# ---- firebird7_in_gate1_tessent_data_mux_ctrl_w19_flat ----
==> firebird7_in_gate1_tessent_data_mux_ctrl_w19_flat/met1.png <==
The bar under the picture is 20 um long.
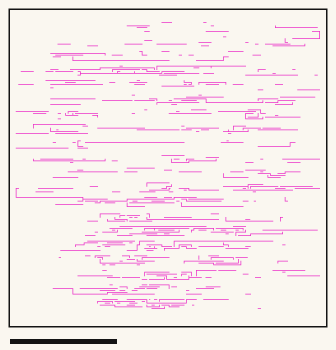

==> src/rtl/firebird7_in_gate1_tessent_data_mux_ctrl_w19_if.sv <==
`default_nettype none
// ============================================================================
// Module   : firebird7_in_gate1_tessent_data_mux_ctrl_w19_if
// Desc     : Override handshake and capture bus of the gate1 data mux sequencer
// Revision : 1.0 - initial release
// ============================================================================
interface firebird7_in_gate1_tessent_data_mux_ctrl_w19_if #(
  parameter int WIDTH = 19
);
  logic             override_req;
  logic             func_idle;
  logic [WIDTH-1:0] functional_data_in;
  logic             ijtag_select;
  logic             func_hold;
  logic             override_ack;
  logic [WIDTH-1:0] capture_data;
  logic             capture_valid;
  logic             timeout_err;

  modport master (
    output override_req, func_idle, functional_data_in,
    input  ijtag_select, func_hold, override_ack, capture_data, capture_valid, timeout_err
  );

  modport slave (
    input  override_req, func_idle, functional_data_in,
    output ijtag_select, func_hold, override_ack, capture_data, capture_valid, timeout_err
  );
endinterface
`default_nettype wire

==> src/rtl/firebird7_in_gate1_tessent_data_mux_ctrl_w19.sv <==
`default_nettype none
// ============================================================================
// Module   : firebird7_in_gate1_tessent_data_mux_ctrl_w19
// Desc     : Select sequencer for the gate1 IJTAG/functional data mux.
//            FIREBIRD7_DATA_MUX_CTRL_DRAIN_TIMEOUT_EN adds a bounded drain wait.
// Revision : 1.0 - initial release
// ============================================================================
module firebird7_in_gate1_tessent_data_mux_ctrl_w19 #(
  parameter int WIDTH         = 19,
  parameter int SETTLE_CYCLES = 2,
  parameter int DRAIN_TIMEOUT = 15
) (
  input  logic ijtag_tck,
  input  logic ijtag_reset,
  firebird7_in_gate1_tessent_data_mux_ctrl_w19_if.slave bus
);

  typedef enum logic [2:0] {
    ST_FUNC     = 3'd0,
    ST_DRAIN    = 3'd1,
    ST_SETTLE   = 3'd2,
    ST_OVERRIDE = 3'd3,
    ST_RELEASE  = 3'd4
  } state_e;

  // One counter serves settle and (optionally) drain timing, sized for the larger.
  localparam int c_cnt_max = (SETTLE_CYCLES > DRAIN_TIMEOUT) ? SETTLE_CYCLES : DRAIN_TIMEOUT;
  localparam int c_cnt_w   = $clog2(c_cnt_max + 1);
  localparam logic [c_cnt_w-1:0] c_settle_last = c_cnt_w'(SETTLE_CYCLES - 1);
  localparam logic [c_cnt_w-1:0] c_cnt_sat     = '1;

  state_e             state_q, state_d;
  logic [c_cnt_w-1:0] cnt_q, cnt_d;
  logic [c_cnt_w-1:0] w_cnt_inc;
  logic               select_q, select_d;
  logic               hold_q, hold_d;
  logic               ack_q, ack_d;
  logic [WIDTH-1:0]   capture_data_q, capture_data_d;
  logic               capture_valid_q, capture_valid_d;
  logic               w_drain_expired;

  assign w_cnt_inc = (cnt_q == c_cnt_sat) ? cnt_q : cnt_q + 1'b1;

`ifdef FIREBIRD7_DATA_MUX_CTRL_DRAIN_TIMEOUT_EN
  localparam logic [c_cnt_w-1:0] c_drain_last = c_cnt_w'(DRAIN_TIMEOUT - 1);
  logic timeout_err_q, timeout_err_d;

  assign w_drain_expired = (cnt_q >= c_drain_last);

  // Sticky flag: only a forced (non-idle) drain completion sets it.
  always_comb begin
    timeout_err_d = timeout_err_q;
    if (state_q == ST_DRAIN && bus.override_req && !bus.func_idle && w_drain_expired) begin
      timeout_err_d = 1'b1;
    end
  end

  always_ff @(posedge ijtag_tck) begin
    if (ijtag_reset) begin
      timeout_err_q <= 1'b0;
    end else begin
      timeout_err_q <= timeout_err_d;
    end
  end

  assign bus.timeout_err = timeout_err_q;
`else
  assign w_drain_expired = 1'b0;
  assign bus.timeout_err = 1'b0;
`endif

  always_comb begin
    state_d         = state_q;
    cnt_d           = cnt_q;
    capture_data_d  = capture_data_q;
    capture_valid_d = capture_valid_q;
    case (state_q)
      ST_FUNC: begin
        if (bus.override_req) begin
          state_d         = ST_DRAIN;
          cnt_d           = '0;
          capture_valid_d = 1'b0;
        end
      end
      ST_DRAIN: begin
        // Abort has priority over an idle producer in the same cycle.
        if (!bus.override_req) begin
          state_d = ST_FUNC;
          cnt_d   = '0;
        end else if (bus.func_idle || w_drain_expired) begin
          state_d         = ST_SETTLE;
          cnt_d           = '0;
          capture_data_d  = bus.functional_data_in;
          capture_valid_d = 1'b1;
        end else begin
`ifdef FIREBIRD7_DATA_MUX_CTRL_DRAIN_TIMEOUT_EN
          cnt_d = w_cnt_inc;
`endif
        end
      end
      ST_SETTLE: begin
        if (!bus.override_req) begin
          state_d = ST_RELEASE;
          cnt_d   = '0;
        end else if (cnt_q >= c_settle_last) begin
          state_d = ST_OVERRIDE;
          cnt_d   = '0;
        end else begin
          cnt_d = w_cnt_inc;
        end
      end
      ST_OVERRIDE: begin
        if (!bus.override_req) begin
          state_d = ST_RELEASE;
          cnt_d   = '0;
        end
      end
      ST_RELEASE: begin
        // A new request is deliberately not looked at until FUNC is reached.
        if (cnt_q >= c_settle_last) begin
          state_d = ST_FUNC;
          cnt_d   = '0;
        end else begin
          cnt_d = w_cnt_inc;
        end
      end
      default: begin
        state_d = ST_FUNC;
        cnt_d   = '0;
      end
    endcase

    select_d = (state_d == ST_SETTLE) || (state_d == ST_OVERRIDE);
    hold_d   = (state_d != ST_FUNC);
    ack_d    = (state_d == ST_OVERRIDE);
  end

  always_ff @(posedge ijtag_tck) begin
    if (ijtag_reset) begin
      state_q         <= ST_FUNC;
      cnt_q           <= '0;
      select_q        <= 1'b0;
      hold_q          <= 1'b0;
      ack_q           <= 1'b0;
      capture_data_q  <= '0;
      capture_valid_q <= 1'b0;
    end else begin
      state_q         <= state_d;
      cnt_q           <= cnt_d;
      select_q        <= select_d;
      hold_q          <= hold_d;
      ack_q           <= ack_d;
      capture_data_q  <= capture_data_d;
      capture_valid_q <= capture_valid_d;
    end
  end

  assign bus.ijtag_select  = select_q;
  assign bus.func_hold     = hold_q;
  assign bus.override_ack  = ack_q;
  assign bus.capture_data  = capture_data_q;
  assign bus.capture_valid = capture_valid_q;

endmodule
`default_nettype wire
==> src/flat_wrapper.sv <==
// flat-port wrapper written by rule: the top's interface ports become plain ports
module firebird7_in_gate1_tessent_data_mux_ctrl_w19_flat 
#(
  parameter int WIDTH         = 19,
  parameter int SETTLE_CYCLES = 2,
  parameter int DRAIN_TIMEOUT = 15
)
  (ijtag_tck, ijtag_reset, bus_override_req, bus_func_idle, bus_functional_data_in, bus_ijtag_select, bus_func_hold, bus_override_ack, bus_capture_data, bus_capture_valid, bus_timeout_err);
  firebird7_in_gate1_tessent_data_mux_ctrl_w19_if #(.WIDTH(WIDTH)) bus_i ();
  input  logic ijtag_tck;
  input  logic ijtag_reset;
  input wire logic [$bits(bus_i.override_req)-1:0] bus_override_req;
  input wire logic [$bits(bus_i.func_idle)-1:0] bus_func_idle;
  input wire logic [$bits(bus_i.functional_data_in)-1:0] bus_functional_data_in;
  output wire logic [$bits(bus_i.ijtag_select)-1:0] bus_ijtag_select;
  output wire logic [$bits(bus_i.func_hold)-1:0] bus_func_hold;
  output wire logic [$bits(bus_i.override_ack)-1:0] bus_override_ack;
  output wire logic [$bits(bus_i.capture_data)-1:0] bus_capture_data;
  output wire logic [$bits(bus_i.capture_valid)-1:0] bus_capture_valid;
  output wire logic [$bits(bus_i.timeout_err)-1:0] bus_timeout_err;
  assign bus_i.override_req = bus_override_req;
  assign bus_i.func_idle = bus_func_idle;
  assign bus_i.functional_data_in = bus_functional_data_in;
  assign bus_ijtag_select = bus_i.ijtag_select;
  assign bus_func_hold = bus_i.func_hold;
  assign bus_override_ack = bus_i.override_ack;
  assign bus_capture_data = bus_i.capture_data;
  assign bus_capture_valid = bus_i.capture_valid;
  assign bus_timeout_err = bus_i.timeout_err;
  firebird7_in_gate1_tessent_data_mux_ctrl_w19 #(.WIDTH(WIDTH), .SETTLE_CYCLES(SETTLE_CYCLES), .DRAIN_TIMEOUT(DRAIN_TIMEOUT)) u_core (.ijtag_tck(ijtag_tck), .ijtag_reset(ijtag_reset), .bus(bus_i));
endmodule
==> config.mk <==
export PLATFORM = sky130hd
export DESIGN_NAME = firebird7_in_gate1_tessent_data_mux_ctrl_w19_flat
export DESIGN_NICKNAME = d
export VERILOG_FILES = /design/src/rtl/firebird7_in_gate1_tessent_data_mux_ctrl_w19_if.sv /design/src/rtl/firebird7_in_gate1_tessent_data_mux_ctrl_w19.sv /design/src/flat_wrapper.sv
export SDC_FILE = /design/constraint.sdc
export NUM_CORES = 1
export LEC_CHECK = 0
export CORE_UTILIZATION = 39
export DETAILED_ROUTE_END_ITERATION = 12
export PLACE_DENSITY = 0.84
export SKIP_LAST_GASP = 1
export SLEW_MARGIN = 30
export SYNTH_ARGS = -nofsm -noshare
export SYNTH_HDL_FRONTEND = slang
export SYNTH_SLANG_ARGS = --single-unit
==> constraint.sdc <==
create_clock -name ijtag_tck -period 1.5 [get_ports ijtag_tck]
set_input_delay 0.375 -clock ijtag_tck [delete_from_list [all_inputs] [get_ports ijtag_tck]]
set_output_delay 0.375 -clock ijtag_tck [all_outputs]
set_load 0.005 [all_outputs]
# ---- imem_loader ----
### src/rtl/imem_loader.sv
// -----------------------------------------------------------------------------
// imem_loader
//   Write side of the byte-addressed instruction store read by the fetch stage.
//   32-bit words arrive over a valid/ready handshake. Each accepted word is
//   written big-endian, one byte per cycle, into an 8-bit-wide memory. Writing
//   starts at a word-aligned base address. A combinational 32-bit big-endian
//   read port lets fetch run from memory that is filled at run time.
//
//   Optional feature: define IMEM_LOADER_CHECKSUM_EN to add the `checksum`
//   output. It is the XOR of every word accepted in the current session.
//
// Ports
//   clk, rst          clock; synchronous active-high reset
//   start, base_addr  begin a session at {base_addr[AW-1:2],2'b00} (IDLE/DONE only)
//   wr_valid/wr_data/wr_last/wr_ready   word write handshake
//   busy, done, ovf   session status (ovf: memory full before wr_last)
//   byte_count        bytes written in the current session
//   checksum          XOR of accepted words (IMEM_LOADER_CHECKSUM_EN only)
//   rd_addr, rd_data  combinational big-endian word read; 0 if rd_addr+3 >= DEPTH
// -----------------------------------------------------------------------------
module imem_loader #(
    parameter int DEPTH = 152,
    parameter int AW    = 8
) (
    input  logic          clk,
    input  logic          rst,
    input  logic          start,
    input  logic [AW-1:0] base_addr,
    input  logic          wr_valid,
    input  logic [31:0]   wr_data,
    input  logic          wr_last,
    output logic          wr_ready,
    output logic          busy,
    output logic          done,
    output logic          ovf,
    output logic [AW:0]   byte_count,
`ifdef IMEM_LOADER_CHECKSUM_EN
    output logic [31:0]   checksum,
`endif
    input  logic [31:0]   rd_addr,
    output logic [31:0]   rd_data
);

    localparam logic [1:0] ST_IDLE  = 2'd0;
    localparam logic [1:0] ST_LOAD  = 2'd1;
    localparam logic [1:0] ST_WRITE = 2'd2;
    localparam logic [1:0] ST_DONE  = 2'd3;

    logic [1:0]    state_q, state_d;
    logic [AW:0]   ptr_q, ptr_d;      // one spare bit so ptr can reach DEPTH
    logic [AW:0]   cnt_q, cnt_d;
    logic [31:0]   shift_q, shift_d;
    logic          last_q, last_d;
    logic [1:0]    idx_q, idx_d;
    logic          done_q, done_d;
    logic          ovf_q, ovf_d;
`ifdef IMEM_LOADER_CHECKSUM_EN
    logic [31:0]   csum_q, csum_d;
`endif

    logic [7:0]    mem [DEPTH];

    // Room for a whole word at ptr; compared in a wider width so ptr+4 cannot wrap.
    logic [AW+1:0] ptr_plus4;
    logic          room;
    assign ptr_plus4 = {1'b0, ptr_q} + (AW+2)'(4);
    assign room      = (ptr_plus4 <= (AW+2)'(DEPTH));

    logic start_ok;
    assign start_ok = start && ((state_q == ST_IDLE) || (state_q == ST_DONE));

    always_comb begin
        state_d = state_q;
        ptr_d   = ptr_q;
        cnt_d   = cnt_q;
        shift_d = shift_q;
        last_d  = last_q;
        idx_d   = idx_q;
        done_d  = done_q;
        ovf_d   = ovf_q;
`ifdef IMEM_LOADER_CHECKSUM_EN
        csum_d  = csum_q;
`endif
        case (state_q)
            ST_IDLE, ST_DONE: begin
                if (start_ok) begin
                    ptr_d   = {1'b0, base_addr & ~AW'(3)};
                    cnt_d   = '0;
                    done_d  = 1'b0;
                    ovf_d   = 1'b0;
`ifdef IMEM_LOADER_CHECKSUM_EN
                    csum_d  = '0;
`endif
                    state_d = ST_LOAD;
                end
            end
            ST_LOAD: begin
                if (!room) begin
                    // Memory exhausted before the last word: end the session.
                    state_d = ST_DONE;
                    done_d  = 1'b1;
                    ovf_d   = 1'b1;
                end else if (wr_valid) begin
                    shift_d = wr_data;
                    last_d  = wr_last;
                    idx_d   = 2'd0;
`ifdef IMEM_LOADER_CHECKSUM_EN
                    csum_d  = csum_q ^ wr_data;
`endif
                    state_d = ST_WRITE;
                end
            end
            default: begin // ST_WRITE
                shift_d = {shift_q[23:0], 8'h00};
                if (ptr_q < (AW+1)'(DEPTH)) begin
                    ptr_d = ptr_q + 1'b1;
                end
                cnt_d = cnt_q + 1'b1;
                idx_d = idx_q + 1'b1;
                if (idx_q == 2'd3) begin
                    if (last_q) begin
                        state_d = ST_DONE;
                        done_d  = 1'b1;
                    end else begin
                        state_d = ST_LOAD;
                    end
                end
            end
        endcase
    end

    always_ff @(posedge clk) begin
        if (rst) begin
            state_q <= ST_IDLE;
            ptr_q   <= '0;
            cnt_q   <= '0;
            shift_q <= '0;
            last_q  <= 1'b0;
            idx_q   <= 2'd0;
            done_q  <= 1'b0;
            ovf_q   <= 1'b0;
`ifdef IMEM_LOADER_CHECKSUM_EN
            csum_q  <= '0;
`endif
        end else begin
            state_q <= state_d;
            ptr_q   <= ptr_d;
            cnt_q   <= cnt_d;
            shift_q <= shift_d;
            last_q  <= last_d;
            idx_q   <= idx_d;
            done_q  <= done_d;
            ovf_q   <= ovf_d;
`ifdef IMEM_LOADER_CHECKSUM_EN
            csum_q  <= csum_d;
`endif
        end
    end

    // Memory is never cleared; a reset edge only suppresses the pending write,
    // which is what aborts a session mid-word.
    logic mem_we;
    assign mem_we = (state_q == ST_WRITE) && !rst;

    always_ff @(posedge clk) begin
        if (mem_we) begin
            mem[ptr_q[AW-1:0]] <= shift_q[31:24];
        end
    end

    // Combinational read, widened by one bit so rd_addr near 2^32 cannot wrap.
    logic [32:0] rd_end;
    logic        rd_in_range;
    assign rd_end      = {1'b0, rd_addr} + 33'd3;
    assign rd_in_range = (rd_end < 33'(DEPTH));

    genvar gi;
    generate
        for (gi = 0; gi < 4; gi++) begin : g_rd_lane
            logic [AW-1:0] lane_addr;
            assign lane_addr = rd_addr[AW-1:0] + AW'(gi);
            assign rd_data[31-8*gi -: 8] = rd_in_range ? mem[lane_addr] : 8'h00;
        end
    endgenerate

    assign wr_ready   = (state_q == ST_LOAD) && room;
    assign busy       = (state_q == ST_LOAD) || (state_q == ST_WRITE);
    assign done       = done_q;
    assign ovf        = ovf_q;
    assign byte_count = cnt_q;
`ifdef IMEM_LOADER_CHECKSUM_EN
    assign checksum   = csum_q;
`endif

endmodule
### config.mk
export PLATFORM = sky130hd
export DESIGN_NAME = imem_loader
export DESIGN_NICKNAME = d
export VERILOG_FILES = /design/src/rtl/imem_loader.sv
export SDC_FILE = /design/constraint.sdc
export NUM_CORES = 2
export LEC_CHECK = 0
export ABC_AREA = 0
export CAP_MARGIN = 10
export CORE_UTILIZATION = 25
export DETAILED_ROUTE_END_ITERATION = 16
export SYNTH_ARGS = -nofsm -noshare
export SYNTH_HDL_FRONTEND = slang
export SYNTH_SLANG_ARGS = --single-unit
export TNS_END_PERCENT = 5
### constraint.sdc
create_clock -name clk -period 13.59 [get_ports clk]
set_input_delay 1.359 -clock clk [delete_from_list [all_inputs] [get_ports clk]]
set_output_delay 1.359 -clock clk [all_outputs]
set_load 0.005 [all_outputs]
# ---- spi_ram_master ----
<file path="config.mk">
export PLATFORM = sky130hd
export DESIGN_NAME = spi_ram_master
export DESIGN_NICKNAME = d
export VERILOG_FILES = /design/src/rtl/spi_ram_master.sv
export SDC_FILE = /design/constraint.sdc
export NUM_CORES = 1
export LEC_CHECK = 0
export CORE_AREA = 2 2 79 81
export DETAILED_ROUTE_END_ITERATION = 16
export DIE_AREA = 0 0 81 83
export GPL_TIMING_DRIVEN = 0
export PLACE_DENSITY = 0.73
export SYNTH_ARGS = -nofsm -noshare
export SYNTH_HDL_FRONTEND = slang
export SYNTH_SLANG_ARGS = --single-unit
</file>
<file path="constraint.sdc">
create_clock -name sclk -period 1.95 [get_ports sclk]
set_input_delay 0.4875 -clock sclk [delete_from_list [all_inputs] [get_ports sclk]]
set_output_delay 0.4875 -clock sclk [all_outputs]
set_load 0.005 [all_outputs]
</file>
<file path="src/rtl/spi_ram_master.sv">
// SPI initiator for the SPI single-port RAM slave: sends 10-bit {type,data} frames MSB first
// and captures the 8-bit reply of read-data frames. Define SPI_RAM_MASTER_CMDBUF_EN for a one-entry command buffer.
module spi_ram_master #(
  parameter int RD_WAIT = 2,
  parameter int GAP     = 1
) (
  input  logic       sclk,
  input  logic       rst_n,
  input  logic       cmd_valid,
  output logic       cmd_ready,
  input  logic [1:0] cmd_type,
  input  logic [7:0] cmd_data,
  output logic       rd_valid,
  output logic [7:0] rd_data,
  output logic       busy,
  output logic       ss_n,
  output logic       MOSI,
  input  logic       MISO
);

  typedef enum logic [2:0] {
    S_IDLE, S_SETUP, S_SHIFT, S_HOLD, S_WAIT, S_CAPT, S_GAP
  } state_t;

  localparam int CW = 16;

  state_t        r_state;
  state_t        w_next_state;
  logic [CW-1:0] r_cnt;
  logic [9:0]    r_shreg;
  logic          r_is_rd;
  logic [7:0]    r_rx;
  logic          r_ss_n;
  logic          r_mosi;
  logic          r_busy;
  logic          r_rd_valid;
  logic [7:0]    r_rd_data;

  logic          w_cnt_done;
  logic          w_cmd_ready;
  logic          w_launch;
  logic [9:0]    w_launch_frame;

`ifdef SPI_RAM_MASTER_CMDBUF_EN
  logic          r_buf_valid;
  logic [9:0]    r_buf;
`endif

  // r_cnt counts cycles spent in the current state; each timed state ends on its last count.
  always_comb begin
    // NOTE: every always_comb output gets a default first so no path can infer a latch.
    w_cnt_done = 1'b0;
    case (r_state)
      S_SHIFT: w_cnt_done = (r_cnt == CW'(9));
      S_WAIT:  w_cnt_done = (r_cnt == CW'(RD_WAIT - 1));
      S_CAPT:  w_cnt_done = (r_cnt == CW'(7));
      S_GAP:   w_cnt_done = (r_cnt == CW'(GAP - 1));
      default: w_cnt_done = 1'b0;
    endcase
  end

  // State register
  always_ff @(posedge sclk or negedge rst_n) begin
    // NOTE: sequential state uses non-blocking assignments so all flops update from pre-edge values.
    if (!rst_n) r_state <= S_IDLE;
    else        r_state <= w_next_state;
  end

  // Next-state logic
  always_comb begin
    w_next_state = r_state;
    case (r_state)
      S_IDLE:  if (w_launch) w_next_state = S_SETUP;
      S_SETUP: w_next_state = S_SHIFT;
      S_SHIFT: if (w_cnt_done) w_next_state = S_HOLD;
      S_HOLD: begin
        if (!r_is_rd)          w_next_state = S_GAP;
        else if (RD_WAIT == 0) w_next_state = S_CAPT;
        else                   w_next_state = S_WAIT;
      end
      S_WAIT:  if (w_cnt_done) w_next_state = S_CAPT;
      S_CAPT:  if (w_cnt_done) w_next_state = S_GAP;
      S_GAP:   if (w_cnt_done) w_next_state = w_launch ? S_SETUP : S_IDLE;
      default: w_next_state = S_IDLE;
    endcase
  end

  // Output logic: handshake and frame launch
  always_comb begin
    w_launch_frame = {cmd_type, cmd_data};
`ifdef SPI_RAM_MASTER_CMDBUF_EN
    w_cmd_ready = !r_buf_valid;
    if (r_buf_valid) w_launch_frame = r_buf;
    if (r_state == S_IDLE)                  w_launch = r_buf_valid || cmd_valid;
    else if (r_state == S_GAP && w_cnt_done) w_launch = r_buf_valid;
    else                                    w_launch = 1'b0;
`else
    w_cmd_ready = (r_state == S_IDLE);
    w_launch    = (r_state == S_IDLE) && cmd_valid;
`endif
  end

`ifdef SPI_RAM_MASTER_CMDBUF_EN
  // Commands accepted outside IDLE wait here; in IDLE an empty buffer lets them launch directly.
  always_ff @(posedge sclk or negedge rst_n) begin
    if (!rst_n) begin
      r_buf_valid <= 1'b0;
      r_buf       <= '0;
    end else if (cmd_valid && w_cmd_ready && r_state != S_IDLE) begin
      r_buf_valid <= 1'b1;
      r_buf       <= {cmd_type, cmd_data};
    end else if (w_launch && r_buf_valid) begin
      r_buf_valid <= 1'b0;
    end
  end
`endif

  // Serial datapath, counters and registered outputs
  always_ff @(posedge sclk or negedge rst_n) begin
    if (!rst_n) begin
      r_cnt      <= '0;
      r_shreg    <= '0;
      r_is_rd    <= 1'b0;
      r_rx       <= '0;
      r_ss_n     <= 1'b1;
      r_mosi     <= 1'b0;
      r_busy     <= 1'b0;
      r_rd_valid <= 1'b0;
      r_rd_data  <= '0;
    end else begin
      r_busy     <= (w_next_state != S_IDLE);
      r_ss_n     <= !(w_next_state inside {S_SETUP, S_SHIFT, S_HOLD, S_WAIT, S_CAPT});
      r_rd_valid <= 1'b0;
      r_cnt      <= (w_next_state != r_state || r_state == S_IDLE) ? '0 : r_cnt + CW'(1);

      if (w_launch) begin
        r_shreg <= w_launch_frame;
        r_is_rd <= &w_launch_frame[9:8];
      end else if (r_state == S_SHIFT) begin
        r_mosi  <= r_shreg[9];
        r_shreg <= {r_shreg[8:0], 1'b0};
      end

      if (r_state == S_HOLD) r_mosi <= 1'b0;

      if (r_state == S_CAPT) begin
        r_rx <= {r_rx[6:0], MISO};
        if (w_cnt_done) begin
          r_rd_data  <= {r_rx[6:0], MISO};
          r_rd_valid <= 1'b1;
        end
      end
    end
  end

  assign cmd_ready = w_cmd_ready;
  assign busy      = r_busy;
  assign ss_n      = r_ss_n;
  assign MOSI      = r_mosi;
  assign rd_valid  = r_rd_valid;
  assign rd_data   = r_rd_data;

endmodule

</file>
# ---- controlador_prueba_mfd ----
==> config.mk <==
export PLATFORM = sky130hd
export DESIGN_NAME = controlador_prueba_mfd
export DESIGN_NICKNAME = d
export VERILOG_FILES = /design/src/rtl/controlador_prueba_mfd.sv
export SDC_FILE = /design/constraint.sdc
export NUM_CORES = 1
export LEC_CHECK = 0
export ABC_CLOCK_PERIOD_IN_PS = 3900
export CAP_MARGIN = 15
export CORE_ASPECT_RATIO = 0.8
export CORE_MARGIN = 5
export CORE_UTILIZATION = 45
export DETAILED_ROUTE_END_ITERATION = 6
export GPL_TIMING_DRIVEN = 1
export PLACE_DENSITY = 0.71
export SLEW_MARGIN = 20
export SYNTH_ARGS = -nofsm -noshare
export SYNTH_HDL_FRONTEND = slang
export SYNTH_SLANG_ARGS = --single-unit
==> constraint.sdc <==
create_clock -name clk -period 3.9 [get_ports clk]
set_input_delay 0.78 -clock clk [delete_from_list [all_inputs] [get_ports clk]]
set_output_delay 0.78 -clock clk [all_outputs]
set_load 0.005 [all_outputs]
==> src/rtl/controlador_prueba_mfd.sv <==
// Purpose: drives the 16 ABCD vectors into a two-output circuit under test and
//          compares {f1,f2} with a programmable expected table.
// Latency: done pulses 16*(SETTLE+2) edges after the edge that accepts start.
// Backpressure: none; start and table writes are ignored while busy.
//
// Ports:
//   clk, rst_n            clock, asynchronous active-low reset
//   start                 sweep request, accepted only in IDLE
//   tbl_we/addr/data      expected-table write port (addr = ABCD, data = {F1,F2})
//   f1, f2                responses of the circuit under test
//   abcd                  registered stimulus vector
//   busy, done, pass      status: not-IDLE, end-of-sweep pulse, zero-mismatch flag
//   err_count             mismatches in the current/last sweep (0..16)
//   first_err(_valid)     index of the first mismatching vector
module controlador_prueba_mfd #(
  parameter int unsigned SETTLE = 1
) (
  input  logic       clk,
  input  logic       rst_n,
  input  logic       start,
  input  logic       tbl_we,
  input  logic [3:0] tbl_addr,
  input  logic [1:0] tbl_data,
  input  logic       f1,
  input  logic       f2,
  output logic [3:0] abcd,
  output logic       busy,
  output logic       done,
  output logic       pass,
  output logic [4:0] err_count,
  output logic [3:0] first_err,
  output logic       first_err_valid
);

  typedef enum logic [2:0] {
    S_IDLE,
    S_APPLY,
    S_WAIT,
    S_CHECK,
    S_FIN
  } state_t;

  // WAIT counts down from SETTLE-1 to 0, giving exactly SETTLE cycles
  localparam logic [3:0] LP_SETTLE_M1 = 4'(SETTLE - 1);

  state_t     r_state;
  logic [3:0] r_idx;
  logic [3:0] r_settle;
  logic [1:0] r_tbl [16];

  logic       w_mismatch;
  logic [4:0] w_err_next;

  assign w_mismatch = ({f1, f2} != r_tbl[r_idx]);
  // 16 vectors at most one miss each: 5 bits never wrap
  assign w_err_next = err_count + 5'(w_mismatch);

  always_ff @(posedge clk or negedge rst_n) begin
    if (!rst_n) begin
      r_state         <= S_IDLE;
      r_idx           <= '0;
      r_settle        <= '0;
      abcd            <= '0;
      busy            <= 1'b0;
      done            <= 1'b0;
      pass            <= 1'b0;
      err_count       <= '0;
      first_err       <= '0;
      first_err_valid <= 1'b0;
      for (int i = 0; i < 16; i++) begin
        r_tbl[i] <= 2'b00;
      end
    end else begin
      done <= 1'b0;

      // Table is writable only while idle; a write on the same edge as an
      // accepted start still lands before its vector is checked.
      if (tbl_we && (r_state == S_IDLE)) begin
        r_tbl[tbl_addr] <= tbl_data;
      end

      case (r_state)
        S_IDLE: begin
          if (start) begin
            r_state         <= S_APPLY;
            r_idx           <= '0;
            abcd            <= '0;
            err_count       <= '0;
            first_err       <= '0;
            first_err_valid <= 1'b0;
            pass            <= 1'b0;
            busy            <= 1'b1;
          end
        end

        S_APPLY: begin
          abcd     <= r_idx;
          r_settle <= LP_SETTLE_M1;
          r_state  <= S_WAIT;
        end

        S_WAIT: begin
          if (r_settle == 4'd0) begin
            r_state <= S_CHECK;
          end else begin
            r_settle <= r_settle - 4'd1;
          end
        end

        S_CHECK: begin
          if (w_mismatch) begin
            err_count <= w_err_next;
            if (!first_err_valid) begin
              first_err       <= r_idx;
              first_err_valid <= 1'b1;
            end
          end
          if (r_idx == 4'd15) begin
            // pass must include this last comparison, hence w_err_next
            r_state <= S_FIN;
            done    <= 1'b1;
            pass    <= (w_err_next == 5'd0);
          end else begin
            r_idx   <= r_idx + 4'd1;
            abcd    <= r_idx + 4'd1;
            r_state <= S_APPLY;
          end
        end

        S_FIN: begin
          r_state <= S_IDLE;
          busy    <= 1'b0;
        end

        default: begin
          r_state <= S_IDLE;
          busy    <= 1'b0;
        end
      endcase
    end
  end

endmodule

==> controlador_prueba_mfd/final_clocks.png <==
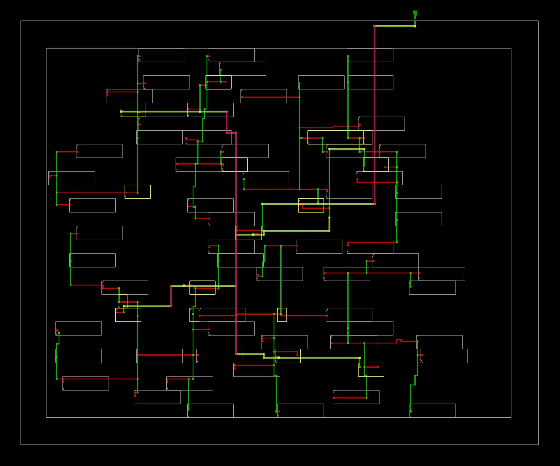
total clock buffers created by CTS: 9
sequential cells: 60

==> reports/metrics.yaml, controlador_prueba_mfd <==
cts.sinks: 60
n_all_inverters: 6
synth.avg_cell_area_um2: 11.0
tns_ns: 0
wl_met1_um: 3310
most_flop_heavy_register: "r_tbl"
synth.yosys.seq_area_share_pct: 48.3
antenna_cells_inserted: 0
cellPowerDensity_mw_per_mm2: 675
dominantRegCellSynth: "dfrtp_1"
share_clk_of_total_power_pct: 23.2
synth.cellmix.xorXnorShare_pct: 2.81
worst-r2r-setup-slack_ns: 0.75
grt_most_used_layer: "met2"
comb_area_share_pct: 41.8
grt_pass1_vias: 2239
timing.critical_path.from: "r_idx[0]"
drv_slew: 0
cts.reportedPaths.clkPinSlew_ns: 0.07
drtIter0Drc: 140
area_growth_pct: 17.4
clock_path_buffers: 2
syn_inst: 284
synth_async_sr_flop_share_pct: 100
routabilityCongestion: 0.806
postSynthRegisterBits: 60
final.min_clock_period_ns: 3.15
design.core.area_mm2: 0.00679
yosys_warning_total: 0
dp_cells: 388
num-fill-cells: 600
status: "finished clean"
final-clk-cell-share_pct: 5.51
cell_internal_pwr_mw: 1.60
drt_pre_antenna_iters: 4
grt_antenna_before_repair: 0
synth_logic_family: "multiplexers"
globalRoute.totalOverflow: 0
final_cell_count_no_fill: 404
tool_warnings: 27
layout.core_utilization_pct: 53.8
common_cells: "60 x dfrtp_1, 39 x mux2_2, 33 x nand2_1"
synth.area.top_cells: "dfrtp_1 48%, mux2_2 14%, mux2i_1 5.1%"
combPwrFrac_pct: 36.7
postPlaceCellArea_mm2: 0.00345
pin_count: 29
timing_hold_violations_final: 0
yosys.area_share.simple_pct: 13.1
use_met3_pct: 5.56
pg_comb_uw: 905
r2r-start: "r_idx[0]"
worst_ep_arrival_time_ns: 3.41
timing.max_cap.violations: 0
timing.rr.end: "pass"
reg_top3: "r_tbl: 32 flops, err_count: 5 flops"
yosys-stat-cells: 284
met2_wirelength_um: 3010
timing.max_slew.rel_slack_pct: 42.8
gr-usage-met1_pct: 23.6
clock_net_power_uw: 573
cts_repair_resize_count: 0
setup_violations: 0
compound_area_share_pct: 11.5
yosysTopAreaCell: "dfrtp_1"
place_hpwl_um: 4620
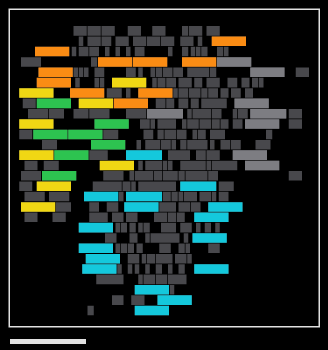
(spi_ram_master/registers.png)
The bar under the picture is 20 um long. Other sequential cells in the stronger grey, the rest of the logic in the fainter grey.
colour	netlist name	placed flops
yellow	rd_data	8
green	r_rx	7
cyan	r_cnt	16
orange	r_shreg	10
not coloured	8

==> reports/metrics.yaml, spi_ram_master <==
maxPowerGroup: "sequential cells"
combPwrFrac_pct: 40.9
grt_pass1_vias: 1759
wl_met3_um: 124
sequentialPowerShare_pct: 43.0
critical_path.max_fanout: 9
layout_top_cell_excl_fill_tap: "dfrtp_1"
status: "finished clean"
grt_most_used_layer: "met2"
power.switching_fraction_pct: 34.1
holdCritPathClass: "input port to asynchronous set/reset pin"
gr-usage-met1_pct: 19.4
synth_cell_types: 41
drtIter0Drc: 89
avgRoutedWirePerCell_um: 14.2
layout.buffer.nonclock.area_share_pct: 14.1
cts_repair_resize_count: 9
cellPowerDensity_mw_per_mm2: 1260
timing.rr.end: "rd_data[1]"
worst_ep_arrival_time_ns: 2.14
peakVddDrop_uv: 872
cell_internal_pwr_mw: 2.51
h-tree-depth: 2
r2r-start: "r_cnt[2]"
power_sequential_mw: 1.64
p_switching_mw: 1.30
worstSetupPathDepth: 6
place_hpwl_um: 3190
pin_count: 27
fin_crit_sh_pct: 99.8
critical-path-slowest-cell: "a2111oi_4"
cts.repair_timing.setup_buffer_count: 4
yosys_area_mm2: 0.00231
worstPathRequired_ns: 2.14
total_leakage_power_nw: 1.32
buffers_excl_clock: 48
max_freq_ghz: 0.514
post_route_worst_setup_slack_ns: 0.00386
total_clock_buffers_created_by_cts: 5
yosysTopAreaCell: "dfrtp_1"
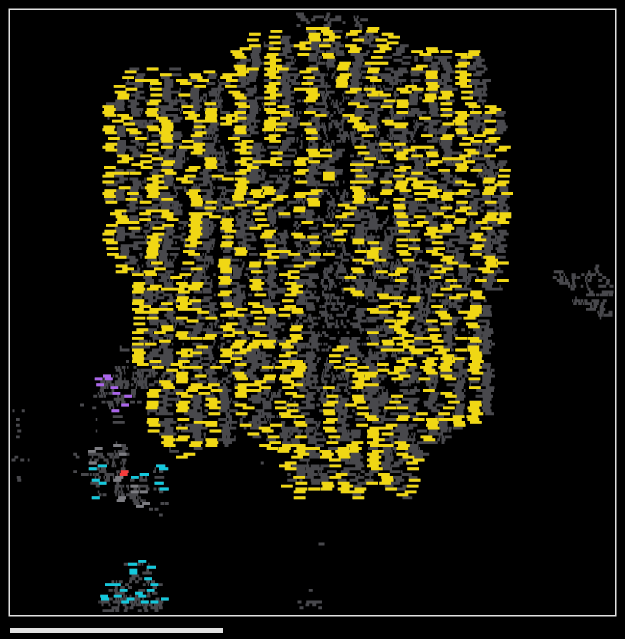
(imem_loader/registers.png)
The bar under the picture is 200 um long. Other sequential cells in the stronger grey, the rest of the logic in the fainter grey.
colour	netlist name	placed flops
red	idx_q	2
cyan	shift_q	32
yellow	mem	1,216
purple	ptr_q	9

==> reports/metrics.yaml, imem_loader <==
r2r-start: "ptr_q[4]"
remaining_drc_errors: 0
timing.rr.end: "mem[17][2]"
postSynthRegisterBits: 1273
totalWireLength_um: 308000
crit_path_start_kind: "input port"
worstPathRequired_ns: 12.23
timing.max_cap.violations: 1
reg2regPathDepth: 4
global_route.usage.met2_pct: 28.1
design.core.area_mm2: 0.318
combPwrFrac_pct: 21.6
layout.buffer.nonclock.area_share_pct: 3.58
failed_checks: "max-capacitance violations, max-slew violations"
comb_area_share_pct: 44.5
antenna_cells_inserted: 11
yosys_warning_total: 0
layout.area.top_class: "combinational gates"
status: "complete, but fails checks"
postPlaceCellArea_mm2: 0.0870
use_met3_pct: 6.75
drv_slew: 1
wl_met1_um: 105000
post_route_worst_setup_slack_ns: 4.77
drtIter0Drc: 9945
maxPowerGroup: "sequential cells"
drt_pre_antenna_iters: 6
==> firebird7_in_gate1_tessent_data_mux_ctrl_w19_flat/final_clocks.png <==
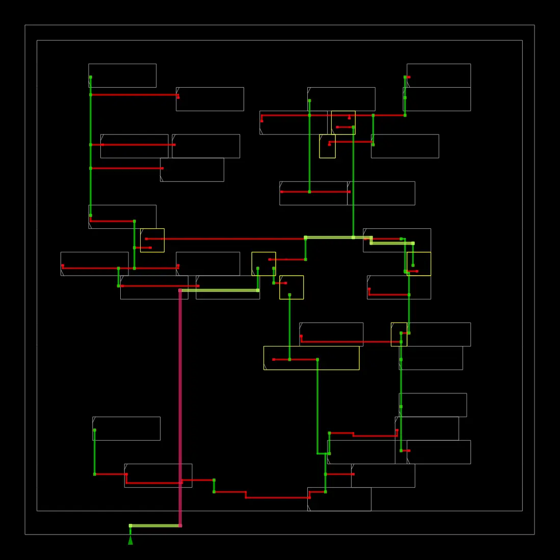
number of clock buffers in the layout: 5
clock latency reported for the late side of the worst-skew pair: 0.32 ns

Notes on firebird7_in_gate1_tessent_data_mux_ctrl_w19_flat/met1.png above:
nets with wire on the layer	182
wire length on this layer	1,300 um
main direction	horizontal
longest straight run	18.4 um
share of all routed wire	42%

==> reports/metrics.yaml, firebird7_in_gate1_tessent_data_mux_ctrl_w19_flat <==
post_route_worst_setup_slack_ns: -0.172
power.switching_fraction_pct: 23.3
worstSetupPathDepth: 6
status: "complete, but fails checks"
whs_endpoint: "u_core.bus.capture_data[15]"
mostFrequentLayoutCells: "28 x nor2_1, 23 x dlygate4sd2_1, 21 x clkdlybuf4s50_1, 18 x dfxtp_2, 17 x mux2i_1"
h-tree-depth: 2
cts.repair_timing.setup_buffer_count: 0
wl_met3_um: 150
worstPathRequired_ns: 1.73
failed_checks: "negative setup slack"
critical_path.max_fanout: 3
taps: 44
timing.rr.end: "u_core.state_q[0]"
layout.area.top_class: "combinational gates"
setup_violations: 8
synth_cell_types: 33
yosys.area_share.adder_pct: 2.97
register_area_um2: 623
yosys-stat-cells: 128
comb_area_share_pct: 32.8
maxPowerGroup: "sequential cells"
final_clock_skew_ns: 0.0118

==> screenshots <==
Layout detail.
panel A
The bar under the picture is 20 um long. Region (259, 373) to (309, 423) um. Cells in grey, sequential cells in the stronger grey; small squares are vias.
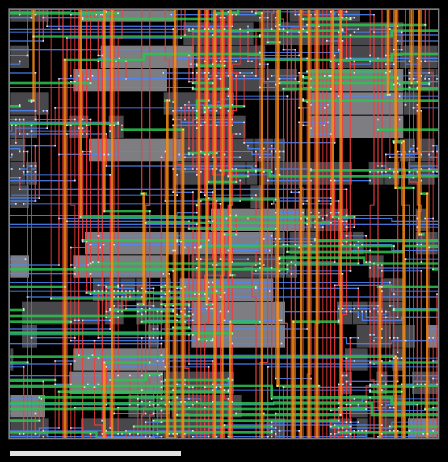
panel B
The bar under the picture is 20 um long. Region (16, 33) to (66, 83) um. Cells in grey, sequential cells in the stronger grey; small squares are vias.
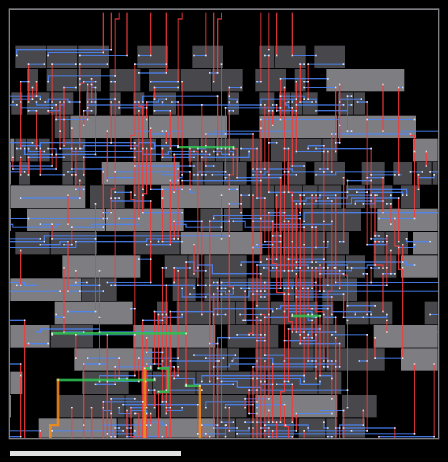
panel C
The bar under the picture is 20 um long. Region (26, 34) to (76, 84) um. Cells in grey, sequential cells in the stronger grey; small squares are vias.
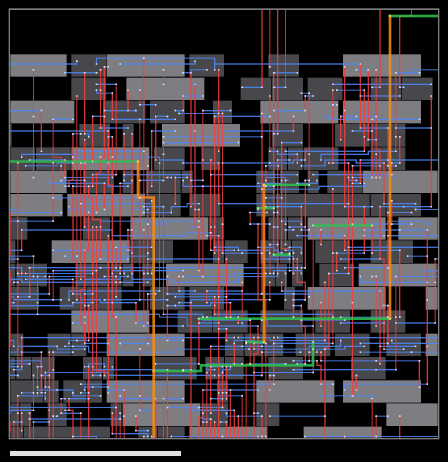
Of these, smallest die: panel B
Of these, largest die: panel A
panel B -> spi_ram_master
panel A -> imem_loader
panel C -> controlador_prueba_mfd

Key to panel C:
colour	layer
green	met3
orange	met4
blue	met1
red	met2
sequential cells in the window	29
netlist names of flops here include	r_tbl (25), r_idx (3)
cells with their middle in the window	130
most frequent	mux2_2 (30), dfrtp_1 (29), nand2_1 (12)


# ---- sar_readout_ctrl ----
==> sar_readout_ctrl/zoom.png <==
The bar under the picture is 20 um long. Region (30, 51) to (80, 101) um. Cells in grey, sequential cells in the stronger grey; small squares are vias.
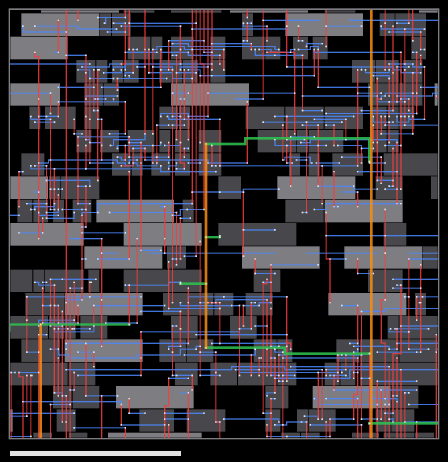

===== src/rtl/sar_pkg.sv =====
// Shared types for the SAR readout controller: conversion and serializer FSM states.
package sar_pkg;
  localparam int SAR_W = 8;

  typedef enum logic [1:0] {
    IDLE,
    TRIG,
    WAIT_EOC,
    GAP
  } conv_state_t;

  typedef enum logic [1:0] {
    S_IDLE,
    S_SHIFT,
    S_HOLD
  } ser_state_t;
endpackage


===== src/rtl/sar_rd_fifo.sv =====
// Small synchronous FIFO with first-word-fall-through read; a pop frees a slot for a same-cycle push.
module sar_rd_fifo #(
  parameter int WIDTH = 8,
  parameter int DEPTH = 4
) (
  input  logic             clk,
  input  logic             rst,
  input  logic             push,
  input  logic             pop,
  input  logic [WIDTH-1:0] din,
  output logic [WIDTH-1:0] dout,
  output logic             full,
  output logic             empty
);
  localparam int AW = $clog2(DEPTH);

  logic [WIDTH-1:0] mem [DEPTH];
  logic [AW:0]      wr_ptr_reg;
  logic [AW:0]      rd_ptr_reg;
  logic             do_pop;
  logic             do_push;

  // Pointers carry one extra wrap bit to tell full from empty.
  assign empty   = (wr_ptr_reg == rd_ptr_reg);
  assign full    = (wr_ptr_reg[AW] != rd_ptr_reg[AW]) &&
                   (wr_ptr_reg[AW-1:0] == rd_ptr_reg[AW-1:0]);
  assign do_pop  = pop && !empty;
  assign do_push = push && (!full || do_pop);
  assign dout    = mem[rd_ptr_reg[AW-1:0]];

  always_ff @(posedge clk or posedge rst) begin
    if (rst) begin
      wr_ptr_reg <= '0;
      rd_ptr_reg <= '0;
    end else begin
      if (do_push) wr_ptr_reg <= wr_ptr_reg + 1'b1;
      if (do_pop)  rd_ptr_reg <= rd_ptr_reg + 1'b1;
    end
  end

  always_ff @(posedge clk) begin
    if (do_push) mem[wr_ptr_reg[AW-1:0]] <= din;
  end
endmodule


===== src/rtl/sar_readout_ctrl.sv =====
// Drives the sar_logic cnvst/eoc handshake, buffers captured codes and shifts them out as
// 8-bit serial frames (MSB first, data changes on sdo_clk falling edges).
module sar_readout_ctrl
  import sar_pkg::*;
#(
  parameter int PERIOD     = 32,
  parameter int TIMEOUT    = 64,
  parameter int FIFO_DEPTH = 4,
  parameter int SCLK_DIV   = 2
) (
  input  logic             clk,
  input  logic             rst,
  input  logic             en,
  input  logic             start,
  input  logic             clr_err,
  input  logic             eoc,
  input  logic [SAR_W-1:0] sar,
  output logic             cnvst,
  output logic             busy,
  output logic             sdo_cs_n,
  output logic             sdo_clk,
  output logic             sdo,
  output logic             overflow,
  output logic             timeout_err
);
  localparam int PW = $clog2(PERIOD);
  localparam int TW = $clog2(TIMEOUT + 1);
  localparam int DW = $clog2(2 * SCLK_DIV);
  localparam int BW = $clog2(SAR_W);

  conv_state_t      conv_state_reg;
  ser_state_t       ser_state_reg;
  logic [PW-1:0]    period_cnt_reg;
  logic [TW-1:0]    to_cnt_reg;
  logic             gap_done_reg;
  logic [DW-1:0]    div_cnt_reg;
  logic [BW-1:0]    bit_cnt_reg;
  logic [SAR_W-1:0] shift_reg;

  logic             fifo_push;
  logic             fifo_pop;
  logic             fifo_full;
  logic             fifo_empty;
  logic [SAR_W-1:0] fifo_dout;
  logic             timeout_hit;
  logic             drop;

  assign fifo_push   = (conv_state_reg == WAIT_EOC) && eoc;
  assign timeout_hit = (conv_state_reg == WAIT_EOC) && !eoc && (to_cnt_reg == TW'(TIMEOUT - 1));
  assign fifo_pop    = (ser_state_reg == S_IDLE) && !fifo_empty;
  assign drop        = fifo_push && fifo_full && !fifo_pop;

  sar_rd_fifo #(
    .WIDTH(SAR_W),
    .DEPTH(FIFO_DEPTH)
  ) u_fifo (
    .clk  (clk),
    .rst  (rst),
    .push (fifo_push),
    .pop  (fifo_pop),
    .din  (sar),
    .dout (fifo_dout),
    .full (fifo_full),
    .empty(fifo_empty)
  );

  // The period counter reads 0 during the TRIG cycle, so a GAP->TRIG decision at PERIOD-1
  // places successive cnvst pulses exactly PERIOD cycles apart.
  always_ff @(posedge clk or posedge rst) begin
    if (rst) begin
      conv_state_reg <= IDLE;
      cnvst          <= 1'b0;
      busy           <= 1'b0;
      period_cnt_reg <= '0;
      to_cnt_reg     <= '0;
      gap_done_reg   <= 1'b0;
    end else begin
      cnvst <= 1'b0;
      if (period_cnt_reg != PW'(PERIOD - 1)) period_cnt_reg <= period_cnt_reg + 1'b1;
      case (conv_state_reg)
        IDLE: begin
          if (en || start) begin
            conv_state_reg <= TRIG;
            cnvst          <= 1'b1;
            busy           <= 1'b1;
            period_cnt_reg <= '0;
          end
        end
        TRIG: begin
          conv_state_reg <= WAIT_EOC;
          to_cnt_reg     <= TW'(1);
        end
        WAIT_EOC: begin
          if (eoc || timeout_hit) begin
            conv_state_reg <= GAP;
            busy           <= 1'b0;
            gap_done_reg   <= 1'b0;
          end else begin
            to_cnt_reg <= to_cnt_reg + 1'b1;
          end
        end
        GAP: begin
          gap_done_reg <= 1'b1;
          if (!en) begin
            conv_state_reg <= IDLE;
          end else if (gap_done_reg && (period_cnt_reg == PW'(PERIOD - 1))) begin
            conv_state_reg <= TRIG;
            cnvst          <= 1'b1;
            busy           <= 1'b1;
            period_cnt_reg <= '0;
          end
        end
        default: conv_state_reg <= IDLE;
      endcase
    end
  end

  // Sticky flags: a set event in the same cycle as clr_err takes priority.
  always_ff @(posedge clk or posedge rst) begin
    if (rst) begin
      overflow    <= 1'b0;
      timeout_err <= 1'b0;
    end else begin
      if (clr_err) begin
        overflow    <= 1'b0;
        timeout_err <= 1'b0;
      end
      if (drop)        overflow    <= 1'b1;
      if (timeout_hit) timeout_err <= 1'b1;
    end
  end

  always_ff @(posedge clk or posedge rst) begin
    if (rst) begin
      ser_state_reg <= S_IDLE;
      sdo_cs_n      <= 1'b1;
      sdo_clk       <= 1'b0;
      sdo           <= 1'b0;
      shift_reg     <= '0;
      bit_cnt_reg   <= '0;
      div_cnt_reg   <= '0;
    end else begin
      case (ser_state_reg)
        S_IDLE: begin
          if (!fifo_empty) begin
            ser_state_reg <= S_SHIFT;
            sdo_cs_n      <= 1'b0;
            sdo           <= fifo_dout[SAR_W-1];
            shift_reg     <= fifo_dout;
            bit_cnt_reg   <= '0;
            div_cnt_reg   <= '0;
          end
        end
        S_SHIFT: begin
          if (div_cnt_reg == DW'(SCLK_DIV - 1)) begin
            div_cnt_reg <= '0;
            if (!sdo_clk) begin
              sdo_clk <= 1'b1;
            end else begin
              sdo_clk <= 1'b0;
              if (bit_cnt_reg == BW'(SAR_W - 1)) begin
                ser_state_reg <= S_HOLD;
                sdo_cs_n      <= 1'b1;
                sdo           <= 1'b0;
              end else begin
                shift_reg   <= {shift_reg[SAR_W-2:0], 1'b0};
                sdo         <= shift_reg[SAR_W-2];
                bit_cnt_reg <= bit_cnt_reg + 1'b1;
              end
            end
          end else begin
            div_cnt_reg <= div_cnt_reg + 1'b1;
          end
        end
        S_HOLD: begin
          // HOLD plus the following IDLE cycle keep cs_n high for 2*SCLK_DIV cycles.
          if (div_cnt_reg == DW'(2 * SCLK_DIV - 2)) begin
            ser_state_reg <= S_IDLE;
            div_cnt_reg   <= '0;
          end else begin
            div_cnt_reg <= div_cnt_reg + 1'b1;
          end
        end
        default: ser_state_reg <= S_IDLE;
      endcase
    end
  end
endmodule

===== config.mk =====
export PLATFORM = sky130hd
export DESIGN_NAME = sar_readout_ctrl
export DESIGN_NICKNAME = d
export VERILOG_FILES = /design/src/rtl/sar_pkg.sv /design/src/rtl/sar_rd_fifo.sv /design/src/rtl/sar_readout_ctrl.sv
export SDC_FILE = /design/constraint.sdc
export NUM_CORES = 1
export LEC_CHECK = 0
export CAP_MARGIN = 20
export CORE_UTILIZATION = 31
export DETAILED_ROUTE_END_ITERATION = 10
export PLACE_DENSITY = 0.55
export SLEW_MARGIN = 20
export SYNTH_ARGS = -nofsm -noshare
export SYNTH_HDL_FRONTEND = slang
export SYNTH_SLANG_ARGS = --single-unit

===== constraint.sdc =====
create_clock -name clk -period 2.4 [get_ports clk]
set_input_delay 0.36 -clock clk [delete_from_list [all_inputs] [get_ports clk]]
set_output_delay 0.36 -clock clk [all_outputs]
set_load 0.03 [all_outputs]

# ---- clkdiv_ctrl_flat ----
[src/rtl/clkdiv_ctrl_if.sv]
// Divide-ratio load handshake: level request plus one-cycle ack/err pulses and busy.
// Requester holds div_req until it sees ack or err; busy blocks new requests while a ratio is pending.
interface clkdiv_ctrl_if #(
  parameter int CNT_W = 8
);
  logic             div_req;
  logic [CNT_W-1:0] div_val;
  logic             div_ack;
  logic             div_err;
  logic             busy;

  modport master (
    output div_req,
    output div_val,
    input  div_ack,
    input  div_err,
    input  busy
  );

  modport slave (
    input  div_req,
    input  div_val,
    output div_ack,
    output div_err,
    output busy
  );
endinterface

[src/rtl/clkdiv_ctrl.sv]
// Programmable clock divider: registered tick/out, ratio loads ack/err one cycle after sampling.
// New ratios apply at the next period wrap (or at once when idle); CLKDIV_DUTY50_EN selects ~50% duty out.
module clkdiv_ctrl #(
  parameter int CNT_W = 8
) (
  input  logic          clk,
  input  logic          reset,
  input  logic          en,
  clkdiv_ctrl_if.slave  div,
  output logic          out,
  output logic          tick
);

  typedef enum logic {IDLE, RUN} state_t;

  localparam logic [CNT_W-1:0] MIN_N = CNT_W'(2);
  localparam logic [CNT_W-1:0] RST_N = CNT_W'(3);

  state_t           state_q, state_d;
  logic [CNT_W-1:0] count_q, count_d;
  logic [CNT_W-1:0] n_active_q, n_active_d;
  logic [CNT_W-1:0] n_pend_q, n_pend_d;
  logic             busy_q, busy_d;
  logic             ack_q, ack_d;
  logic             err_q, err_d;
  logic             out_d, tick_d;
  logic             sample, legal, wrap;

  always_ff @(posedge clk) begin
    if (reset) begin
      state_q    <= IDLE;
      count_q    <= '0;
      n_active_q <= RST_N;
      n_pend_q   <= '0;
      busy_q     <= 1'b0;
      ack_q      <= 1'b0;
      err_q      <= 1'b0;
      out        <= 1'b0;
      tick       <= 1'b0;
    end else begin
      state_q    <= state_d;
      count_q    <= count_d;
      n_active_q <= n_active_d;
      n_pend_q   <= n_pend_d;
      busy_q     <= busy_d;
      ack_q      <= ack_d;
      err_q      <= err_d;
      out        <= out_d;
      tick       <= tick_d;
    end
  end

  always_comb begin
    state_d    = state_q;
    count_d    = count_q;
    n_active_d = n_active_q;
    n_pend_d   = n_pend_q;
    busy_d     = busy_q;

    // Ack/err pulse cycles also block sampling, so a held request is not re-taken.
    sample = div.div_req && !busy_q && !ack_q && !err_q;
    legal  = div.div_val >= MIN_N;
    ack_d  = sample && legal;
    err_d  = sample && !legal;
    wrap   = count_q == n_active_q - 1'b1;

    case (state_q)
      IDLE: begin
        if (en) begin
          state_d = RUN;
          count_d = '0;
        end
      end
      RUN: begin
        if (!en) begin
          state_d = IDLE;
          count_d = '0;
          if (busy_q) begin
            n_active_d = n_pend_q;
            busy_d     = 1'b0;
          end
        end else if (wrap) begin
          count_d = '0;
          if (busy_q) begin
            n_active_d = n_pend_q;
            busy_d     = 1'b0;
          end
        end else begin
          count_d = count_q + 1'b1;
        end
      end
      default: begin
        state_d = IDLE;
        count_d = '0;
      end
    endcase

    // Ratios accepted while not staying in RUN take effect immediately; otherwise wait for the wrap.
    if (ack_d) begin
      if (state_q == IDLE || !en) begin
        n_active_d = div.div_val;
      end else begin
        n_pend_d = div.div_val;
        busy_d   = 1'b1;
      end
    end

    tick_d = (state_d == RUN) && (count_d == '0);
`ifdef CLKDIV_DUTY50_EN
    out_d = (state_d == RUN) &&
            ({1'b0, count_d} < (({1'b0, n_active_d} + 1'b1) >> 1));
`else
    out_d = tick_d;
`endif
  end

  assign div.div_ack = ack_q;
  assign div.div_err = err_q;
  assign div.busy    = busy_q;

endmodule

[src/flat_wrapper.sv]
// flat-port wrapper written by rule: the top's interface ports become plain ports
module clkdiv_ctrl_flat 
#(
  parameter int CNT_W = 8
)
  (clk, reset, en, out, tick, div_div_req, div_div_val, div_div_ack, div_div_err, div_busy);
  clkdiv_ctrl_if #(.CNT_W(CNT_W)) div_i ();
  input  logic clk;
  input  logic reset;
  input  logic en;
  output logic out;
  output logic tick;
  input wire logic [$bits(div_i.div_req)-1:0] div_div_req;
  input wire logic [$bits(div_i.div_val)-1:0] div_div_val;
  output wire logic [$bits(div_i.div_ack)-1:0] div_div_ack;
  output wire logic [$bits(div_i.div_err)-1:0] div_div_err;
  output wire logic [$bits(div_i.busy)-1:0] div_busy;
  assign div_i.div_req = div_div_req;
  assign div_i.div_val = div_div_val;
  assign div_div_ack = div_i.div_ack;
  assign div_div_err = div_i.div_err;
  assign div_busy = div_i.busy;
  clkdiv_ctrl #(.CNT_W(CNT_W)) u_core (.clk(clk), .reset(reset), .en(en), .div(div_i), .out(out), .tick(tick));
endmodule
[config.mk]
export PLATFORM = sky130hd
export DESIGN_NAME = clkdiv_ctrl_flat
export DESIGN_NICKNAME = d
export VERILOG_FILES = /design/src/rtl/clkdiv_ctrl_if.sv /design/src/rtl/clkdiv_ctrl.sv /design/src/flat_wrapper.sv
export SDC_FILE = /design/constraint.sdc
export NUM_CORES = 1
export LEC_CHECK = 0
export CAP_MARGIN = 0
export CORE_ASPECT_RATIO = 1.5
export CORE_UTILIZATION = 51
export DETAILED_ROUTE_END_ITERATION = 7
export PLACE_DENSITY_LB_ADDON = 0.25
export SETUP_SLACK_MARGIN = 0.5
export SLEW_MARGIN = 15
export SYNTH_ARGS = -nofsm -noshare
export SYNTH_HDL_FRONTEND = slang
export SYNTH_SLANG_ARGS = --single-unit
[constraint.sdc]
create_clock -name clk -period 2.1 [get_ports clk]
set_input_delay 0.42 -clock clk [delete_from_list [all_inputs] [get_ports clk]]
set_output_delay 0.42 -clock clk [all_outputs]
set_load 0.1 [all_outputs]
# ---- sha_model_pipe ----
==> src/rtl/sha_model_pipe.sv <==
// Behavioural stand-in for the SHA-256 double-hash core: throttled accept, sequence tagging,
// pseudo-hash (seed + tag) through a fixed-latency pipe. Optional macro SHA_MODEL_FLUSH_EN.
module sha_model_pipe #(
  parameter int unsigned COUNTBITS = 6,
  parameter int unsigned DELAY_C   = 4,
  parameter int unsigned II        = 1
) (
  input  logic                 clk,
  input  logic                 rst,
  input  logic                 validIn,
  input  logic                 newBlockIn,
  input  logic [351:0]         initialState,
  output logic                 readyOut,
  output logic                 validOut,
  output logic                 newBlockOut,
  output logic [255:0]         hash,
  output logic [31:0]          difficulty,
  output logic [COUNTBITS-1:0] seqOut
);

  localparam int unsigned HASH_W = 256;
  localparam int unsigned DIFF_W = 32;
  localparam int unsigned THR_W  = (II > 1) ? $clog2(II) : 1;
  localparam logic [THR_W-1:0] THR_LOAD = THR_W'(II - 1);

  logic [COUNTBITS-1:0] seq_q, seq_d;
  logic [THR_W-1:0]     thr_q, thr_d;
  logic                 ready_q, ready_d;

  logic [DELAY_C-1:0]   vld_q, vld_d;
  logic [DELAY_C-1:0]   nb_q, nb_d;
  logic [HASH_W-1:0]    hash_q [DELAY_C];
  logic [HASH_W-1:0]    hash_d [DELAY_C];
  logic [DIFF_W-1:0]    diff_q [DELAY_C];
  logic [DIFF_W-1:0]    diff_d [DELAY_C];
  logic [COUNTBITS-1:0] tag_q  [DELAY_C];
  logic [COUNTBITS-1:0] tag_d  [DELAY_C];

  logic                 accept_c;
  logic [COUNTBITS-1:0] tag_c;

  always_comb begin
    accept_c = validIn && ready_q;
    tag_c    = newBlockIn ? '0 : seq_q;
  end

  // Sequence counter and initiation-interval throttle
  always_comb begin
    seq_d = seq_q;
    thr_d = thr_q;
    if (accept_c) begin
      seq_d = newBlockIn ? COUNTBITS'(1) : seq_q + COUNTBITS'(1);
      thr_d = THR_LOAD;
    end else if (thr_q != '0) begin
      thr_d = thr_q - THR_W'(1);
    end
    ready_d = (thr_d == '0);
  end

  // Pipe shift; bubbles carry zeroed data so idle outputs stay at their reset values
  always_comb begin
    vld_d  = '0;
    nb_d   = '0;
    hash_d = hash_q;
    diff_d = diff_q;
    tag_d  = tag_q;

    vld_d[0]  = accept_c;
    nb_d[0]   = accept_c && newBlockIn;
    hash_d[0] = accept_c ? initialState[255:0] + HASH_W'(tag_c) : '0;
    diff_d[0] = accept_c ? initialState[351:320] : '0;
    tag_d[0]  = accept_c ? tag_c : '0;

    for (int unsigned i = 1; i < DELAY_C; i++) begin
      vld_d[i]  = vld_q[i-1];
      nb_d[i]   = nb_q[i-1];
      hash_d[i] = hash_q[i-1];
      diff_d[i] = diff_q[i-1];
      tag_d[i]  = tag_q[i-1];
    end

`ifdef SHA_MODEL_FLUSH_EN
    // A new block retires every older in-flight entry on the same edge
    if (accept_c && newBlockIn) begin
      for (int unsigned i = 1; i < DELAY_C; i++) begin
        vld_d[i] = 1'b0;
      end
    end
`endif
  end

  always_ff @(posedge clk) begin
    if (rst) begin
      seq_q   <= '0;
      thr_q   <= '0;
      ready_q <= 1'b1;
      vld_q   <= '0;
      nb_q    <= '0;
      for (int unsigned i = 0; i < DELAY_C; i++) begin
        hash_q[i] <= '0;
        diff_q[i] <= '0;
        tag_q[i]  <= '0;
      end
    end else begin
      seq_q   <= seq_d;
      thr_q   <= thr_d;
      ready_q <= ready_d;
      vld_q   <= vld_d;
      nb_q    <= nb_d;
      hash_q  <= hash_d;
      diff_q  <= diff_d;
      tag_q   <= tag_d;
    end
  end

  assign readyOut    = ready_q;
  assign validOut    = vld_q[DELAY_C-1];
  assign newBlockOut = nb_q[DELAY_C-1];
  assign hash        = hash_q[DELAY_C-1];
  assign difficulty  = diff_q[DELAY_C-1];
  assign seqOut      = tag_q[DELAY_C-1];

endmodule
==> config.mk <==
export PLATFORM = sky130hd
export DESIGN_NAME = sha_model_pipe
export DESIGN_NICKNAME = d
export VERILOG_FILES = /design/src/rtl/sha_model_pipe.sv
export SDC_FILE = /design/constraint.sdc
export NUM_CORES = 1
export LEC_CHECK = 0
export ABC_CLOCK_PERIOD_IN_PS = 11800
export CORE_MARGIN = 4
export CORE_UTILIZATION = 55
export DETAILED_ROUTE_END_ITERATION = 10
export PLACE_DENSITY = 0.82
export SYNTH_ARGS = -nofsm -noshare
export SYNTH_HDL_FRONTEND = slang
export SYNTH_SLANG_ARGS = --single-unit
==> constraint.sdc <==
create_clock -name clk -period 11.8 [get_ports clk]
set_clock_uncertainty 0.2 [all_clocks]
set_input_delay 2.95 -clock clk [delete_from_list [all_inputs] [get_ports clk]]
set_output_delay 2.95 -clock clk [all_outputs]
set_load 0.005 [all_outputs]
==> sar_readout_ctrl/met1.png <==
The bar under the picture is 20 um long.
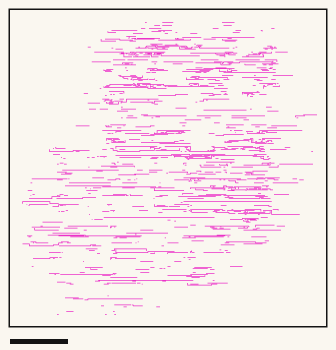
share of all routed wire	47%
longest straight run	38.2 um

Notes on sar_readout_ctrl/zoom.png above:
colour	layer
orange	met4
green	met3
blue	met1
red	met2
cells with their middle in the window	139
sequential cells in the window	18
netlist names of flops here include	to_cnt_reg (5), u_fifo.wr_ptr_reg (3), conv_state_reg (2)
most frequent	dfrtp_1 (18), ha_1 (14)

==> reports/metrics.yaml, sar_readout_ctrl <==
r2r-start: "conv_state_reg[0]"
h-tree-depth: 3
timing.rr.end: "u_fifo.mem[1][0]"
holdCritPathClass: "input port to asynchronous set/reset pin"
mostFrequentLayoutCells: "41 x dfrtp_1, 32 x edfxtp_1, 22 x nand2_1, 20 x clkdlybuf4s50_1, 18 x ha_1"
drv_slew: 0
cp_cell_sequence: "inv_1 > ha_1 > nand2_1 > a41oi_2 > and2_1"
nFlopsAndLatches: 74
synth_logic_family: "simple AND/OR/NAND/NOR gates"
clock_insertion_delay_worst_skew_ns: 0.34
remaining_drc_errors: 0
rows: 38
worst-r2r-setup-slack_ns: 0.27
final_cell_count_no_fill: 453
synth_cell_types: 48
synth_top_area_share_pct: 28.8
area.share.sequential_pct: 47.2
postRouteAntennaNets: 0
drt_pre_antenna_iters: 4
area_growth_pct: 19.6
status: "finished clean"
tns_ns: 0
max_freq_ghz: 0.469
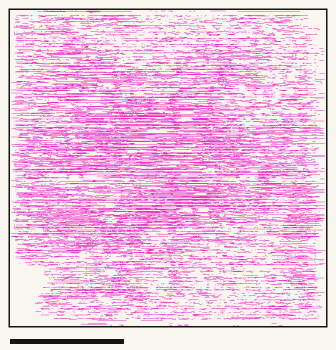
(sha_model_pipe/met1.png)
The bar under the picture is 100 um long.
nets with wire on the layer	4,494
wire length on this layer	52.1 mm

==> reports/metrics.yaml, sha_model_pipe <==
maxPowerGroup: "sequential cells"
gr-usage-met1_pct: 41.0
buffers_excl_clock: 621
sequentialPowerShare_pct: 51.0
status: "finished clean"
layout.area.top_class: "registers"
syn_nets: 4229
antenna_cells_inserted: 27
yosys_warning_total: 0
place_hpwl_um: 94800
cellPowerDensity_mw_per_mm2: 162
clockRootBuffer: "clkbuf_16"
critical_path.max_fanout: 10
r2r-start: "seq_q[0]"
max_freq_ghz: 0.130
comb_gates: 2472
worst_pin_slew_ns: 1.39
fin_crit_sh_pct: 65.4
grt_pass1_vias: 29000
timing.critical_path.mode_cell: "a21oi_1"
postRouteAntennaNets: 0
h-tree-depth: 3
largest_register_ff_count: 768
register_area_mm2: 0.0238
layout_top_cell_excl_fill_tap: "dfxtp_1"
drt_pre_antenna_iters: 6
logic_area_mm2: 0.0150
postSynthRegisterBits: 1190
p_switching_mw: 1.77
worst_ep_arrival_time_ns: 8.01
hold_buffers: 0
layout.core_utilization_pct: 70.1
synth_top_area_share_pct: 60.3
grt_most_used_layer: "met2"
timing_hold_violations_final: 0
via_count: 29800
largest_net_degree_at_the_start_of_global_routing: 225
yosys.area_share.simple_pct: 31.1
==> clkdiv_ctrl_flat/met1.png <==
The bar under the picture is 10 um long.
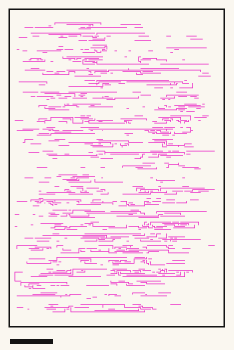
nets with wire on the layer	245
longest straight run	21.2 um
wire length on this layer	1,840 um

==> reports/metrics.yaml, clkdiv_ctrl_flat <==
status: "complete, but fails checks"
failed_checks: "negative setup slack"
synth.yosys.seq_area_share_pct: 34.0
synth_cell_types: 44
remaining_drc_errors: 0
synth.area.mux_share_pct: 5.87
tool_warnings: 29
critical-path-max-stage-delay_ns: 0.53
cts.repair_timing.setup_buffer_count: 4
tns_ns: -1.62
worst_hold_startpoint: "div_div_val[3]"
timing.critical_path.max_delay_family: "simple AND/OR/NAND/NOR gates"
common_cells: "29 x dfxtp_1, 18 x nor2_1, 15 x nand2_1"
layout.area.top_class: "combinational gates"
r2r-start: "u_core.n_active_q[1]"
avgRoutedWirePerCell_um: 18.5
drtIter0Drc: 86
area.share.sequential_pct: 23.5
setup_violations: 16
yosys_area_mm2: 0.00171
dominantRegCellSynth: "dfxtp_1"
detailedPlace.worstSlack_ns: -0.530
use_met3_pct: 6.88
syn_nets: 215
p_switching_uw: 429
buffers_excl_clock: 57
report.power.total_mw: 1.54
final_clock_skew_ns: 0.0143
layout_top_cell_excl_fill_tap: "buf_4"
sequentialPowerShare_pct: 38.1
critical_path.max_fanout: 7
fin_worst_hold_slack_ns: 0.393
worst_hold_path.num_cells: 3
post_route_worst_setup_slack_ns: -0.175
synth.area.top_cells: "dfxtp_1 34%, mux2i_1 5.9%, xnor2_1 4.1%"
place_hpwl_um: 3300
hold_buffers: 0

==> layout pictures side by side <==
Clock routing.
(a)
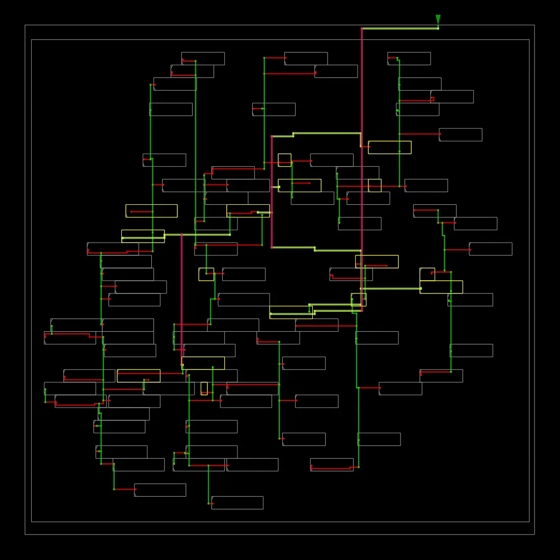
(b)
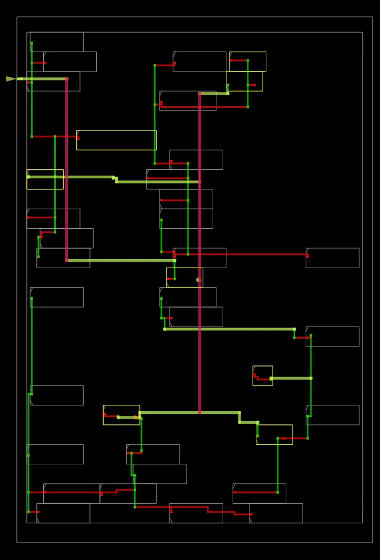
(c)
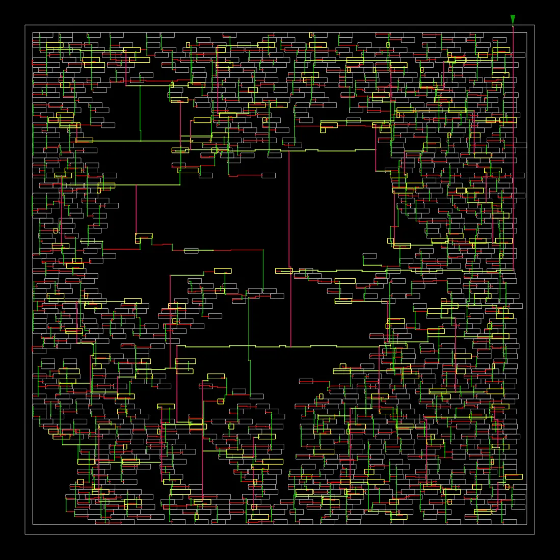
Of these, most clock buffers: (c)
sha_model_pipe is (c).
sar_readout_ctrl is (a).
clkdiv_ctrl_flat is (b).


# ---- muldiv_unit ----
==> muldiv_unit/met1.png <==
The bar under the picture is 50 um long.
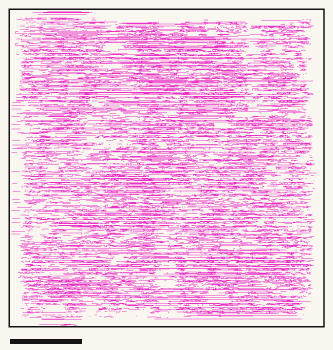

==> src/rtl/muldiv_unit.sv <==
// muldiv_unit: iterative RV32M multiply/divide unit.
// Shift-add multiply and restoring divide on operand magnitudes, BITS_PER_CYCLE
// bits per iteration, followed by a one-cycle sign fix-up. Divide-by-zero and
// signed overflow are resolved at accept time without iterating.
module muldiv_unit #(
    parameter int unsigned XLEN           = 32,
    parameter int unsigned BITS_PER_CYCLE = 1
) (
    input  logic            clk,
    input  logic            rst_n,
    input  logic            in_valid,
    output logic            in_ready,
    input  logic [2:0]      op,
    input  logic [XLEN-1:0] a,
    input  logic [XLEN-1:0] b,
    input  logic            flush,
    output logic            out_valid,
    input  logic            out_ready,
    output logic [XLEN-1:0] res,
    output logic            busy
);
    localparam int unsigned N  = XLEN / BITS_PER_CYCLE;
    localparam int unsigned CW = (N > 1) ? $clog2(N) : 1;
    localparam logic [XLEN-1:0] MIN_NEG = {1'b1, {(XLEN-1){1'b0}}};

    typedef enum logic [1:0] {S_IDLE, S_BUSY, S_FIX, S_DONE} state_t;

    state_t            r_state, w_state_next;
    logic [2:0]        r_op;
    logic              r_sign_a, r_sign_b;
    logic [XLEN-1:0]   r_mag_a, r_mag_b, r_res;
    logic [2*XLEN-1:0] r_acc, w_acc_step;
    logic [CW-1:0]     r_cnt;

    logic              w_accept, w_last;
    logic              w_signed_a, w_signed_b, w_sign_a, w_sign_b;
    logic              w_div0, w_ovf, w_special;
    logic [XLEN-1:0]   w_mag_a, w_mag_b, w_special_res, w_fix_res;
    logic [2*XLEN-1:0] w_prod;
    logic [XLEN-1:0]   w_quo, w_rem;

    // Operand classification for the request presented at the input.
    assign w_signed_a = (op == 3'd1) || (op == 3'd2) || (op == 3'd4) || (op == 3'd6);
    assign w_signed_b = (op == 3'd1) || (op == 3'd4) || (op == 3'd6);
    assign w_sign_a   = w_signed_a & a[XLEN-1];
    assign w_sign_b   = w_signed_b & b[XLEN-1];
    assign w_mag_a    = w_sign_a ? (~a + 1'b1) : a;
    assign w_mag_b    = w_sign_b ? (~b + 1'b1) : b;

    assign w_div0    = op[2] && (b == '0);
    assign w_ovf     = ((op == 3'd4) || (op == 3'd6)) && (a == MIN_NEG) && (b == '1);
    assign w_special = w_div0 || w_ovf;
    // op[1] separates remainder (REM/REMU) from quotient (DIV/DIVU).
    assign w_special_res = w_div0 ? (op[1] ? a : '1) : (op[1] ? '0 : a);

    assign w_accept = in_valid && (r_state == S_IDLE) && !flush;
    assign w_last   = (r_cnt == CW'(N - 1));

    // State register.
    always_ff @(posedge clk or negedge rst_n) begin
        if (!rst_n) begin
            r_state <= S_IDLE;
        end else begin
            r_state <= w_state_next;
        end
    end

    // Next-state logic; flush overrides every transition.
    always_comb begin
        w_state_next = r_state;
        if (flush) begin
            w_state_next = S_IDLE;
        end else begin
            case (r_state)
                S_IDLE:  if (in_valid) w_state_next = w_special ? S_DONE : S_BUSY;
                S_BUSY:  if (w_last) w_state_next = S_FIX;
                S_FIX:   w_state_next = S_DONE;
                S_DONE:  if (out_ready) w_state_next = S_IDLE;
                default: w_state_next = S_IDLE;
            endcase
        end
    end

    // One iteration: BITS_PER_CYCLE shift-add or restoring-divide steps.
    // Multiply keeps {product_hi, multiplier} in r_acc and shifts right;
    // divide keeps {remainder, dividend/quotient} and shifts left.
    always_comb begin
        logic [2*XLEN-1:0] w_it_acc;
        logic [XLEN:0]     w_it_sum;
        w_it_acc = r_acc;
        w_it_sum = '0;
        for (int unsigned i = 0; i < BITS_PER_CYCLE; i++) begin
            if (r_op[2]) begin
                w_it_sum = {w_it_acc[2*XLEN-1:XLEN], w_it_acc[XLEN-1]} - {1'b0, r_mag_b};
                if (!w_it_sum[XLEN]) begin
                    w_it_acc = {w_it_sum[XLEN-1:0], w_it_acc[XLEN-2:0], 1'b1};
                end else begin
                    w_it_acc = {w_it_acc[2*XLEN-2:0], 1'b0};
                end
            end else begin
                w_it_sum = {1'b0, w_it_acc[2*XLEN-1:XLEN]}
                         + ({1'b0, r_mag_a} & {(XLEN+1){w_it_acc[0]}});
                w_it_acc = {w_it_sum, w_it_acc[XLEN-1:1]};
            end
        end
        w_acc_step = w_it_acc;
    end

    // Sign correction and result selection for the FIX cycle.
    always_comb begin
        w_prod    = (r_sign_a ^ r_sign_b) ? (~r_acc + 1'b1) : r_acc;
        w_quo     = (r_sign_a ^ r_sign_b) ? (~r_acc[XLEN-1:0] + 1'b1) : r_acc[XLEN-1:0];
        w_rem     = r_sign_a ? (~r_acc[2*XLEN-1:XLEN] + 1'b1) : r_acc[2*XLEN-1:XLEN];
        w_fix_res = '0;
        case (r_op)
            3'd0:             w_fix_res = w_prod[XLEN-1:0];
            3'd1, 3'd2, 3'd3: w_fix_res = w_prod[2*XLEN-1:XLEN];
            3'd4, 3'd5:       w_fix_res = w_quo;
            default:          w_fix_res = w_rem;
        endcase
    end

    // Datapath registers: latch on accept, iterate in BUSY, commit in FIX.
    always_ff @(posedge clk or negedge rst_n) begin
        if (!rst_n) begin
            r_op     <= '0;
            r_sign_a <= 1'b0;
            r_sign_b <= 1'b0;
            r_mag_a  <= '0;
            r_mag_b  <= '0;
            r_acc    <= '0;
            r_cnt    <= '0;
            r_res    <= '0;
        end else if (w_accept) begin
            r_op     <= op;
            r_sign_a <= w_sign_a;
            r_sign_b <= w_sign_b;
            r_mag_a  <= w_mag_a;
            r_mag_b  <= w_mag_b;
            r_acc    <= {{XLEN{1'b0}}, (op[2] ? w_mag_a : w_mag_b)};
            r_cnt    <= '0;
            if (w_special) begin
                r_res <= w_special_res;
            end
        end else if (!flush && (r_state == S_BUSY)) begin
            r_acc <= w_acc_step;
            r_cnt <= r_cnt + 1'b1;
        end else if (!flush && (r_state == S_FIX)) begin
            r_res <= w_fix_res;
        end
    end

    assign in_ready  = (r_state == S_IDLE);
    assign out_valid = (r_state == S_DONE);
    assign busy      = (r_state != S_IDLE);
    assign res       = r_res;

endmodule

==> config.mk <==
export PLATFORM = sky130hd
export DESIGN_NAME = muldiv_unit
export DESIGN_NICKNAME = d
export VERILOG_FILES = /design/src/rtl/muldiv_unit.sv
export SDC_FILE = /design/constraint.sdc
export NUM_CORES = 1
export LEC_CHECK = 0
export ABC_AREA = 1
export CAP_MARGIN = 20
export CORE_AREA = 4 4 214 216
export DETAILED_ROUTE_END_ITERATION = 10
export DIE_AREA = 0 0 218 220
export SYNTH_ARGS = -nofsm -noshare
export SYNTH_HDL_FRONTEND = slang
export SYNTH_SLANG_ARGS = --single-unit
==> constraint.sdc <==
create_clock -name clk -period 2.9 [get_ports clk]
set_clock_uncertainty 0.15 [all_clocks]
set_input_delay 0.58 -clock clk [delete_from_list [all_inputs] [get_ports clk]]
set_output_delay 0.58 -clock clk [all_outputs]
set_load 0.05 [all_outputs]
# ---- fetch_unit ----
## src/rtl/fetch_unit.sv

```systemverilog
// fetch_unit: PC-driven instruction fetch into a small FIFO with valid/ready output and redirect flush
module fetch_unit #(
    parameter int PC_W    = 6,
    parameter int INSTR_W = 16,
    parameter int DEPTH   = 4
) (
    input  logic                     clk,
    input  logic                     rst,
    output logic [PC_W-1:0]          pc,
    input  logic [INSTR_W-1:0]       instr,
    input  logic                     fetch_en,
    input  logic                     redirect_valid,
    input  logic [PC_W-1:0]          redirect_pc,
    output logic                     out_valid,
    output logic [INSTR_W-1:0]       out_instr,
    output logic [PC_W-1:0]          out_pc,
    input  logic                     out_ready,
    output logic [$clog2(DEPTH):0]   buf_count
);
    localparam int AW = $clog2(DEPTH);
    localparam logic [AW:0] FULL = (AW+1)'(DEPTH);

    logic [PC_W-1:0]    pc_q, pc_d;
    logic [AW:0]        cnt_q, cnt_d;
    logic [AW-1:0]      rd_q, rd_d, wr_q, wr_d;
    logic [PC_W-1:0]    pcs_q [DEPTH];
    logic [INSTR_W-1:0] ins_q [DEPTH];
    logic               pop, push;

    assign pc        = pc_q;
    assign buf_count = cnt_q;
    assign out_valid = cnt_q != '0;
    assign out_instr = ins_q[rd_q];
    assign out_pc    = pcs_q[rd_q];

    // Handshake decode and next state; a redirect voids any push or pop in its cycle
    always_comb begin
        pop   = out_valid && out_ready;
        push  = fetch_en && !redirect_valid && (cnt_q != FULL || pop);
        pc_d  = redirect_valid ? redirect_pc : push ? pc_q + 1'b1 : pc_q;
        wr_d  = redirect_valid ? '0 : push ? wr_q + 1'b1 : wr_q;
        rd_d  = redirect_valid ? '0 : pop ? rd_q + 1'b1 : rd_q;
        cnt_d = redirect_valid ? '0 :
                (push && !pop) ? cnt_q + 1'b1 :
                (pop && !push) ? cnt_q - 1'b1 : cnt_q;
    end

    // State registers and buffer storage, cleared asynchronously
    always_ff @(posedge clk or posedge rst) begin
        if (rst) begin
            pc_q  <= '0;
            cnt_q <= '0;
            rd_q  <= '0;
            wr_q  <= '0;
            for (int i = 0; i < DEPTH; i++) begin
                pcs_q[i] <= '0;
                ins_q[i] <= '0;
            end
        end else begin
            pc_q  <= pc_d;
            cnt_q <= cnt_d;
            rd_q  <= rd_d;
            wr_q  <= wr_d;
            if (push) begin
                pcs_q[wr_q] <= pc_q;
                ins_q[wr_q] <= instr;
            end
        end
    end
endmodule

```

## config.mk

```make
export PLATFORM = sky130hd
export DESIGN_NAME = fetch_unit
export DESIGN_NICKNAME = d
export VERILOG_FILES = /design/src/rtl/fetch_unit.sv
export SDC_FILE = /design/constraint.sdc
export NUM_CORES = 1
export LEC_CHECK = 0
export ABC_AREA = 1
export CAP_MARGIN = 10
export CORE_ASPECT_RATIO = 1.25
export CORE_MARGIN = 4
export CORE_UTILIZATION = 60
export CTS_BUF_LIST = sky130_fd_sc_hd__clkbuf_16
export CTS_CLUSTER_DIAMETER = 150
export DETAILED_ROUTE_END_ITERATION = 7
export PLACE_DENSITY_LB_ADDON = 0.25
export RECOVER_POWER = 25
export SYNTH_ARGS = -nofsm -noshare
export SYNTH_HDL_FRONTEND = slang
export SYNTH_SLANG_ARGS = --single-unit
```

## constraint.sdc

```tcl
create_clock -name clk -period 7.3 [get_ports clk]
set_input_delay 1.46 -clock clk [delete_from_list [all_inputs] [get_ports clk]]
set_output_delay 1.46 -clock clk [all_outputs]
set_load 0.005 [all_outputs]
```

# ---- sdm_decimator ----
`config.mk`:
```
export PLATFORM = sky130hd
export DESIGN_NAME = sdm_decimator
export DESIGN_NICKNAME = d
export VERILOG_FILES = /design/src/rtl/sdm_decimator.sv
export SDC_FILE = /design/constraint.sdc
export NUM_CORES = 1
export LEC_CHECK = 0
export CELL_PAD_IN_SITES_DETAIL_PLACEMENT = 1
export CELL_PAD_IN_SITES_GLOBAL_PLACEMENT = 1
export CORE_UTILIZATION = 50
export CTS_BUF_LIST = sky130_fd_sc_hd__clkbuf_2
export DETAILED_ROUTE_END_ITERATION = 8
export GPL_TIMING_DRIVEN = 1
export HOLD_SLACK_MARGIN = 0.1
export PLACE_DENSITY = 0.91
export SLEW_MARGIN = 30
export SYNTH_ARGS = -nofsm -noshare
export SYNTH_HDL_FRONTEND = slang
export SYNTH_SLANG_ARGS = --single-unit
export TNS_END_PERCENT = 5
```
`constraint.sdc`:
```
create_clock -name clk -period 10.6 [get_ports clk]
set_input_delay 2.12 -clock clk [delete_from_list [all_inputs] [get_ports clk]]
set_output_delay 2.12 -clock clk [all_outputs]
set_load 0.01 [all_outputs]
```
`src/rtl/sdm_decimator.sv`:
```
`default_nettype none
// ============================================================================
//  Module      : sdm_decimator
//  Description : Third-order CIC decimator (differential delay 1) that turns
//                a 1-bit sigma-delta stream into 16-bit signed PCM words.
//                Three wrapping integrators run at the din_en rate. Every
//                DECIM samples the last integrator feeds three combs. The comb
//                result is scaled to 17 bits and then reduced to 16 bits.
//  Ports       : clk        - single clock for all state
//                rst_n      - asynchronous active-low reset
//                din_en     - sample strobe; din is used only when high
//                din        - bitstream bit (1 = +1, 0 = -1)
//                clr        - synchronous restart of filter and warm-up
//                dout       - signed PCM word, held between valid pulses
//                dout_valid - one-cycle pulse qualifying dout
//  Parameter   : DECIM      - decimation ratio, power of two in 32..256
//  Option      : SDM_DEC_SAT_EN - when defined, clamp the 17-bit scaled value
//                to the 16-bit range. When undefined, keep its low 16 bits.
//  Revision    : 1.0 - initial release
// ============================================================================
module sdm_decimator #(
    parameter int DECIM = 64
) (
    input  logic        clk,
    input  logic        rst_n,
    input  logic        din_en,
    input  logic        din,
    input  logic        clr,
    output logic [15:0] dout,
    output logic        dout_valid
);

    localparam int L     = $clog2(DECIM);
    localparam int W     = 3 * L + 2;
    localparam int SHIFT = 3 * L - 15;

    // Reject any ratio that is not a power of two within 32..256.
    generate
        if ((DECIM < 32) || (DECIM > 256) || ((DECIM & (DECIM - 1)) != 0)) begin : g_bad_decim
            $error("sdm_decimator: DECIM must be a power of two in 32..256");
        end
    endgenerate

    // Filter state.
    logic signed [W-1:0] r_int1, r_int2, r_int3;
    logic signed [W-1:0] r_dly1, r_dly2, r_dly3;
    logic [L-1:0]        r_cnt;
    logic [1:0]          r_warm;

    // Combinational datapath.
    logic signed [W-1:0] w_x;
    logic signed [W-1:0] w_int3_next;
    logic signed [W-1:0] w_comb1, w_comb2, w_comb3;
    logic                w_wrap;
    logic [15:0]         w_dout_next;

    assign w_x         = din ? W'(1) : {W{1'b1}};
    // The captured frame value includes the current sample's update.
    assign w_int3_next = r_int3 + r_int2;
    // DECIM is a power of two, so an all-ones count marks the frame end.
    assign w_wrap      = din_en & (&r_cnt);

    // The combs only need to produce a result on the wrap cycle. They run
    // combinationally from the new int3 value, so the result lands in dout
    // on the same clock edge that closes the frame.
    assign w_comb1 = w_int3_next - r_dly1;
    assign w_comb2 = w_comb1 - r_dly2;
    assign w_comb3 = w_comb2 - r_dly3;

`ifdef SDM_DEC_SAT_EN
    logic signed [16:0] w_scaled;

    assign w_scaled = 17'(w_comb3 >>> SHIFT);

    // The 17-bit value lies in -2^15..+2^15. It overflows 16 bits only when
    // bits 16 and 15 differ, and then the sign bit selects the clamp.
    always_comb begin
        w_dout_next = w_scaled[15:0];
        if (w_scaled[16] != w_scaled[15]) begin
            w_dout_next = w_scaled[16] ? 16'h8000 : 16'h7FFF;
        end
    end
`else
    // Keeping the low 16 bits lets +2^15 wrap to -32768.
    assign w_dout_next = 16'(w_comb3 >>> SHIFT);
`endif

    always_ff @(posedge clk or negedge rst_n) begin
        if (!rst_n) begin
            r_int1     <= '0;
            r_int2     <= '0;
            r_int3     <= '0;
            r_dly1     <= '0;
            r_dly2     <= '0;
            r_dly3     <= '0;
            r_cnt      <= '0;
            r_warm     <= 2'd0;
            dout       <= 16'h0000;
            dout_valid <= 1'b0;
        end else begin
            dout_valid <= 1'b0;
            if (clr) begin
                // clr wins over din_en. dout keeps its last word.
                r_int1 <= '0;
                r_int2 <= '0;
                r_int3 <= '0;
                r_dly1 <= '0;
                r_dly2 <= '0;
                r_dly3 <= '0;
                r_cnt  <= '0;
                r_warm <= 2'd0;
            end else if (din_en) begin
                // Cascaded registers: each stage adds the previous value of
                // the stage before it.
                r_int1 <= r_int1 + w_x;
                r_int2 <= r_int2 + r_int1;
                r_int3 <= w_int3_next;
                r_cnt  <= r_cnt + L'(1);
                if (w_wrap) begin
                    r_dly1 <= w_int3_next;
                    r_dly2 <= w_comb1;
                    r_dly3 <= w_comb2;
                    dout   <= w_dout_next;
                    // The comb delays start at zero. The first two words are
                    // therefore incomplete and are not flagged.
                    if (r_warm == 2'd2) begin
                        dout_valid <= 1'b1;
                    end else begin
                        r_warm <= r_warm + 2'd1;
                    end
                end
            end
        end
    end

endmodule
`default_nettype wire

```
# ---- seq_ram_arbiter ----
File: src/rtl/seq_ram_arbiter_pkg.sv
// Shared constants and types for the sequence RAM port arbiter.
// Requester indices match the bit order of the req/we/addr/wdata vectors.
package seq_ram_arbiter_pkg;

    localparam int unsigned NREQ       = 3;
    localparam int unsigned REQ_SEQ    = 0;
    localparam int unsigned REQ_GAME   = 1;
    localparam int unsigned REQ_SCORE  = 2;

    localparam int unsigned SEQ_ADDR_W = 5;
    localparam int unsigned SEQ_DATA_W = 4;

    typedef logic [1:0] req_idx_t;

    typedef enum logic [1:0] {
        OWN_SEQ   = 2'd0,
        OWN_GAME  = 2'd1,
        OWN_SCORE = 2'd2,
        OWN_IDLE  = 2'd3
    } owner_e;

    typedef struct packed {
        logic     vld;
        req_idx_t idx;
    } rd_tag_t;

    function automatic req_idx_t next_idx(input req_idx_t i);
        return (i >= req_idx_t'(NREQ - 1)) ? '0 : i + 2'd1;
    endfunction

    function automatic logic [NREQ-1:0] idx_onehot(input req_idx_t i);
        logic [NREQ-1:0] v;
        v = '0;
        if (i < req_idx_t'(NREQ)) begin
            v[i] = 1'b1;
        end
        return v;
    endfunction

endpackage

File: src/rtl/seq_ram_arbiter_rr_pick.sv
// Combinational 3-way round-robin picker: first set, non-excluded request
// found scanning upward (with wrap) from the start index.
module rr_pick
    import seq_ram_arbiter_pkg::*;
(
    input  logic [NREQ-1:0] req,
    input  req_idx_t        start,
    input  logic [NREQ-1:0] excl,
    output logic            valid,
    output req_idx_t        idx
);

    logic [NREQ-1:0] cand;
    req_idx_t        cur;

    always_comb begin
        cand  = req & ~excl;
        valid = 1'b0;
        idx   = '0;
        cur   = start;
        for (int unsigned k = 0; k < NREQ; k++) begin
            if (!valid && cand[cur]) begin
                valid = 1'b1;
                idx   = cur;
            end
            cur = next_idx(cur);
        end
    end

endmodule

File: src/rtl/seq_ram_arbiter.sv
// Round-robin, burst-bounded arbiter sharing the single sequence RAM port between
// the sequencer, game controller and score lookup; read data is tagged back to its issuer.
module seq_ram_arbiter
    import seq_ram_arbiter_pkg::*;
#(
    parameter int unsigned ADDR_W    = SEQ_ADDR_W,
    parameter int unsigned DATA_W    = SEQ_DATA_W,
    parameter int unsigned RD_LAT    = 1,
    parameter int unsigned MAX_BURST = 8
) (
    input  logic                   clk,
    input  logic                   rst,
    input  logic [NREQ-1:0]        req,
    input  logic [NREQ-1:0]        we,
    input  logic [NREQ*ADDR_W-1:0] addr,
    input  logic [NREQ*DATA_W-1:0] wdata,
    output logic [NREQ-1:0]        gnt,
    output logic [NREQ-1:0]        rvalid,
    output logic [DATA_W-1:0]      rdata,
    output logic [ADDR_W-1:0]      ram_addr,
    output logic [DATA_W-1:0]      ram_wdata,
    output logic                   ram_we,
    input  logic [DATA_W-1:0]      ram_q
);

    localparam int unsigned      CNT_W      = $clog2(MAX_BURST + 1);
    localparam logic [CNT_W-1:0] BURST_LAST = CNT_W'(MAX_BURST - 1);

    owner_e            owner_q, owner_d;
    logic [NREQ-1:0]   gnt_q, gnt_d;
    req_idx_t          last_q, last_d;
    logic [CNT_W-1:0]  count_q, count_d;
    logic [ADDR_W-1:0] addr_last_q, addr_last_d;
    logic [DATA_W-1:0] wdata_last_q, wdata_last_d;
    rd_tag_t           rd_pipe_q [RD_LAT];
    rd_tag_t           rd_pipe_d [RD_LAT];
    rd_tag_t           rd_tail;

    logic              owner_vld;
    req_idx_t          sel_idx;
    logic              beat;
    req_idx_t          pick_start;
    logic              pick_any_vld, pick_oth_vld;
    req_idx_t          pick_any_idx, pick_oth_idx;

    assign owner_vld  = (owner_q != OWN_IDLE);
    assign sel_idx    = owner_vld ? req_idx_t'(owner_q) : '0;
    assign beat       = owner_vld && req[sel_idx];
    assign pick_start = next_idx(last_q);

    rr_pick u_pick_any (
        .req   (req),
        .start (pick_start),
        .excl  ('0),
        .valid (pick_any_vld),
        .idx   (pick_any_idx)
    );

    // last_q always equals the current owner, so this scans from owner+1.
    rr_pick u_pick_oth (
        .req   (req),
        .start (pick_start),
        .excl  (gnt_q),
        .valid (pick_oth_vld),
        .idx   (pick_oth_idx)
    );

    always_comb begin
        owner_d = owner_q;
        last_d  = last_q;
        count_d = count_q;
        if (!beat) begin
            count_d = '0;
            if (pick_any_vld) begin
                owner_d = owner_e'(pick_any_idx);
                last_d  = pick_any_idx;
            end else begin
                owner_d = OWN_IDLE;
            end
        end else if (count_q < BURST_LAST) begin
            count_d = count_q + 1'b1;
        end else begin
            // Burst limit reached: yield only if someone else is waiting.
            count_d = '0;
            if (pick_oth_vld) begin
                owner_d = owner_e'(pick_oth_idx);
                last_d  = pick_oth_idx;
            end
        end
        gnt_d = idx_onehot(req_idx_t'(owner_d));
    end

    always_comb begin
        ram_we    = 1'b0;
        ram_addr  = addr_last_q;
        ram_wdata = wdata_last_q;
        if (beat) begin
            ram_we    = we[sel_idx];
            ram_addr  = addr[sel_idx*ADDR_W +: ADDR_W];
            ram_wdata = wdata[sel_idx*DATA_W +: DATA_W];
        end
        addr_last_d  = ram_addr;
        wdata_last_d = ram_wdata;
    end

    always_comb begin
        rd_pipe_d[0].vld = beat && !we[sel_idx];
        rd_pipe_d[0].idx = sel_idx;
        for (int unsigned k = 1; k < RD_LAT; k++) begin
            rd_pipe_d[k] = rd_pipe_q[k-1];
        end
    end

    always_ff @(posedge clk or negedge rst) begin
        if (!rst) begin
            owner_q      <= OWN_IDLE;
            gnt_q        <= '0;
            last_q       <= req_idx_t'(REQ_SCORE);
            count_q      <= '0;
            addr_last_q  <= '0;
            wdata_last_q <= '0;
            for (int unsigned k = 0; k < RD_LAT; k++) begin
                rd_pipe_q[k] <= '0;
            end
        end else begin
            owner_q      <= owner_d;
            gnt_q        <= gnt_d;
            last_q       <= last_d;
            count_q      <= count_d;
            addr_last_q  <= addr_last_d;
            wdata_last_q <= wdata_last_d;
            for (int unsigned k = 0; k < RD_LAT; k++) begin
                rd_pipe_q[k] <= rd_pipe_d[k];
            end
        end
    end

    assign rd_tail = rd_pipe_q[RD_LAT-1];
    assign gnt     = gnt_q;
    assign rvalid  = rd_tail.vld ? idx_onehot(rd_tail.idx) : '0;
    assign rdata   = rd_tail.vld ? ram_q : '0;

endmodule
File: config.mk
export PLATFORM = sky130hd
export DESIGN_NAME = seq_ram_arbiter
export DESIGN_NICKNAME = d
export VERILOG_FILES = /design/src/rtl/seq_ram_arbiter_pkg.sv /design/src/rtl/seq_ram_arbiter_rr_pick.sv /design/src/rtl/seq_ram_arbiter.sv
export SDC_FILE = /design/constraint.sdc
export NUM_CORES = 1
export LEC_CHECK = 0
export ABC_CLOCK_PERIOD_IN_PS = 4200
export CORE_MARGIN = 2
export CORE_UTILIZATION = 40
export CTS_CLUSTER_DIAMETER = 80
export DETAILED_ROUTE_END_ITERATION = 12
export GPL_TIMING_DRIVEN = 0
export PLACE_DENSITY_LB_ADDON = 0.08
export SLEW_MARGIN = 40
export SYNTH_ARGS = -nofsm -noshare
export SYNTH_HDL_FRONTEND = slang
export SYNTH_HIERARCHICAL = 1
export SYNTH_SLANG_ARGS = --single-unit
File: constraint.sdc
create_clock -name clk -period 4.2 [get_ports clk]
set_input_delay 0.63 -clock clk [delete_from_list [all_inputs] [get_ports clk]]
set_output_delay 0.63 -clock clk [all_outputs]
set_load 0.05 [all_outputs]
==> seq_ram_arbiter/wire_density.png <==
The bar under the picture is 20 um long. 13 x 13 tiles, from dark blue (low) to red (high), scaled to the fullest tile. Values are wire area over tile area, all layers added.
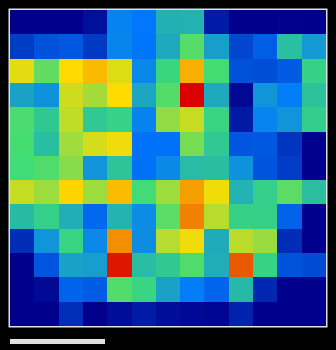
nearly empty tiles	15%
fullest tile	0.37
tiles over half the peak	28%
mean over tiles	0.13

==> reports/metrics.yaml, seq_ram_arbiter <==
antenna_cells_inserted: 0
cell_internal_pwr_uw: 861
wl_met1_um: 1570
yosys.area_share.simple_pct: 23.5
postPlaceCellArea_mm2: 0.00221
layout_top_cell_excl_fill_tap: "clkdlybuf4s50_1"
grt_most_used_layer: "met2"
met2_wirelength_um: 1850
status: "finished clean"
design.core.area_mm2: 0.00372
via_count: 1382
drtIter0Drc: 58
p_switching_uw: 888
nFlopsAndLatches: 23
grt_pass1_vias: 1365
sequentialPowerShare_pct: 21.4
grt_setup_unrepaired: "no"
final-clk-cell-share_pct: 2.00
dieHeight_um: 66.5
postRouteAntennaNets: 0
cts.sinks: 23
pg_comb_mw: 1.24
globalRoute.totalOverflow: 0
fin_nets: 268
critical_path.max_fanout: 10
total_clock_buffers_created_by_cts: 3
maxPowerGroup: "combinational cells"
timing.critical_path.max_delay_family: "buffers and inverters"
compound_area_share_pct: 17.9
tns_ns: 0
route.detailed.vias_per_inst: 5.03
h-tree-depth: 1
area.share.sequential_pct: 25.7
power_sequential_uw: 375
taps: 48
synth_logic_family: "simple AND/OR/NAND/NOR gates"
drt_pre_antenna_iters: 4
tritoncts: "done"
edf_count: 0
layout.area.top_class: "combinational gates"
cts.reportedPaths.clkPinSlew_ns: 0.08
timing.critical_path.from: "req[0]"
cellPowerDensity_mw_per_mm2: 776
n_all_inverters: 3
final_cell_count_no_fill: 275
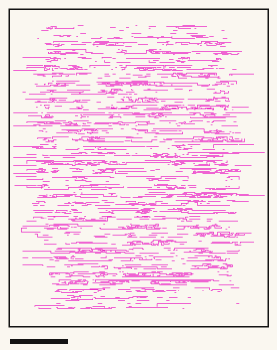
(fetch_unit/met1.png)
The bar under the picture is 20 um long.
share of all routed wire	43%
wire length on this layer	4,570 um
longest straight run	40.5 um

==> reports/metrics.yaml, fetch_unit <==
dieHeight_um: 108
met2_wirelength_um: 5330
final_clock_skew_ns: 0.00781
postPlaceCellArea_mm2: 0.00531
top_signal_layer_used: "met4"
synth.avg_cell_area_um2: 9.18
synth.cell_area_mm2: 0.00482
synth_top_area_share_pct: 52.5
cts_repair_resize_count: 0
use_met3_pct: 4.88
status: "complete, but fails checks"
synth.yosys.seq_area_share_pct: 52.5
critPathBufInv: 2
grt_antenna_before_repair: 0
timing.critical_path.from: "rd_q[1]"
critical_path.endpoint_type: "output port"
worstSetupPathDepth: 4
failed_checks: "max-capacitance violations, max-slew violations"
drv_slew: 51
globalRoute.totalOverflow: 0
remaining_drc_errors: 0
fin_area_mm2: 0.00566
report.power.total_mw: 2.36
timing.max_cap.violations: 1
final-clk-cell-share_pct: 6.41
clock_net_power_uw: 578
taps: 95
power_sequential_uw: 925
synth_async_sr_flop_share_pct: 100
buffers_excl_clock: 61
post_route_cells_drive_above_1_share_pct: 12.6
setup_violations: 0
cp_cell_sequence: "inv_1 > o21ai_0 > o22ai_1 > clkdlybuf4s50_1"
cts.reportedPaths.clkPinSlew_ns: 0.07
n_all_inverters: 35
comb_area_share_pct: 33.8
p_switching_uw: 777
place_hpwl_um: 6320
sequentialPowerShare_pct: 39.2
worst_ep_arrival_time_ns: 2.72
worst_pin_slew_ns: 2.23
critical-path-max-stage-delay_ns: 0.70
edf_count: 0
drt_pre_antenna_iters: 5
largest_net_degree_at_the_start_of_global_routing: 53
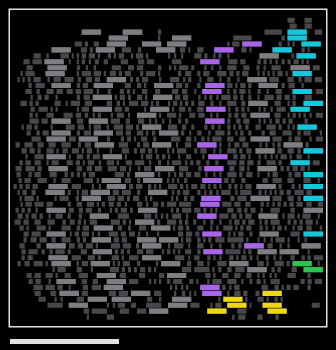
(sdm_decimator/registers.png)
The bar under the picture is 50 um long. Other sequential cells in the stronger grey, the rest of the logic in the fainter grey.
colour	netlist name	placed flops
purple	r_dly2	19
cyan	dout	16
green	r_warm	2
yellow	r_cnt	6
not coloured	96

==> sdm_decimator/zoom.png <==
The bar under the picture is 20 um long. Region (47, 76) to (97, 126) um. Cells in grey, sequential cells in the stronger grey; small squares are vias.
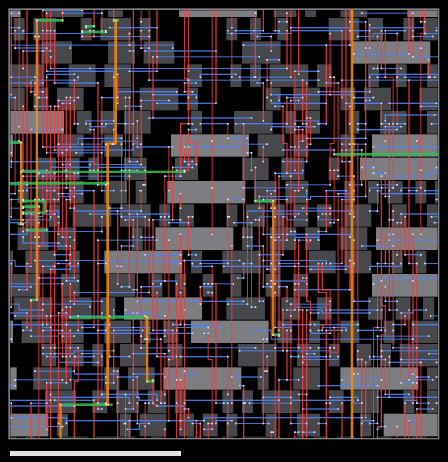
colour	layer
blue	met1
red	met2
orange	met4
green	met3
sequential cells in the window	15
cells with their middle in the window	183
netlist names of flops here include	r_dly2 (7), r_dly1 (6), r_int3 (2)
most frequent	nand2_1 (33), a21oi_1 (22)

==> reports/metrics.yaml, sdm_decimator <==
synth_top_area_share_pct: 34.1
logic_area_mm2: 0.00628
synth_cell_types: 66
synth_logic_family: "AND-OR/OR-AND gates"
timing_hold_violations_final: 0
mostFrequentLayoutCells: "139 x dfrtp_1, 136 x nand2_1, 112 x nor2_1, 112 x a21oi_1, 108 x ha_1"
worstSetupPathDepth: 27
final_cell_count_no_fill: 1450
fin_worst_hold_slack_ns: 0.513
worst_pin_slew_ns: 0.887
yosys_area_mm2: 0.0102
clock_path_buffers: 2
yosys-stat-cells: 1165
combPwrFrac_pct: 72.9
tritoncts: "done"
worst_hold_path.num_cells: 2
syn_nets: 1283
hold_buffers: 0
synth.area.top_cells: "dfrtp_1 34%, ha_1 13%, xnor2_1 5.6%"
timing.critical_path.max_delay_family: "AND-OR/OR-AND gates"
gr-usage-met1_pct: 26.0
cell_internal_pwr_mw: 1.66
whs_endpoint: "dout[13]"
met2_wirelength_um: 12600
num-fill-cells: 2330
worst_ep_arrival_time_ns: 7.06
dieArea_mm2: 0.0210
clock_net_power_uw: 273
total_leakage_power_nw: 5.01
yosys.area_share.adder_pct: 14.2
dieHeight_um: 145
antenna_cells_inserted: 1
clockRootBuffer: "clkbuf_2"
area.share.sequential_pct: 32.1
status: "finished clean"
share_clk_of_total_power_pct: 8.6
top_signal_layer_used: "met4"
via_count: 8246
edf_count: 0
use_met3_pct: 3.75
final.min_clock_period_ns: 6.36
drv_slew: 0
globalRoute.totalOverflow: 0
postSynthRegisterBits: 139
die-width_um: 145
crit_path_start_kind: "flop"
drtIter0Drc: 198
remaining_drc_errors: 0
synth.avg_cell_area_um2: 8.75
timing.rr.end: "dout[15]"
first_pass_grt_wire_length_um: 40200
==> muldiv_unit/final_clocks.png <==
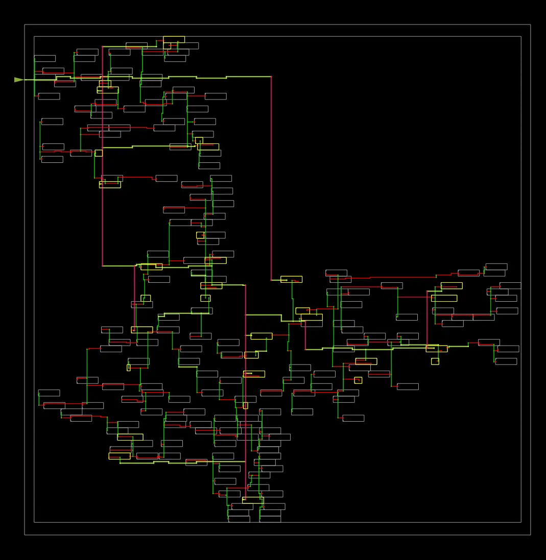
clock latency reported for the late side of the worst-skew pair: 0.50 ns
sequential cells: 172
clock network power: 2.53 mW

==> muldiv_unit/pins.png <==
The bar under the picture is 50 um long. Pins as bars across the die edge, other pins in grey.
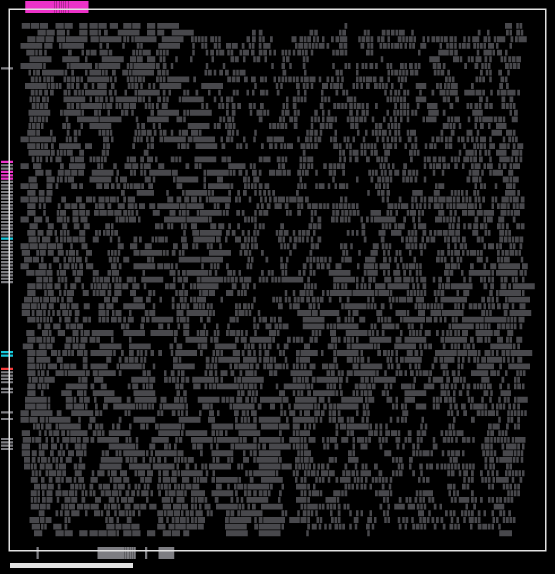
colour	port	pins	direction	edge
red	busy	1	output	left
cyan	op	3	input	left
magenta	res	32	output	28 top, 4 left

Notes on muldiv_unit/met1.png above:
longest straight run	138 um
main direction	horizontal
nets with wire on the layer	3,791

==> reports/metrics.yaml, muldiv_unit <==
status: "finished clean"
totalWireLength_um: 95200
critical_path.max_fanout: 6
synth.avg_cell_area_um2: 5.55
drt_pre_antenna_iters: 6
wl_met1_um: 38700
postSynthRegisterBits: 172
setup_violations: 0
most_flop_heavy_register: "r_acc"
num-fill-cells: 4625
layout.clock_buffers: 19
crit_path_end: "res[31]"
die-width_um: 218
synth_cell_types: 49
common_cells: "1,283 x nand2_1, 490 x inv_1, 418 x nor2_1"
largest_net_degree_at_the_start_of_global_routing: 88
layout.core_utilization_pct: 55.5
worst_hold_path.num_cells: 2
h-tree-depth: 4
pin_count: 107
holdCritPathClass: "flop to flop"
synth.cellmix.xorXnorShare_pct: 3.90
timing.critical_path.mode_cell: "nand2_1"
layout.area.top_class: "combinational gates"
cp_cell_sequence: "buf_4 > nor2_1 > nand2_1 > nor2_1 > nand2_1 > nor2_1 > nand2_1 > nand2_1 > nand2_1 > nand3_1 > nand4_1 > nand2_1 > nand2_1"
placement.io_buffers: 106
avgRoutedWirePerCell_um: 21.3
synth.area.top_cells: "nand2_1 25%, dfrtp_1 22%, inv_1 9.4%"
cts.sinks: 172
crit_path_start_kind: "flop"

# ---- multicycle_cpu ----
[config.mk]
export PLATFORM = sky130hd
export DESIGN_NAME = multicycle_cpu
export DESIGN_NICKNAME = d
export VERILOG_FILES = /design/src/rtl/cpu_pkg.sv /design/src/rtl/cpu_alu.sv /design/src/rtl/multicycle_cpu.sv
export SDC_FILE = /design/constraint.sdc
export NUM_CORES = 1
export LEC_CHECK = 0
export ABC_CLOCK_PERIOD_IN_PS = 4800
export CAP_MARGIN = 10
export CORE_UTILIZATION = 25
export DETAILED_ROUTE_END_ITERATION = 10
export GPL_TIMING_DRIVEN = 1
export HOLD_SLACK_MARGIN = 0.15
export PLACE_DENSITY_LB_ADDON = 0.15
export SLEW_MARGIN = 20
export SYNTH_ARGS = -nofsm -noshare
export SYNTH_HDL_FRONTEND = slang
export SYNTH_HIERARCHICAL = 1
export SYNTH_SLANG_ARGS = --single-unit
[constraint.sdc]
create_clock -name clk -period 4.8 [get_ports clk]
set_input_delay 0.72 -clock clk [delete_from_list [all_inputs] [get_ports clk]]
set_output_delay 0.72 -clock clk [all_outputs]
set_load 0.01 [all_outputs]
[src/rtl/cpu_pkg.sv]
// Shared definitions for the multicycle CPU: opcodes, FSM states, instruction
// field positions and small decode helpers.
package cpu_pkg;

    typedef enum logic [3:0] {
        OP_NOP  = 4'd0,
        OP_MOVI = 4'd1,
        OP_ADD  = 4'd2,
        OP_CMP  = 4'd3,
        OP_JE   = 4'd4,
        OP_JNE  = 4'd5,
        OP_HLT  = 4'd6,
        OP_SUB  = 4'd7,
        OP_JMP  = 4'd8
    } opcode_e;

    typedef enum logic [2:0] {
        S_IDLE,
        S_FETCH,
        S_IMM,
        S_EXEC,
        S_HALT
    } state_e;

    typedef enum logic {
        ALU_ADD,
        ALU_SUB
    } alu_op_e;

    localparam int OPC_HI = 7;
    localparam int OPC_LO = 4;
    localparam int RD_HI  = 3;
    localparam int RD_LO  = 2;
    localparam int RS_HI  = 1;
    localparam int RS_LO  = 0;

    // Opcodes followed by an immediate byte
    function automatic logic hasImm(input logic [3:0] opc);
        case (opc)
            OP_MOVI, OP_CMP, OP_JE, OP_JNE, OP_JMP: return 1'b1;
            default:                                return 1'b0;
        endcase
    endfunction

    function automatic logic isLegalOpc(input logic [3:0] opc);
        return opc <= OP_JMP;
    endfunction

endpackage

[src/rtl/cpu_alu.sv]
// Add/subtract unit with zero and carry/borrow flags; the extra result bit
// carries out on ADD and holds the borrow on SUB.
module cpu_alu
    import cpu_pkg::*;
#(
    parameter int DW = 8
) (
    input  logic [DW-1:0] i_a,
    input  logic [DW-1:0] i_b,
    input  alu_op_e       i_op,
    output logic [DW-1:0] o_result,
    output logic          o_carry,
    output logic          o_zero
);

    logic [DW:0] w_ext;

    assign w_ext    = (i_op == ALU_ADD) ? ({1'b0, i_a} + {1'b0, i_b})
                                        : ({1'b0, i_a} - {1'b0, i_b});
    assign o_result = w_ext[DW-1:0];
    assign o_carry  = w_ext[DW];
    assign o_zero   = (w_ext[DW-1:0] == '0);

endmodule

[src/rtl/multicycle_cpu.sv]
// Small multicycle CPU: byte-wide instruction memory loaded externally,
// FETCH/IMM/EXEC sequencing, NREGS general registers and Z/C flags.
module multicycle_cpu
    import cpu_pkg::*;
#(
    parameter int DW         = 8,
    parameter int NREGS      = 4,
    parameter int IMEM_DEPTH = 16,
    localparam int PW        = $clog2(IMEM_DEPTH)
) (
    input  logic          clk,
    input  logic          reset,
    input  logic          start,
    input  logic          load_en,
    input  logic [PW-1:0] load_addr,
    input  logic [7:0]    load_data,
    input  logic [1:0]    dbg_sel,
    output logic [DW-1:0] dbg_data,
    output logic [PW-1:0] pc_out,
    output logic          halted,
    output logic          err
);

    state_e        r_state;
    state_e        w_nextState;
    logic [7:0]    r_imem [IMEM_DEPTH];
    logic [7:0]    r_ir;
    logic [7:0]    r_imm;
    logic [PW-1:0] r_pc;
    logic [DW-1:0] r_regs [NREGS];
    logic          r_zFlag;
    logic          r_cFlag;
    logic          r_err;

    logic [3:0]    w_opcode;
    logic [1:0]    w_rd;
    logic [1:0]    w_rs;
    logic [7:0]    w_fetchByte;
    logic          w_idleLike;
    logic          w_loadAccept;
    logic          w_illegal;
    logic          w_jumpTaken;
    logic [DW-1:0] w_immExt;
    logic [DW-1:0] w_rdVal;
    logic [DW-1:0] w_rsVal;
    logic [DW-1:0] w_aluB;
    alu_op_e       w_aluOp;
    logic [DW-1:0] w_aluResult;
    logic          w_aluCarry;
    logic          w_aluZero;

    assign w_opcode     = r_ir[OPC_HI:OPC_LO];
    assign w_rd         = r_ir[RD_HI:RD_LO];
    assign w_rs         = r_ir[RS_HI:RS_LO];
    assign w_fetchByte  = r_imem[r_pc];
    assign w_idleLike   = (r_state == S_IDLE) || (r_state == S_HALT);
    assign w_loadAccept = load_en && w_idleLike && !start;
    assign w_illegal    = !isLegalOpc(w_opcode) || (int'(w_rd) >= NREGS)
                          || (int'(w_rs) >= NREGS);
    assign w_immExt     = DW'(r_imm);
    assign w_rdVal      = r_regs[w_rd];
    assign w_rsVal      = r_regs[w_rs];
    assign w_aluB       = (w_opcode == OP_CMP) ? w_immExt : w_rsVal;
    assign w_aluOp      = (w_opcode == OP_ADD) ? ALU_ADD : ALU_SUB;
    assign w_jumpTaken  = (w_opcode == OP_JMP)
                          || ((w_opcode == OP_JE)  &&  r_zFlag)
                          || ((w_opcode == OP_JNE) && !r_zFlag);

    assign pc_out = r_pc;
    assign halted = (r_state == S_HALT);
    assign err    = r_err;

    cpu_alu #(.DW(DW)) u_alu (
        .i_a      (w_rdVal),
        .i_b      (w_aluB),
        .i_op     (w_aluOp),
        .o_result (w_aluResult),
        .o_carry  (w_aluCarry),
        .o_zero   (w_aluZero)
    );

    always_comb begin
        dbg_data = '0;
        if (int'(dbg_sel) < NREGS) begin
            dbg_data = r_regs[dbg_sel];
        end
    end

    // Program memory is deliberately left out of reset so a loaded program survives it
    always_ff @(posedge clk) begin
        if (w_loadAccept) begin
            r_imem[load_addr] <= load_data;
        end
    end

    always_ff @(posedge clk or posedge reset) begin
        if (reset) begin
            r_state <= S_IDLE;
        end else begin
            r_state <= w_nextState;
        end
    end

    always_comb begin
        w_nextState = r_state;
        case (r_state)
            S_IDLE, S_HALT: if (start) w_nextState = S_FETCH;
            S_FETCH:        w_nextState = hasImm(w_fetchByte[OPC_HI:OPC_LO]) ? S_IMM : S_EXEC;
            S_IMM:          w_nextState = S_EXEC;
            S_EXEC:         w_nextState = (w_illegal || (w_opcode == OP_HLT)) ? S_HALT : S_FETCH;
            default:        w_nextState = S_IDLE;
        endcase
    end

    // Datapath: pc wraps naturally through its PW-bit width
    always_ff @(posedge clk or posedge reset) begin
        if (reset) begin
            r_pc    <= '0;
            r_ir    <= '0;
            r_imm   <= '0;
            r_zFlag <= 1'b0;
            r_cFlag <= 1'b0;
            r_err   <= 1'b0;
            for (int i = 0; i < NREGS; i++) begin
                r_regs[i] <= '0;
            end
        end else begin
            case (r_state)
                S_IDLE, S_HALT: begin
                    if (start) begin
                        r_pc  <= '0;
                        r_err <= 1'b0;
                    end
                end
                S_FETCH: begin
                    r_ir <= w_fetchByte;
                    r_pc <= r_pc + 1'b1;
                end
                S_IMM: begin
                    r_imm <= w_fetchByte;
                    r_pc  <= r_pc + 1'b1;
                end
                S_EXEC: begin
                    if (w_illegal) begin
                        r_err <= 1'b1;
                    end else begin
                        case (w_opcode)
                            OP_MOVI: r_regs[w_rd] <= w_immExt;
                            OP_ADD, OP_SUB: begin
                                r_regs[w_rd] <= w_aluResult;
                                r_zFlag      <= w_aluZero;
                                r_cFlag      <= w_aluCarry;
                            end
                            OP_CMP: begin
                                r_zFlag <= w_aluZero;
                                r_cFlag <= w_aluCarry;
                            end
                            OP_JE, OP_JNE, OP_JMP: begin
                                if (w_jumpTaken) r_pc <= r_imm[PW-1:0];
                            end
                            default: ;
                        endcase
                    end
                end
                default: ;
            endcase
        end
    end

endmodule

# ---- biquad_coeff_wbs ----
--- src/rtl/biquad_coeff_pkg.sv ---
// Shared constants for the biquad coefficient register block: bank map, depths,
// CTRL bit positions and per-bank offsets into the flattened coefficient bus.
package biquad_coeff_pkg;

  localparam int unsigned NBANK           = 7;
  localparam int unsigned NCOEF_TOTAL     = 25;
  localparam logic [6:0]  CTRL_ADDR       = 7'h00;
  localparam int unsigned CTRL_UPDATE_BIT = 0;
  localparam int unsigned CTRL_ENABLE_BIT = 16;

  // Bank order: ZFIR, C, INCR, FCHAIN, GCHAIN, FCROSS, GCROSS.
  function automatic int unsigned bank_depth(input int unsigned b);
    case (b)
      0:       return 8;
      1:       return 4;
      2:       return 4;
      3:       return 3;
      4:       return 4;
      5:       return 1;
      default: return 1;
    endcase
  endfunction

  function automatic int unsigned bank_off(input int unsigned b);
    int unsigned off = 0;
    for (int unsigned i = 0; i < b; i++) off += bank_depth(i);
    return off;
  endfunction

  function automatic logic [6:0] bank_base(input int unsigned b);
    return 7'(4 * (b + 1));
  endfunction

endpackage

--- src/rtl/biquad_coeff_bank.sv ---
// One coefficient bank: shift-in staging registers plus a saturating write count.
module biquad_coeff_bank #(
  parameter int unsigned DEPTH     = 4,
  parameter int unsigned COEF_BITS = 18
) (
  input  logic                         clk_i,
  input  logic                         rst_ni,
  input  logic                         wr_i,
  input  logic                         clr_i,
  input  logic [COEF_BITS-1:0]         dat_i,
  output logic [DEPTH*COEF_BITS-1:0]   stage_o,
  output logic [7:0]                   count_o
);

  logic [COEF_BITS-1:0] r_stage [DEPTH];
  logic [7:0]           r_count;

  always_ff @(posedge clk_i or negedge rst_ni) begin
    if (!rst_ni) begin
      for (int unsigned i = 0; i < DEPTH; i++) r_stage[i] <= '0;
      r_count <= '0;
    end else begin
      if (wr_i) begin
        r_stage[0] <= dat_i;
        for (int unsigned i = 1; i < DEPTH; i++) r_stage[i] <= r_stage[i-1];
      end
      // A write coinciding with a commit counts as the first write of the new round.
      if (clr_i) begin
        r_count <= {7'b0, wr_i};
      end else if (wr_i && (r_count < 8'(DEPTH))) begin
        r_count <= r_count + 8'd1;
      end
    end
  end

  for (genvar i = 0; i < DEPTH; i++) begin : g_out
    assign stage_o[i*COEF_BITS +: COEF_BITS] = r_stage[i];
  end

  assign count_o = r_count;

endmodule

--- src/rtl/biquad_coeff_wbs.sv ---
// Wishbone classic slave holding staged biquad coefficients; a commit copies all
// staging banks to the active coefficient bus in one cycle.
module biquad_coeff_wbs
  import biquad_coeff_pkg::*;
#(
  parameter int unsigned COEF_BITS = 18,
  parameter int unsigned NCOEF     = 25
) (
  input  logic                       wb_clk_i,
  input  logic                       wb_rst_ni,
  input  logic                       wb_cyc_i,
  input  logic                       wb_stb_i,
  input  logic                       wb_we_i,
  input  logic [6:0]                 wb_adr_i,
  input  logic [31:0]                wb_dat_i,
  input  logic [3:0]                 wb_sel_i,
  output logic                       wb_ack_o,
  output logic                       wb_err_o,
  output logic                       wb_rty_o,
  output logic [31:0]                wb_dat_o,
  input  logic                       global_update_i,
  output logic [NCOEF*COEF_BITS-1:0] coef_o,
  output logic                       update_o,
  output logic                       bypass_o
);

  logic [1:0]                 r_rst_sync;
  logic                       w_rst_n;
  logic                       r_ack;
  logic                       r_update;
  logic                       r_enable;
  logic                       r_bypass;
  logic [31:0]                r_dat;
  logic [NCOEF*COEF_BITS-1:0] r_coef;
  logic [NCOEF*COEF_BITS-1:0] w_stage;
  logic [7:0]                 w_count [NBANK];
  logic [COEF_BITS-1:0]       w_head  [NBANK];
  logic                       w_req;
  logic                       w_wr;
  logic                       w_ctrl_wr;
  logic                       w_update;
  logic [31:0]                w_rdata;
  logic                       w_unused;

  // Asynchronous assert, synchronous release.
  always_ff @(posedge wb_clk_i or negedge wb_rst_ni) begin
    if (!wb_rst_ni) r_rst_sync <= 2'b00;
    else            r_rst_sync <= {r_rst_sync[0], 1'b1};
  end
  assign w_rst_n = r_rst_sync[1];

  assign w_req     = wb_cyc_i & wb_stb_i & ~r_ack;
  assign w_wr      = w_req & wb_we_i;
  assign w_ctrl_wr = w_wr & (wb_adr_i == CTRL_ADDR);
  assign w_update  = (w_ctrl_wr & wb_dat_i[CTRL_UPDATE_BIT]) | global_update_i;

  for (genvar b = 0; b < NBANK; b++) begin : g_bank
    localparam int unsigned Depth = bank_depth(b);
    localparam int unsigned Off   = bank_off(b);
    logic [Depth*COEF_BITS-1:0] w_flat;

    biquad_coeff_bank #(
      .DEPTH     (Depth),
      .COEF_BITS (COEF_BITS)
    ) u_bank (
      .clk_i   (wb_clk_i),
      .rst_ni  (w_rst_n),
      .wr_i    (w_wr & (wb_adr_i == bank_base(b))),
      .clr_i   (w_update),
      .dat_i   (wb_dat_i[COEF_BITS-1:0]),
      .stage_o (w_flat),
      .count_o (w_count[b])
    );

    assign w_stage[Off*COEF_BITS +: Depth*COEF_BITS] = w_flat;
    assign w_head[b] = w_flat[COEF_BITS-1:0];
  end

  // Unmapped and unaligned addresses fall through to zero.
  always_comb begin
    w_rdata = '0;
    if (wb_adr_i == CTRL_ADDR) w_rdata[CTRL_ENABLE_BIT] = r_enable;
    for (int unsigned b = 0; b < NBANK; b++) begin
      if (wb_adr_i == bank_base(b)) begin
        w_rdata[31:24]          = w_count[b];
        w_rdata[COEF_BITS-1:0]  = w_head[b];
      end
    end
  end

  always_ff @(posedge wb_clk_i or negedge w_rst_n) begin
    if (!w_rst_n) begin
      r_ack    <= 1'b0;
      r_update <= 1'b0;
      r_enable <= 1'b0;
      r_bypass <= 1'b1;
      r_dat    <= '0;
      r_coef   <= '0;
    end else begin
      r_ack    <= w_req;
      r_update <= w_update;
      r_dat    <= (w_req & ~wb_we_i) ? w_rdata : 32'h0;
      if (w_update) r_coef <= w_stage;
      if (w_ctrl_wr) begin
        r_enable <= wb_dat_i[CTRL_ENABLE_BIT];
        r_bypass <= ~wb_dat_i[CTRL_ENABLE_BIT];
      end
    end
  end

  assign w_unused = ^{wb_sel_i, wb_dat_i[31:COEF_BITS]};

  assign wb_ack_o = r_ack;
  assign wb_err_o = 1'b0;
  assign wb_rty_o = 1'b0;
  assign wb_dat_o = r_dat;
  assign coef_o   = r_coef;
  assign update_o = r_update;
  assign bypass_o = r_bypass;

endmodule
--- config.mk ---
export PLATFORM = sky130hd
export DESIGN_NAME = biquad_coeff_wbs
export DESIGN_NICKNAME = d
export VERILOG_FILES = /design/src/rtl/biquad_coeff_pkg.sv /design/src/rtl/biquad_coeff_bank.sv /design/src/rtl/biquad_coeff_wbs.sv
export SDC_FILE = /design/constraint.sdc
export NUM_CORES = 2
export LEC_CHECK = 0
export CORE_ASPECT_RATIO = 0.8
export CORE_MARGIN = 1.5
export CORE_UTILIZATION = 40
export DETAILED_ROUTE_END_ITERATION = 7
export HOLD_SLACK_MARGIN = 0.1
export PLACE_DENSITY = 0.61
export SETUP_SLACK_MARGIN = 0.02
export SYNTH_ARGS = -nofsm -noshare
export SYNTH_HDL_FRONTEND = slang
export SYNTH_SLANG_ARGS = --single-unit
--- constraint.sdc ---
create_clock -name wb_clk_i -period 61 [get_ports wb_clk_i]
set_input_delay 15.25 -clock wb_clk_i [delete_from_list [all_inputs] [get_ports wb_clk_i]]
set_output_delay 15.25 -clock wb_clk_i [all_outputs]
set_load 0.005 [all_outputs]
# ---- led_fade_sequencer ----
==> config.mk <==
export PLATFORM = sky130hd
export DESIGN_NAME = led_fade_sequencer
export DESIGN_NICKNAME = d
export VERILOG_FILES = /design/src/rtl/led_fade_sequencer.sv
export SDC_FILE = /design/constraint.sdc
export NUM_CORES = 1
export LEC_CHECK = 0
export CAP_MARGIN = 20
export CORE_ASPECT_RATIO = 1.1
export CORE_MARGIN = 5
export CORE_UTILIZATION = 40
export CTS_BUF_LIST = sky130_fd_sc_hd__clkbuf_16
export DETAILED_ROUTE_END_ITERATION = 12
export PLACE_DENSITY = 0.69
export SETUP_SLACK_MARGIN = 0.02
export SYNTH_ARGS = -nofsm -noshare
export SYNTH_HDL_FRONTEND = slang
export SYNTH_SLANG_ARGS = --single-unit
==> constraint.sdc <==
create_clock -name clk -period 4.3 [get_ports clk]
set_input_delay 0.645 -clock clk [delete_from_list [all_inputs] [get_ports clk]]
set_output_delay 0.645 -clock clk [all_outputs]
set_load 0.02 [all_outputs]
==> src/rtl/led_fade_sequencer.sv <==
// RGB status-LED keyframe sequencer: ramps three PWM duties 1 % per step
// between a fixed table of keyframes, holds at each, and wraps around.
module led_fade_sequencer #(
    parameter int                  STEP_CYCLES = 20000,
    parameter int                  HOLD_CYCLES = 2000000,
    parameter int                  N_KEYS      = 4,
    parameter logic [7*N_KEYS-1:0] KEYS_R      = '0,
    parameter logic [7*N_KEYS-1:0] KEYS_G      = '0,
    parameter logic [7*N_KEYS-1:0] KEYS_B      = '0
) (
    input  logic                      clk,
    input  logic                      rst_n,
    input  logic                      start,
    input  logic                      stop,
    input  logic                      pause,
    output logic [6:0]                duty_r,
    output logic [6:0]                duty_g,
    output logic [6:0]                duty_b,
    output logic                      pwm_r,
    output logic                      pwm_g,
    output logic                      pwm_b,
    output logic [$clog2(N_KEYS)-1:0] key_idx,
    output logic                      key_done,
    output logic                      busy
);

    localparam int KW = $clog2(N_KEYS);
    localparam int SW = (STEP_CYCLES > 1) ? $clog2(STEP_CYCLES) : 1;
    localparam int HW = (HOLD_CYCLES > 1) ? $clog2(HOLD_CYCLES) : 1;
    localparam logic [SW-1:0] STEP_LAST = SW'(STEP_CYCLES - 1);
    localparam logic [HW-1:0] HOLD_LAST = HW'(HOLD_CYCLES - 1);
    localparam logic [KW-1:0] KEY_LAST  = KW'(N_KEYS - 1);
    localparam logic [6:0]    PWM_LAST  = 7'd99;

    localparam logic [1:0] S_IDLE = 2'd0;
    localparam logic [1:0] S_RAMP = 2'd1;
    localparam logic [1:0] S_HOLD = 2'd2;

    function automatic logic [6:0] clamp_duty(input logic [6:0] v);
        return (v > 7'd100) ? 7'd100 : v;
    endfunction

    function automatic logic [6:0] step_toward(input logic [6:0] cur, input logic [6:0] tgt);
        if (cur < tgt)      return cur + 7'd1;
        else if (cur > tgt) return cur - 7'd1;
        else                return cur;
    endfunction

    logic [6:0] key_r [N_KEYS];
    logic [6:0] key_g [N_KEYS];
    logic [6:0] key_b [N_KEYS];

    genvar gi;
    generate
        for (gi = 0; gi < N_KEYS; gi++) begin : g_keys
            assign key_r[gi] = clamp_duty(KEYS_R[7*gi +: 7]);
            assign key_g[gi] = clamp_duty(KEYS_G[7*gi +: 7]);
            assign key_b[gi] = clamp_duty(KEYS_B[7*gi +: 7]);
        end
    endgenerate

    logic [1:0]    state_q, state_d;
    logic [6:0]    duty_r_q, duty_r_d, duty_g_q, duty_g_d, duty_b_q, duty_b_d;
    logic [KW-1:0] key_idx_q, key_idx_d, tgt_q, tgt_d;
    logic [SW-1:0] step_q, step_d;
    logic [HW-1:0] hold_q, hold_d;
    logic [6:0]    pwm_cnt_q, pwm_cnt_d;
    logic          pwm_r_q, pwm_r_d, pwm_g_q, pwm_g_d, pwm_b_q, pwm_b_d;
    logic [6:0]    tgt_r, tgt_g, tgt_b;

    assign tgt_r = key_r[tgt_q];
    assign tgt_g = key_g[tgt_q];
    assign tgt_b = key_b[tgt_q];

    always_comb begin
        state_d   = state_q;
        duty_r_d  = duty_r_q;
        duty_g_d  = duty_g_q;
        duty_b_d  = duty_b_q;
        key_idx_d = key_idx_q;
        tgt_d     = tgt_q;
        step_d    = step_q;
        hold_d    = hold_q;
        key_done  = 1'b0;
        if (stop) begin
            state_d   = S_IDLE;
            duty_r_d  = '0;
            duty_g_d  = '0;
            duty_b_d  = '0;
            key_idx_d = '0;
            tgt_d     = '0;
            step_d    = '0;
            hold_d    = '0;
        end else begin
            case (state_q)
                S_IDLE: begin
                    if (start) begin
                        state_d   = S_RAMP;
                        duty_r_d  = key_r[0];
                        duty_g_d  = key_g[0];
                        duty_b_d  = key_b[0];
                        key_idx_d = '0;
                        tgt_d     = KW'(1);
                        step_d    = '0;
                        hold_d    = '0;
                    end
                end
                S_RAMP: begin
                    if (!pause) begin
                        if (step_q == STEP_LAST) begin
                            step_d   = '0;
                            duty_r_d = step_toward(duty_r_q, tgt_r);
                            duty_g_d = step_toward(duty_g_q, tgt_g);
                            duty_b_d = step_toward(duty_b_q, tgt_b);
                        end else begin
                            step_d = step_q + 1'b1;
                        end
                        // Compare post-step duties so the final step and HOLD entry share an edge.
                        if (duty_r_d == tgt_r && duty_g_d == tgt_g && duty_b_d == tgt_b) begin
                            state_d   = S_HOLD;
                            key_idx_d = tgt_q;
                            hold_d    = '0;
                        end
                    end
                end
                S_HOLD: begin
                    if (!pause) begin
                        if (hold_q == HOLD_LAST) begin
                            key_done = 1'b1;
                            tgt_d    = (key_idx_q == KEY_LAST) ? '0 : key_idx_q + 1'b1;
                            step_d   = '0;
                            hold_d   = '0;
                            state_d  = S_RAMP;
                        end else begin
                            hold_d = hold_q + 1'b1;
                        end
                    end
                end
                default: state_d = S_IDLE;
            endcase
        end
    end

    always_comb begin
        pwm_cnt_d = (pwm_cnt_q == PWM_LAST) ? '0 : pwm_cnt_q + 7'd1;
        pwm_r_d   = (pwm_cnt_q < duty_r_q);
        pwm_g_d   = (pwm_cnt_q < duty_g_q);
        pwm_b_d   = (pwm_cnt_q < duty_b_q);
    end

    always_ff @(posedge clk or negedge rst_n) begin
        if (!rst_n) begin
            state_q   <= S_IDLE;
            duty_r_q  <= '0;
            duty_g_q  <= '0;
            duty_b_q  <= '0;
            key_idx_q <= '0;
            tgt_q     <= '0;
            step_q    <= '0;
            hold_q    <= '0;
            pwm_cnt_q <= '0;
            pwm_r_q   <= 1'b0;
            pwm_g_q   <= 1'b0;
            pwm_b_q   <= 1'b0;
        end else begin
            state_q   <= state_d;
            duty_r_q  <= duty_r_d;
            duty_g_q  <= duty_g_d;
            duty_b_q  <= duty_b_d;
            key_idx_q <= key_idx_d;
            tgt_q     <= tgt_d;
            step_q    <= step_d;
            hold_q    <= hold_d;
            pwm_cnt_q <= pwm_cnt_d;
            pwm_r_q   <= pwm_r_d;
            pwm_g_q   <= pwm_g_d;
            pwm_b_q   <= pwm_b_d;
        end
    end

    assign duty_r  = duty_r_q;
    assign duty_g  = duty_g_q;
    assign duty_b  = duty_b_q;
    assign pwm_r   = pwm_r_q;
    assign pwm_g   = pwm_g_q;
    assign pwm_b   = pwm_b_q;
    assign key_idx = key_idx_q;
    assign busy    = (state_q != S_IDLE);

endmodule

# ---- btn_gesture_decoder ----
**config.mk**
```make
export PLATFORM = sky130hd
export DESIGN_NAME = btn_gesture_decoder
export DESIGN_NICKNAME = d
export VERILOG_FILES = /design/src/rtl/btn_gesture_decoder.sv
export SDC_FILE = /design/constraint.sdc
export NUM_CORES = 1
export LEC_CHECK = 0
export CAP_MARGIN = 20
export CORE_ASPECT_RATIO = 1.5
export CORE_MARGIN = 2
export CORE_UTILIZATION = 60
export CTS_CLUSTER_SIZE = 12
export DETAILED_ROUTE_END_ITERATION = 8
export PLACE_DENSITY = 0.8
export SKIP_CTS_REPAIR_TIMING = 1
export SYNTH_ARGS = -nofsm -noshare
export SYNTH_HDL_FRONTEND = slang
export SYNTH_SLANG_ARGS = --single-unit
```
**constraint.sdc**
```tcl
create_clock -name clk -period 3.8 [get_ports clk]
set_input_delay 0.57 -clock clk [delete_from_list [all_inputs] [get_ports clk]]
set_output_delay 0.57 -clock clk [all_outputs]
set_load 0.1 [all_outputs]
```
**src/rtl/btn_gesture_decoder.sv**
```systemverilog
// Raw active-low button -> synchroniser -> counter debouncer -> gesture FSM (short/long/double pulses).
// Define GESTURE_REPEAT_EN to add the auto-repeat pulse while the button stays held past a long press.
module btn_gesture_decoder #(
    parameter int DEB_CYCLES    = 100_000,
    parameter int LONG_CYCLES   = 4_000_000,
    parameter int GAP_CYCLES    = 750_000,
    parameter int REPEAT_CYCLES = 5_000_000
) (
    input  logic clk,
    input  logic rst,
    input  logic btn,
    output logic btn_debounce,
    output logic pressed,
    output logic short_press,
    output logic long_press,
    output logic double_press,
    output logic repeat_press
);

    localparam int LG_MAX = (LONG_CYCLES > GAP_CYCLES) ? LONG_CYCLES : GAP_CYCLES;
    localparam int T_MAX  = (LG_MAX > REPEAT_CYCLES) ? LG_MAX : REPEAT_CYCLES;
    localparam int TW     = $clog2(T_MAX + 1);
    localparam int DW     = $clog2(DEB_CYCLES + 1);

    localparam logic [DW-1:0] DEB_LAST  = DW'(DEB_CYCLES - 1);
    localparam logic [TW-1:0] LONG_LAST = TW'(LONG_CYCLES - 1);
    localparam logic [TW-1:0] GAP_LAST  = TW'(GAP_CYCLES - 1);
    localparam logic [TW-1:0] TIMER_SAT = {TW{1'b1}};
`ifdef GESTURE_REPEAT_EN
    localparam logic [TW-1:0] REP_LAST  = TW'(REPEAT_CYCLES - 1);
`endif

    typedef enum logic [2:0] {
        IDLE   = 3'd0,
        PRESS1 = 3'd1,
        WAIT2  = 3'd2,
        PRESS2 = 3'd3,
        HELD   = 3'd4
    } state_t;

    logic          sync_meta;
    logic          sync_btn;
    logic [DW-1:0] deb_cnt;
    logic          deb_q;
    logic          dn;
    logic          up;
    state_t        state;
    logic [TW-1:0] timer;
    logic [TW-1:0] timer_inc;

    // Synchroniser and debouncer; reset values match a released button.
    always_ff @(posedge clk or posedge rst) begin
        if (rst) begin
            sync_meta    <= 1'b1;
            sync_btn     <= 1'b1;
            btn_debounce <= 1'b1;
            deb_cnt      <= '0;
            deb_q        <= 1'b1;
        end else begin
            sync_meta <= btn;
            sync_btn  <= sync_meta;
            deb_q     <= btn_debounce;
            if (sync_btn != btn_debounce) begin
                if (deb_cnt == DEB_LAST) begin
                    btn_debounce <= ~btn_debounce;
                    deb_cnt      <= '0;
                end else begin
                    deb_cnt <= deb_cnt + 1'b1;
                end
            end else begin
                deb_cnt <= '0;
            end
        end
    end

    // Edge events come from the registered copy, one cycle behind btn_debounce.
    assign dn = deb_q & ~btn_debounce;
    assign up = ~deb_q & btn_debounce;
    assign timer_inc = (timer == TIMER_SAT) ? timer : timer + 1'b1;

`ifndef GESTURE_REPEAT_EN
    assign repeat_press = 1'b0;
`endif

    // Gesture FSM: edges are tested before timer expiry so an edge always wins.
    always_ff @(posedge clk or posedge rst) begin
        if (rst) begin
            state        <= IDLE;
            timer        <= '0;
            pressed      <= 1'b0;
            short_press  <= 1'b0;
            long_press   <= 1'b0;
            double_press <= 1'b0;
`ifdef GESTURE_REPEAT_EN
            repeat_press <= 1'b0;
`endif
        end else begin
            short_press  <= 1'b0;
            long_press   <= 1'b0;
            double_press <= 1'b0;
`ifdef GESTURE_REPEAT_EN
            repeat_press <= 1'b0;
`endif
            timer <= timer_inc;
            case (state)
                IDLE: begin
                    timer <= '0;
                    if (dn) begin
                        state   <= PRESS1;
                        pressed <= 1'b1;
                    end
                end
                PRESS1: begin
                    if (up) begin
                        state   <= WAIT2;
                        timer   <= '0;
                        pressed <= 1'b0;
                    end else if (timer == LONG_LAST) begin
                        state      <= HELD;
                        timer      <= '0;
                        long_press <= 1'b1;
                    end
                end
                WAIT2: begin
                    if (dn) begin
                        state   <= PRESS2;
                        timer   <= '0;
                        pressed <= 1'b1;
                    end else if (timer == GAP_LAST) begin
                        state       <= IDLE;
                        timer       <= '0;
                        short_press <= 1'b1;
                    end
                end
                PRESS2: begin
                    if (up) begin
                        state        <= IDLE;
                        timer        <= '0;
                        pressed      <= 1'b0;
                        double_press <= 1'b1;
                    end else if (timer == LONG_LAST) begin
                        state      <= HELD;
                        timer      <= '0;
                        long_press <= 1'b1;
                    end
                end
                HELD: begin
                    if (up) begin
                        state   <= IDLE;
                        timer   <= '0;
                        pressed <= 1'b0;
                    end else begin
`ifdef GESTURE_REPEAT_EN
                        if (timer == REP_LAST) begin
                            timer        <= '0;
                            repeat_press <= 1'b1;
                        end
`else
                        timer <= '0;
`endif
                    end
                end
                default: begin
                    state   <= IDLE;
                    timer   <= '0;
                    pressed <= 1'b0;
                end
            endcase
        end
    end

endmodule

```
==> led_fade_sequencer/pins.png <==
The bar under the picture is 20 um long. Pins as bars across the die edge, other pins in grey.
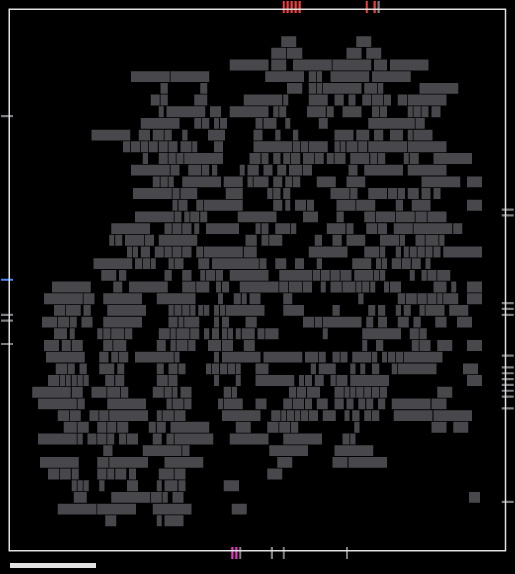
colour	port	pins	direction	edge
magenta	key_idx	2	output	bottom
red	duty_r	7	output	top
blue	busy	1	output	left
all pins by edge	14 right, 8 top, 6 bottom, 5 left

==> reports/metrics.yaml, led_fade_sequencer <==
first_pass_grt_wire_length_um: 20600
synth.yosys.seq_area_share_pct: 37.5
worst_ep_arrival_time_ns: 3.71
critical_path.max_fanout: 21
wl_met1_um: 5280
layout.area.top_class: "combinational gates"
globalRoute.totalOverflow: 0
pin_count: 33
largest_register_ff_count: 21
critical-path-max-stage-delay_ns: 0.64
synth_async_sr_flop_share_pct: 100
reg2regPathDepth: 8
post_route_worst_setup_slack_ns: 0.858
synth.cellmix.xorXnorShare_pct: 1.08
most_flop_heavy_register: "hold_q"
syn_inst: 571
post_route_cells_drive_above_1_share_pct: 6.99
area_growth_pct: 15.8
avgRoutedWirePerCell_um: 16.2
timing_hold_violations_final: 0
fin_nets: 629
tool_warnings: 28
drtIter0Drc: 303
critical-path-slowest-cell: "or4_4"
reg_top3: "hold_q: 21 flops, step_q: 15 flops"
register_area_mm2: 0.00183
yosys_area_mm2: 0.00487
grt_antenna_before_repair: 0
postPlaceCellArea_mm2: 0.00533
sequentialPowerShare_pct: 42.7
synth.area.top_cells: "dfrtp_1 38%, ha_1 6.9%, o21ai_0 6.4%"
cts.repair_timing.setup_buffer_count: 0
clock_path_buffers: 2
via_count: 4465
crit_path_end: "hold_q[1]"
detailedPlace.worstSlack_ns: 0.892
placement.io_buffers: 32
wl_met3_um: 628
power_sequential_uw: 711
remaining_drc_errors: 0
top_cell: "dfrtp_1"
global_route.usage.met2_pct: 29.3
cellPowerDensity_mw_per_mm2: 295
type_of_the_worst_setup_path: "flop to flop"
synth.avg_cell_area_um2: 8.52
timing.critical_path.from: "step_q[8]"
h-tree-depth: 3
dominantRegCellSynth: "dfrtp_1"
fin_crit_sh_pct: 80.1
grt_most_used_layer: "met2"
cell_internal_pwr_mw: 1.25
status: "finished clean"
==> biquad_coeff_wbs/pins.png <==
The bar under the picture is 100 um long. Pins as bars across the die edge, other pins in grey.
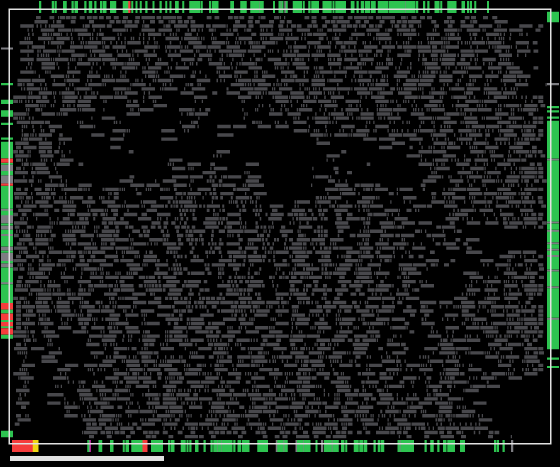
colour	port	pins	direction	edge
green	coef_o	450	output	146 top, 127 bottom, 110 right, 67 left
magenta	wb_rst_ni	1	input	bottom
yellow	wb_sel_i	4	input	bottom
red	wb_dat_i	32	input	17 bottom, 14 left, 1 top

==> reports/metrics.yaml, biquad_coeff_wbs <==
status: "finished clean"
nFlopsAndLatches: 988
design.core.area_mm2: 0.0953
report.power.total_mw: 1.38
comb_area_share_pct: 26.7
combPwrFrac_pct: 3.5
area.share.sequential_pct: 51.2
placement.io_buffers: 509
synth_logic_family: "simple AND/OR/NAND/NOR gates"
sequentialPowerShare_pct: 48.1
dieArea_mm2: 0.0985
worst-r2r-setup-slack_ns: 56.43
maxPowerGroup: "the clock network"
synth.avg_cell_area_um2: 8.94
rows: 101
cts_repair_resize_count: 0
grt_antenna_before_repair: 11
synth_async_sr_flop_share_pct: 100
post_route_worst_setup_slack_ns: 41.48
pin_count: 536
clockRootBuffer: "clkbuf_16"
worstSetupPathDepth: 8
cellPowerDensity_mw_per_mm2: 28.7
worst_ep_arrival_time_ns: 20.12
timing.critical_path.from: "wb_adr_i[4]"
power.switching_fraction_pct: 22.8
yosys.area_share.adder_pct: 0.291
type_of_the_worst_setup_path: "input port to flop"
layout.buffer.nonclock.area_share_pct: 11.2
final_cell_count_no_fill: 6103
holdCritPathClass: "flop to asynchronous set/reset pin"
grt_pass1_vias: 29300
top_signal_layer_used: "met5"
layout.core_utilization_pct: 50.7
mostFrequentLayoutCells: "2,672 x nand2_1, 986 x dfrtp_1, 507 x clkdlybuf4s50_1, 102 x clkbuf_16, 67 x o21ai_0"
totalWireLength_um: 123000
synth_cell_types: 54
fin_area_mm2: 0.0483
final_clock_skew_ns: 0.0219
cts.sinks: 988
fin_worst_hold_slack_ns: 0.344
grt_most_used_layer: "met2"
synth.cellmix.xorXnorShare_pct: 0
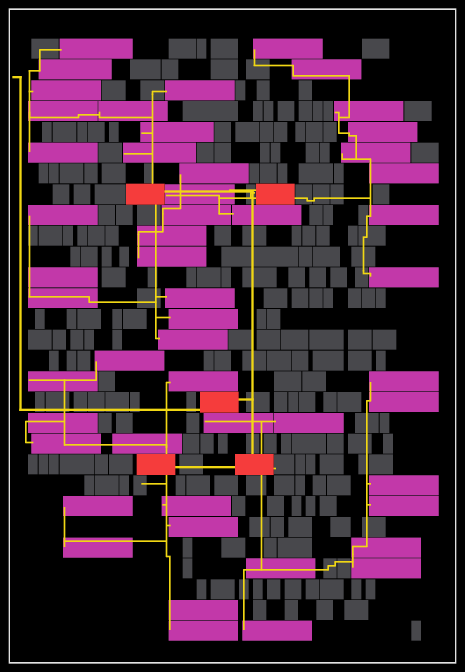
(btn_gesture_decoder/clock_map.png)
[red] cells driving clock nets | count: 5
[yellow] clock wires | length: 534 um
[magenta] flip-flops | count: 51
flops lie	all over the die

==> reports/metrics.yaml, btn_gesture_decoder <==
worst_hold_startpoint: "sync_meta"
share_clk_of_total_power_pct: 34.0
grt_most_used_layer: "met2"
num-fill-cells: 340
setup_violations: 0
timing.rr.end: "timer[4]"
p_switching_uw: 191
tns_ns: 0
cell_internal_pwr_uw: 682
power.switching_fraction_pct: 21.9
comb_area_share_pct: 45.1
layout_top_cell_excl_fill_tap: "nor2_1"
worstSetupPathDepth: 1
critical-path-max-stage-delay_ns: 1.15
h-tree-depth: 2
maxPowerGroup: "sequential cells"
crit_path_end: "btn_debounce"
route.detailed.vias_per_inst: 5.92
compound_area_share_pct: 9.32
syn_inst: 273
post_route_cells_drive_above_1_share_pct: 7.53
clock_path_buffers: 2
grt_pass1_vias: 1907
pin_count: 9
report.power.total_uw: 873
drtIter0Drc: 65
status: "finished clean"
synth.cellmix.xorXnorShare_pct: 10.9
gr-usage-met1_pct: 26.0
synth.cell_area_mm2: 0.00264
critPathBufInv: 1
logic_area_mm2: 0.00127
==> multicycle_cpu/final_clocks.png <==
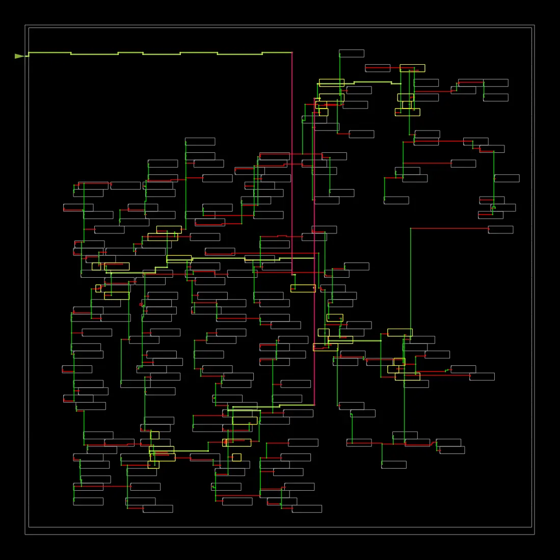
final clock skew: 0.0135 ns
number of clock buffers in the layout: 18
clock network power: 1.45 mW
number of clock sinks seen by CTS: 185
total clock buffers created by CTS: 17

==> multicycle_cpu/pins.png <==
The bar under the picture is 50 um long. Pins as bars across the die edge, other pins in grey.
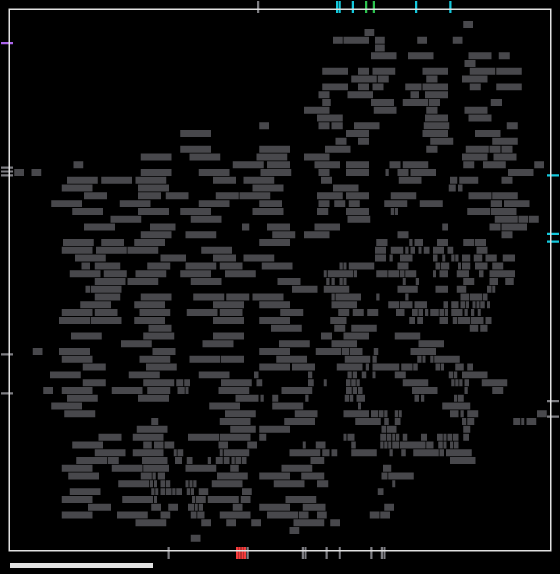
colour	port	pins	direction	edge
cyan	dbg_data	8	output	5 top, 3 right
green	dbg_sel	2	input	top
red	load_addr	4	input	bottom
purple	clk	1	input	left
all pins by edge	13 bottom, 8 top, 6 left, 5 right

==> reports/metrics.yaml, multicycle_cpu <==
fin_area_mm2: 0.0101
largest_net_degree_at_the_start_of_global_routing: 58
layout_top_cell_excl_fill_tap: "edfxtp_1"
whs_endpoint: "r_imm[4]"
timing.rr.end: "r_regs[31]"
peakVddDrop_uv: 362
synth.cell_area_mm2: 0.00871
worstSetupPathDepth: 15
drv_slew: 0
timing.max_slew.rel_slack_pct: 29.5
avgRoutedWirePerCell_um: 20.3
worst_ep_arrival_time_ns: 4.35
status: "finished clean"
timing_hold_violations_final: 0
grt_most_used_layer: "met2"
detailedPlace.worstSlack_ns: 0.735
clock_path_buffers: 2
tritoncts: "done"
report.power.total_mw: 6.83
hold_buffers: 0
grt_setup_unrepaired: "no"
dieHeight_um: 189
critical_path.max_fanout: 9
dp_cells: 1022
reg_top3: "r_imem: 128 flops, r_regs: 32 flops"
antenna_cells_inserted: 0
global_route.usage.met2_pct: 21.8
grt_antenna_before_repair: 0
max_freq_ghz: 0.248
placement.io_buffers: 31
groute.usage.overall_pct: 12.7
worst_hold_startpoint: "r_imm[4]"
routabilityCongestion: 0.745
fin_crit_sh_pct: 84.0
tns_ns: 0
share_clk_of_total_power_pct: 21.2
clockRootBuffer: "clkbuf_16"
total_leakage_power_nw: 3.52
first_pass_grt_wire_length_um: 32800

==> screenshots <==
Sequential cells grouped by signal name.
Plate I
The bar under the picture is 50 um long. Other sequential cells in the stronger grey, the rest of the logic in the fainter grey.
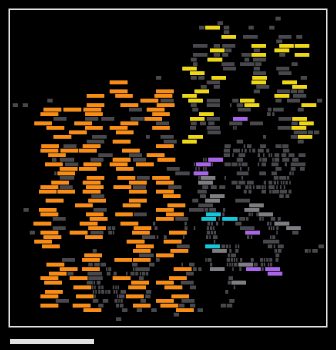
Plate II
The bar under the picture is 20 um long. Other sequential cells in the stronger grey, the rest of the logic in the fainter grey.
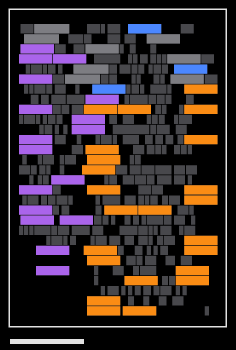
Plate III
The bar under the picture is 20 um long. Other sequential cells in the stronger grey, the rest of the logic in the fainter grey.
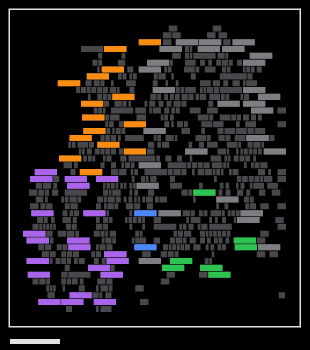
- led_fade_sequencer = Plate III
- multicycle_cpu = Plate I
- btn_gesture_decoder = Plate II
The one with the smallest die is Plate II.
The one with the largest die is Plate I.


# ---- sb_msg_tx_serializer_flat ----
==> sb_msg_tx_serializer_flat/registers.png <==
The bar under the picture is 20 um long. Other sequential cells in the stronger grey, the rest of the logic in the fainter grey.
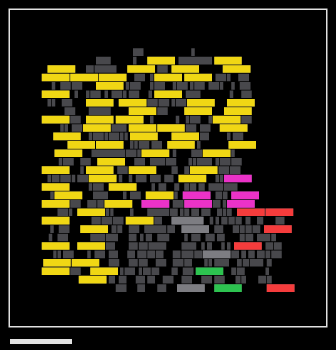

<file path="config.mk">
export PLATFORM = sky130hd
export DESIGN_NAME = sb_msg_tx_serializer_flat
export DESIGN_NICKNAME = d
export VERILOG_FILES = /design/src/rtl/sb_msg_pkg.sv /design/src/rtl/sb_msg_tx_serializer_if.sv /design/src/rtl/sb_pkt_shifter.sv /design/src/rtl/sb_msg_tx_serializer.sv /design/src/flat_wrapper.sv
export SDC_FILE = /design/constraint.sdc
export NUM_CORES = 1
export LEC_CHECK = 0
export CAP_MARGIN = 15
export CORE_MARGIN = 10
export CORE_UTILIZATION = 52
export CTS_CLUSTER_SIZE = 25
export DETAILED_ROUTE_END_ITERATION = 10
export PLACE_DENSITY = 0.76
export SLEW_MARGIN = 10
export SYNTH_ARGS = -nofsm -noshare
export SYNTH_HDL_FRONTEND = slang
export SYNTH_SLANG_ARGS = --single-unit
</file>
<file path="constraint.sdc">
create_clock -name CLK -period 1.9 [get_ports CLK]
set_input_delay 0.475 -clock CLK [delete_from_list [all_inputs] [get_ports CLK]]
set_output_delay 0.475 -clock CLK [all_outputs]
set_load 0.02 [all_outputs]
</file>
<file path="src/rtl/sb_msg_pkg.sv">
// Shared constants, message table and packet builder for the sideband
// message-without-data transmitter.
package sb_msg_pkg;

  localparam int SB_MSG_WIDTH = 4;
  localparam int PKT_WIDTH    = 64;

  localparam logic [SB_MSG_WIDTH-1:0] MSG_CAL_DONE_REQ  = 4'd1;
  localparam logic [SB_MSG_WIDTH-1:0] MSG_CAL_DONE_RESP = 4'd2;

  localparam logic [4:0] OPCODE_MSG_NO_DATA = 5'b10010;

  localparam int OPCODE_LSB  = 0;
  localparam int MSGCODE_LSB = 14;
  localparam int SRCID_LSB   = 29;
  localparam int SUBCODE_LSB = 32;
  localparam int DSTID_LSB   = 56;
  localparam int CP_BIT      = 62;
  localparam int DP_BIT      = 63;

  typedef enum logic [1:0] {
    ST_IDLE  = 2'd0,
    ST_SHIFT = 2'd1,
    ST_GAP   = 2'd2
  } tx_state_t;

  typedef struct packed {
    logic       known;
    logic [7:0] msg_code;
    logic [7:0] msg_subcode;
  } msg_info_t;

  // New messages are added here; anything absent is reported as unknown.
  function automatic msg_info_t lookup_msg(input logic [SB_MSG_WIDTH-1:0] id);
    msg_info_t info;
    info = '0;
    case (id)
      MSG_CAL_DONE_REQ:  info = '{known: 1'b1, msg_code: 8'hA5, msg_subcode: 8'h02};
      MSG_CAL_DONE_RESP: info = '{known: 1'b1, msg_code: 8'hAA, msg_subcode: 8'h02};
      default:           info = '0;
    endcase
    return info;
  endfunction

  function automatic logic [PKT_WIDTH-1:0] build_pkt(input logic [7:0] msg_code,
                                                     input logic [7:0] msg_subcode,
                                                     input logic [2:0] srcid,
                                                     input logic [2:0] dstid);
    logic [PKT_WIDTH-1:0] pkt;
    pkt = '0;
    pkt[OPCODE_LSB  +: 5] = OPCODE_MSG_NO_DATA;
    pkt[MSGCODE_LSB +: 8] = msg_code;
    pkt[SRCID_LSB   +: 3] = srcid;
    pkt[SUBCODE_LSB +: 8] = msg_subcode;
    pkt[DSTID_LSB   +: 3] = dstid;
    pkt[CP_BIT]           = ^pkt[CP_BIT-1:0];
    pkt[DP_BIT]           = 1'b0;
    return pkt;
  endfunction

endpackage

</file>
<file path="src/rtl/sb_msg_tx_serializer_if.sv">
// Request/status bundle between LTSM sub-state logic and the sideband transmitter.
// Handshake: the requester holds i_msg_valid_tx and i_TX_SbMessage as a level until it
// sees o_falling_edge_busy; the ID is captured on acceptance and later changes are ignored.
interface sb_msg_tx_serializer_if;
  import sb_msg_pkg::*;

  logic [SB_MSG_WIDTH-1:0] i_TX_SbMessage;
  logic                    i_msg_valid_tx;
  logic                    o_TXDATASB;
  logic                    o_TXCKSB_en;
  logic                    o_busy;
  logic                    o_falling_edge_busy;
  logic                    o_unknown_msg;

  modport master (
    output i_TX_SbMessage, i_msg_valid_tx,
    input  o_TXDATASB, o_TXCKSB_en, o_busy, o_falling_edge_busy, o_unknown_msg
  );

  modport slave (
    input  i_TX_SbMessage, i_msg_valid_tx,
    output o_TXDATASB, o_TXCKSB_en, o_busy, o_falling_edge_busy, o_unknown_msg
  );
endinterface

</file>
<file path="src/rtl/sb_pkt_shifter.sv">
// Parallel-load shift register emitting a packet LSB-first, one bit per cycle,
// with a done strobe on the cycle the last bit is on the line.
module sb_pkt_shifter #(
  parameter int PKT_WIDTH = 64
) (
  input  logic                 clk,
  input  logic                 rst_n,
  input  logic                 load,
  input  logic [PKT_WIDTH-1:0] pkt,
  output logic                 ser_data,
  output logic                 active,
  output logic                 done
);
  localparam int CW = $clog2(PKT_WIDTH);
  localparam logic [CW-1:0] LAST_BIT = CW'(PKT_WIDTH - 1);

  logic [PKT_WIDTH-1:0] sreg;
  logic [CW-1:0]        bit_cnt;

  // Shifting on the final bit as well leaves the register zeroed afterwards,
  // so the line idles low without extra gating.
  always_ff @(posedge clk or negedge rst_n) begin
    if (!rst_n) begin
      sreg    <= '0;
      bit_cnt <= '0;
      active  <= 1'b0;
    end else if (load) begin
      sreg    <= pkt;
      bit_cnt <= '0;
      active  <= 1'b1;
    end else if (active) begin
      sreg <= sreg >> 1;
      if (bit_cnt == LAST_BIT) begin
        active  <= 1'b0;
        bit_cnt <= '0;
      end else begin
        bit_cnt <= bit_cnt + 1'b1;
      end
    end
  end

  assign ser_data = sreg[0];
  assign done     = active && (bit_cnt == LAST_BIT);
endmodule

</file>
<file path="src/rtl/sb_msg_tx_serializer.sv">
// Sideband message transmitter: accepts an encoded message ID, sends the 64-bit
// packet serially, then holds busy through the idle gap and pulses on busy release.
module sb_msg_tx_serializer
  import sb_msg_pkg::*;
#(
  parameter int         GAP_CYCLES = 32,
  parameter logic [2:0] SRCID      = 3'b010,
  parameter logic [2:0] DSTID      = 3'b110
) (
  input  logic                     CLK,
  input  logic                     rst_n,
  sb_msg_tx_serializer_if.slave    bus,
  output tx_state_t                dbg_state
);
  localparam int GW = $clog2(GAP_CYCLES);
  localparam logic [GW-1:0] GAP_LAST = GW'(GAP_CYCLES - 1);

  tx_state_t            state;
  logic [GW-1:0]        gap_cnt;
  logic                 busy_q;
  logic                 fe_q;
  logic                 unknown_q;
  msg_info_t            info;
  logic                 accept;
  logic [PKT_WIDTH-1:0] pkt;
  logic                 ser_data;
  logic                 sh_active;
  logic                 sh_done;

  assign info = lookup_msg(bus.i_TX_SbMessage);
  assign pkt  = build_pkt(info.msg_code, info.msg_subcode, SRCID, DSTID);

  // The pulse cycle blocks acceptance so a requester still holding valid
  // while reacting to the pulse does not get a duplicate packet.
  assign accept = (state == ST_IDLE) && bus.i_msg_valid_tx && info.known && !fe_q;

  sb_pkt_shifter #(.PKT_WIDTH(PKT_WIDTH)) u_shifter (
    .clk      (CLK),
    .rst_n    (rst_n),
    .load     (accept),
    .pkt      (pkt),
    .ser_data (ser_data),
    .active   (sh_active),
    .done     (sh_done)
  );

  always_ff @(posedge CLK or negedge rst_n) begin
    if (!rst_n) begin
      state     <= ST_IDLE;
      gap_cnt   <= '0;
      busy_q    <= 1'b0;
      fe_q      <= 1'b0;
      unknown_q <= 1'b0;
    end else begin
      fe_q      <= 1'b0;
      unknown_q <= (state == ST_IDLE) && bus.i_msg_valid_tx && !info.known;
      case (state)
        ST_IDLE: begin
          if (accept) begin
            state  <= ST_SHIFT;
            busy_q <= 1'b1;
          end
        end
        ST_SHIFT: begin
          if (sh_done) begin
            state   <= ST_GAP;
            gap_cnt <= '0;
          end
        end
        ST_GAP: begin
          if (gap_cnt == GAP_LAST) begin
            state   <= ST_IDLE;
            gap_cnt <= '0;
            busy_q  <= 1'b0;
            fe_q    <= 1'b1;
          end else begin
            gap_cnt <= gap_cnt + 1'b1;
          end
        end
        default: state <= ST_IDLE;
      endcase
    end
  end

  assign bus.o_TXDATASB          = ser_data;
  assign bus.o_TXCKSB_en         = sh_active;
  assign bus.o_busy              = busy_q;
  assign bus.o_falling_edge_busy = fe_q;
  assign bus.o_unknown_msg       = unknown_q;
  assign dbg_state               = state;
endmodule

</file>
<file path="src/flat_wrapper.sv">
// flat-port wrapper written by rule: the top's interface ports become plain ports
module sb_msg_tx_serializer_flat import sb_msg_pkg::*;
#(
  parameter int         GAP_CYCLES = 32,
  parameter logic [2:0] SRCID      = 3'b010,
  parameter logic [2:0] DSTID      = 3'b110
)
  (CLK, rst_n, dbg_state, bus_i_TX_SbMessage, bus_i_msg_valid_tx, bus_o_TXDATASB, bus_o_TXCKSB_en, bus_o_busy, bus_o_falling_edge_busy, bus_o_unknown_msg);
  sb_msg_tx_serializer_if bus_i ();
  input  logic CLK;
  input  logic rst_n;
  output tx_state_t dbg_state;
  input wire logic [$bits(bus_i.i_TX_SbMessage)-1:0] bus_i_TX_SbMessage;
  input wire logic [$bits(bus_i.i_msg_valid_tx)-1:0] bus_i_msg_valid_tx;
  output wire logic [$bits(bus_i.o_TXDATASB)-1:0] bus_o_TXDATASB;
  output wire logic [$bits(bus_i.o_TXCKSB_en)-1:0] bus_o_TXCKSB_en;
  output wire logic [$bits(bus_i.o_busy)-1:0] bus_o_busy;
  output wire logic [$bits(bus_i.o_falling_edge_busy)-1:0] bus_o_falling_edge_busy;
  output wire logic [$bits(bus_i.o_unknown_msg)-1:0] bus_o_unknown_msg;
  assign bus_i.i_TX_SbMessage = bus_i_TX_SbMessage;
  assign bus_i.i_msg_valid_tx = bus_i_msg_valid_tx;
  assign bus_o_TXDATASB = bus_i.o_TXDATASB;
  assign bus_o_TXCKSB_en = bus_i.o_TXCKSB_en;
  assign bus_o_busy = bus_i.o_busy;
  assign bus_o_falling_edge_busy = bus_i.o_falling_edge_busy;
  assign bus_o_unknown_msg = bus_i.o_unknown_msg;
  sb_msg_tx_serializer #(.GAP_CYCLES(GAP_CYCLES), .SRCID(SRCID), .DSTID(DSTID)) u_core (.CLK(CLK), .rst_n(rst_n), .bus(bus_i), .dbg_state(dbg_state));
endmodule
</file>
# ---- magnitude_ctrl ----
<file path="config.mk">
export PLATFORM = sky130hd
export DESIGN_NAME = magnitude_ctrl
export DESIGN_NICKNAME = d
export VERILOG_FILES = /design/src/rtl/magnitude_ctrl.sv
export SDC_FILE = /design/constraint.sdc
export NUM_CORES = 1
export LEC_CHECK = 0
export ABC_AREA = 1
export CORE_MARGIN = 2
export CORE_UTILIZATION = 45
export DETAILED_ROUTE_END_ITERATION = 16
export PLACE_DENSITY = 0.75
export SLEW_MARGIN = 20
export SYNTH_ARGS = -nofsm -noshare
export SYNTH_HDL_FRONTEND = slang
export SYNTH_SLANG_ARGS = --single-unit
</file>
<file path="constraint.sdc">
create_clock -name clk -period 2.1 [get_ports clk]
set_clock_uncertainty 0.1 [all_clocks]
set_input_delay 0.42 -clock clk [delete_from_list [all_inputs] [get_ports clk]]
set_output_delay 0.42 -clock clk [all_outputs]
set_load 0.005 [all_outputs]
</file>
<file path="src/rtl/magnitude_ctrl.sv">
// Sobel magnitude sequencer: issues gx/gy pairs to the magnitude unit under
// credit control and packs the returned 4-bit pixels two per output byte.
module magnitude_ctrl #(
    parameter int PIXELS_PER_FRAME = 1024,
    parameter int CNT_W            = 11,
    parameter int PBUF_DEPTH       = 4
) (
    input  logic             clk,
    input  logic             n_rst,
    input  logic             frame_start,
    input  logic             conv_valid,
    input  logic [9:0]       conv_gx,
    input  logic [9:0]       conv_gy,
    output logic             conv_ready,
    output logic [9:0]       mag_gx,
    output logic [9:0]       mag_gy,
    output logic             mag_calc_done,
    input  logic [3:0]       mag_pixel,
    input  logic             mag_output_enable,
    output logic             out_valid,
    output logic [7:0]       out_data,
    input  logic             out_ready,
    output logic             busy,
    output logic             frame_done,
    output logic [CNT_W-1:0] pixel_count,
    output logic             err
);
    // state | meaning
    // IDLE  | waiting for frame_start
    // RUN   | accepting pairs and issuing them to the magnitude unit
    // DRAIN | all pairs issued; flushing pipeline, buffer and packer
    // DONE  | one-cycle frame completion pulse
    typedef enum logic [1:0] {IDLE, RUN, DRAIN, DONE} state_t;

    localparam int PTR_W = $clog2(PBUF_DEPTH);
    localparam int OCC_W = PTR_W + 1;

    state_t           state, state_nxt;
    logic [OCC_W-1:0] in_flight, buf_count;
    logic [PTR_W-1:0] wr_ptr, rd_ptr;
    logic [3:0]       pbuf [PBUF_DEPTH];
    logic             half_valid;
    logic [3:0]       half_nib;
    logic [OCC_W:0]   credit_used;

    logic start, accept, last_pair, mag_take, unexpected, ret_ok;
    logic out_free, pop, overflow, push, drained;

    assign start       = (state == IDLE) && frame_start;
    assign credit_used = {1'b0, in_flight} + {1'b0, buf_count};
    assign conv_ready  = (state == RUN)
                         && (credit_used < (OCC_W+1)'(PBUF_DEPTH))
                         && (pixel_count < CNT_W'(PIXELS_PER_FRAME));
    assign accept      = conv_valid && conv_ready;
    assign last_pair   = accept && (pixel_count == CNT_W'(PIXELS_PER_FRAME - 1));

    // Stale results arriving in IDLE (e.g. after a mid-frame reset) are ignored.
    assign mag_take    = mag_output_enable && (state != IDLE);
    assign unexpected  = mag_take && (in_flight == '0);
    assign ret_ok      = mag_take && (in_flight != '0);

    // The high-half pop never touches out_data, so only the second pop waits for the byte slot.
    assign out_free    = !out_valid || out_ready;
    assign pop         = (buf_count != '0) && (!half_valid || out_free);
    assign overflow    = ret_ok && (buf_count == OCC_W'(PBUF_DEPTH)) && !pop;
    assign push        = ret_ok && !overflow;

    assign drained     = (in_flight == '0) && (buf_count == '0) && !half_valid && !out_valid;
    assign busy        = (state == RUN) || (state == DRAIN);
    assign frame_done  = (state == DONE);

    always_ff @(posedge clk or negedge n_rst) begin
        if (!n_rst) state <= IDLE;
        else        state <= state_nxt;
    end

    always_comb begin
        state_nxt = state;
        case (state)
            IDLE:    if (frame_start) state_nxt = RUN;
            RUN:     if (last_pair)   state_nxt = DRAIN;
            DRAIN:   if (drained)     state_nxt = DONE;
            DONE:    state_nxt = IDLE;
            default: state_nxt = IDLE;
        endcase
    end

    always_ff @(posedge clk or negedge n_rst) begin
        if (!n_rst) begin
            mag_gx        <= '0;
            mag_gy        <= '0;
            mag_calc_done <= 1'b0;
            pixel_count   <= '0;
            in_flight     <= '0;
        end else begin
            mag_calc_done <= accept;
            if (accept) begin
                mag_gx <= conv_gx;
                mag_gy <= conv_gy;
            end
            if (start)       pixel_count <= '0;
            else if (accept) pixel_count <= pixel_count + CNT_W'(1);
            if (start) begin
                in_flight <= '0;
            end else begin
                case ({accept, ret_ok})
                    2'b10:   in_flight <= in_flight + OCC_W'(1);
                    2'b01:   in_flight <= in_flight - OCC_W'(1);
                    default: in_flight <= in_flight;
                endcase
            end
        end
    end

    always_ff @(posedge clk) begin
        if (push) pbuf[wr_ptr] <= mag_pixel;
    end

    always_ff @(posedge clk or negedge n_rst) begin
        if (!n_rst) begin
            wr_ptr     <= '0;
            rd_ptr     <= '0;
            buf_count  <= '0;
            half_valid <= 1'b0;
            half_nib   <= '0;
            out_valid  <= 1'b0;
            out_data   <= '0;
            err        <= 1'b0;
        end else if (start) begin
            wr_ptr     <= '0;
            rd_ptr     <= '0;
            buf_count  <= '0;
            half_valid <= 1'b0;
            half_nib   <= '0;
            out_valid  <= 1'b0;
            out_data   <= '0;
            err        <= 1'b0;
        end else begin
            if (push) wr_ptr <= wr_ptr + PTR_W'(1);
            if (pop)  rd_ptr <= rd_ptr + PTR_W'(1);
            case ({push, pop})
                2'b10:   buf_count <= buf_count + OCC_W'(1);
                2'b01:   buf_count <= buf_count - OCC_W'(1);
                default: buf_count <= buf_count;
            endcase
            if (unexpected || overflow) err <= 1'b1;

            if (out_valid && out_ready) out_valid <= 1'b0;
            if (pop) begin
                if (half_valid) begin
                    out_data   <= {half_nib, pbuf[rd_ptr]};
                    out_valid  <= 1'b1;
                    half_valid <= 1'b0;
                end else begin
                    half_nib   <= pbuf[rd_ptr];
                    half_valid <= 1'b1;
                end
            end
        end
    end

endmodule

</file>
# ---- aff7seg_scan ----
==> src/rtl/aff7seg_scan.sv <==
// aff7seg_scan: time-multiplexed scan controller for a 4-digit 7-segment display.
// Holds a packed BCD value and presents one digit per slot to the shared decoder
// while driving the matching digit enable. New values arrive via Load, wait in a
// staging register, and are only copied to the displayed shadow register at a
// frame boundary. This keeps a single frame from mixing old and new digits.
module aff7seg_scan #(
    parameter int CLK_DIV         = 50000,
    parameter int GUARD           = 1,
    parameter bit ENABLE_POLARITY = 1'b0
) (
    input  logic        Clk,
    input  logic        nReset,
    input  logic [15:0] Value,
    input  logic        Load,
    input  logic        BlankZero,
    output logic        Ack,
    output logic [3:0]  Digit,
    output logic [3:0]  DigEn,
    output logic [1:0]  DigIdx
);

    localparam int            PW         = (CLK_DIV > 1) ? $clog2(CLK_DIV) : 1;
    localparam logic [PW-1:0] PCNT_LAST  = PW'(CLK_DIV - 1);
    localparam logic [PW-1:0] PCNT_GUARD = PW'(GUARD);
    localparam logic [3:0]    EN_OFF     = {4{~ENABLE_POLARITY}};

    logic [PW-1:0] pcnt;
    logic [15:0]   staging;
    logic [15:0]   shadow;
    logic          pending;

    logic          tick;
    logic          boundary;
    logic          transfer;
    logic          guard_ok;
    logic [PW-1:0] pcnt_nxt;
    logic [1:0]    idx_nxt;
    logic [15:0]   shadow_nxt;
    logic [3:0]    blank_nxt;
    logic [3:0]    digit_nxt;
    logic [3:0]    digen_nxt;

    // Next-state view of the scan; outputs are registered from these so that
    // Digit, DigIdx and DigEn all line up with the counter they describe.
    always_comb begin
        tick       = (pcnt == PCNT_LAST);
        boundary   = tick && (DigIdx == 2'd3);
        // A Load in the boundary cycle wins: the older staged value is dropped
        // and the transfer is pushed out by one full frame.
        transfer   = boundary && pending && !Load;
        pcnt_nxt   = tick ? '0 : pcnt + 1'b1;
        idx_nxt    = tick ? DigIdx + 2'd1 : DigIdx;
        shadow_nxt = transfer ? staging : shadow;

        blank_nxt    = 4'b0000;
        blank_nxt[1] = BlankZero && (shadow_nxt[15:4]  == 12'h000);
        blank_nxt[2] = BlankZero && (shadow_nxt[15:8]  == 8'h00);
        blank_nxt[3] = BlankZero && (shadow_nxt[15:12] == 4'h0);

        digit_nxt = shadow_nxt[{idx_nxt, 2'b00} +: 4];

        digen_nxt = EN_OFF;
        if (guard_ok && !blank_nxt[idx_nxt]) begin
            digen_nxt[idx_nxt] = ENABLE_POLARITY;
        end
    end

    // With no guard interval every cycle of a slot may drive its enable.
    generate
        if (GUARD == 0) begin : g_no_guard
            assign guard_ok = 1'b1;
        end else begin : g_guard
            assign guard_ok = (pcnt_nxt >= PCNT_GUARD);
        end
    endgenerate

    // Scan counters, value registers and registered outputs.
    always_ff @(posedge Clk) begin
        if (!nReset) begin
            pcnt    <= '0;
            DigIdx  <= 2'd0;
            Digit   <= 4'h0;
            DigEn   <= EN_OFF;
            Ack     <= 1'b0;
            shadow  <= 16'h0000;
            staging <= 16'h0000;
            pending <= 1'b0;
        end else begin
            pcnt   <= pcnt_nxt;
            DigIdx <= idx_nxt;
            Digit  <= digit_nxt;
            DigEn  <= digen_nxt;
            Ack    <= transfer;
            shadow <= shadow_nxt;
            if (Load) begin
                staging <= Value;
                pending <= 1'b1;
            end else if (transfer) begin
                pending <= 1'b0;
            end
        end
    end

endmodule

==> config.mk <==
export PLATFORM = sky130hd
export DESIGN_NAME = aff7seg_scan
export DESIGN_NICKNAME = d
export VERILOG_FILES = /design/src/rtl/aff7seg_scan.sv
export SDC_FILE = /design/constraint.sdc
export NUM_CORES = 1
export LEC_CHECK = 0
export CORE_MARGIN = 5
export CORE_UTILIZATION = 50
export CTS_BUF_LIST = sky130_fd_sc_hd__clkbuf_8
export CTS_CLUSTER_SIZE = 30
export DETAILED_ROUTE_END_ITERATION = 6
export PLACE_DENSITY = 0.69
export REMOVE_ABC_BUFFERS = 1
export SLEW_MARGIN = 20
export SYNTH_ARGS = -nofsm -noshare
export SYNTH_HDL_FRONTEND = slang
export SYNTH_SLANG_ARGS = --single-unit
==> constraint.sdc <==
create_clock -name Clk -period 3.4 [get_ports Clk]
set_clock_uncertainty 0.05 [all_clocks]
set_input_delay 0.34 -clock Clk [delete_from_list [all_inputs] [get_ports Clk]]
set_output_delay 0.34 -clock Clk [all_outputs]
set_load 0.02 [all_outputs]
# ---- contador_crescente_bcd ----
`config.mk`:
```
export PLATFORM = sky130hd
export DESIGN_NAME = contador_crescente_bcd
export DESIGN_NICKNAME = d
export VERILOG_FILES = /design/src/rtl/contador_crescente_bcd.sv
export SDC_FILE = /design/constraint.sdc
export NUM_CORES = 1
export LEC_CHECK = 0
export CAP_MARGIN = 20
export CORE_UTILIZATION = 48
export CTS_CLUSTER_SIZE = 16
export DETAILED_ROUTE_END_ITERATION = 7
export HOLD_SLACK_MARGIN = 0.15
export PLACE_DENSITY = 0.78
export RECOVER_POWER = 100
export SETUP_SLACK_MARGIN = 0.4
export SLEW_MARGIN = 10
export SYNTH_ARGS = -nofsm -noshare
export SYNTH_HDL_FRONTEND = slang
export SYNTH_SLANG_ARGS = --single-unit
```
`constraint.sdc`:
```
create_clock -name clk -period 3 [get_ports clk]
set_clock_uncertainty 0.15 [all_clocks]
set_input_delay 0.45 -clock clk [delete_from_list [all_inputs] [get_ports clk]]
set_output_delay 0.45 -clock clk [all_outputs]
set_load 0.01 [all_outputs]
```
`src/rtl/contador_crescente_bcd.sv`:
```
// Four-digit BCD up-counter with preset, external target value and an
// IDLE/RUN/PAUSE/DONE control FSM; tc pulses for one cycle on the 9999->0000 wrap.
module contador_crescente_bcd (
    input  logic        clk,
    input  logic        reset,
    input  logic        load,
    input  logic [15:0] data,
    input  logic [15:0] limit,
    input  logic        tick,
    input  logic        start,
    input  logic        stop,
    output logic [15:0] count,
    output logic        tc,
    output logic        done,
    output logic        running
);

    typedef enum logic [1:0] {
        ST_IDLE  = 2'd0,
        ST_RUN   = 2'd1,
        ST_PAUSE = 2'd2,
        ST_DONE  = 2'd3
    } state_t;

    state_t      state_r;
    state_t      state_s;
    logic [15:0] count_r;
    logic [15:0] count_s;
    logic        tc_r;
    logic        tc_s;
    logic [16:0] inc_s;

    // Forces every non-decimal nibble to zero so count never carries an invalid digit.
    function automatic logic [15:0] bcd_sanitize(input logic [15:0] value);
        logic [15:0] result;
        result = 16'h0000;
        for (int i = 0; i < 4; i++) begin
            if (value[4*i +: 4] > 4'd9) begin
                result[4*i +: 4] = 4'd0;
            end else begin
                result[4*i +: 4] = value[4*i +: 4];
            end
        end
        return result;
    endfunction

    // Ripple BCD +1; bit 16 is the carry out of the thousands digit.
    function automatic logic [16:0] bcd_increment(input logic [15:0] value);
        logic [15:0] result;
        logic        carry;
        result = 16'h0000;
        carry  = 1'b1;
        for (int i = 0; i < 4; i++) begin
            if (!carry) begin
                result[4*i +: 4] = value[4*i +: 4];
            end else if (value[4*i +: 4] >= 4'd9) begin
                result[4*i +: 4] = 4'd0;
            end else begin
                result[4*i +: 4] = value[4*i +: 4] + 4'd1;
                carry            = 1'b0;
            end
        end
        return {carry, result};
    endfunction

    assign inc_s = bcd_increment(count_r);

    // Next-state, next-count and wrap pulse; load dominates, then stop > start > tick.
    always_comb begin
        state_s = state_r;
        count_s = count_r;
        tc_s    = 1'b0;
        if (load) begin
            count_s = bcd_sanitize(data);
            state_s = ST_IDLE;
        end else begin
            case (state_r)
                ST_IDLE: begin
                    if (stop) begin
                        state_s = ST_IDLE;
                    end else if (start) begin
                        // Already at target: finish without counting.
                        if (count_r == limit) begin
                            state_s = ST_DONE;
                        end else begin
                            state_s = ST_RUN;
                        end
                    end else begin
                        state_s = ST_IDLE;
                    end
                end
                ST_RUN: begin
                    if (stop) begin
                        state_s = ST_PAUSE;
                    end else if (tick) begin
                        count_s = inc_s[15:0];
                        tc_s    = inc_s[16];
                        if (inc_s[15:0] == limit) begin
                            state_s = ST_DONE;
                        end else begin
                            state_s = ST_RUN;
                        end
                    end else if (count_r == limit) begin
                        state_s = ST_DONE;
                    end else begin
                        state_s = ST_RUN;
                    end
                end
                ST_PAUSE: begin
                    if (stop) begin
                        state_s = ST_PAUSE;
                    end else if (start) begin
                        state_s = ST_RUN;
                    end else begin
                        state_s = ST_PAUSE;
                    end
                end
                ST_DONE: begin
                    if (stop) begin
                        state_s = ST_DONE;
                    end else if (start) begin
                        count_s = 16'h0000;
                        state_s = ST_RUN;
                    end else begin
                        state_s = ST_DONE;
                    end
                end
                default: begin
                    count_s = 16'h0000;
                    state_s = ST_IDLE;
                end
            endcase
        end
    end

    // State, count and wrap-pulse registers with synchronous reset.
    always_ff @(posedge clk) begin
        if (reset) begin
            state_r <= ST_IDLE;
            count_r <= 16'h0000;
            tc_r    <= 1'b0;
        end else begin
            state_r <= state_s;
            count_r <= count_s;
            tc_r    <= tc_s;
        end
    end

    assign count   = count_r;
    assign tc      = tc_r;
    assign done    = (state_r == ST_DONE);
    assign running = (state_r == ST_RUN);

endmodule

```
# ---- add_4 ----
--- src/rtl/add_4.sv ---
// add_4 -- WIDTH-bit ripple-carry adder with carry-in/carry-out and a
// registered copy of the result.
//
// The combinational path (sum, cout) is a structural chain of WIDTH full
// adders with no clock dependency. The registered path (sum_q, cout_q) loads
// the current combinational result on a rising clk when en is high. It is
// cleared asynchronously by reset.
//
// Optional feature macro: ADD_4_OVF_EN
//   When defined, the module adds the output port ovf. This port reports the
//   two's-complement overflow of a+b+cin as c[WIDTH]^c[WIDTH-1]. When the macro
//   is undefined, neither the port nor the logic exists.
//
// Parameters:
//   WIDTH   operand/sum width in bits, legal range 1..32 (default 4)
//
// Ports:
//   clk     in   1      rising-edge clock, used only by the registered outputs
//   reset   in   1      asynchronous active-high clear of sum_q/cout_q
//   a       in   WIDTH  operand A, unsigned
//   b       in   WIDTH  operand B, unsigned
//   cin     in   1      carry in
//   en      in   1      load enable for sum_q/cout_q
//   sum     out  WIDTH  combinational (a+b+cin) mod 2^WIDTH
//   cout    out  1      combinational carry out
//   sum_q   out  WIDTH  registered sum
//   cout_q  out  1      registered cout
//   ovf     out  1      combinational signed overflow (ADD_4_OVF_EN only)

module add_4 #(
  parameter int WIDTH = 4
) (
  input  logic             clk,
  input  logic             reset,
  input  logic [WIDTH-1:0] a,
  input  logic [WIDTH-1:0] b,
  input  logic             cin,
  input  logic             en,
  output logic [WIDTH-1:0] sum,
  output logic             cout,
  output logic [WIDTH-1:0] sum_q,
  output logic             cout_q
`ifdef ADD_4_OVF_EN
  ,
  output logic             ovf
`endif
);

  // Carry chain: c[0] is the carry in, and c[WIDTH] is the carry out.
  logic [WIDTH:0] c;

  assign c[0] = cin;

  for (genvar i = 0; i < WIDTH; i++) begin : g_fa
    logic p;
    // p is the propagate term; it is shared by the sum and carry equations.
    assign p        = a[i] ^ b[i];
    assign sum[i]   = p ^ c[i];
    assign c[i + 1] = (a[i] & b[i]) | (c[i] & p);
  end

  assign cout = c[WIDTH];

`ifdef ADD_4_OVF_EN
  // Signed overflow occurs when the carry into the MSB differs from the carry out of it.
  assign ovf = c[WIDTH] ^ c[WIDTH-1];
`endif

  // Registered copy. Reset has priority over a coincident enabled edge.
  always_ff @(posedge clk or posedge reset) begin
    if (reset) begin
      sum_q  <= '0;
      cout_q <= 1'b0;
    end else if (en) begin
      sum_q  <= sum;
      cout_q <= cout;
    end
  end

endmodule

--- config.mk ---
export PLATFORM = sky130hd
export DESIGN_NAME = add_4
export DESIGN_NICKNAME = d
export VERILOG_FILES = /design/src/rtl/add_4.sv
export SDC_FILE = /design/constraint.sdc
export NUM_CORES = 1
export LEC_CHECK = 0
export CAP_MARGIN = 20
export CORE_AREA = 2 2 39 41
export CTS_CLUSTER_DIAMETER = 30
export DETAILED_ROUTE_END_ITERATION = 10
export DIE_AREA = 0 0 41 43
export PLACE_DENSITY = 0.71
export SLEW_MARGIN = 20
export SYNTH_ARGS = -nofsm -noshare
export SYNTH_HDL_FRONTEND = slang
export SYNTH_SLANG_ARGS = --single-unit
export TNS_END_PERCENT = 20
--- constraint.sdc ---
create_clock -name clk -period 2.05 [get_ports clk]
set_clock_uncertainty 0.1 [all_clocks]
set_input_delay 0.3075 -clock clk [delete_from_list [all_inputs] [get_ports clk]]
set_output_delay 0.3075 -clock clk [all_outputs]
set_load 0.1 [all_outputs]
==> sb_msg_tx_serializer_flat/final_clocks.png <==
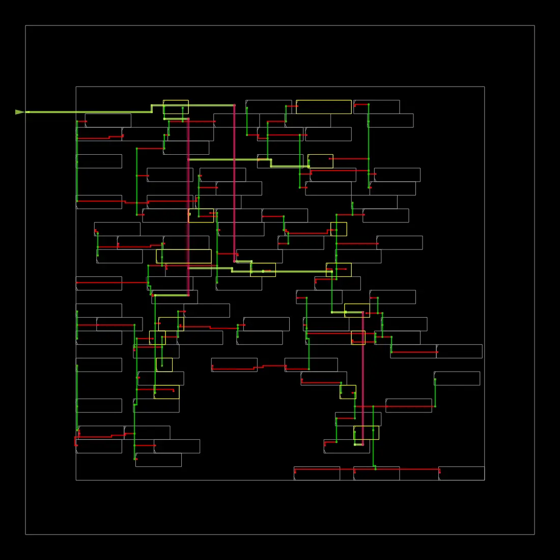
clock latency reported for the late side of the worst-skew pair: 0.35 ns
clock network power: 1.41 mW
sequential cells: 80

==> sb_msg_tx_serializer_flat/met1.png <==
The bar under the picture is 20 um long.
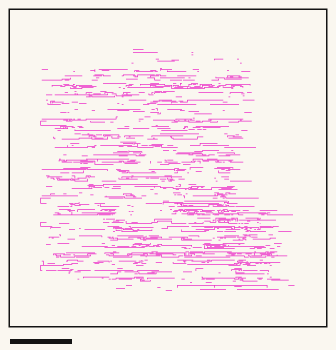
share of all routed wire	48%
main direction	horizontal
wire length on this layer	2,930 um
longest straight run	29.0 um
nets with wire on the layer	325

## Picture notes: sb_msg_tx_serializer_flat/registers.png
colour	netlist name	placed flops
magenta	u_core.u_shifter.bit_cnt	6
yellow	u_core.u_shifter.sreg	63
green	u_core.dbg_state	2
red	u_core.gap_cnt	5

==> reports/metrics.yaml, sb_msg_tx_serializer_flat <==
most_flop_heavy_register: "u_core.u_shifter.sreg"
place_hpwl_um: 4120
routabilityCongestion: 0.801
dp_cells: 399
status: "finished clean"
logic_area_mm2: 0.00139
cts.repair_timing.setup_buffer_count: 0
fin_worst_hold_slack_ns: 0.0862
detailedPlace.worstSlack_ns: -0.256
critical-path-max-stage-delay_ns: 0.63
layout_top_cell_excl_fill_tap: "dfrtp_1"
crit_path_end: "bus_o_falling_edge_busy"
final_clock_skew_ns: 0.00997
cp_cell_sequence: "clkdlybuf4s50_1"
dieHeight_um: 102
synth.avg_cell_area_um2: 11.5
fin_crit_sh_pct: 97.7
postSynthRegisterBits: 80
final_cell_count_no_fill: 415
drv_slew: 0
cts.reportedPaths.clkPinSlew_ns: 0.09
gr-usage-met1_pct: 16.6
power_sequential_mw: 2.76
tns_ns: 0
tool_warnings: 26
placement.io_buffers: 13
reg_top3: "u_core.u_shifter.sreg: 63 flops, u_core.u_shifter.bit_cnt: 6 flops, u_core.gap_cnt: 5 flops"
syn_nets: 313
synth.yosys.seq_area_share_pct: 57.2
yosysTopAreaCell: "dfrtp_1"
largest_register_ff_count: 63
remaining_drc_errors: 0
use_met3_pct: 3.51
fin_nets: 343
clock_path_buffers: 2
worstPathRequired_ns: 1.42
first_pass_grt_wire_length_um: 10800
final.min_clock_period_ns: 1.86
synth.area.mux_share_pct: 17.5
comb_area_share_pct: 34.0
yosys-stat-cells: 303
post_route_cells_drive_above_1_share_pct: 13.9
syn_inst: 303
edf_count: 0
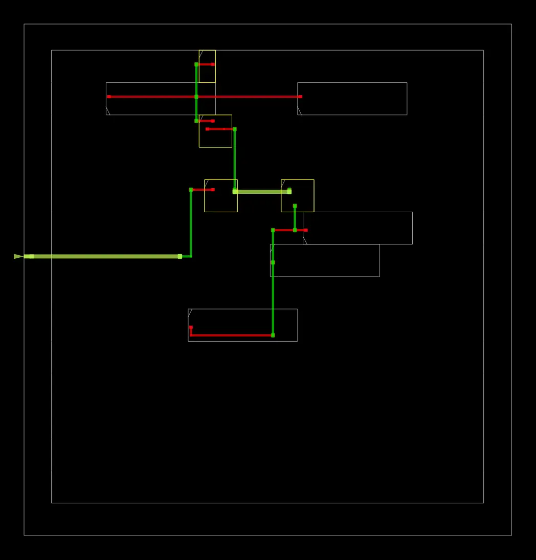
(add_4/final_clocks.png)
sequential cells: 5
number of clock sinks seen by CTS: 5
number of clock buffers in the layout: 4
clock network power: 111 uW
total clock buffers created by CTS: 3

==> add_4/clock_map.png <==
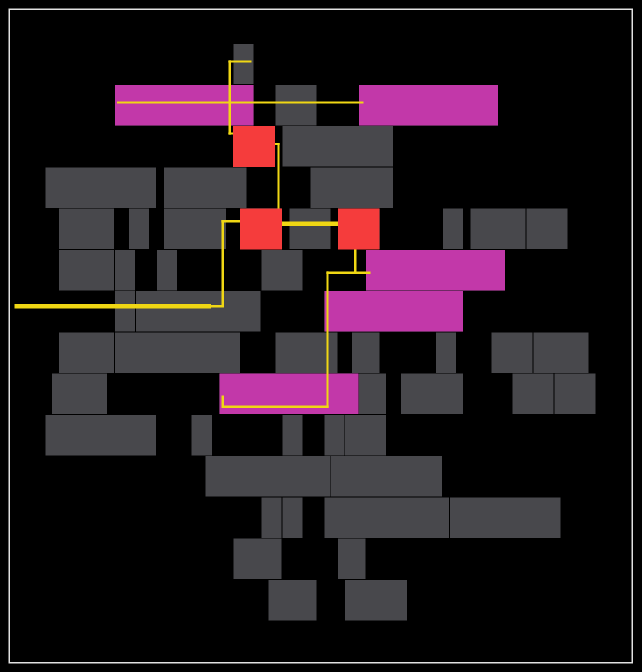
[yellow] clock wires | length: 78.2 um
[magenta] flip-flops | count: 5
[red] cells driving clock nets | count: 3
routed clock nets	4

==> reports/metrics.yaml, add_4 <==
status: "complete, but fails checks"
clock_insertion_delay_worst_skew_ns: 0.23
critical-path-slowest-cell: "fa_2"
yosys.area_share.simple_pct: 1.25
drtIter0Drc: 4
global_route.usage.met2_pct: 14.1
layout.buffer.nonclock.area_share_pct: 41.7
share_clk_of_total_power_pct: 15.4
timing.max_cap.violations: 0
post_route_worst_setup_slack_ns: -0.494
worst_pin_slew_ns: 0.290
dieHeight_um: 43
antenna_cells_inserted: 0
design.core.area_mm2: 0.00138
timing.critical_path.mode_cell: "fa_2"
timing_hold_violations_final: 0
layout_top_cell_excl_fill_tap: "buf_4"
most_flop_heavy_register: "sum_q"
pg_comb_uw: 482
setup_violations: 4
drv_slew: 0
top_signal_layer_used: "met3"
power_sequential_uw: 130
critical_path.max_fanout: 2
reg_top3: "sum_q: 4 flops, cout_q: 1 flops"
failed_checks: "negative setup slack"
synth_top_area_share_pct: 41.7
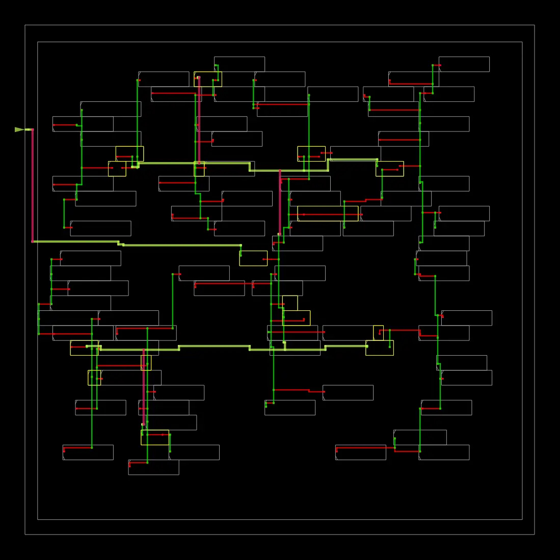
(magnitude_ctrl/final_clocks.png)
clock network power: 1.07 mW
number of clock sinks seen by CTS: 75
total clock buffers created by CTS: 9
number of clock buffers in the layout: 9

==> reports/metrics.yaml, magnitude_ctrl <==
taps: 102
timing_hold_violations_final: 0
worst_hold_startpoint: "mag_gy[7]"
synth_top_area_share_pct: 41.6
h-tree-depth: 3
globalRoute.totalOverflow: 0
peakVddDrop_uv: 713
synth.yosys.seq_area_share_pct: 55.1
die-width_um: 92.8
comb_gates: 268
dieHeight_um: 92.8
remaining_drc_errors: 0
type_of_the_worst_setup_path: "flop to flop"
postPlaceCellArea_mm2: 0.00458
setup_violations: 2
reg2regPathDepth: 14
sequentialPowerShare_pct: 35.0
register_area_mm2: 0.00196
worst-r2r-setup-slack_ns: -0.07
failed_checks: "negative setup slack"
global_route.usage.met2_pct: 33.9
status: "complete, but fails checks"
detailedPlace.worstSlack_ns: -0.292
post_route_worst_setup_slack_ns: -0.0664
largest_net_degree_at_the_start_of_global_routing: 31
wl_met1_um: 3420
tritoncts: "done"
yosys.area_share.simple_pct: 26.0
totalWireLength_um: 7850
drv_slew: 0
timing.critical_path.max_delay_family: "adder cells"
share_clk_of_total_power_pct: 16.3
place_hpwl_um: 5810
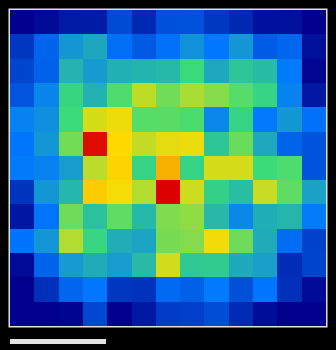
(contador_crescente_bcd/wire_density.png)
The bar under the picture is 20 um long. 13 x 13 tiles, from dark blue (low) to red (high), scaled to the fullest tile. Values are wire area over tile area, all layers added.
fullest tile	0.63
tiles over half the peak	24%
mean over tiles	0.22
nearly empty tiles	5.9%

==> reports/metrics.yaml, contador_crescente_bcd <==
route.detailed.vias_per_inst: 5.92
combPwrFrac_pct: 39.2
synth.cellmix.xorXnorShare_pct: 12.5
num-fill-cells: 340
max_freq_ghz: 0.381
final_cell_count_no_fill: 364
cts_repair_resize_count: 1
common_cells: "28 x nor2_1, 19 x dfxtp_1, 18 x nand2_1"
area.share.sequential_pct: 14.2
detailedPlace.worstSlack_ns: 0.215
power_sequential_uw: 288
comb_area_share_pct: 55.6
tool_warnings: 34
yosys.area_share.simple_pct: 29.5
fin_area_mm2: 0.00271
timing.rr.end: "state_r[1]"
remaining_drc_errors: 0
holdCritPathClass: "flop to flop"
synth_logic_family: "simple AND/OR/NAND/NOR gates"
type_of_the_worst_setup_path: "flop to flop"
tns_ns: 0
drt_pre_antenna_iters: 4
timing.critical_path.from: "count[1]"
crit_path_end: "state_r[1]"
worst-r2r-setup-slack_ns: 0.38
layout.core_utilization_pct: 71.3
comb_gates: 210
design.core.area_mm2: 0.00380
layout.clock_buffers: 4
drtIter0Drc: 118
globalRoute.totalOverflow: 0
report.power.total_uw: 786
postRouteAntennaNets: 0
cts.sinks: 19
status: "finished clean"
edf_count: 0
layout_top_cell_excl_fill_tap: "clkdlybuf4s50_1"
yosys.area_share.adder_pct: 7.66
synth.area.mux_share_pct: 0.574
clock_path_buffers: 2
timing.max_cap.violations: 0
crit_path_start_kind: "flop"
synth.avg_cell_area_um2: 7.72
final.min_clock_period_ns: 2.62
synth_async_sr_flop_share_pct: 0
==> aff7seg_scan/zoom.png <==
The bar under the picture is 20 um long. Region (18, 35) to (68, 85) um. Cells in grey, sequential cells in the stronger grey; small squares are vias.
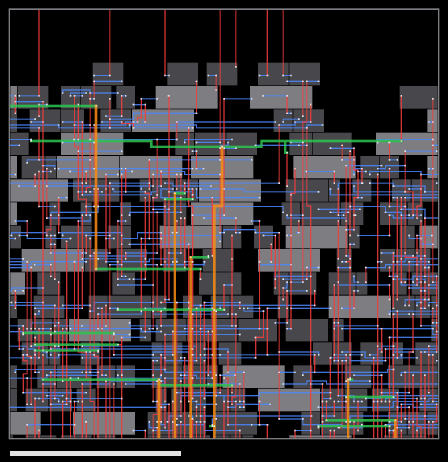
colour	layer
orange	met4
blue	met1
green	met3
red	met2
sequential cells in the window	21
most frequent	nand2_1 (22), dfxtp_1 (21)
netlist names of flops here include	shadow (6), pcnt (4), staging (4)
cells with their middle in the window	160

==> aff7seg_scan/registers.png <==
The bar under the picture is 20 um long. Other sequential cells in the stronger grey, the rest of the logic in the fainter grey.
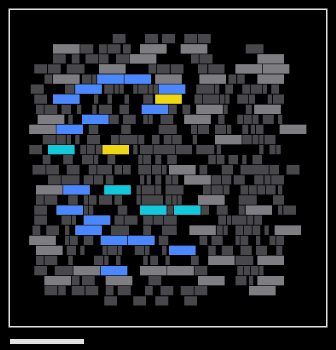
colour	netlist name	placed flops
blue	shadow	16
yellow	DigIdx	2
cyan	Digit	4
not coloured	38

==> reports/metrics.yaml, aff7seg_scan <==
compound_area_share_pct: 12.4
clock_insertion_delay_worst_skew_ns: 0.34
cellPowerDensity_mw_per_mm2: 407
num-fill-cells: 499
drv_slew: 0
post_route_worst_setup_slack_ns: 0.377
timing.critical_path.max_delay_family: "simple AND/OR/NAND/NOR gates"
worst_ep_arrival_time_ns: 3.18
pin_count: 31
timing.critical_path.from: "pcnt[0]"
timing_hold_violations_final: 0
yosysTopAreaCell: "dfxtp_1"
register_area_mm2: 0.00120
nFlopsAndLatches: 60
critical_path.max_fanout: 24
logic_area_mm2: 0.00154
placement.io_buffers: 30
fin_crit_sh_pct: 88.9
worstSetupPathDepth: 7
holdCritPathClass: "flop to flop"
setup_violations: 0
postPlaceCellArea_mm2: 0.00319
use_met3_pct: 7.38
synth.cell_area_mm2: 0.00283
area_growth_pct: 18.6
n_all_inverters: 3
share_clk_of_total_power_pct: 40.2
clock_net_power_uw: 549
drt_pre_antenna_iters: 4
fp_util_pct: 51.4
pg_comb_uw: 83.4
power_sequential_uw: 734
top_cell: "dfxtp_1"
total_leakage_power_nw: 1.27
yosys_warning_total: 0
crit_path_end: "DigEn[1]"
top_signal_layer_used: "met4"
rows: 27
final_cell_count_no_fill: 420
dieArea_mm2: 0.00727
design.core.area_mm2: 0.00551
dp_cells: 405
crit_path_start_kind: "flop"
layout_top_cell_excl_fill_tap: "dfxtp_1"
edf_count: 0
worst_pin_slew_ns: 0.668
postRouteAntennaNets: 0
status: "finished clean"
tool_warnings: 26
area.share.sequential_pct: 35.8
max_freq_ghz: 0.331

==> gallery <==
I/O pins on the die edge.
image #1
The bar under the picture is 20 um long. Pins as bars across the die edge, other pins in grey.
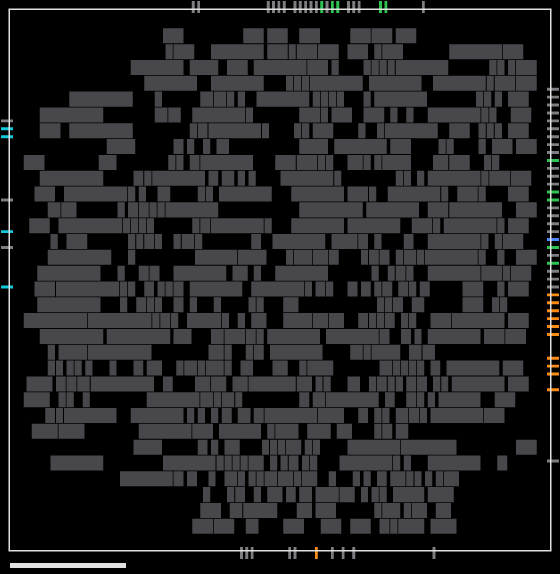
image #2
The bar under the picture is 20 um long. Pins as bars across the die edge, other pins in grey.
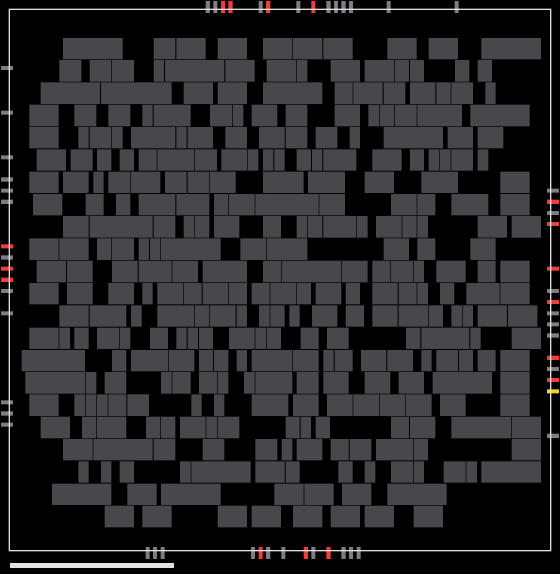
image #3
The bar under the picture is 10 um long. Pins as bars across the die edge, other pins in grey.
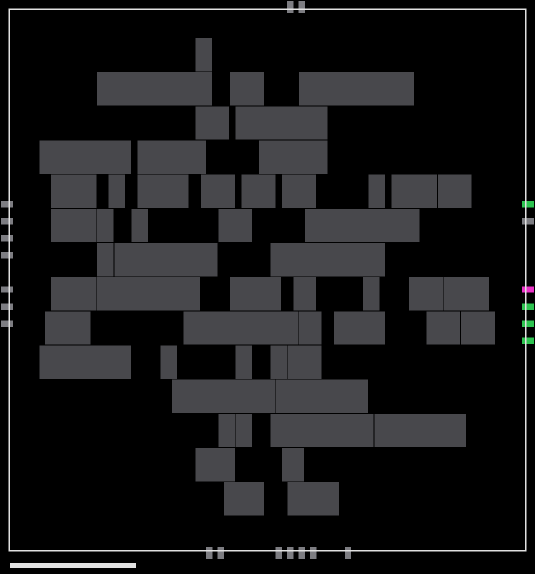
image #4
The bar under the picture is 20 um long. Pins as bars across the die edge, other pins in grey.
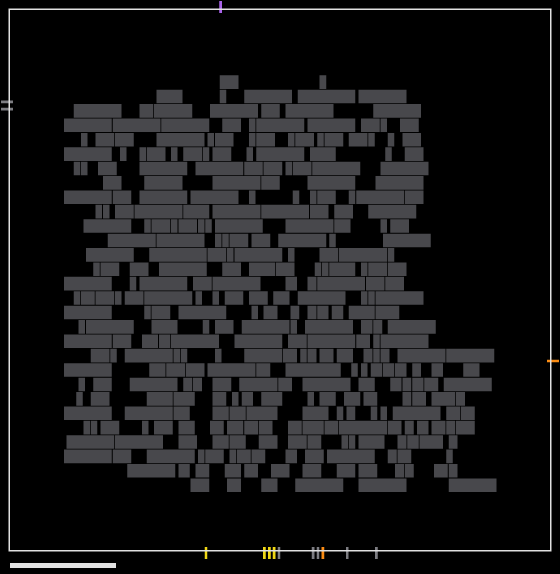
image #5
The bar under the picture is 20 um long. Pins as bars across the die edge, other pins in grey.
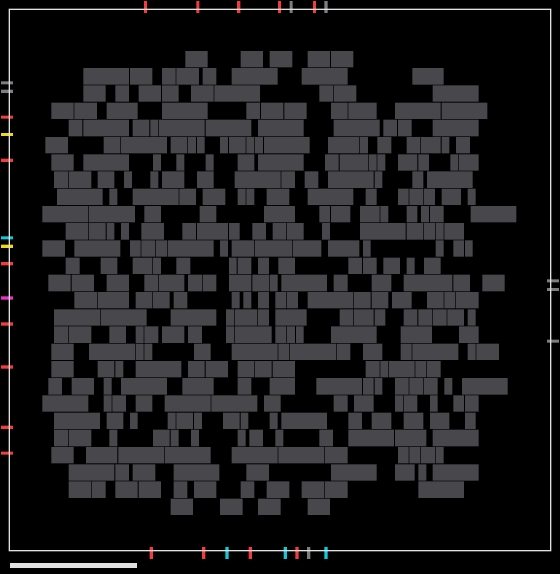
| picture | from |
|---|---|
| image #2 | contador_crescente_bcd |
| image #5 | aff7seg_scan |
| image #4 | sb_msg_tx_serializer_flat |
| image #3 | add_4 |
| image #1 | magnitude_ctrl |


# ---- tagged_priority_queue ----
==> tagged_priority_queue/met1.png <==
The bar under the picture is 100 um long.
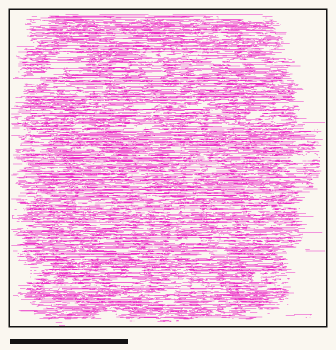

## src/rtl/tpq_pkg.sv

```systemverilog
// Shared types and the key comparator for the tagged priority queue.
package tpq_pkg;

   localparam bit MIN_FIRST = 1'b0;
   localparam bit MAX_FIRST = 1'b1;

   // Comparator operand width; keys are zero-extended to this width.
   localparam int unsigned CMP_W = 64;

   typedef enum logic [2:0] {
      OP_HOLD,
      OP_PUSH,
      OP_POP,
      OP_PUSHPOP,
      OP_CLEAR
   } op_t;

   // True when key a may stay ahead of key b (equal keys keep arrival order).
   function automatic logic better_or_equal(input logic [CMP_W-1:0] a,
                                            input logic [CMP_W-1:0] b,
                                            input logic             mode);
      return (mode == MAX_FIRST) ? (a >= b) : (a <= b);
   endfunction

endpackage

```

## src/rtl/tagged_priority_queue_cell.sv

```systemverilog
// One slot of the sorted array: holds, shifts from a neighbour, or captures the push entry.
module tpq_cell
   import tpq_pkg::*;
#(
   parameter int unsigned KEY_W = 32,
   parameter int unsigned TAG_W = 8,
   parameter bit          MODE  = 1'b0,
   parameter bit          HEAD  = 1'b0
) (
   input  logic             CLK,
   input  logic             RSTn,
   input  op_t              op,
   input  logic [KEY_W-1:0] push_key,
   input  logic [TAG_W-1:0] push_tag,
   input  logic             above_occ,
   input  logic [KEY_W-1:0] above_key,
   input  logic [TAG_W-1:0] above_tag,
   input  logic             ge_above,
   input  logic             below_occ,
   input  logic [KEY_W-1:0] below_key,
   input  logic [TAG_W-1:0] below_tag,
   input  logic             ge_below,
   output logic             occ,
   output logic [KEY_W-1:0] key,
   output logic [TAG_W-1:0] tag,
   output logic             ge
);

   logic             nxt_occ;
   logic [KEY_W-1:0] nxt_key;
   logic [TAG_W-1:0] nxt_tag;

   assign ge = occ && better_or_equal(CMP_W'(key), CMP_W'(push_key), MODE);

   // Insert point is the first slot whose own entry is not better-or-equal.
   always_comb begin
      nxt_occ = occ;
      nxt_key = key;
      nxt_tag = tag;
      unique case (op)
         OP_CLEAR: begin
            nxt_occ = 1'b0;
            nxt_key = '0;
            nxt_tag = '0;
         end
         OP_POP: begin
            nxt_occ = below_occ;
            nxt_key = below_key;
            nxt_tag = below_tag;
         end
         OP_PUSH: begin
            if (!ge) begin
               if (HEAD || ge_above) begin
                  nxt_occ = 1'b1;
                  nxt_key = push_key;
                  nxt_tag = push_tag;
               end else begin
                  nxt_occ = above_occ;
                  nxt_key = above_key;
                  nxt_tag = above_tag;
               end
            end
         end
         // Head leaves; the survivors are slots 1.., so compare one slot lower.
         OP_PUSHPOP: begin
            if (ge_below) begin
               nxt_occ = below_occ;
               nxt_key = below_key;
               nxt_tag = below_tag;
            end else if (HEAD || ge) begin
               nxt_occ = 1'b1;
               nxt_key = push_key;
               nxt_tag = push_tag;
            end
         end
         default: ;
      endcase
   end

   always_ff @(posedge CLK or posedge RSTn) begin
      if (RSTn) begin
         occ <= 1'b0;
         key <= '0;
         tag <= '0;
      end else begin
         occ <= nxt_occ;
         key <= nxt_key;
         tag <= nxt_tag;
      end
   end

endmodule

```

## src/rtl/tagged_priority_queue.sv

```systemverilog
// Sorted-array priority queue of {key, tag} with show-ahead head, push+pop and flush.
module tagged_priority_queue
#(
   parameter int unsigned  DEPTH     = 10,
   parameter int unsigned  KEY_W     = 32,
   parameter int unsigned  TAG_W     = 8,
   parameter bit           MAX_FIRST = 1'b0,
   localparam int unsigned CNT_W     = $clog2(DEPTH + 1)
) (
   input  logic             CLK,
   input  logic             RSTn,
   input  logic             i_flush,
   input  logic             i_push,
   input  logic [KEY_W-1:0] i_push_key,
   input  logic [TAG_W-1:0] i_push_tag,
   input  logic             i_pop,
   output logic             o_head_valid,
   output logic [KEY_W-1:0] o_head_key,
   output logic [TAG_W-1:0] o_head_tag,
   output logic [CNT_W-1:0] o_count,
   output logic             o_full,
   output logic             o_empty,
   output logic             o_overflow,
   output logic             o_underflow
);
   import tpq_pkg::*;

   op_t              op;
   logic [CNT_W-1:0] count_q;
   logic             ovf_q;
   logic             unf_q;

   // Index DEPTH is an always-empty sentinel below the last slot.
   logic             occ_a [DEPTH+1];
   logic [KEY_W-1:0] key_a [DEPTH+1];
   logic [TAG_W-1:0] tag_a [DEPTH+1];
   logic             ge_a  [DEPTH+1];

   assign occ_a[DEPTH] = 1'b0;
   assign key_a[DEPTH] = '0;
   assign tag_a[DEPTH] = '0;
   assign ge_a[DEPTH]  = 1'b0;

   assign o_count      = count_q;
   assign o_full       = (count_q == CNT_W'(DEPTH));
   assign o_empty      = (count_q == '0);
   assign o_head_valid = !o_empty;
   assign o_head_key   = key_a[0];
   assign o_head_tag   = tag_a[0];
   assign o_overflow   = ovf_q;
   assign o_underflow  = unf_q;

   always_comb begin
      op = OP_HOLD;
      if (i_flush)                 op = OP_CLEAR;
      else if (i_push && i_pop)    op = OP_PUSHPOP;
      else if (i_push && !o_full)  op = OP_PUSH;
      else if (i_pop && !o_empty)  op = OP_POP;
   end

   for (genvar i = 0; i < DEPTH; i++) begin : g_cell
      localparam int unsigned UP = (i == 0) ? 0 : i - 1;

      tpq_cell #(
         .KEY_W (KEY_W),
         .TAG_W (TAG_W),
         .MODE  (MAX_FIRST),
         .HEAD  (i == 0)
      ) u_cell (
         .CLK       (CLK),
         .RSTn      (RSTn),
         .op        (op),
         .push_key  (i_push_key),
         .push_tag  (i_push_tag),
         .above_occ (occ_a[UP]),
         .above_key (key_a[UP]),
         .above_tag (tag_a[UP]),
         .ge_above  ((i == 0) ? 1'b0 : ge_a[UP]),
         .below_occ (occ_a[i+1]),
         .below_key (key_a[i+1]),
         .below_tag (tag_a[i+1]),
         .ge_below  (ge_a[i+1]),
         .occ       (occ_a[i]),
         .key       (key_a[i]),
         .tag       (tag_a[i]),
         .ge        (ge_a[i])
      );
   end

   // Occupancy and one-cycle error pulses; flush suppresses both pulses.
   always_ff @(posedge CLK or posedge RSTn) begin
      if (RSTn) begin
         count_q <= '0;
         ovf_q   <= 1'b0;
         unf_q   <= 1'b0;
      end else begin
         ovf_q <= !i_flush && i_push && !i_pop && o_full;
         unf_q <= !i_flush && i_pop && o_empty;
         unique case (op)
            OP_CLEAR:   count_q <= '0;
            OP_PUSH:    count_q <= count_q + CNT_W'(1);
            OP_POP:     count_q <= count_q - CNT_W'(1);
            OP_PUSHPOP: if (o_empty) count_q <= CNT_W'(1);
            default: ;
         endcase
      end
   end

endmodule

```

## config.mk

```make
export PLATFORM = sky130hd
export DESIGN_NAME = tagged_priority_queue
export DESIGN_NICKNAME = d
export VERILOG_FILES = /design/src/rtl/tpq_pkg.sv /design/src/rtl/tagged_priority_queue_cell.sv /design/src/rtl/tagged_priority_queue.sv
export SDC_FILE = /design/constraint.sdc
export NUM_CORES = 2
export LEC_CHECK = 0
export CELL_PAD_IN_SITES_DETAIL_PLACEMENT = 0
export CELL_PAD_IN_SITES_GLOBAL_PLACEMENT = 1
export CORE_MARGIN = 2
export CORE_UTILIZATION = 45
export DETAILED_ROUTE_END_ITERATION = 10
export PLACE_DENSITY_LB_ADDON = 0.25
export SETUP_SLACK_MARGIN = 0.05
export SLEW_MARGIN = 20
export SYNTH_ARGS = -nofsm -noshare
export SYNTH_HDL_FRONTEND = slang
export SYNTH_SLANG_ARGS = --single-unit
```

## constraint.sdc

```tcl
create_clock -name CLK -period 15.3 [get_ports CLK]
set_clock_uncertainty 0.2 [all_clocks]
set_input_delay 4.59 -clock CLK [delete_from_list [all_inputs] [get_ports CLK]]
set_output_delay 4.59 -clock CLK [all_outputs]
set_load 0.005 [all_outputs]
```

# ---- dmem_arbiter ----
<file path="src/rtl/dmem_arbiter.sv">
// dmem_arbiter: shares the data-memory port between the MEM stage and a host.
// Host starvation is bounded by a denial counter; locked bursts are capped.
module dmem_arbiter #(
   parameter int ADDR_W     = 32,
   parameter int DATA_W     = 32,
   parameter int STARVE_MAX = 4,
   parameter int LOCK_MAX   = 8
) (
   input  logic              clk,
   input  logic              rst,
   input  logic              cpu_re,
   input  logic              cpu_we,
   input  logic [ADDR_W-1:0] cpu_addr,
   input  logic [DATA_W-1:0] cpu_wdata,
   input  logic [2:0]        cpu_func3,
   output logic [DATA_W-1:0] cpu_rdata,
   output logic              cpu_stall,
   input  logic              host_valid,
   output logic              host_ready,
   input  logic              host_we,
   input  logic              host_lock,
   input  logic [ADDR_W-1:0] host_addr,
   input  logic [DATA_W-1:0] host_wdata,
   input  logic [2:0]        host_func3,
   output logic              host_rvalid,
   output logic [DATA_W-1:0] host_rdata,
   output logic              mem_re,
   output logic              mem_we,
   output logic [ADDR_W-1:0] mem_addr,
   output logic [DATA_W-1:0] mem_wdata,
   output logic [2:0]        mem_func3,
   input  logic [DATA_W-1:0] mem_rdata
);

   localparam int SW = $clog2(STARVE_MAX + 1);
   localparam int LW = $clog2(LOCK_MAX);
   localparam logic [SW-1:0] STARVE_TOP = SW'(STARVE_MAX);
   localparam logic [LW-1:0] LOCK_TOP   = LW'(LOCK_MAX - 1);

   typedef enum logic {ARB, LOCK} state_t;

   state_t            r_state, w_state_nxt;
   logic [SW-1:0]     r_starve, w_starve_nxt, w_starve_inc;
   logic [LW-1:0]     r_lock_cnt, w_lock_nxt;
   logic              r_cpu_pri, w_cpu_pri_nxt;
   logic              r_rvalid;
   logic [DATA_W-1:0] r_rdata;
   logic              w_cpu_req;
   logic              w_host_gnt;
   logic              w_cpu_gnt;

   assign w_cpu_req    = cpu_re | cpu_we;
   assign w_starve_inc = (r_starve == STARVE_TOP) ? r_starve
                                                  : r_starve + SW'(1);

   always_comb begin
      w_state_nxt   = r_state;
      w_starve_nxt  = r_starve;
      w_lock_nxt    = r_lock_cnt;
      w_cpu_pri_nxt = r_cpu_pri;
      w_host_gnt    = 1'b0;
      w_cpu_gnt     = 1'b0;
      cpu_stall     = 1'b0;
      if (rst) begin
         unique case (r_state)
            ARB: begin
               if (w_cpu_req && r_cpu_pri) begin
                  w_cpu_gnt     = 1'b1;
                  w_cpu_pri_nxt = 1'b0;
                  if (host_valid) w_starve_nxt = w_starve_inc;
               end else if (w_cpu_req && host_valid
                            && r_starve == STARVE_TOP) begin
                  w_host_gnt   = 1'b1;
                  cpu_stall    = 1'b1;
                  w_starve_nxt = '0;
               end else if (w_cpu_req) begin
                  w_cpu_gnt    = 1'b1;
                  w_starve_nxt = host_valid ? w_starve_inc : '0;
               end else if (host_valid) begin
                  w_host_gnt   = 1'b1;
                  w_starve_nxt = '0;
               end else begin
                  w_cpu_pri_nxt = 1'b0;
               end
               if (w_host_gnt && host_lock) begin
                  w_state_nxt = LOCK;
                  w_lock_nxt  = LW'(1);
               end
            end
            LOCK: begin
               // CPU stays frozen for the whole burst, bubbles included
               w_host_gnt = host_valid;
               cpu_stall  = w_cpu_req;
               if (host_valid) begin
                  if (!host_lock) begin
                     w_state_nxt = ARB;
                     w_lock_nxt  = '0;
                  end else if (r_lock_cnt == LOCK_TOP) begin
                     w_state_nxt   = ARB;
                     w_lock_nxt    = '0;
                     w_cpu_pri_nxt = 1'b1;
                  end else begin
                     w_lock_nxt = r_lock_cnt + LW'(1);
                  end
               end
            end
            default: w_state_nxt = ARB;
         endcase
      end
   end

   assign host_ready = w_host_gnt;
   assign mem_re     = w_host_gnt ? ~host_we : (w_cpu_gnt & cpu_re);
   assign mem_we     = w_host_gnt ?  host_we : (w_cpu_gnt & cpu_we);
   assign mem_addr   = w_host_gnt ? host_addr  : cpu_addr;
   assign mem_wdata  = w_host_gnt ? host_wdata : cpu_wdata;
   assign mem_func3  = w_host_gnt ? host_func3 : cpu_func3;
   assign cpu_rdata  = mem_rdata;

   always_ff @(posedge clk) begin
      if (!rst) begin
         r_state    <= ARB;
         r_starve   <= '0;
         r_lock_cnt <= '0;
         r_cpu_pri  <= 1'b0;
         r_rvalid   <= 1'b0;
         r_rdata    <= '0;
      end else begin
         r_state    <= w_state_nxt;
         r_starve   <= w_starve_nxt;
         r_lock_cnt <= w_lock_nxt;
         r_cpu_pri  <= w_cpu_pri_nxt;
         r_rvalid   <= w_host_gnt & ~host_we;
         if (w_host_gnt && !host_we) r_rdata <= mem_rdata;
      end
   end

   assign host_rvalid = r_rvalid;
   assign host_rdata  = r_rdata;

endmodule
</file>
<file path="config.mk">
export PLATFORM = sky130hd
export DESIGN_NAME = dmem_arbiter
export DESIGN_NICKNAME = d
export VERILOG_FILES = /design/src/rtl/dmem_arbiter.sv
export SDC_FILE = /design/constraint.sdc
export NUM_CORES = 1
export LEC_CHECK = 0
export CORE_AREA = 10 10 112 114
export DETAILED_ROUTE_END_ITERATION = 8
export DIE_AREA = 0 0 122 124
export GPL_TIMING_DRIVEN = 0
export PLACE_DENSITY = 0.92
export SYNTH_ARGS = -nofsm -noshare
export SYNTH_HDL_FRONTEND = slang
export SYNTH_SLANG_ARGS = --single-unit
</file>
<file path="constraint.sdc">
create_clock -name clk -period 5.3 [get_ports clk]
set_input_delay 0.795 -clock clk [delete_from_list [all_inputs] [get_ports clk]]
set_output_delay 0.795 -clock clk [all_outputs]
set_load 0.02 [all_outputs]
</file>
# ---- oled_spi_scheduler ----
[src/rtl/oled_spi_scheduler.sv]
// oled_spi_scheduler: shares one OLED SPI write port (mode 0, MSB first)
// between two byte-stream requesters with round-robin burst arbitration.
module oled_spi_scheduler #(
   parameter int CLK_DIV = 2
) (
   input  logic       Clock,
   input  logic       Reset,
   input  logic       Req0,
   input  logic       Req1,
   input  logic [7:0] Byte0,
   input  logic [7:0] Byte1,
   input  logic       DnC0,
   input  logic       DnC1,
   input  logic       Last0,
   input  logic       Last1,
   output logic       Ack0,
   output logic       Ack1,
   output logic [1:0] Grant,
   output logic       Busy,
   output logic       SCLK,
   output logic       nCS,
   output logic       DnC,
   output logic       SDIN
);

   localparam int DW = (CLK_DIV > 1) ? $clog2(CLK_DIV) : 1;
   localparam logic [DW-1:0] DIV_MAX = DW'(CLK_DIV - 1);

   typedef enum logic [1:0] {
      IDLE,
      SHIFT,
      HOLD,
      GAP
   } state_t;

   state_t        state_q, state_d;
   logic [DW-1:0] div_q, div_d;
   logic [2:0]    bit_q, bit_d;
   logic [7:0]    shreg_q, shreg_d;
   logic          sclk_q, sclk_d;
   logic          ncs_q, ncs_d;
   logic          dnc_q, dnc_d;
   logic          last_q, last_d;
   logic          owner_q, owner_d;
   logic          rr_q, rr_d;
   logic          busy_q, busy_d;
   logic [1:0]    ack_q, ack_d;
   logic [1:0]    grant_q, grant_d;

   logic       div_done;
   logic       bit_end;
   logic       byte_done;
   logic       req_any;
   logic       win_sel;
   logic       sel;
   logic       sel_req;
   logic [7:0] sel_byte;
   logic       sel_dnc;
   logic       sel_last;
   logic       load;

   always_comb begin
      div_done  = (div_q == DIV_MAX);
      bit_end   = (state_q == SHIFT)
                  && sclk_q && div_done;
      byte_done = bit_end && (bit_q == 3'd0);
      req_any   = Req0 | Req1;
      // rr_q holds the most recent owner
      win_sel   = (Req0 & Req1) ? ~rr_q : Req1;
      sel       = (state_q == IDLE) ? win_sel
                                    : owner_q;
      sel_req   = sel ? Req1 : Req0;
      sel_byte  = sel ? Byte1 : Byte0;
      sel_dnc   = sel ? DnC1 : DnC0;
      sel_last  = sel ? Last1 : Last0;
      load      = ((state_q == IDLE) && req_any)
                  || (byte_done && !last_q && sel_req)
                  || ((state_q == HOLD) && sel_req);
   end

   always_ff @(posedge Clock) begin
      if (Reset) begin
         state_q <= IDLE;
         div_q   <= '0;
         bit_q   <= 3'd0;
         shreg_q <= 8'h00;
         sclk_q  <= 1'b0;
         ncs_q   <= 1'b1;
         dnc_q   <= 1'b0;
         last_q  <= 1'b0;
         owner_q <= 1'b0;
         rr_q    <= 1'b1;
         busy_q  <= 1'b0;
         ack_q   <= 2'b00;
         grant_q <= 2'b00;
      end else begin
         state_q <= state_d;
         div_q   <= div_d;
         bit_q   <= bit_d;
         shreg_q <= shreg_d;
         sclk_q  <= sclk_d;
         ncs_q   <= ncs_d;
         dnc_q   <= dnc_d;
         last_q  <= last_d;
         owner_q <= owner_d;
         rr_q    <= rr_d;
         busy_q  <= busy_d;
         ack_q   <= ack_d;
         grant_q <= grant_d;
      end
   end

   always_comb begin
      state_d = state_q;
      unique case (state_q)
         IDLE: begin
            if (req_any) state_d = SHIFT;
         end
         SHIFT: begin
            if (byte_done) begin
               if (last_q)       state_d = GAP;
               else if (sel_req) state_d = SHIFT;
               else              state_d = HOLD;
            end
         end
         HOLD: begin
            if (sel_req) state_d = SHIFT;
         end
         GAP: begin
            if (div_done) state_d = IDLE;
         end
         default: state_d = IDLE;
      endcase
   end

   always_comb begin
      div_d   = '0;
      sclk_d  = 1'b0;
      bit_d   = bit_q;
      shreg_d = shreg_q;
      ncs_d   = ncs_q;
      dnc_d   = dnc_q;
      last_d  = last_q;
      owner_d = owner_q;
      rr_d    = rr_q;
      grant_d = grant_q;
      ack_d   = 2'b00;
      busy_d  = (state_d != IDLE);
      unique case (state_q)
         SHIFT: begin
            div_d  = div_done ? '0
                              : div_q + DW'(1);
            sclk_d = div_done ? ~sclk_q : sclk_q;
            if (bit_end && (bit_q != 3'd0)) begin
               bit_d   = bit_q - 3'd1;
               shreg_d = {shreg_q[6:0], 1'b0};
            end
            if (byte_done && last_q) ncs_d = 1'b1;
         end
         GAP: begin
            div_d = div_done ? '0
                             : div_q + DW'(1);
            if (div_done) begin
               grant_d = 2'b00;
               rr_d    = owner_q;
            end
         end
         default: ;
      endcase
      if (load) begin
         div_d   = '0;
         sclk_d  = 1'b0;
         bit_d   = 3'd7;
         shreg_d = sel_byte;
         ncs_d   = 1'b0;
         dnc_d   = sel_dnc;
         last_d  = sel_last;
         owner_d = sel;
         grant_d = sel ? 2'b10 : 2'b01;
         ack_d   = sel ? 2'b10 : 2'b01;
      end
   end

   assign Ack0  = ack_q[0];
   assign Ack1  = ack_q[1];
   assign Grant = grant_q;
   assign Busy  = busy_q;
   assign SCLK  = sclk_q;
   assign nCS   = ncs_q;
   assign DnC   = dnc_q;
   assign SDIN  = shreg_q[7];

endmodule

[config.mk]
export PLATFORM = sky130hd
export DESIGN_NAME = oled_spi_scheduler
export DESIGN_NICKNAME = d
export VERILOG_FILES = /design/src/rtl/oled_spi_scheduler.sv
export SDC_FILE = /design/constraint.sdc
export NUM_CORES = 1
export LEC_CHECK = 0
export ABC_AREA = 1
export CORE_AREA = 4 4 56 58
export CTS_CLUSTER_DIAMETER = 150
export CTS_CLUSTER_SIZE = 24
export DETAILED_ROUTE_END_ITERATION = 10
export DIE_AREA = 0 0 60 62
export HOLD_SLACK_MARGIN = 0.03
export PLACE_DENSITY = 0.81
export SLEW_MARGIN = 0
export SYNTH_ARGS = -nofsm -noshare
export SYNTH_HDL_FRONTEND = slang
export SYNTH_SLANG_ARGS = --single-unit
[constraint.sdc]
create_clock -name Clock -period 4.6 [get_ports Clock]
set_clock_uncertainty 0.1 [all_clocks]
set_input_delay 0.92 -clock Clock [delete_from_list [all_inputs] [get_ports Clock]]
set_output_delay 0.92 -clock Clock [all_outputs]
set_load 0.02 [all_outputs]
# ---- ifu_prefetch_flat ----
<file path="src/rtl/ifu_prefetch_if.sv">
// Fetch front-end bundle: instruction memory request/response,
// decode-side instruction handshake and next-PC redirect.
interface ifu_prefetch_if;
  logic        im_req_valid;
  logic        im_req_ready;
  logic [31:0] im_req_addr;
  logic        im_rsp_valid;
  logic [31:0] im_rsp_data;
  logic        instr_valid;
  logic        instr_ready;
  logic [31:0] instr;
  logic [31:0] instr_pc;
  logic        redirect_valid;
  logic [31:0] redirect_pc;

  modport master (
    output im_req_valid, im_req_addr,
    output instr_valid, instr, instr_pc,
    input  im_req_ready, im_rsp_valid, im_rsp_data,
    input  instr_ready, redirect_valid, redirect_pc
  );

  modport slave (
    input  im_req_valid, im_req_addr,
    input  instr_valid, instr, instr_pc,
    output im_req_ready, im_rsp_valid, im_rsp_data,
    output instr_ready, redirect_valid, redirect_pc
  );
endinterface

</file>
<file path="src/rtl/ifu_prefetch.sv">
// Instruction prefetch: credit-based word fetch into a small
// {word, pc} queue, with redirect flush and stale-response discard.
module ifu_prefetch #(
  parameter logic [31:0] RESET_PC = 32'h0000_3000,
  parameter int          DEPTH    = 4
) (
  input logic          clk,
  input logic          reset,
  ifu_prefetch_if.master bus
);
  localparam int AW = $clog2(DEPTH);
  localparam int CW = $clog2(DEPTH + 1);
  localparam logic [CW:0] LIMIT = DEPTH[CW:0];

  logic [31:0]   fpc;
  logic [31:0]   q_word [DEPTH];
  logic [31:0]   q_pc   [DEPTH];
  logic [31:0]   tag    [DEPTH];
  logic [AW-1:0] q_rd, q_wr, t_rd, t_wr;
  logic [CW-1:0] count, inflight, discard;
  logic [CW:0]   used;
  logic          issue, acc, rsp, push, pop, redir, head;

  assign redir = bus.redirect_valid;
  assign used  = {1'b0, count} + {1'b0, inflight};
  // credits cover both queued and in-flight words
  assign issue = reset && !redir && (used < LIMIT);
  assign acc   = issue && bus.im_req_ready;
  assign rsp   = bus.im_rsp_valid;
  assign push  = rsp && !redir && (discard == '0);
  assign head  = count != '0;
  assign pop   = head && bus.instr_ready;

  assign bus.im_req_valid = issue;
  assign bus.im_req_addr  = issue ? fpc : '0;
  assign bus.instr_valid  = head;
  assign bus.instr        = head ? q_word[q_rd] : '0;
  assign bus.instr_pc     = head ? q_pc[q_rd] : '0;

  always_ff @(posedge clk) begin
    if (acc) tag[t_wr] <= fpc;
    if (push) begin
      q_word[q_wr] <= bus.im_rsp_data;
      q_pc[q_wr]   <= tag[t_rd];
    end
  end

  always_ff @(posedge clk or negedge reset) begin
    if (!reset) begin
      fpc      <= RESET_PC;
      q_rd     <= '0;
      q_wr     <= '0;
      t_rd     <= '0;
      t_wr     <= '0;
      count    <= '0;
      inflight <= '0;
      discard  <= '0;
    end else begin
      inflight <= inflight + CW'(acc) - CW'(rsp);
      if (redir) begin
        fpc     <= bus.redirect_pc & ~32'h3;
        q_rd    <= '0;
        q_wr    <= '0;
        t_rd    <= '0;
        t_wr    <= '0;
        count   <= '0;
        // everything still outstanding is now stale
        discard <= inflight - CW'(rsp);
      end else begin
        if (acc) begin
          fpc  <= fpc + 32'd4;
          t_wr <= t_wr + AW'(1);
        end
        if (rsp && discard != '0) discard <= discard - CW'(1);
        if (push) begin
          q_wr <= q_wr + AW'(1);
          t_rd <= t_rd + AW'(1);
        end
        if (pop) q_rd <= q_rd + AW'(1);
        count <= count + CW'(push) - CW'(pop);
      end
    end
  end
endmodule

</file>
<file path="src/flat_wrapper.sv">
// flat-port wrapper written by rule: the top's interface ports become plain ports
module ifu_prefetch_flat 
#(
  parameter logic [31:0] RESET_PC = 32'h0000_3000,
  parameter int          DEPTH    = 4
)
  (clk, reset, bus_im_req_valid, bus_im_req_addr, bus_instr_valid, bus_instr, bus_instr_pc, bus_im_req_ready, bus_im_rsp_valid, bus_im_rsp_data, bus_instr_ready, bus_redirect_valid, bus_redirect_pc);
  ifu_prefetch_if bus_i ();
  input logic clk;
  input logic reset;
  output wire logic [$bits(bus_i.im_req_valid)-1:0] bus_im_req_valid;
  output wire logic [$bits(bus_i.im_req_addr)-1:0] bus_im_req_addr;
  output wire logic [$bits(bus_i.instr_valid)-1:0] bus_instr_valid;
  output wire logic [$bits(bus_i.instr)-1:0] bus_instr;
  output wire logic [$bits(bus_i.instr_pc)-1:0] bus_instr_pc;
  input wire logic [$bits(bus_i.im_req_ready)-1:0] bus_im_req_ready;
  input wire logic [$bits(bus_i.im_rsp_valid)-1:0] bus_im_rsp_valid;
  input wire logic [$bits(bus_i.im_rsp_data)-1:0] bus_im_rsp_data;
  input wire logic [$bits(bus_i.instr_ready)-1:0] bus_instr_ready;
  input wire logic [$bits(bus_i.redirect_valid)-1:0] bus_redirect_valid;
  input wire logic [$bits(bus_i.redirect_pc)-1:0] bus_redirect_pc;
  assign bus_im_req_valid = bus_i.im_req_valid;
  assign bus_im_req_addr = bus_i.im_req_addr;
  assign bus_instr_valid = bus_i.instr_valid;
  assign bus_instr = bus_i.instr;
  assign bus_instr_pc = bus_i.instr_pc;
  assign bus_i.im_req_ready = bus_im_req_ready;
  assign bus_i.im_rsp_valid = bus_im_rsp_valid;
  assign bus_i.im_rsp_data = bus_im_rsp_data;
  assign bus_i.instr_ready = bus_instr_ready;
  assign bus_i.redirect_valid = bus_redirect_valid;
  assign bus_i.redirect_pc = bus_redirect_pc;
  ifu_prefetch #(.RESET_PC(RESET_PC), .DEPTH(DEPTH)) u_core (.clk(clk), .reset(reset), .bus(bus_i));
endmodule
</file>
<file path="config.mk">
export PLATFORM = sky130hd
export DESIGN_NAME = ifu_prefetch_flat
export DESIGN_NICKNAME = d
export VERILOG_FILES = /design/src/rtl/ifu_prefetch_if.sv /design/src/rtl/ifu_prefetch.sv /design/src/flat_wrapper.sv
export SDC_FILE = /design/constraint.sdc
export NUM_CORES = 1
export LEC_CHECK = 0
export CAP_MARGIN = 30
export CORE_ASPECT_RATIO = 0.6
export CORE_MARGIN = 2
export CORE_UTILIZATION = 65
export CTS_CLUSTER_SIZE = 30
export DETAILED_ROUTE_END_ITERATION = 10
export DONT_BUFFER_PORTS = 1
export GPL_ROUTABILITY_DRIVEN = 0
export PLACE_DENSITY = 0.81
export SYNTH_ARGS = -nofsm -noshare
export SYNTH_HDL_FRONTEND = slang
export SYNTH_SLANG_ARGS = --single-unit
</file>
<file path="constraint.sdc">
create_clock -name clk -period 9.4 [get_ports clk]
set_input_delay 2.35 -clock clk [delete_from_list [all_inputs] [get_ports clk]]
set_output_delay 2.35 -clock clk [all_outputs]
set_load 0.01 [all_outputs]
</file>

==> notes/layouts.md <==
Pictures saved along the way, in no particular order.

Sequential cells grouped by signal name.
shot_01.png
The bar under the picture is 20 um long. Other sequential cells in the stronger grey, the rest of the logic in the fainter grey.
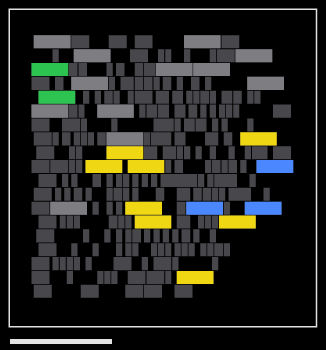
shot_02.png
The bar under the picture is 100 um long. Other sequential cells in the stronger grey, the rest of the logic in the fainter grey.
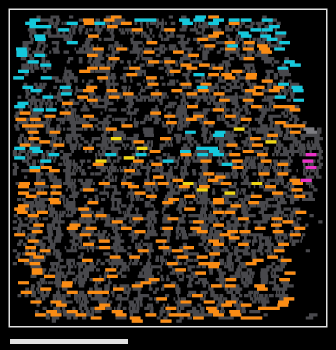
shot_03.png
The bar under the picture is 20 um long. Other sequential cells in the stronger grey, the rest of the logic in the fainter grey.
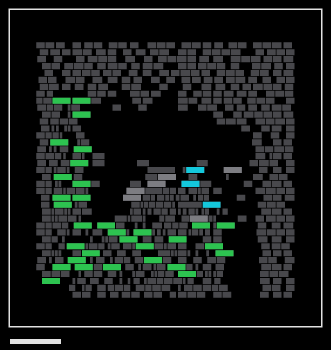
shot_04.png
The bar under the picture is 50 um long. Other sequential cells in the stronger grey, the rest of the logic in the fainter grey.
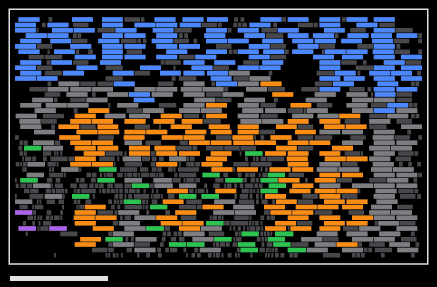
shot_04.png is ifu_prefetch_flat.
shot_02.png is tagged_priority_queue.
shot_03.png is dmem_arbiter.
shot_01.png is oled_spi_scheduler.
The one with the fewest sequential cells is shot_01.png.
The one with the fewest cells is shot_01.png.

==> ifu_prefetch_flat/zoom.png <==
The bar under the picture is 20 um long. Region (81, 65) to (131, 115) um. Cells in grey, sequential cells in the stronger grey; small squares are vias.
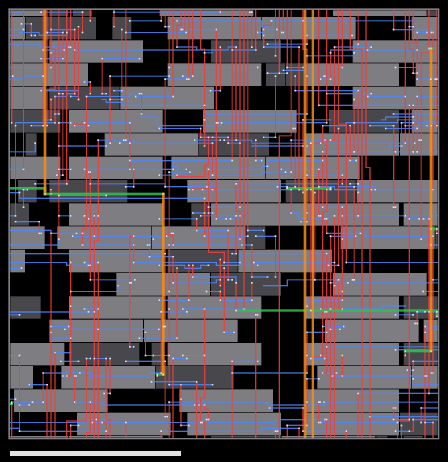
colour	layer
green	met3
blue	met1
red	met2
orange	met4
most frequent	edfxtp_1 (46), mux4_2 (11), and2_1 (6)
netlist names of flops here include	u_core.q_pc (18), u_core.q_word (18), u_core.tag (10)
sequential cells in the window	46
cells with their middle in the window	67

==> ifu_prefetch_flat/pins.png <==
The bar under the picture is 50 um long. Pins as bars across the die edge, other pins in grey.
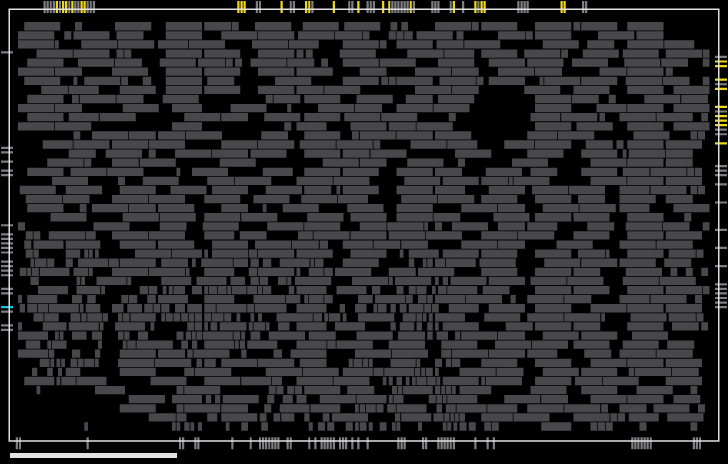
colour	port	pins	direction	edge
yellow	bus_instr	32	output	23 top, 9 right
cyan	bus_im_req_ready	1	input	left

==> reports/metrics.yaml, ifu_prefetch_flat <==
status: "finished clean"
cp_cell_sequence: "nor3_1 > nand2_1 > nor3b_2 > buf_4 > and2_1"
postPlaceCellArea_mm2: 0.0171
layout.clock_buffers: 46
fin_area_mm2: 0.0182
setup_violations: 0
power_sequential_mw: 2.26
comb_area_share_pct: 23.7
wl_met3_um: 2570
total_clock_buffers_created_by_cts: 36
crit_path_end: "bus_im_req_addr[12]"
final_clock_skew_ns: 0.0183
rows: 45
h-tree-depth: 2
critPathBufInv: 1
type_of_the_worst_setup_path: "input port to output port"
fp_util_pct: 66.4
clock_path_buffers: 3
cts_repair_resize_count: 0
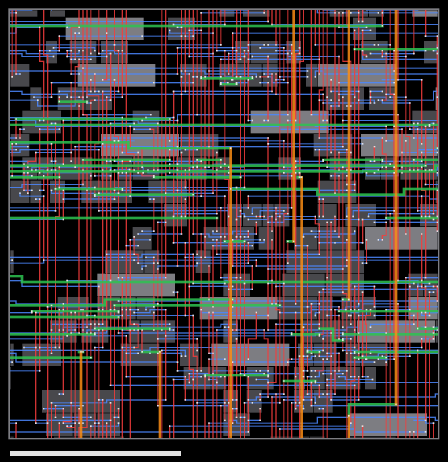
(tagged_priority_queue/zoom.png)
The bar under the picture is 20 um long. Region (109, 163) to (159, 213) um. Cells in grey, sequential cells in the stronger grey; small squares are vias.
colour	layer
green	met3
blue	met1
red	met2
orange	met4
cells with their middle in the window	122
netlist names of flops here include	g_cell.u_cell.key (11), g_cell.u_cell.tag (1)
sequential cells in the window	12
most frequent	ha_1 (16), o21ai_0 (14), a32oi_1 (13)

==> tagged_priority_queue/pins.png <==
The bar under the picture is 100 um long. Pins as bars across the die edge, other pins in grey.
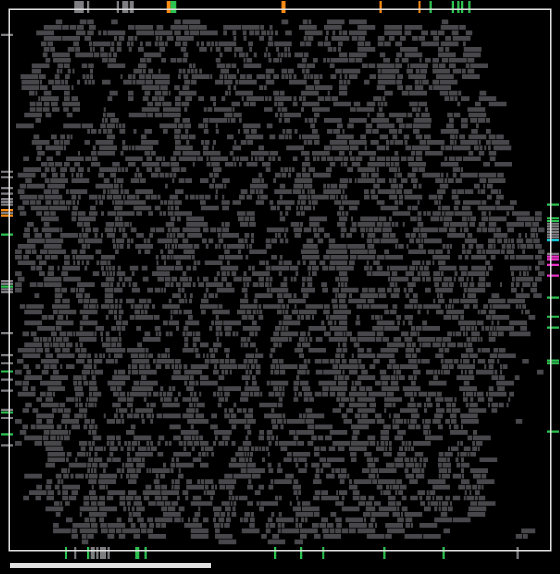
colour	port	pins	direction	edge
orange	i_push_tag	8	input	6 top, 2 left
magenta	o_count	4	output	right
green	i_push_key	32	input	10 bottom, 9 right, 8 top, 5 left
cyan	i_flush	1	input	right

Notes on tagged_priority_queue/met1.png above:
share of all routed wire	41%
nets with wire on the layer	3,403
wire length on this layer	56.4 mm

==> reports/metrics.yaml, tagged_priority_queue <==
status: "finished clean"
comb_area_share_pct: 55.8
postRouteAntennaNets: 0
clock_path_buffers: 3
area.share.sequential_pct: 29.5
yosysTopAreaCell: "dfrtp_1"
critPathBufInv: 4
antenna_cells_inserted: 0
dp_cells: 4123
p_switching_uw: 912
num-fill-cells: 6331
dieArea_mm2: 0.0721
final_cell_count_no_fill: 4219
met2_wirelength_um: 58300
clockRootBuffer: "clkbuf_16"
cellPowerDensity_mw_per_mm2: 83.8
gr-usage-met1_pct: 52.0
cp_cell_sequence: "clkdlybuf4s50_1 > inv_1 > ha_1 > nand4_1 > nor4_1 > o21ai_0 > a31oi_2 > nor2_4 > buf_4 > o21ai_4 > buf_4 > a22oi_1 > o2bb2ai_1"
total_leakage_power_nw: 15.1
timing.critical_path.mode_cell: "buf_4"
max_freq_ghz: 0.0976
dieHeight_um: 268
routabilityCongestion: 0.948
h-tree-depth: 2
crit_path_end: "g_cell[0].u_cell.key[23]"
combPwrFrac_pct: 15.8
design.core.area_mm2: 0.0689
comb_gates: 2451
reg2regPathDepth: 11
synth.cell_area_mm2: 0.0315
clock_net_power_mw: 1.36
post_route_cells_drive_above_1_share_pct: 10.4
cts_repair_resize_count: 0
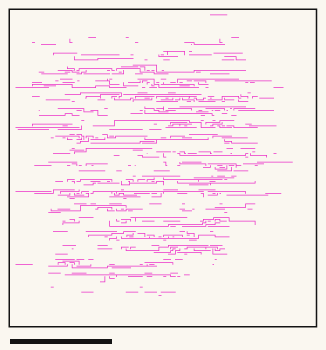
(oled_spi_scheduler/met1.png)
The bar under the picture is 20 um long.
longest straight run	21.6 um
main direction	horizontal
nets with wire on the layer	234
share of all routed wire	50%

==> reports/metrics.yaml, oled_spi_scheduler <==
final.min_clock_period_ns: 2.51
fin_nets: 258
status: "finished clean"
buffers_excl_clock: 32
total_leakage_power_nw: 0.782
largest_register_ff_count: 8
pin_count: 33
antenna_cells_inserted: 0
synth.cell_area_mm2: 0.00132
fin_crit_sh_pct: 54.7
dominantRegCellSynth: "dfxtp_1"
postSynthRegisterBits: 25
timing_hold_violations_final: 0
edf_count: 0
synth.yosys.seq_area_share_pct: 37.8
yosys.area_share.simple_pct: 39.5
timing.critical_path.max_delay_family: "simple AND/OR/NAND/NOR gates"
peakVddDrop_uv: 241
==> dmem_arbiter/final_clocks.png <==
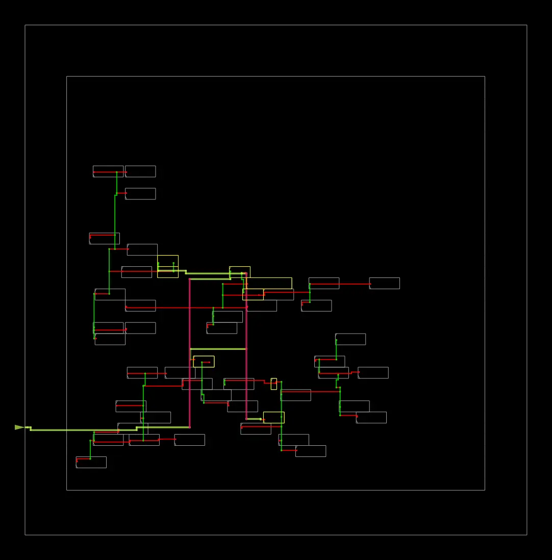
total clock buffers created by CTS: 5
clock network power: 262 uW

==> reports/metrics.yaml, dmem_arbiter <==
comb_gates: 212
postRouteAntennaNets: 0
tritoncts: "done"
drt_pre_antenna_iters: 4
critical-path-max-stage-delay_ns: 0.59
yosys_warning_total: 0
cts_repair_resize_count: 0
grt_antenna_before_repair: 0
maxPowerGroup: "combinational cells"
pg_comb_uw: 440
worst_hold_path.num_cells: 2
layout.area.top_class: "buffers"
holdCritPathClass: "flop to flop"
dominantRegCellSynth: "dfxtp_1"
hold_buffers: 0
critPathBufInv: 3
share_clk_of_total_power_pct: 25.6
n_all_inverters: 5
timing.max_cap.violations: 0
common_cells: "70 x nand2_1, 61 x mux2_2, 41 x dfxtp_1"
fin_crit_sh_pct: 72.2
wl_met3_um: 1380
synth.avg_cell_area_um2: 9.43
status: "finished clean"
largest_net_degree_at_the_start_of_global_routing: 13
totalWireLength_um: 15300
yosys.area_share.adder_pct: 1.70
layout.clock_buffers: 7
cts.sinks: 41
worstSetupPathDepth: 6
cts.repair_timing.setup_buffer_count: 0
synth_cell_types: 41
worst-r2r-setup-slack_ns: 3.43
sequentialPowerShare_pct: 31.3
antenna_cells_inserted: 0
via_count: 3461
tool_warnings: 27
avgRoutedWirePerCell_um: 20.0
pin_count: 309
edf_count: 0
synth_async_sr_flop_share_pct: 0

# ---- regdump_ctrl ----
==> regdump_ctrl/registers.png <==
The bar under the picture is 20 um long. Other sequential cells in the stronger grey, the rest of the logic in the fainter grey.
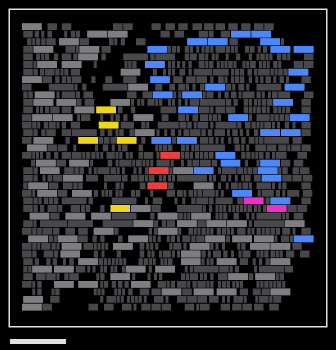

`src/rtl/regdump_pkg.sv`:
```
// Shared types and constants for the register-dump run controller.
package regdump_pkg;

  typedef enum logic [2:0] {
    IDLE,
    SEL,
    CAP,
    OUT,
    RUN,
    DONE
  } state_t;

  localparam logic [1:0] STOP_NONE    = 2'd0;
  localparam logic [1:0] STOP_HALT    = 2'd1;
  localparam logic [1:0] STOP_STABLE  = 2'd2;
  localparam logic [1:0] STOP_TIMEOUT = 2'd3;

  localparam int NUM_REGS = 32;

endpackage

```
`src/rtl/regdump_ctrl_pc_stable_det.sv`:
```
// Detects a PC that has not moved for STABLE_CYCLES consecutive run cycles.
module pc_stable_det #(
  parameter int STABLE_CYCLES = 8
) (
  input  logic        clk,
  input  logic        rst,
  input  logic        clear,
  input  logic        en,
  input  logic [31:0] pc,
  output logic        stable
);

  localparam int CW = (STABLE_CYCLES > 2) ? $clog2(STABLE_CYCLES) : 1;
  localparam logic [CW-1:0] CNT_MAX = CW'(STABLE_CYCLES - 1);

  logic [31:0]   prev_pc;
  logic [CW-1:0] stable_cnt;

  always_ff @(posedge clk) begin
    if (rst) begin
      prev_pc    <= '0;
      stable_cnt <= '0;
    end else if (clear) begin
      prev_pc    <= pc;
      stable_cnt <= '0;
    end else if (en) begin
      prev_pc <= pc;
      if (pc == prev_pc) begin
        if (stable_cnt != CNT_MAX)
          stable_cnt <= stable_cnt + CW'(1);
      end else begin
        stable_cnt <= '0;
      end
    end
  end

  // Uses the pre-update count so the stop fires on the last unchanged cycle.
  assign stable = en && (stable_cnt == CNT_MAX) && (pc == prev_pc);

endmodule

```
`src/rtl/regdump_ctrl.sv`:
```
// Run/dump controller: gates the CPU, detects end of program, then streams
// all architectural registers out through a valid/ready port.
module regdump_ctrl
  import regdump_pkg::*;
#(
  parameter int MAX_CYCLES    = 20000,
  parameter int STABLE_CYCLES = 8,
  parameter int CNT_W         = 32
) (
  input  logic             clk,
  input  logic             rst,
  input  logic             start,
  input  logic [31:0]      pc,
  input  logic             halt_in,
  output logic             cpu_run,
  output logic [4:0]       reg_sel,
  input  logic [31:0]      reg_data,
  output logic             dump_valid,
  input  logic             dump_ready,
  output logic [4:0]       dump_idx,
  output logic [31:0]      dump_data,
  output logic             busy,
  output logic             done,
  output logic [1:0]       stop_reason,
  output logic [CNT_W-1:0] cycle_count
);

  localparam logic [4:0] LAST_IDX = 5'(NUM_REGS - 1);

  state_t     state, state_n;
  logic [4:0] idx;
  logic       launch;
  logic       stable;
  logic [1:0] stop_code;

  assign launch = start && (state == IDLE || state == DONE);

  pc_stable_det #(
    .STABLE_CYCLES(STABLE_CYCLES)
  ) u_stable (
    .clk   (clk),
    .rst   (rst),
    .clear (launch),
    .en    (state == RUN),
    .pc    (pc),
    .stable(stable)
  );

  // Halt outranks PC-stable, which outranks the cycle limit.
  always_comb begin
    stop_code = STOP_NONE;
    if (halt_in)
      stop_code = STOP_HALT;
    else if (stable)
      stop_code = STOP_STABLE;
    else if (cycle_count == CNT_W'(MAX_CYCLES - 1))
      stop_code = STOP_TIMEOUT;
  end

  always_ff @(posedge clk) begin
    if (rst) state <= IDLE;
    else     state <= state_n;
  end

  always_comb begin
    state_n = state;
    case (state)
      IDLE, DONE: if (start) state_n = RUN;
      RUN:        if (stop_code != STOP_NONE) state_n = SEL;
      SEL:        state_n = CAP;
      CAP:        state_n = OUT;
      OUT:        if (dump_ready) state_n = (idx == LAST_IDX) ? DONE : SEL;
      default:    state_n = IDLE;
    endcase
  end

  always_ff @(posedge clk) begin
    if (rst) begin
      cycle_count <= '0;
      stop_reason <= STOP_NONE;
      idx         <= '0;
      reg_sel     <= '0;
      dump_valid  <= 1'b0;
      dump_idx    <= '0;
      dump_data   <= '0;
    end else begin
      case (state)
        IDLE, DONE: begin
          if (start) begin
            cycle_count <= '0;
            stop_reason <= STOP_NONE;
          end
        end
        RUN: begin
          cycle_count <= cycle_count + CNT_W'(1);
          if (stop_code != STOP_NONE) begin
            stop_reason <= stop_code;
            idx         <= '0;
          end
        end
        SEL: reg_sel <= idx;
        // x0 is hard-wired zero regardless of what the debug port returns.
        CAP: begin
          dump_data  <= (idx == 5'd0) ? 32'd0 : reg_data;
          dump_idx   <= idx;
          dump_valid <= 1'b1;
        end
        OUT: begin
          if (dump_ready) begin
            dump_valid <= 1'b0;
            if (idx != LAST_IDX)
              idx <= idx + 5'd1;
          end
        end
        default: ;
      endcase
    end
  end

  assign cpu_run = (state == RUN);
  assign busy    = (state == RUN) || (state == SEL) || (state == CAP) || (state == OUT);
  assign done    = (state == DONE);

endmodule

```
`config.mk`:
```
export PLATFORM = sky130hd
export DESIGN_NAME = regdump_ctrl
export DESIGN_NICKNAME = d
export VERILOG_FILES = /design/src/rtl/regdump_pkg.sv /design/src/rtl/regdump_ctrl_pc_stable_det.sv /design/src/rtl/regdump_ctrl.sv
export SDC_FILE = /design/constraint.sdc
export NUM_CORES = 1
export LEC_CHECK = 0
export ABC_AREA = 1
export CAP_MARGIN = 10
export CORE_MARGIN = 4
export CORE_UTILIZATION = 54
export DETAILED_ROUTE_END_ITERATION = 8
export MAX_ROUTING_LAYER = met4
export PLACE_DENSITY = 0.87
export SETUP_SLACK_MARGIN = 0.1
export SKIP_CTS_REPAIR_TIMING = 1
export SYNTH_ARGS = -nofsm -noshare
export SYNTH_HDL_FRONTEND = slang
export SYNTH_SLANG_ARGS = --single-unit
```
`constraint.sdc`:
```
create_clock -name clk -period 5.15 [get_ports clk]
set_input_delay 1.03 -clock clk [delete_from_list [all_inputs] [get_ports clk]]
set_output_delay 1.03 -clock clk [all_outputs]
set_load 0.02 [all_outputs]
```
# ---- ysyx_22040895_id_ctrl ----
**config.mk**
```make
export PLATFORM = sky130hd
export DESIGN_NAME = ysyx_22040895_id_ctrl
export DESIGN_NICKNAME = d
export VERILOG_FILES = /design/src/rtl/ysyx_22040895_id_ctrl.sv
export SDC_FILE = /design/constraint.sdc
export NUM_CORES = 1
export LEC_CHECK = 0
export CAP_MARGIN = 40
export CORE_UTILIZATION = 49
export DETAILED_ROUTE_END_ITERATION = 10
export GPL_TIMING_DRIVEN = 0
export PLACE_DENSITY = 0.81
export SYNTH_ARGS = -nofsm -noshare
export SYNTH_HDL_FRONTEND = slang
export SYNTH_SLANG_ARGS = --single-unit
export TNS_END_PERCENT = 5
```
**constraint.sdc**
```tcl
create_clock -name clk -period 2 [get_ports clk]
set_clock_uncertainty 0.15 [all_clocks]
set_input_delay 0.2 -clock clk [delete_from_list [all_inputs] [get_ports clk]]
set_output_delay 0.2 -clock clk [all_outputs]
set_load 0.005 [all_outputs]
```
**src/rtl/ysyx_22040895_id_ctrl.sv**
```systemverilog
// Decode-stage sequencer: two-entry skid buffer between the IFU and IDU/EXU with an optional
// load-use interlock and bubble counter, enabled by defining YSYX_22040895_HAZARD_EN.
module ysyx_22040895_id_ctrl #(
   parameter int unsigned PC_W   = 64,
   parameter int unsigned INST_W = 32
) (
   input  logic              clk,
   input  logic              rst,
   input  logic              if_valid_i,
   input  logic [INST_W-1:0] if_inst_i,
   input  logic [PC_W-1:0]   if_pc_i,
   output logic              if_ready_o,
   output logic              id_valid_o,
   output logic [INST_W-1:0] id_inst_o,
   output logic [PC_W-1:0]   id_pc_o,
   input  logic              ex_ready_i,
   input  logic              ex_load_i,
   input  logic [4:0]        ex_rd_i,
   input  logic              flush_i,
   output logic [31:0]       bubble_cnt_o
);

   typedef enum logic [1:0] {
      StEmpty = 2'd0,
      StOne   = 2'd1,
      StTwo   = 2'd2
   } state_e;

   state_e            state_q, state_d;
   logic [INST_W-1:0] head_inst_q, head_inst_d;
   logic [PC_W-1:0]   head_pc_q, head_pc_d;
   logic [INST_W-1:0] skid_inst_q, skid_inst_d;
   logic [PC_W-1:0]   skid_pc_q, skid_pc_d;

   logic hazard;
   logic push;
   logic pop;

`ifdef YSYX_22040895_HAZARD_EN
   logic [6:0]  opcode;
   logic        uses_rs1;
   logic        uses_rs2;
   logic [31:0] bubble_cnt_q, bubble_cnt_d;

   assign opcode = head_inst_q[6:0];

   always_comb begin
      uses_rs1 = 1'b1;
      uses_rs2 = 1'b0;
      unique case (opcode)
         7'b0110111, 7'b0010111, 7'b1101111: uses_rs1 = 1'b0;
         7'b0110011, 7'b0111011, 7'b0100011, 7'b1100011: uses_rs2 = 1'b1;
         default: ;
      endcase
   end

   assign hazard = ex_load_i && (ex_rd_i != 5'd0) &&
                   ((uses_rs1 && (head_inst_q[19:15] == ex_rd_i)) ||
                    (uses_rs2 && (head_inst_q[24:20] == ex_rd_i)));

   always_comb begin
      bubble_cnt_d = bubble_cnt_q;
      if ((state_q != StEmpty) && hazard && !flush_i) begin
         bubble_cnt_d = bubble_cnt_q + 32'd1;
      end
   end

   always_ff @(posedge clk) begin
      if (rst) begin
         bubble_cnt_q <= '0;
      end else begin
         bubble_cnt_q <= bubble_cnt_d;
      end
   end

   assign bubble_cnt_o = bubble_cnt_q;
`else
   // Without the interlock, load-use ordering is left to forwarding or the compiler.
   logic unused_ex;
   assign unused_ex    = ^{ex_load_i, ex_rd_i};
   assign hazard       = 1'b0;
   assign bubble_cnt_o = '0;
`endif

   assign if_ready_o = (state_q != StTwo) && !rst;
   assign id_valid_o = (state_q != StEmpty) && !hazard;
   assign id_inst_o  = head_inst_q;
   assign id_pc_o    = head_pc_q;

   assign push = if_valid_i && if_ready_o;
   assign pop  = id_valid_o && ex_ready_i;

   always_comb begin
      state_d     = state_q;
      head_inst_d = head_inst_q;
      head_pc_d   = head_pc_q;
      skid_inst_d = skid_inst_q;
      skid_pc_d   = skid_pc_q;
      if (flush_i) begin
         state_d = StEmpty;
      end else begin
         unique case (state_q)
            StEmpty: begin
               if (push) begin
                  state_d     = StOne;
                  head_inst_d = if_inst_i;
                  head_pc_d   = if_pc_i;
               end
            end
            StOne: begin
               if (push && pop) begin
                  head_inst_d = if_inst_i;
                  head_pc_d   = if_pc_i;
               end else if (push) begin
                  state_d     = StTwo;
                  skid_inst_d = if_inst_i;
                  skid_pc_d   = if_pc_i;
               end else if (pop) begin
                  state_d = StEmpty;
               end
            end
            StTwo: begin
               if (pop) begin
                  state_d     = StOne;
                  head_inst_d = skid_inst_q;
                  head_pc_d   = skid_pc_q;
               end
            end
            default: state_d = StEmpty;
         endcase
      end
   end

   always_ff @(posedge clk) begin
      if (rst) begin
         state_q     <= StEmpty;
         head_inst_q <= '0;
         head_pc_q   <= '0;
         skid_inst_q <= '0;
         skid_pc_q   <= '0;
      end else begin
         state_q     <= state_d;
         head_inst_q <= head_inst_d;
         head_pc_q   <= head_pc_d;
         skid_inst_q <= skid_inst_d;
         skid_pc_q   <= skid_pc_d;
      end
   end

endmodule
```

==> gallery <==
Signal wires on met1.
picture 1
The bar under the picture is 50 um long.
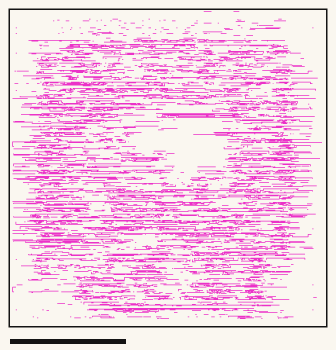
picture 2
The bar under the picture is 20 um long.
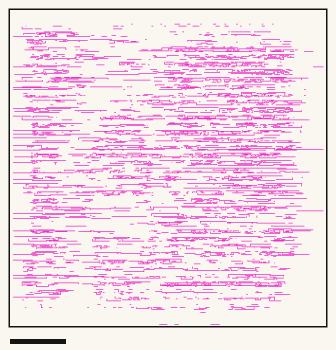
ysyx_22040895_id_ctrl -> picture 1
regdump_ctrl -> picture 2

==> ysyx_22040895_id_ctrl/pins.png <==
The bar under the picture is 50 um long. Pins as bars across the die edge, other pins in grey.
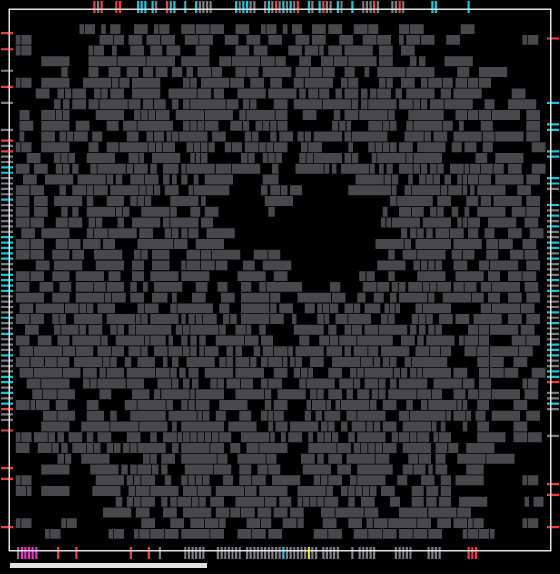
colour	port	pins	direction	edge
yellow	flush_i	1	input	bottom
magenta	ex_rd_i	5	input	bottom
cyan	id_pc_o	64	output	23 right, 21 top, 19 left, 1 bottom
red	bubble_cnt_o	32	output	10 left, 10 top, 7 bottom, 5 right
all pins by edge	67 bottom, 63 left, 56 top, 51 right

==> reports/metrics.yaml, ysyx_22040895_id_ctrl <==
status: "complete, but fails checks"
failed_checks: "negative setup slack"
postRouteAntennaNets: 0
taps: 225
whs_endpoint: "skid_inst_q[23]"
worstSetupPathDepth: 7
clock_insertion_delay_worst_skew_ns: 0.44
wl_met1_um: 11700
met2_wirelength_um: 12700
first_pass_grt_wire_length_um: 42200
pin_count: 237
p_switching_mw: 2.19
top_signal_layer_used: "met4"
avgRoutedWirePerCell_um: 19.1
type_of_the_worst_setup_path: "flop to flop"
worst-r2r-setup-slack_ns: -0.05
synth_top_area_share_pct: 43.6
final_cell_count_no_fill: 1441
nFlopsAndLatches: 194
crit_path_end: "id_pc_o[60]"
h-tree-depth: 4
synth.cellmix.xorXnorShare_pct: 0
timing.max_cap.violations: 0
design.core.area_mm2: 0.0175
postSynthRegisterBits: 194
remaining_drc_errors: 0
drv_slew: 0
fin_area_mm2: 0.0120
common_cells: "194 x dfxtp_1, 98 x clkbuf_1, 97 x a21oi_1, 97 x mux2i_1"
clock_path_buffers: 2
critical_path.endpoint_type: "flop"
setup_violations: 30
edf_count: 0
post_route_worst_setup_slack_ns: -0.0542
critical-path-slowest-cell: "a311oi_1"
==> regdump_ctrl/final_clocks.png <==
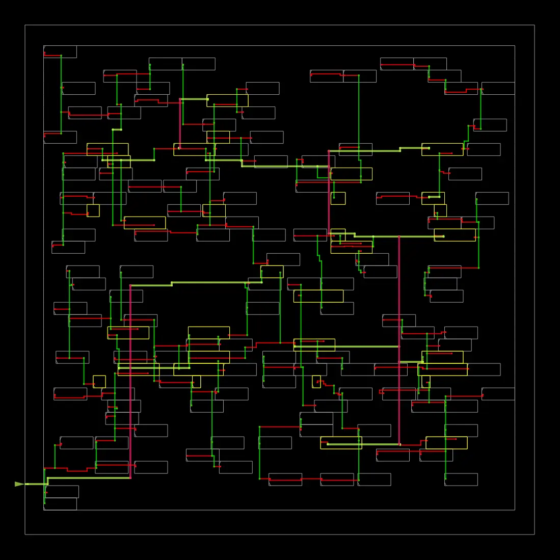
total clock buffers created by CTS: 17
clock network power: 1.22 mW

==> regdump_ctrl/zoom.png <==
The bar under the picture is 20 um long. Region (32, 54) to (82, 104) um. Cells in grey, sequential cells in the stronger grey; small squares are vias.
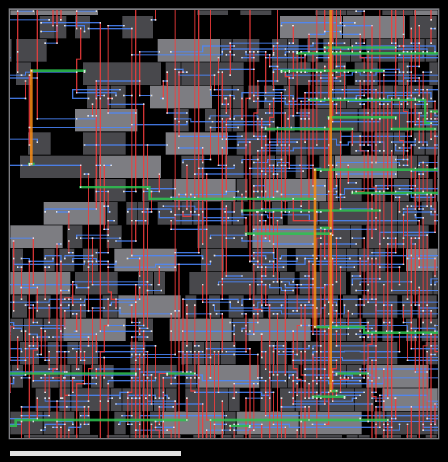
colour	layer
orange	met4
red	met2
blue	met1
green	met3
cells with their middle in the window	237
sequential cells in the window	26
netlist names of flops here include	cycle_count (15), idx (3), reg_sel (3)
most frequent	nand2_1 (39), dfxtp_1 (26), inv_1 (25)

About regdump_ctrl/registers.png:
colour	netlist name	placed flops
blue	cycle_count	32
magenta	stop_reason	2
yellow	idx	5
red	state	3
not coloured	78

==> reports/metrics.yaml, regdump_ctrl <==
h-tree-depth: 4
reg2regPathDepth: 10
whs_endpoint: "reg_sel[4]"
via_count: 6014
critical-path-slowest-cell: "clkdlybuf4s50_1"
crit_path_start_kind: "flop"
crit_path_end: "busy"
dominantRegCellSynth: "dfxtp_1"
yosys.area_share.adder_pct: 1.25
common_cells: "144 x nand2_1, 123 x nor2_1, 120 x dfxtp_1"
drv_slew: 0
tritoncts: "done"
mostFrequentLayoutCells: "148 x clkdlybuf4s50_1, 144 x nand2_1, 122 x nor2_1, 120 x dfxtp_1, 88 x o21ai_0"
critPathBufInv: 2
synth.cell_area_mm2: 0.00600
status: "finished clean"
cell_internal_pwr_mw: 2.44
die-width_um: 113
worst_ep_arrival_time_ns: 2.59
tns_ns: 0
share_clk_of_total_power_pct: 32.2
synth_top_area_share_pct: 40.1
layout.area.top_class: "combinational gates"
dieArea_mm2: 0.0129
worst_hold_path.num_cells: 2
layout.clock_buffers: 21
post_route_cells_drive_above_1_share_pct: 9.90
synth.yosys.seq_area_share_pct: 40.1
drt_pre_antenna_iters: 6
reg_top3: "cycle_count: 32 flops, dump_data: 32 flops, u_stable.prev_pc: 32 flops"
timing.critical_path.max_delay_family: "buffers and inverters"
met2_wirelength_um: 7470
synth.avg_cell_area_um2: 7.14
final_clock_skew_ns: 0.0111
max_freq_ghz: 0.277
global_route.usage.met2_pct: 42.5
clock_insertion_delay_worst_skew_ns: 0.53
power.switching_fraction_pct: 35.5
peakVddDrop_uv: 398
yosysTopAreaCell: "dfxtp_1"
holdCritPathClass: "flop to flop"
synth_cell_types: 46
critical-path-max-stage-delay_ns: 0.64
use_met3_pct: 8.28
total_leakage_power_nw: 3.27
comb_gates: 589
comb_area_share_pct: 37.6
synth_async_sr_flop_share_pct: 0
critical_path.max_fanout: 30
clock_path_buffers: 2


==> layout pictures side by side <==
I/O pins on the die edge.
panel A
The bar under the picture is 20 um long. Pins as bars across the die edge, other pins in grey.
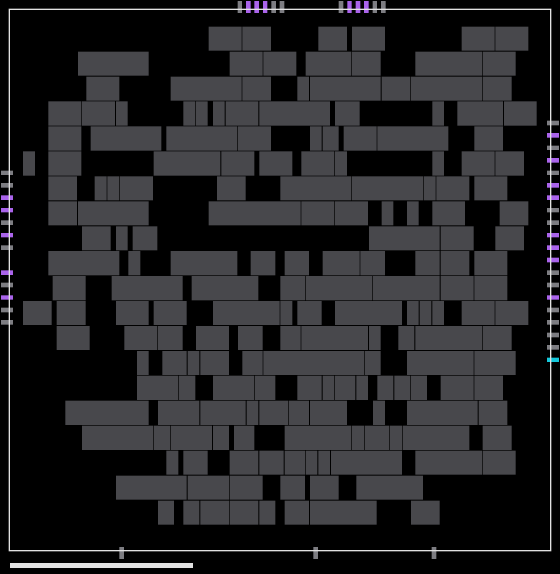
panel B
The bar under the picture is 10 um long. Pins as bars across the die edge, other pins in grey.
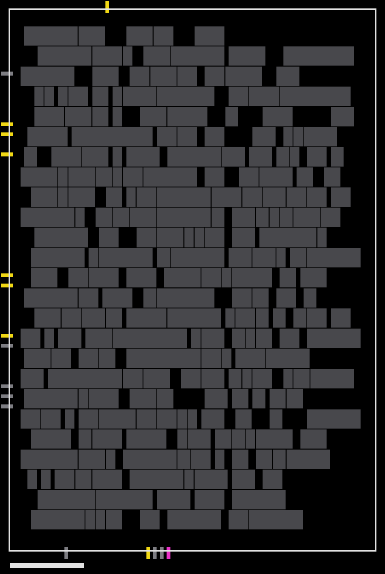
panel C
The bar under the picture is 20 um long. Pins as bars across the die edge, other pins in grey.
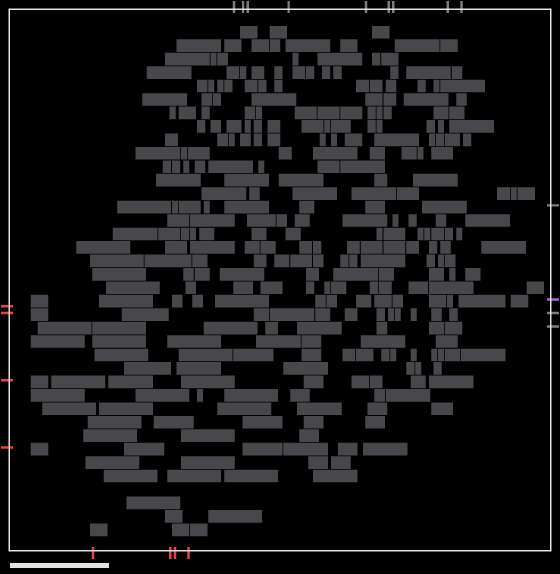
panel D
The bar under the picture is 20 um long. Pins as bars across the die edge, other pins in grey.
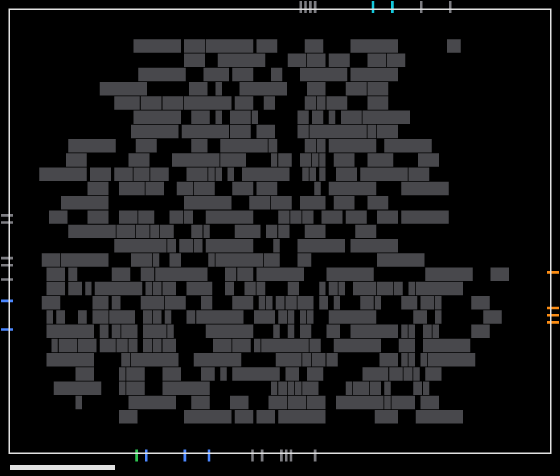
panel E
The bar under the picture is 100 um long. Pins as bars across the die edge, other pins in grey.
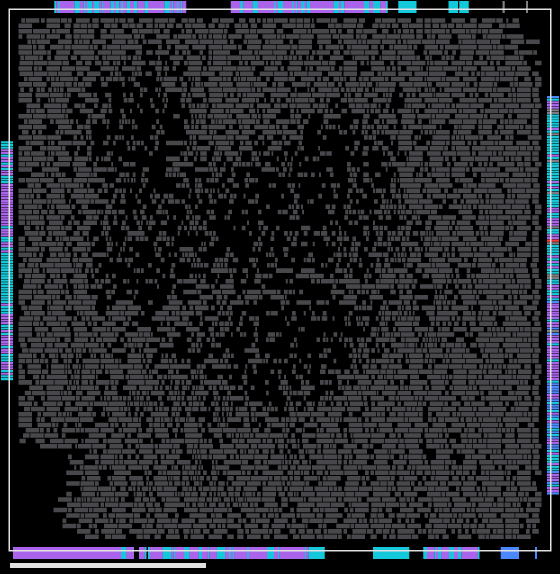
panel F
The bar under the picture is 20 um long. Pins as bars across the die edge, other pins in grey.
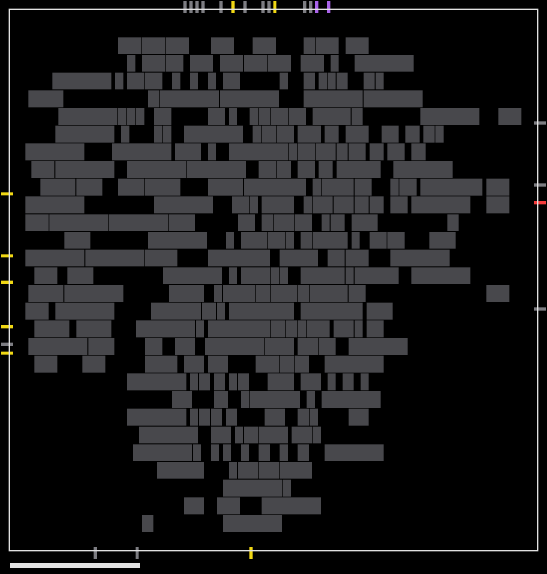
- panel C = sar_readout_ctrl
- panel B = clkdiv_ctrl_flat
- panel F = spi_ram_master
- panel D = controlador_prueba_mfd
- panel E = sha_model_pipe
- panel A = firebird7_in_gate1_tessent_data_mux_ctrl_w19_flat


==> notes/layouts.md <==
Pictures saved along the way, in no particular order.

Sequential cells grouped by signal name.
Plate I
The bar under the picture is 50 um long. Other sequential cells in the stronger grey, the rest of the logic in the fainter grey.
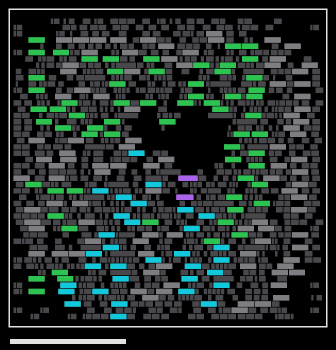
Plate II
The bar under the picture is 20 um long. Other sequential cells in the stronger grey, the rest of the logic in the fainter grey.
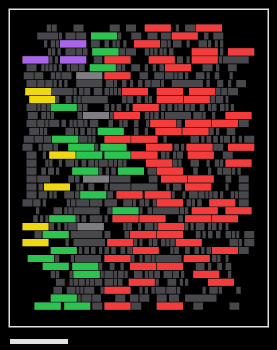
Plate III
The bar under the picture is 50 um long. Other sequential cells in the stronger grey, the rest of the logic in the fainter grey.
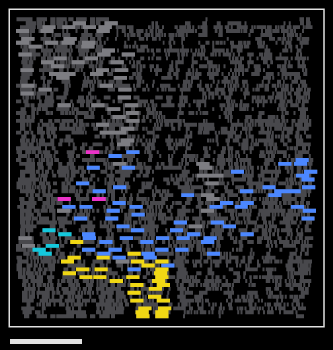
Plate IV
The bar under the picture is 100 um long. Other sequential cells in the stronger grey, the rest of the logic in the fainter grey.
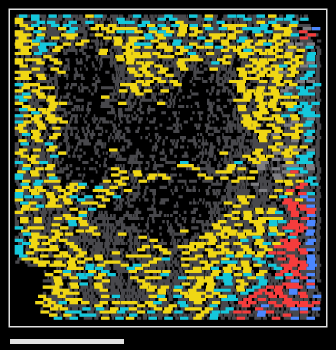
Plate V
The bar under the picture is 20 um long. Other sequential cells in the stronger grey, the rest of the logic in the fainter grey.
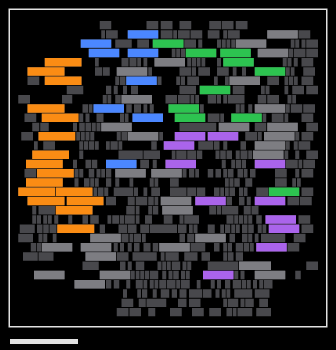
Plate VI
The bar under the picture is 20 um long. Other sequential cells in the stronger grey, the rest of the logic in the fainter grey.
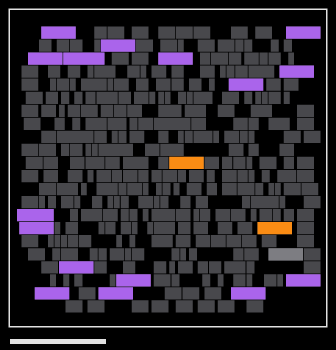
- fewest sequential cells: Plate VI
- most cells: Plate IV
Plate III: muldiv_unit
Plate II: fetch_unit
Plate IV: sha_model_pipe
Plate I: ysyx_22040895_id_ctrl
Plate V: magnitude_ctrl
Plate VI: contador_crescente_bcd

No activity file was given, so power comes from the tool's default toggle rates.
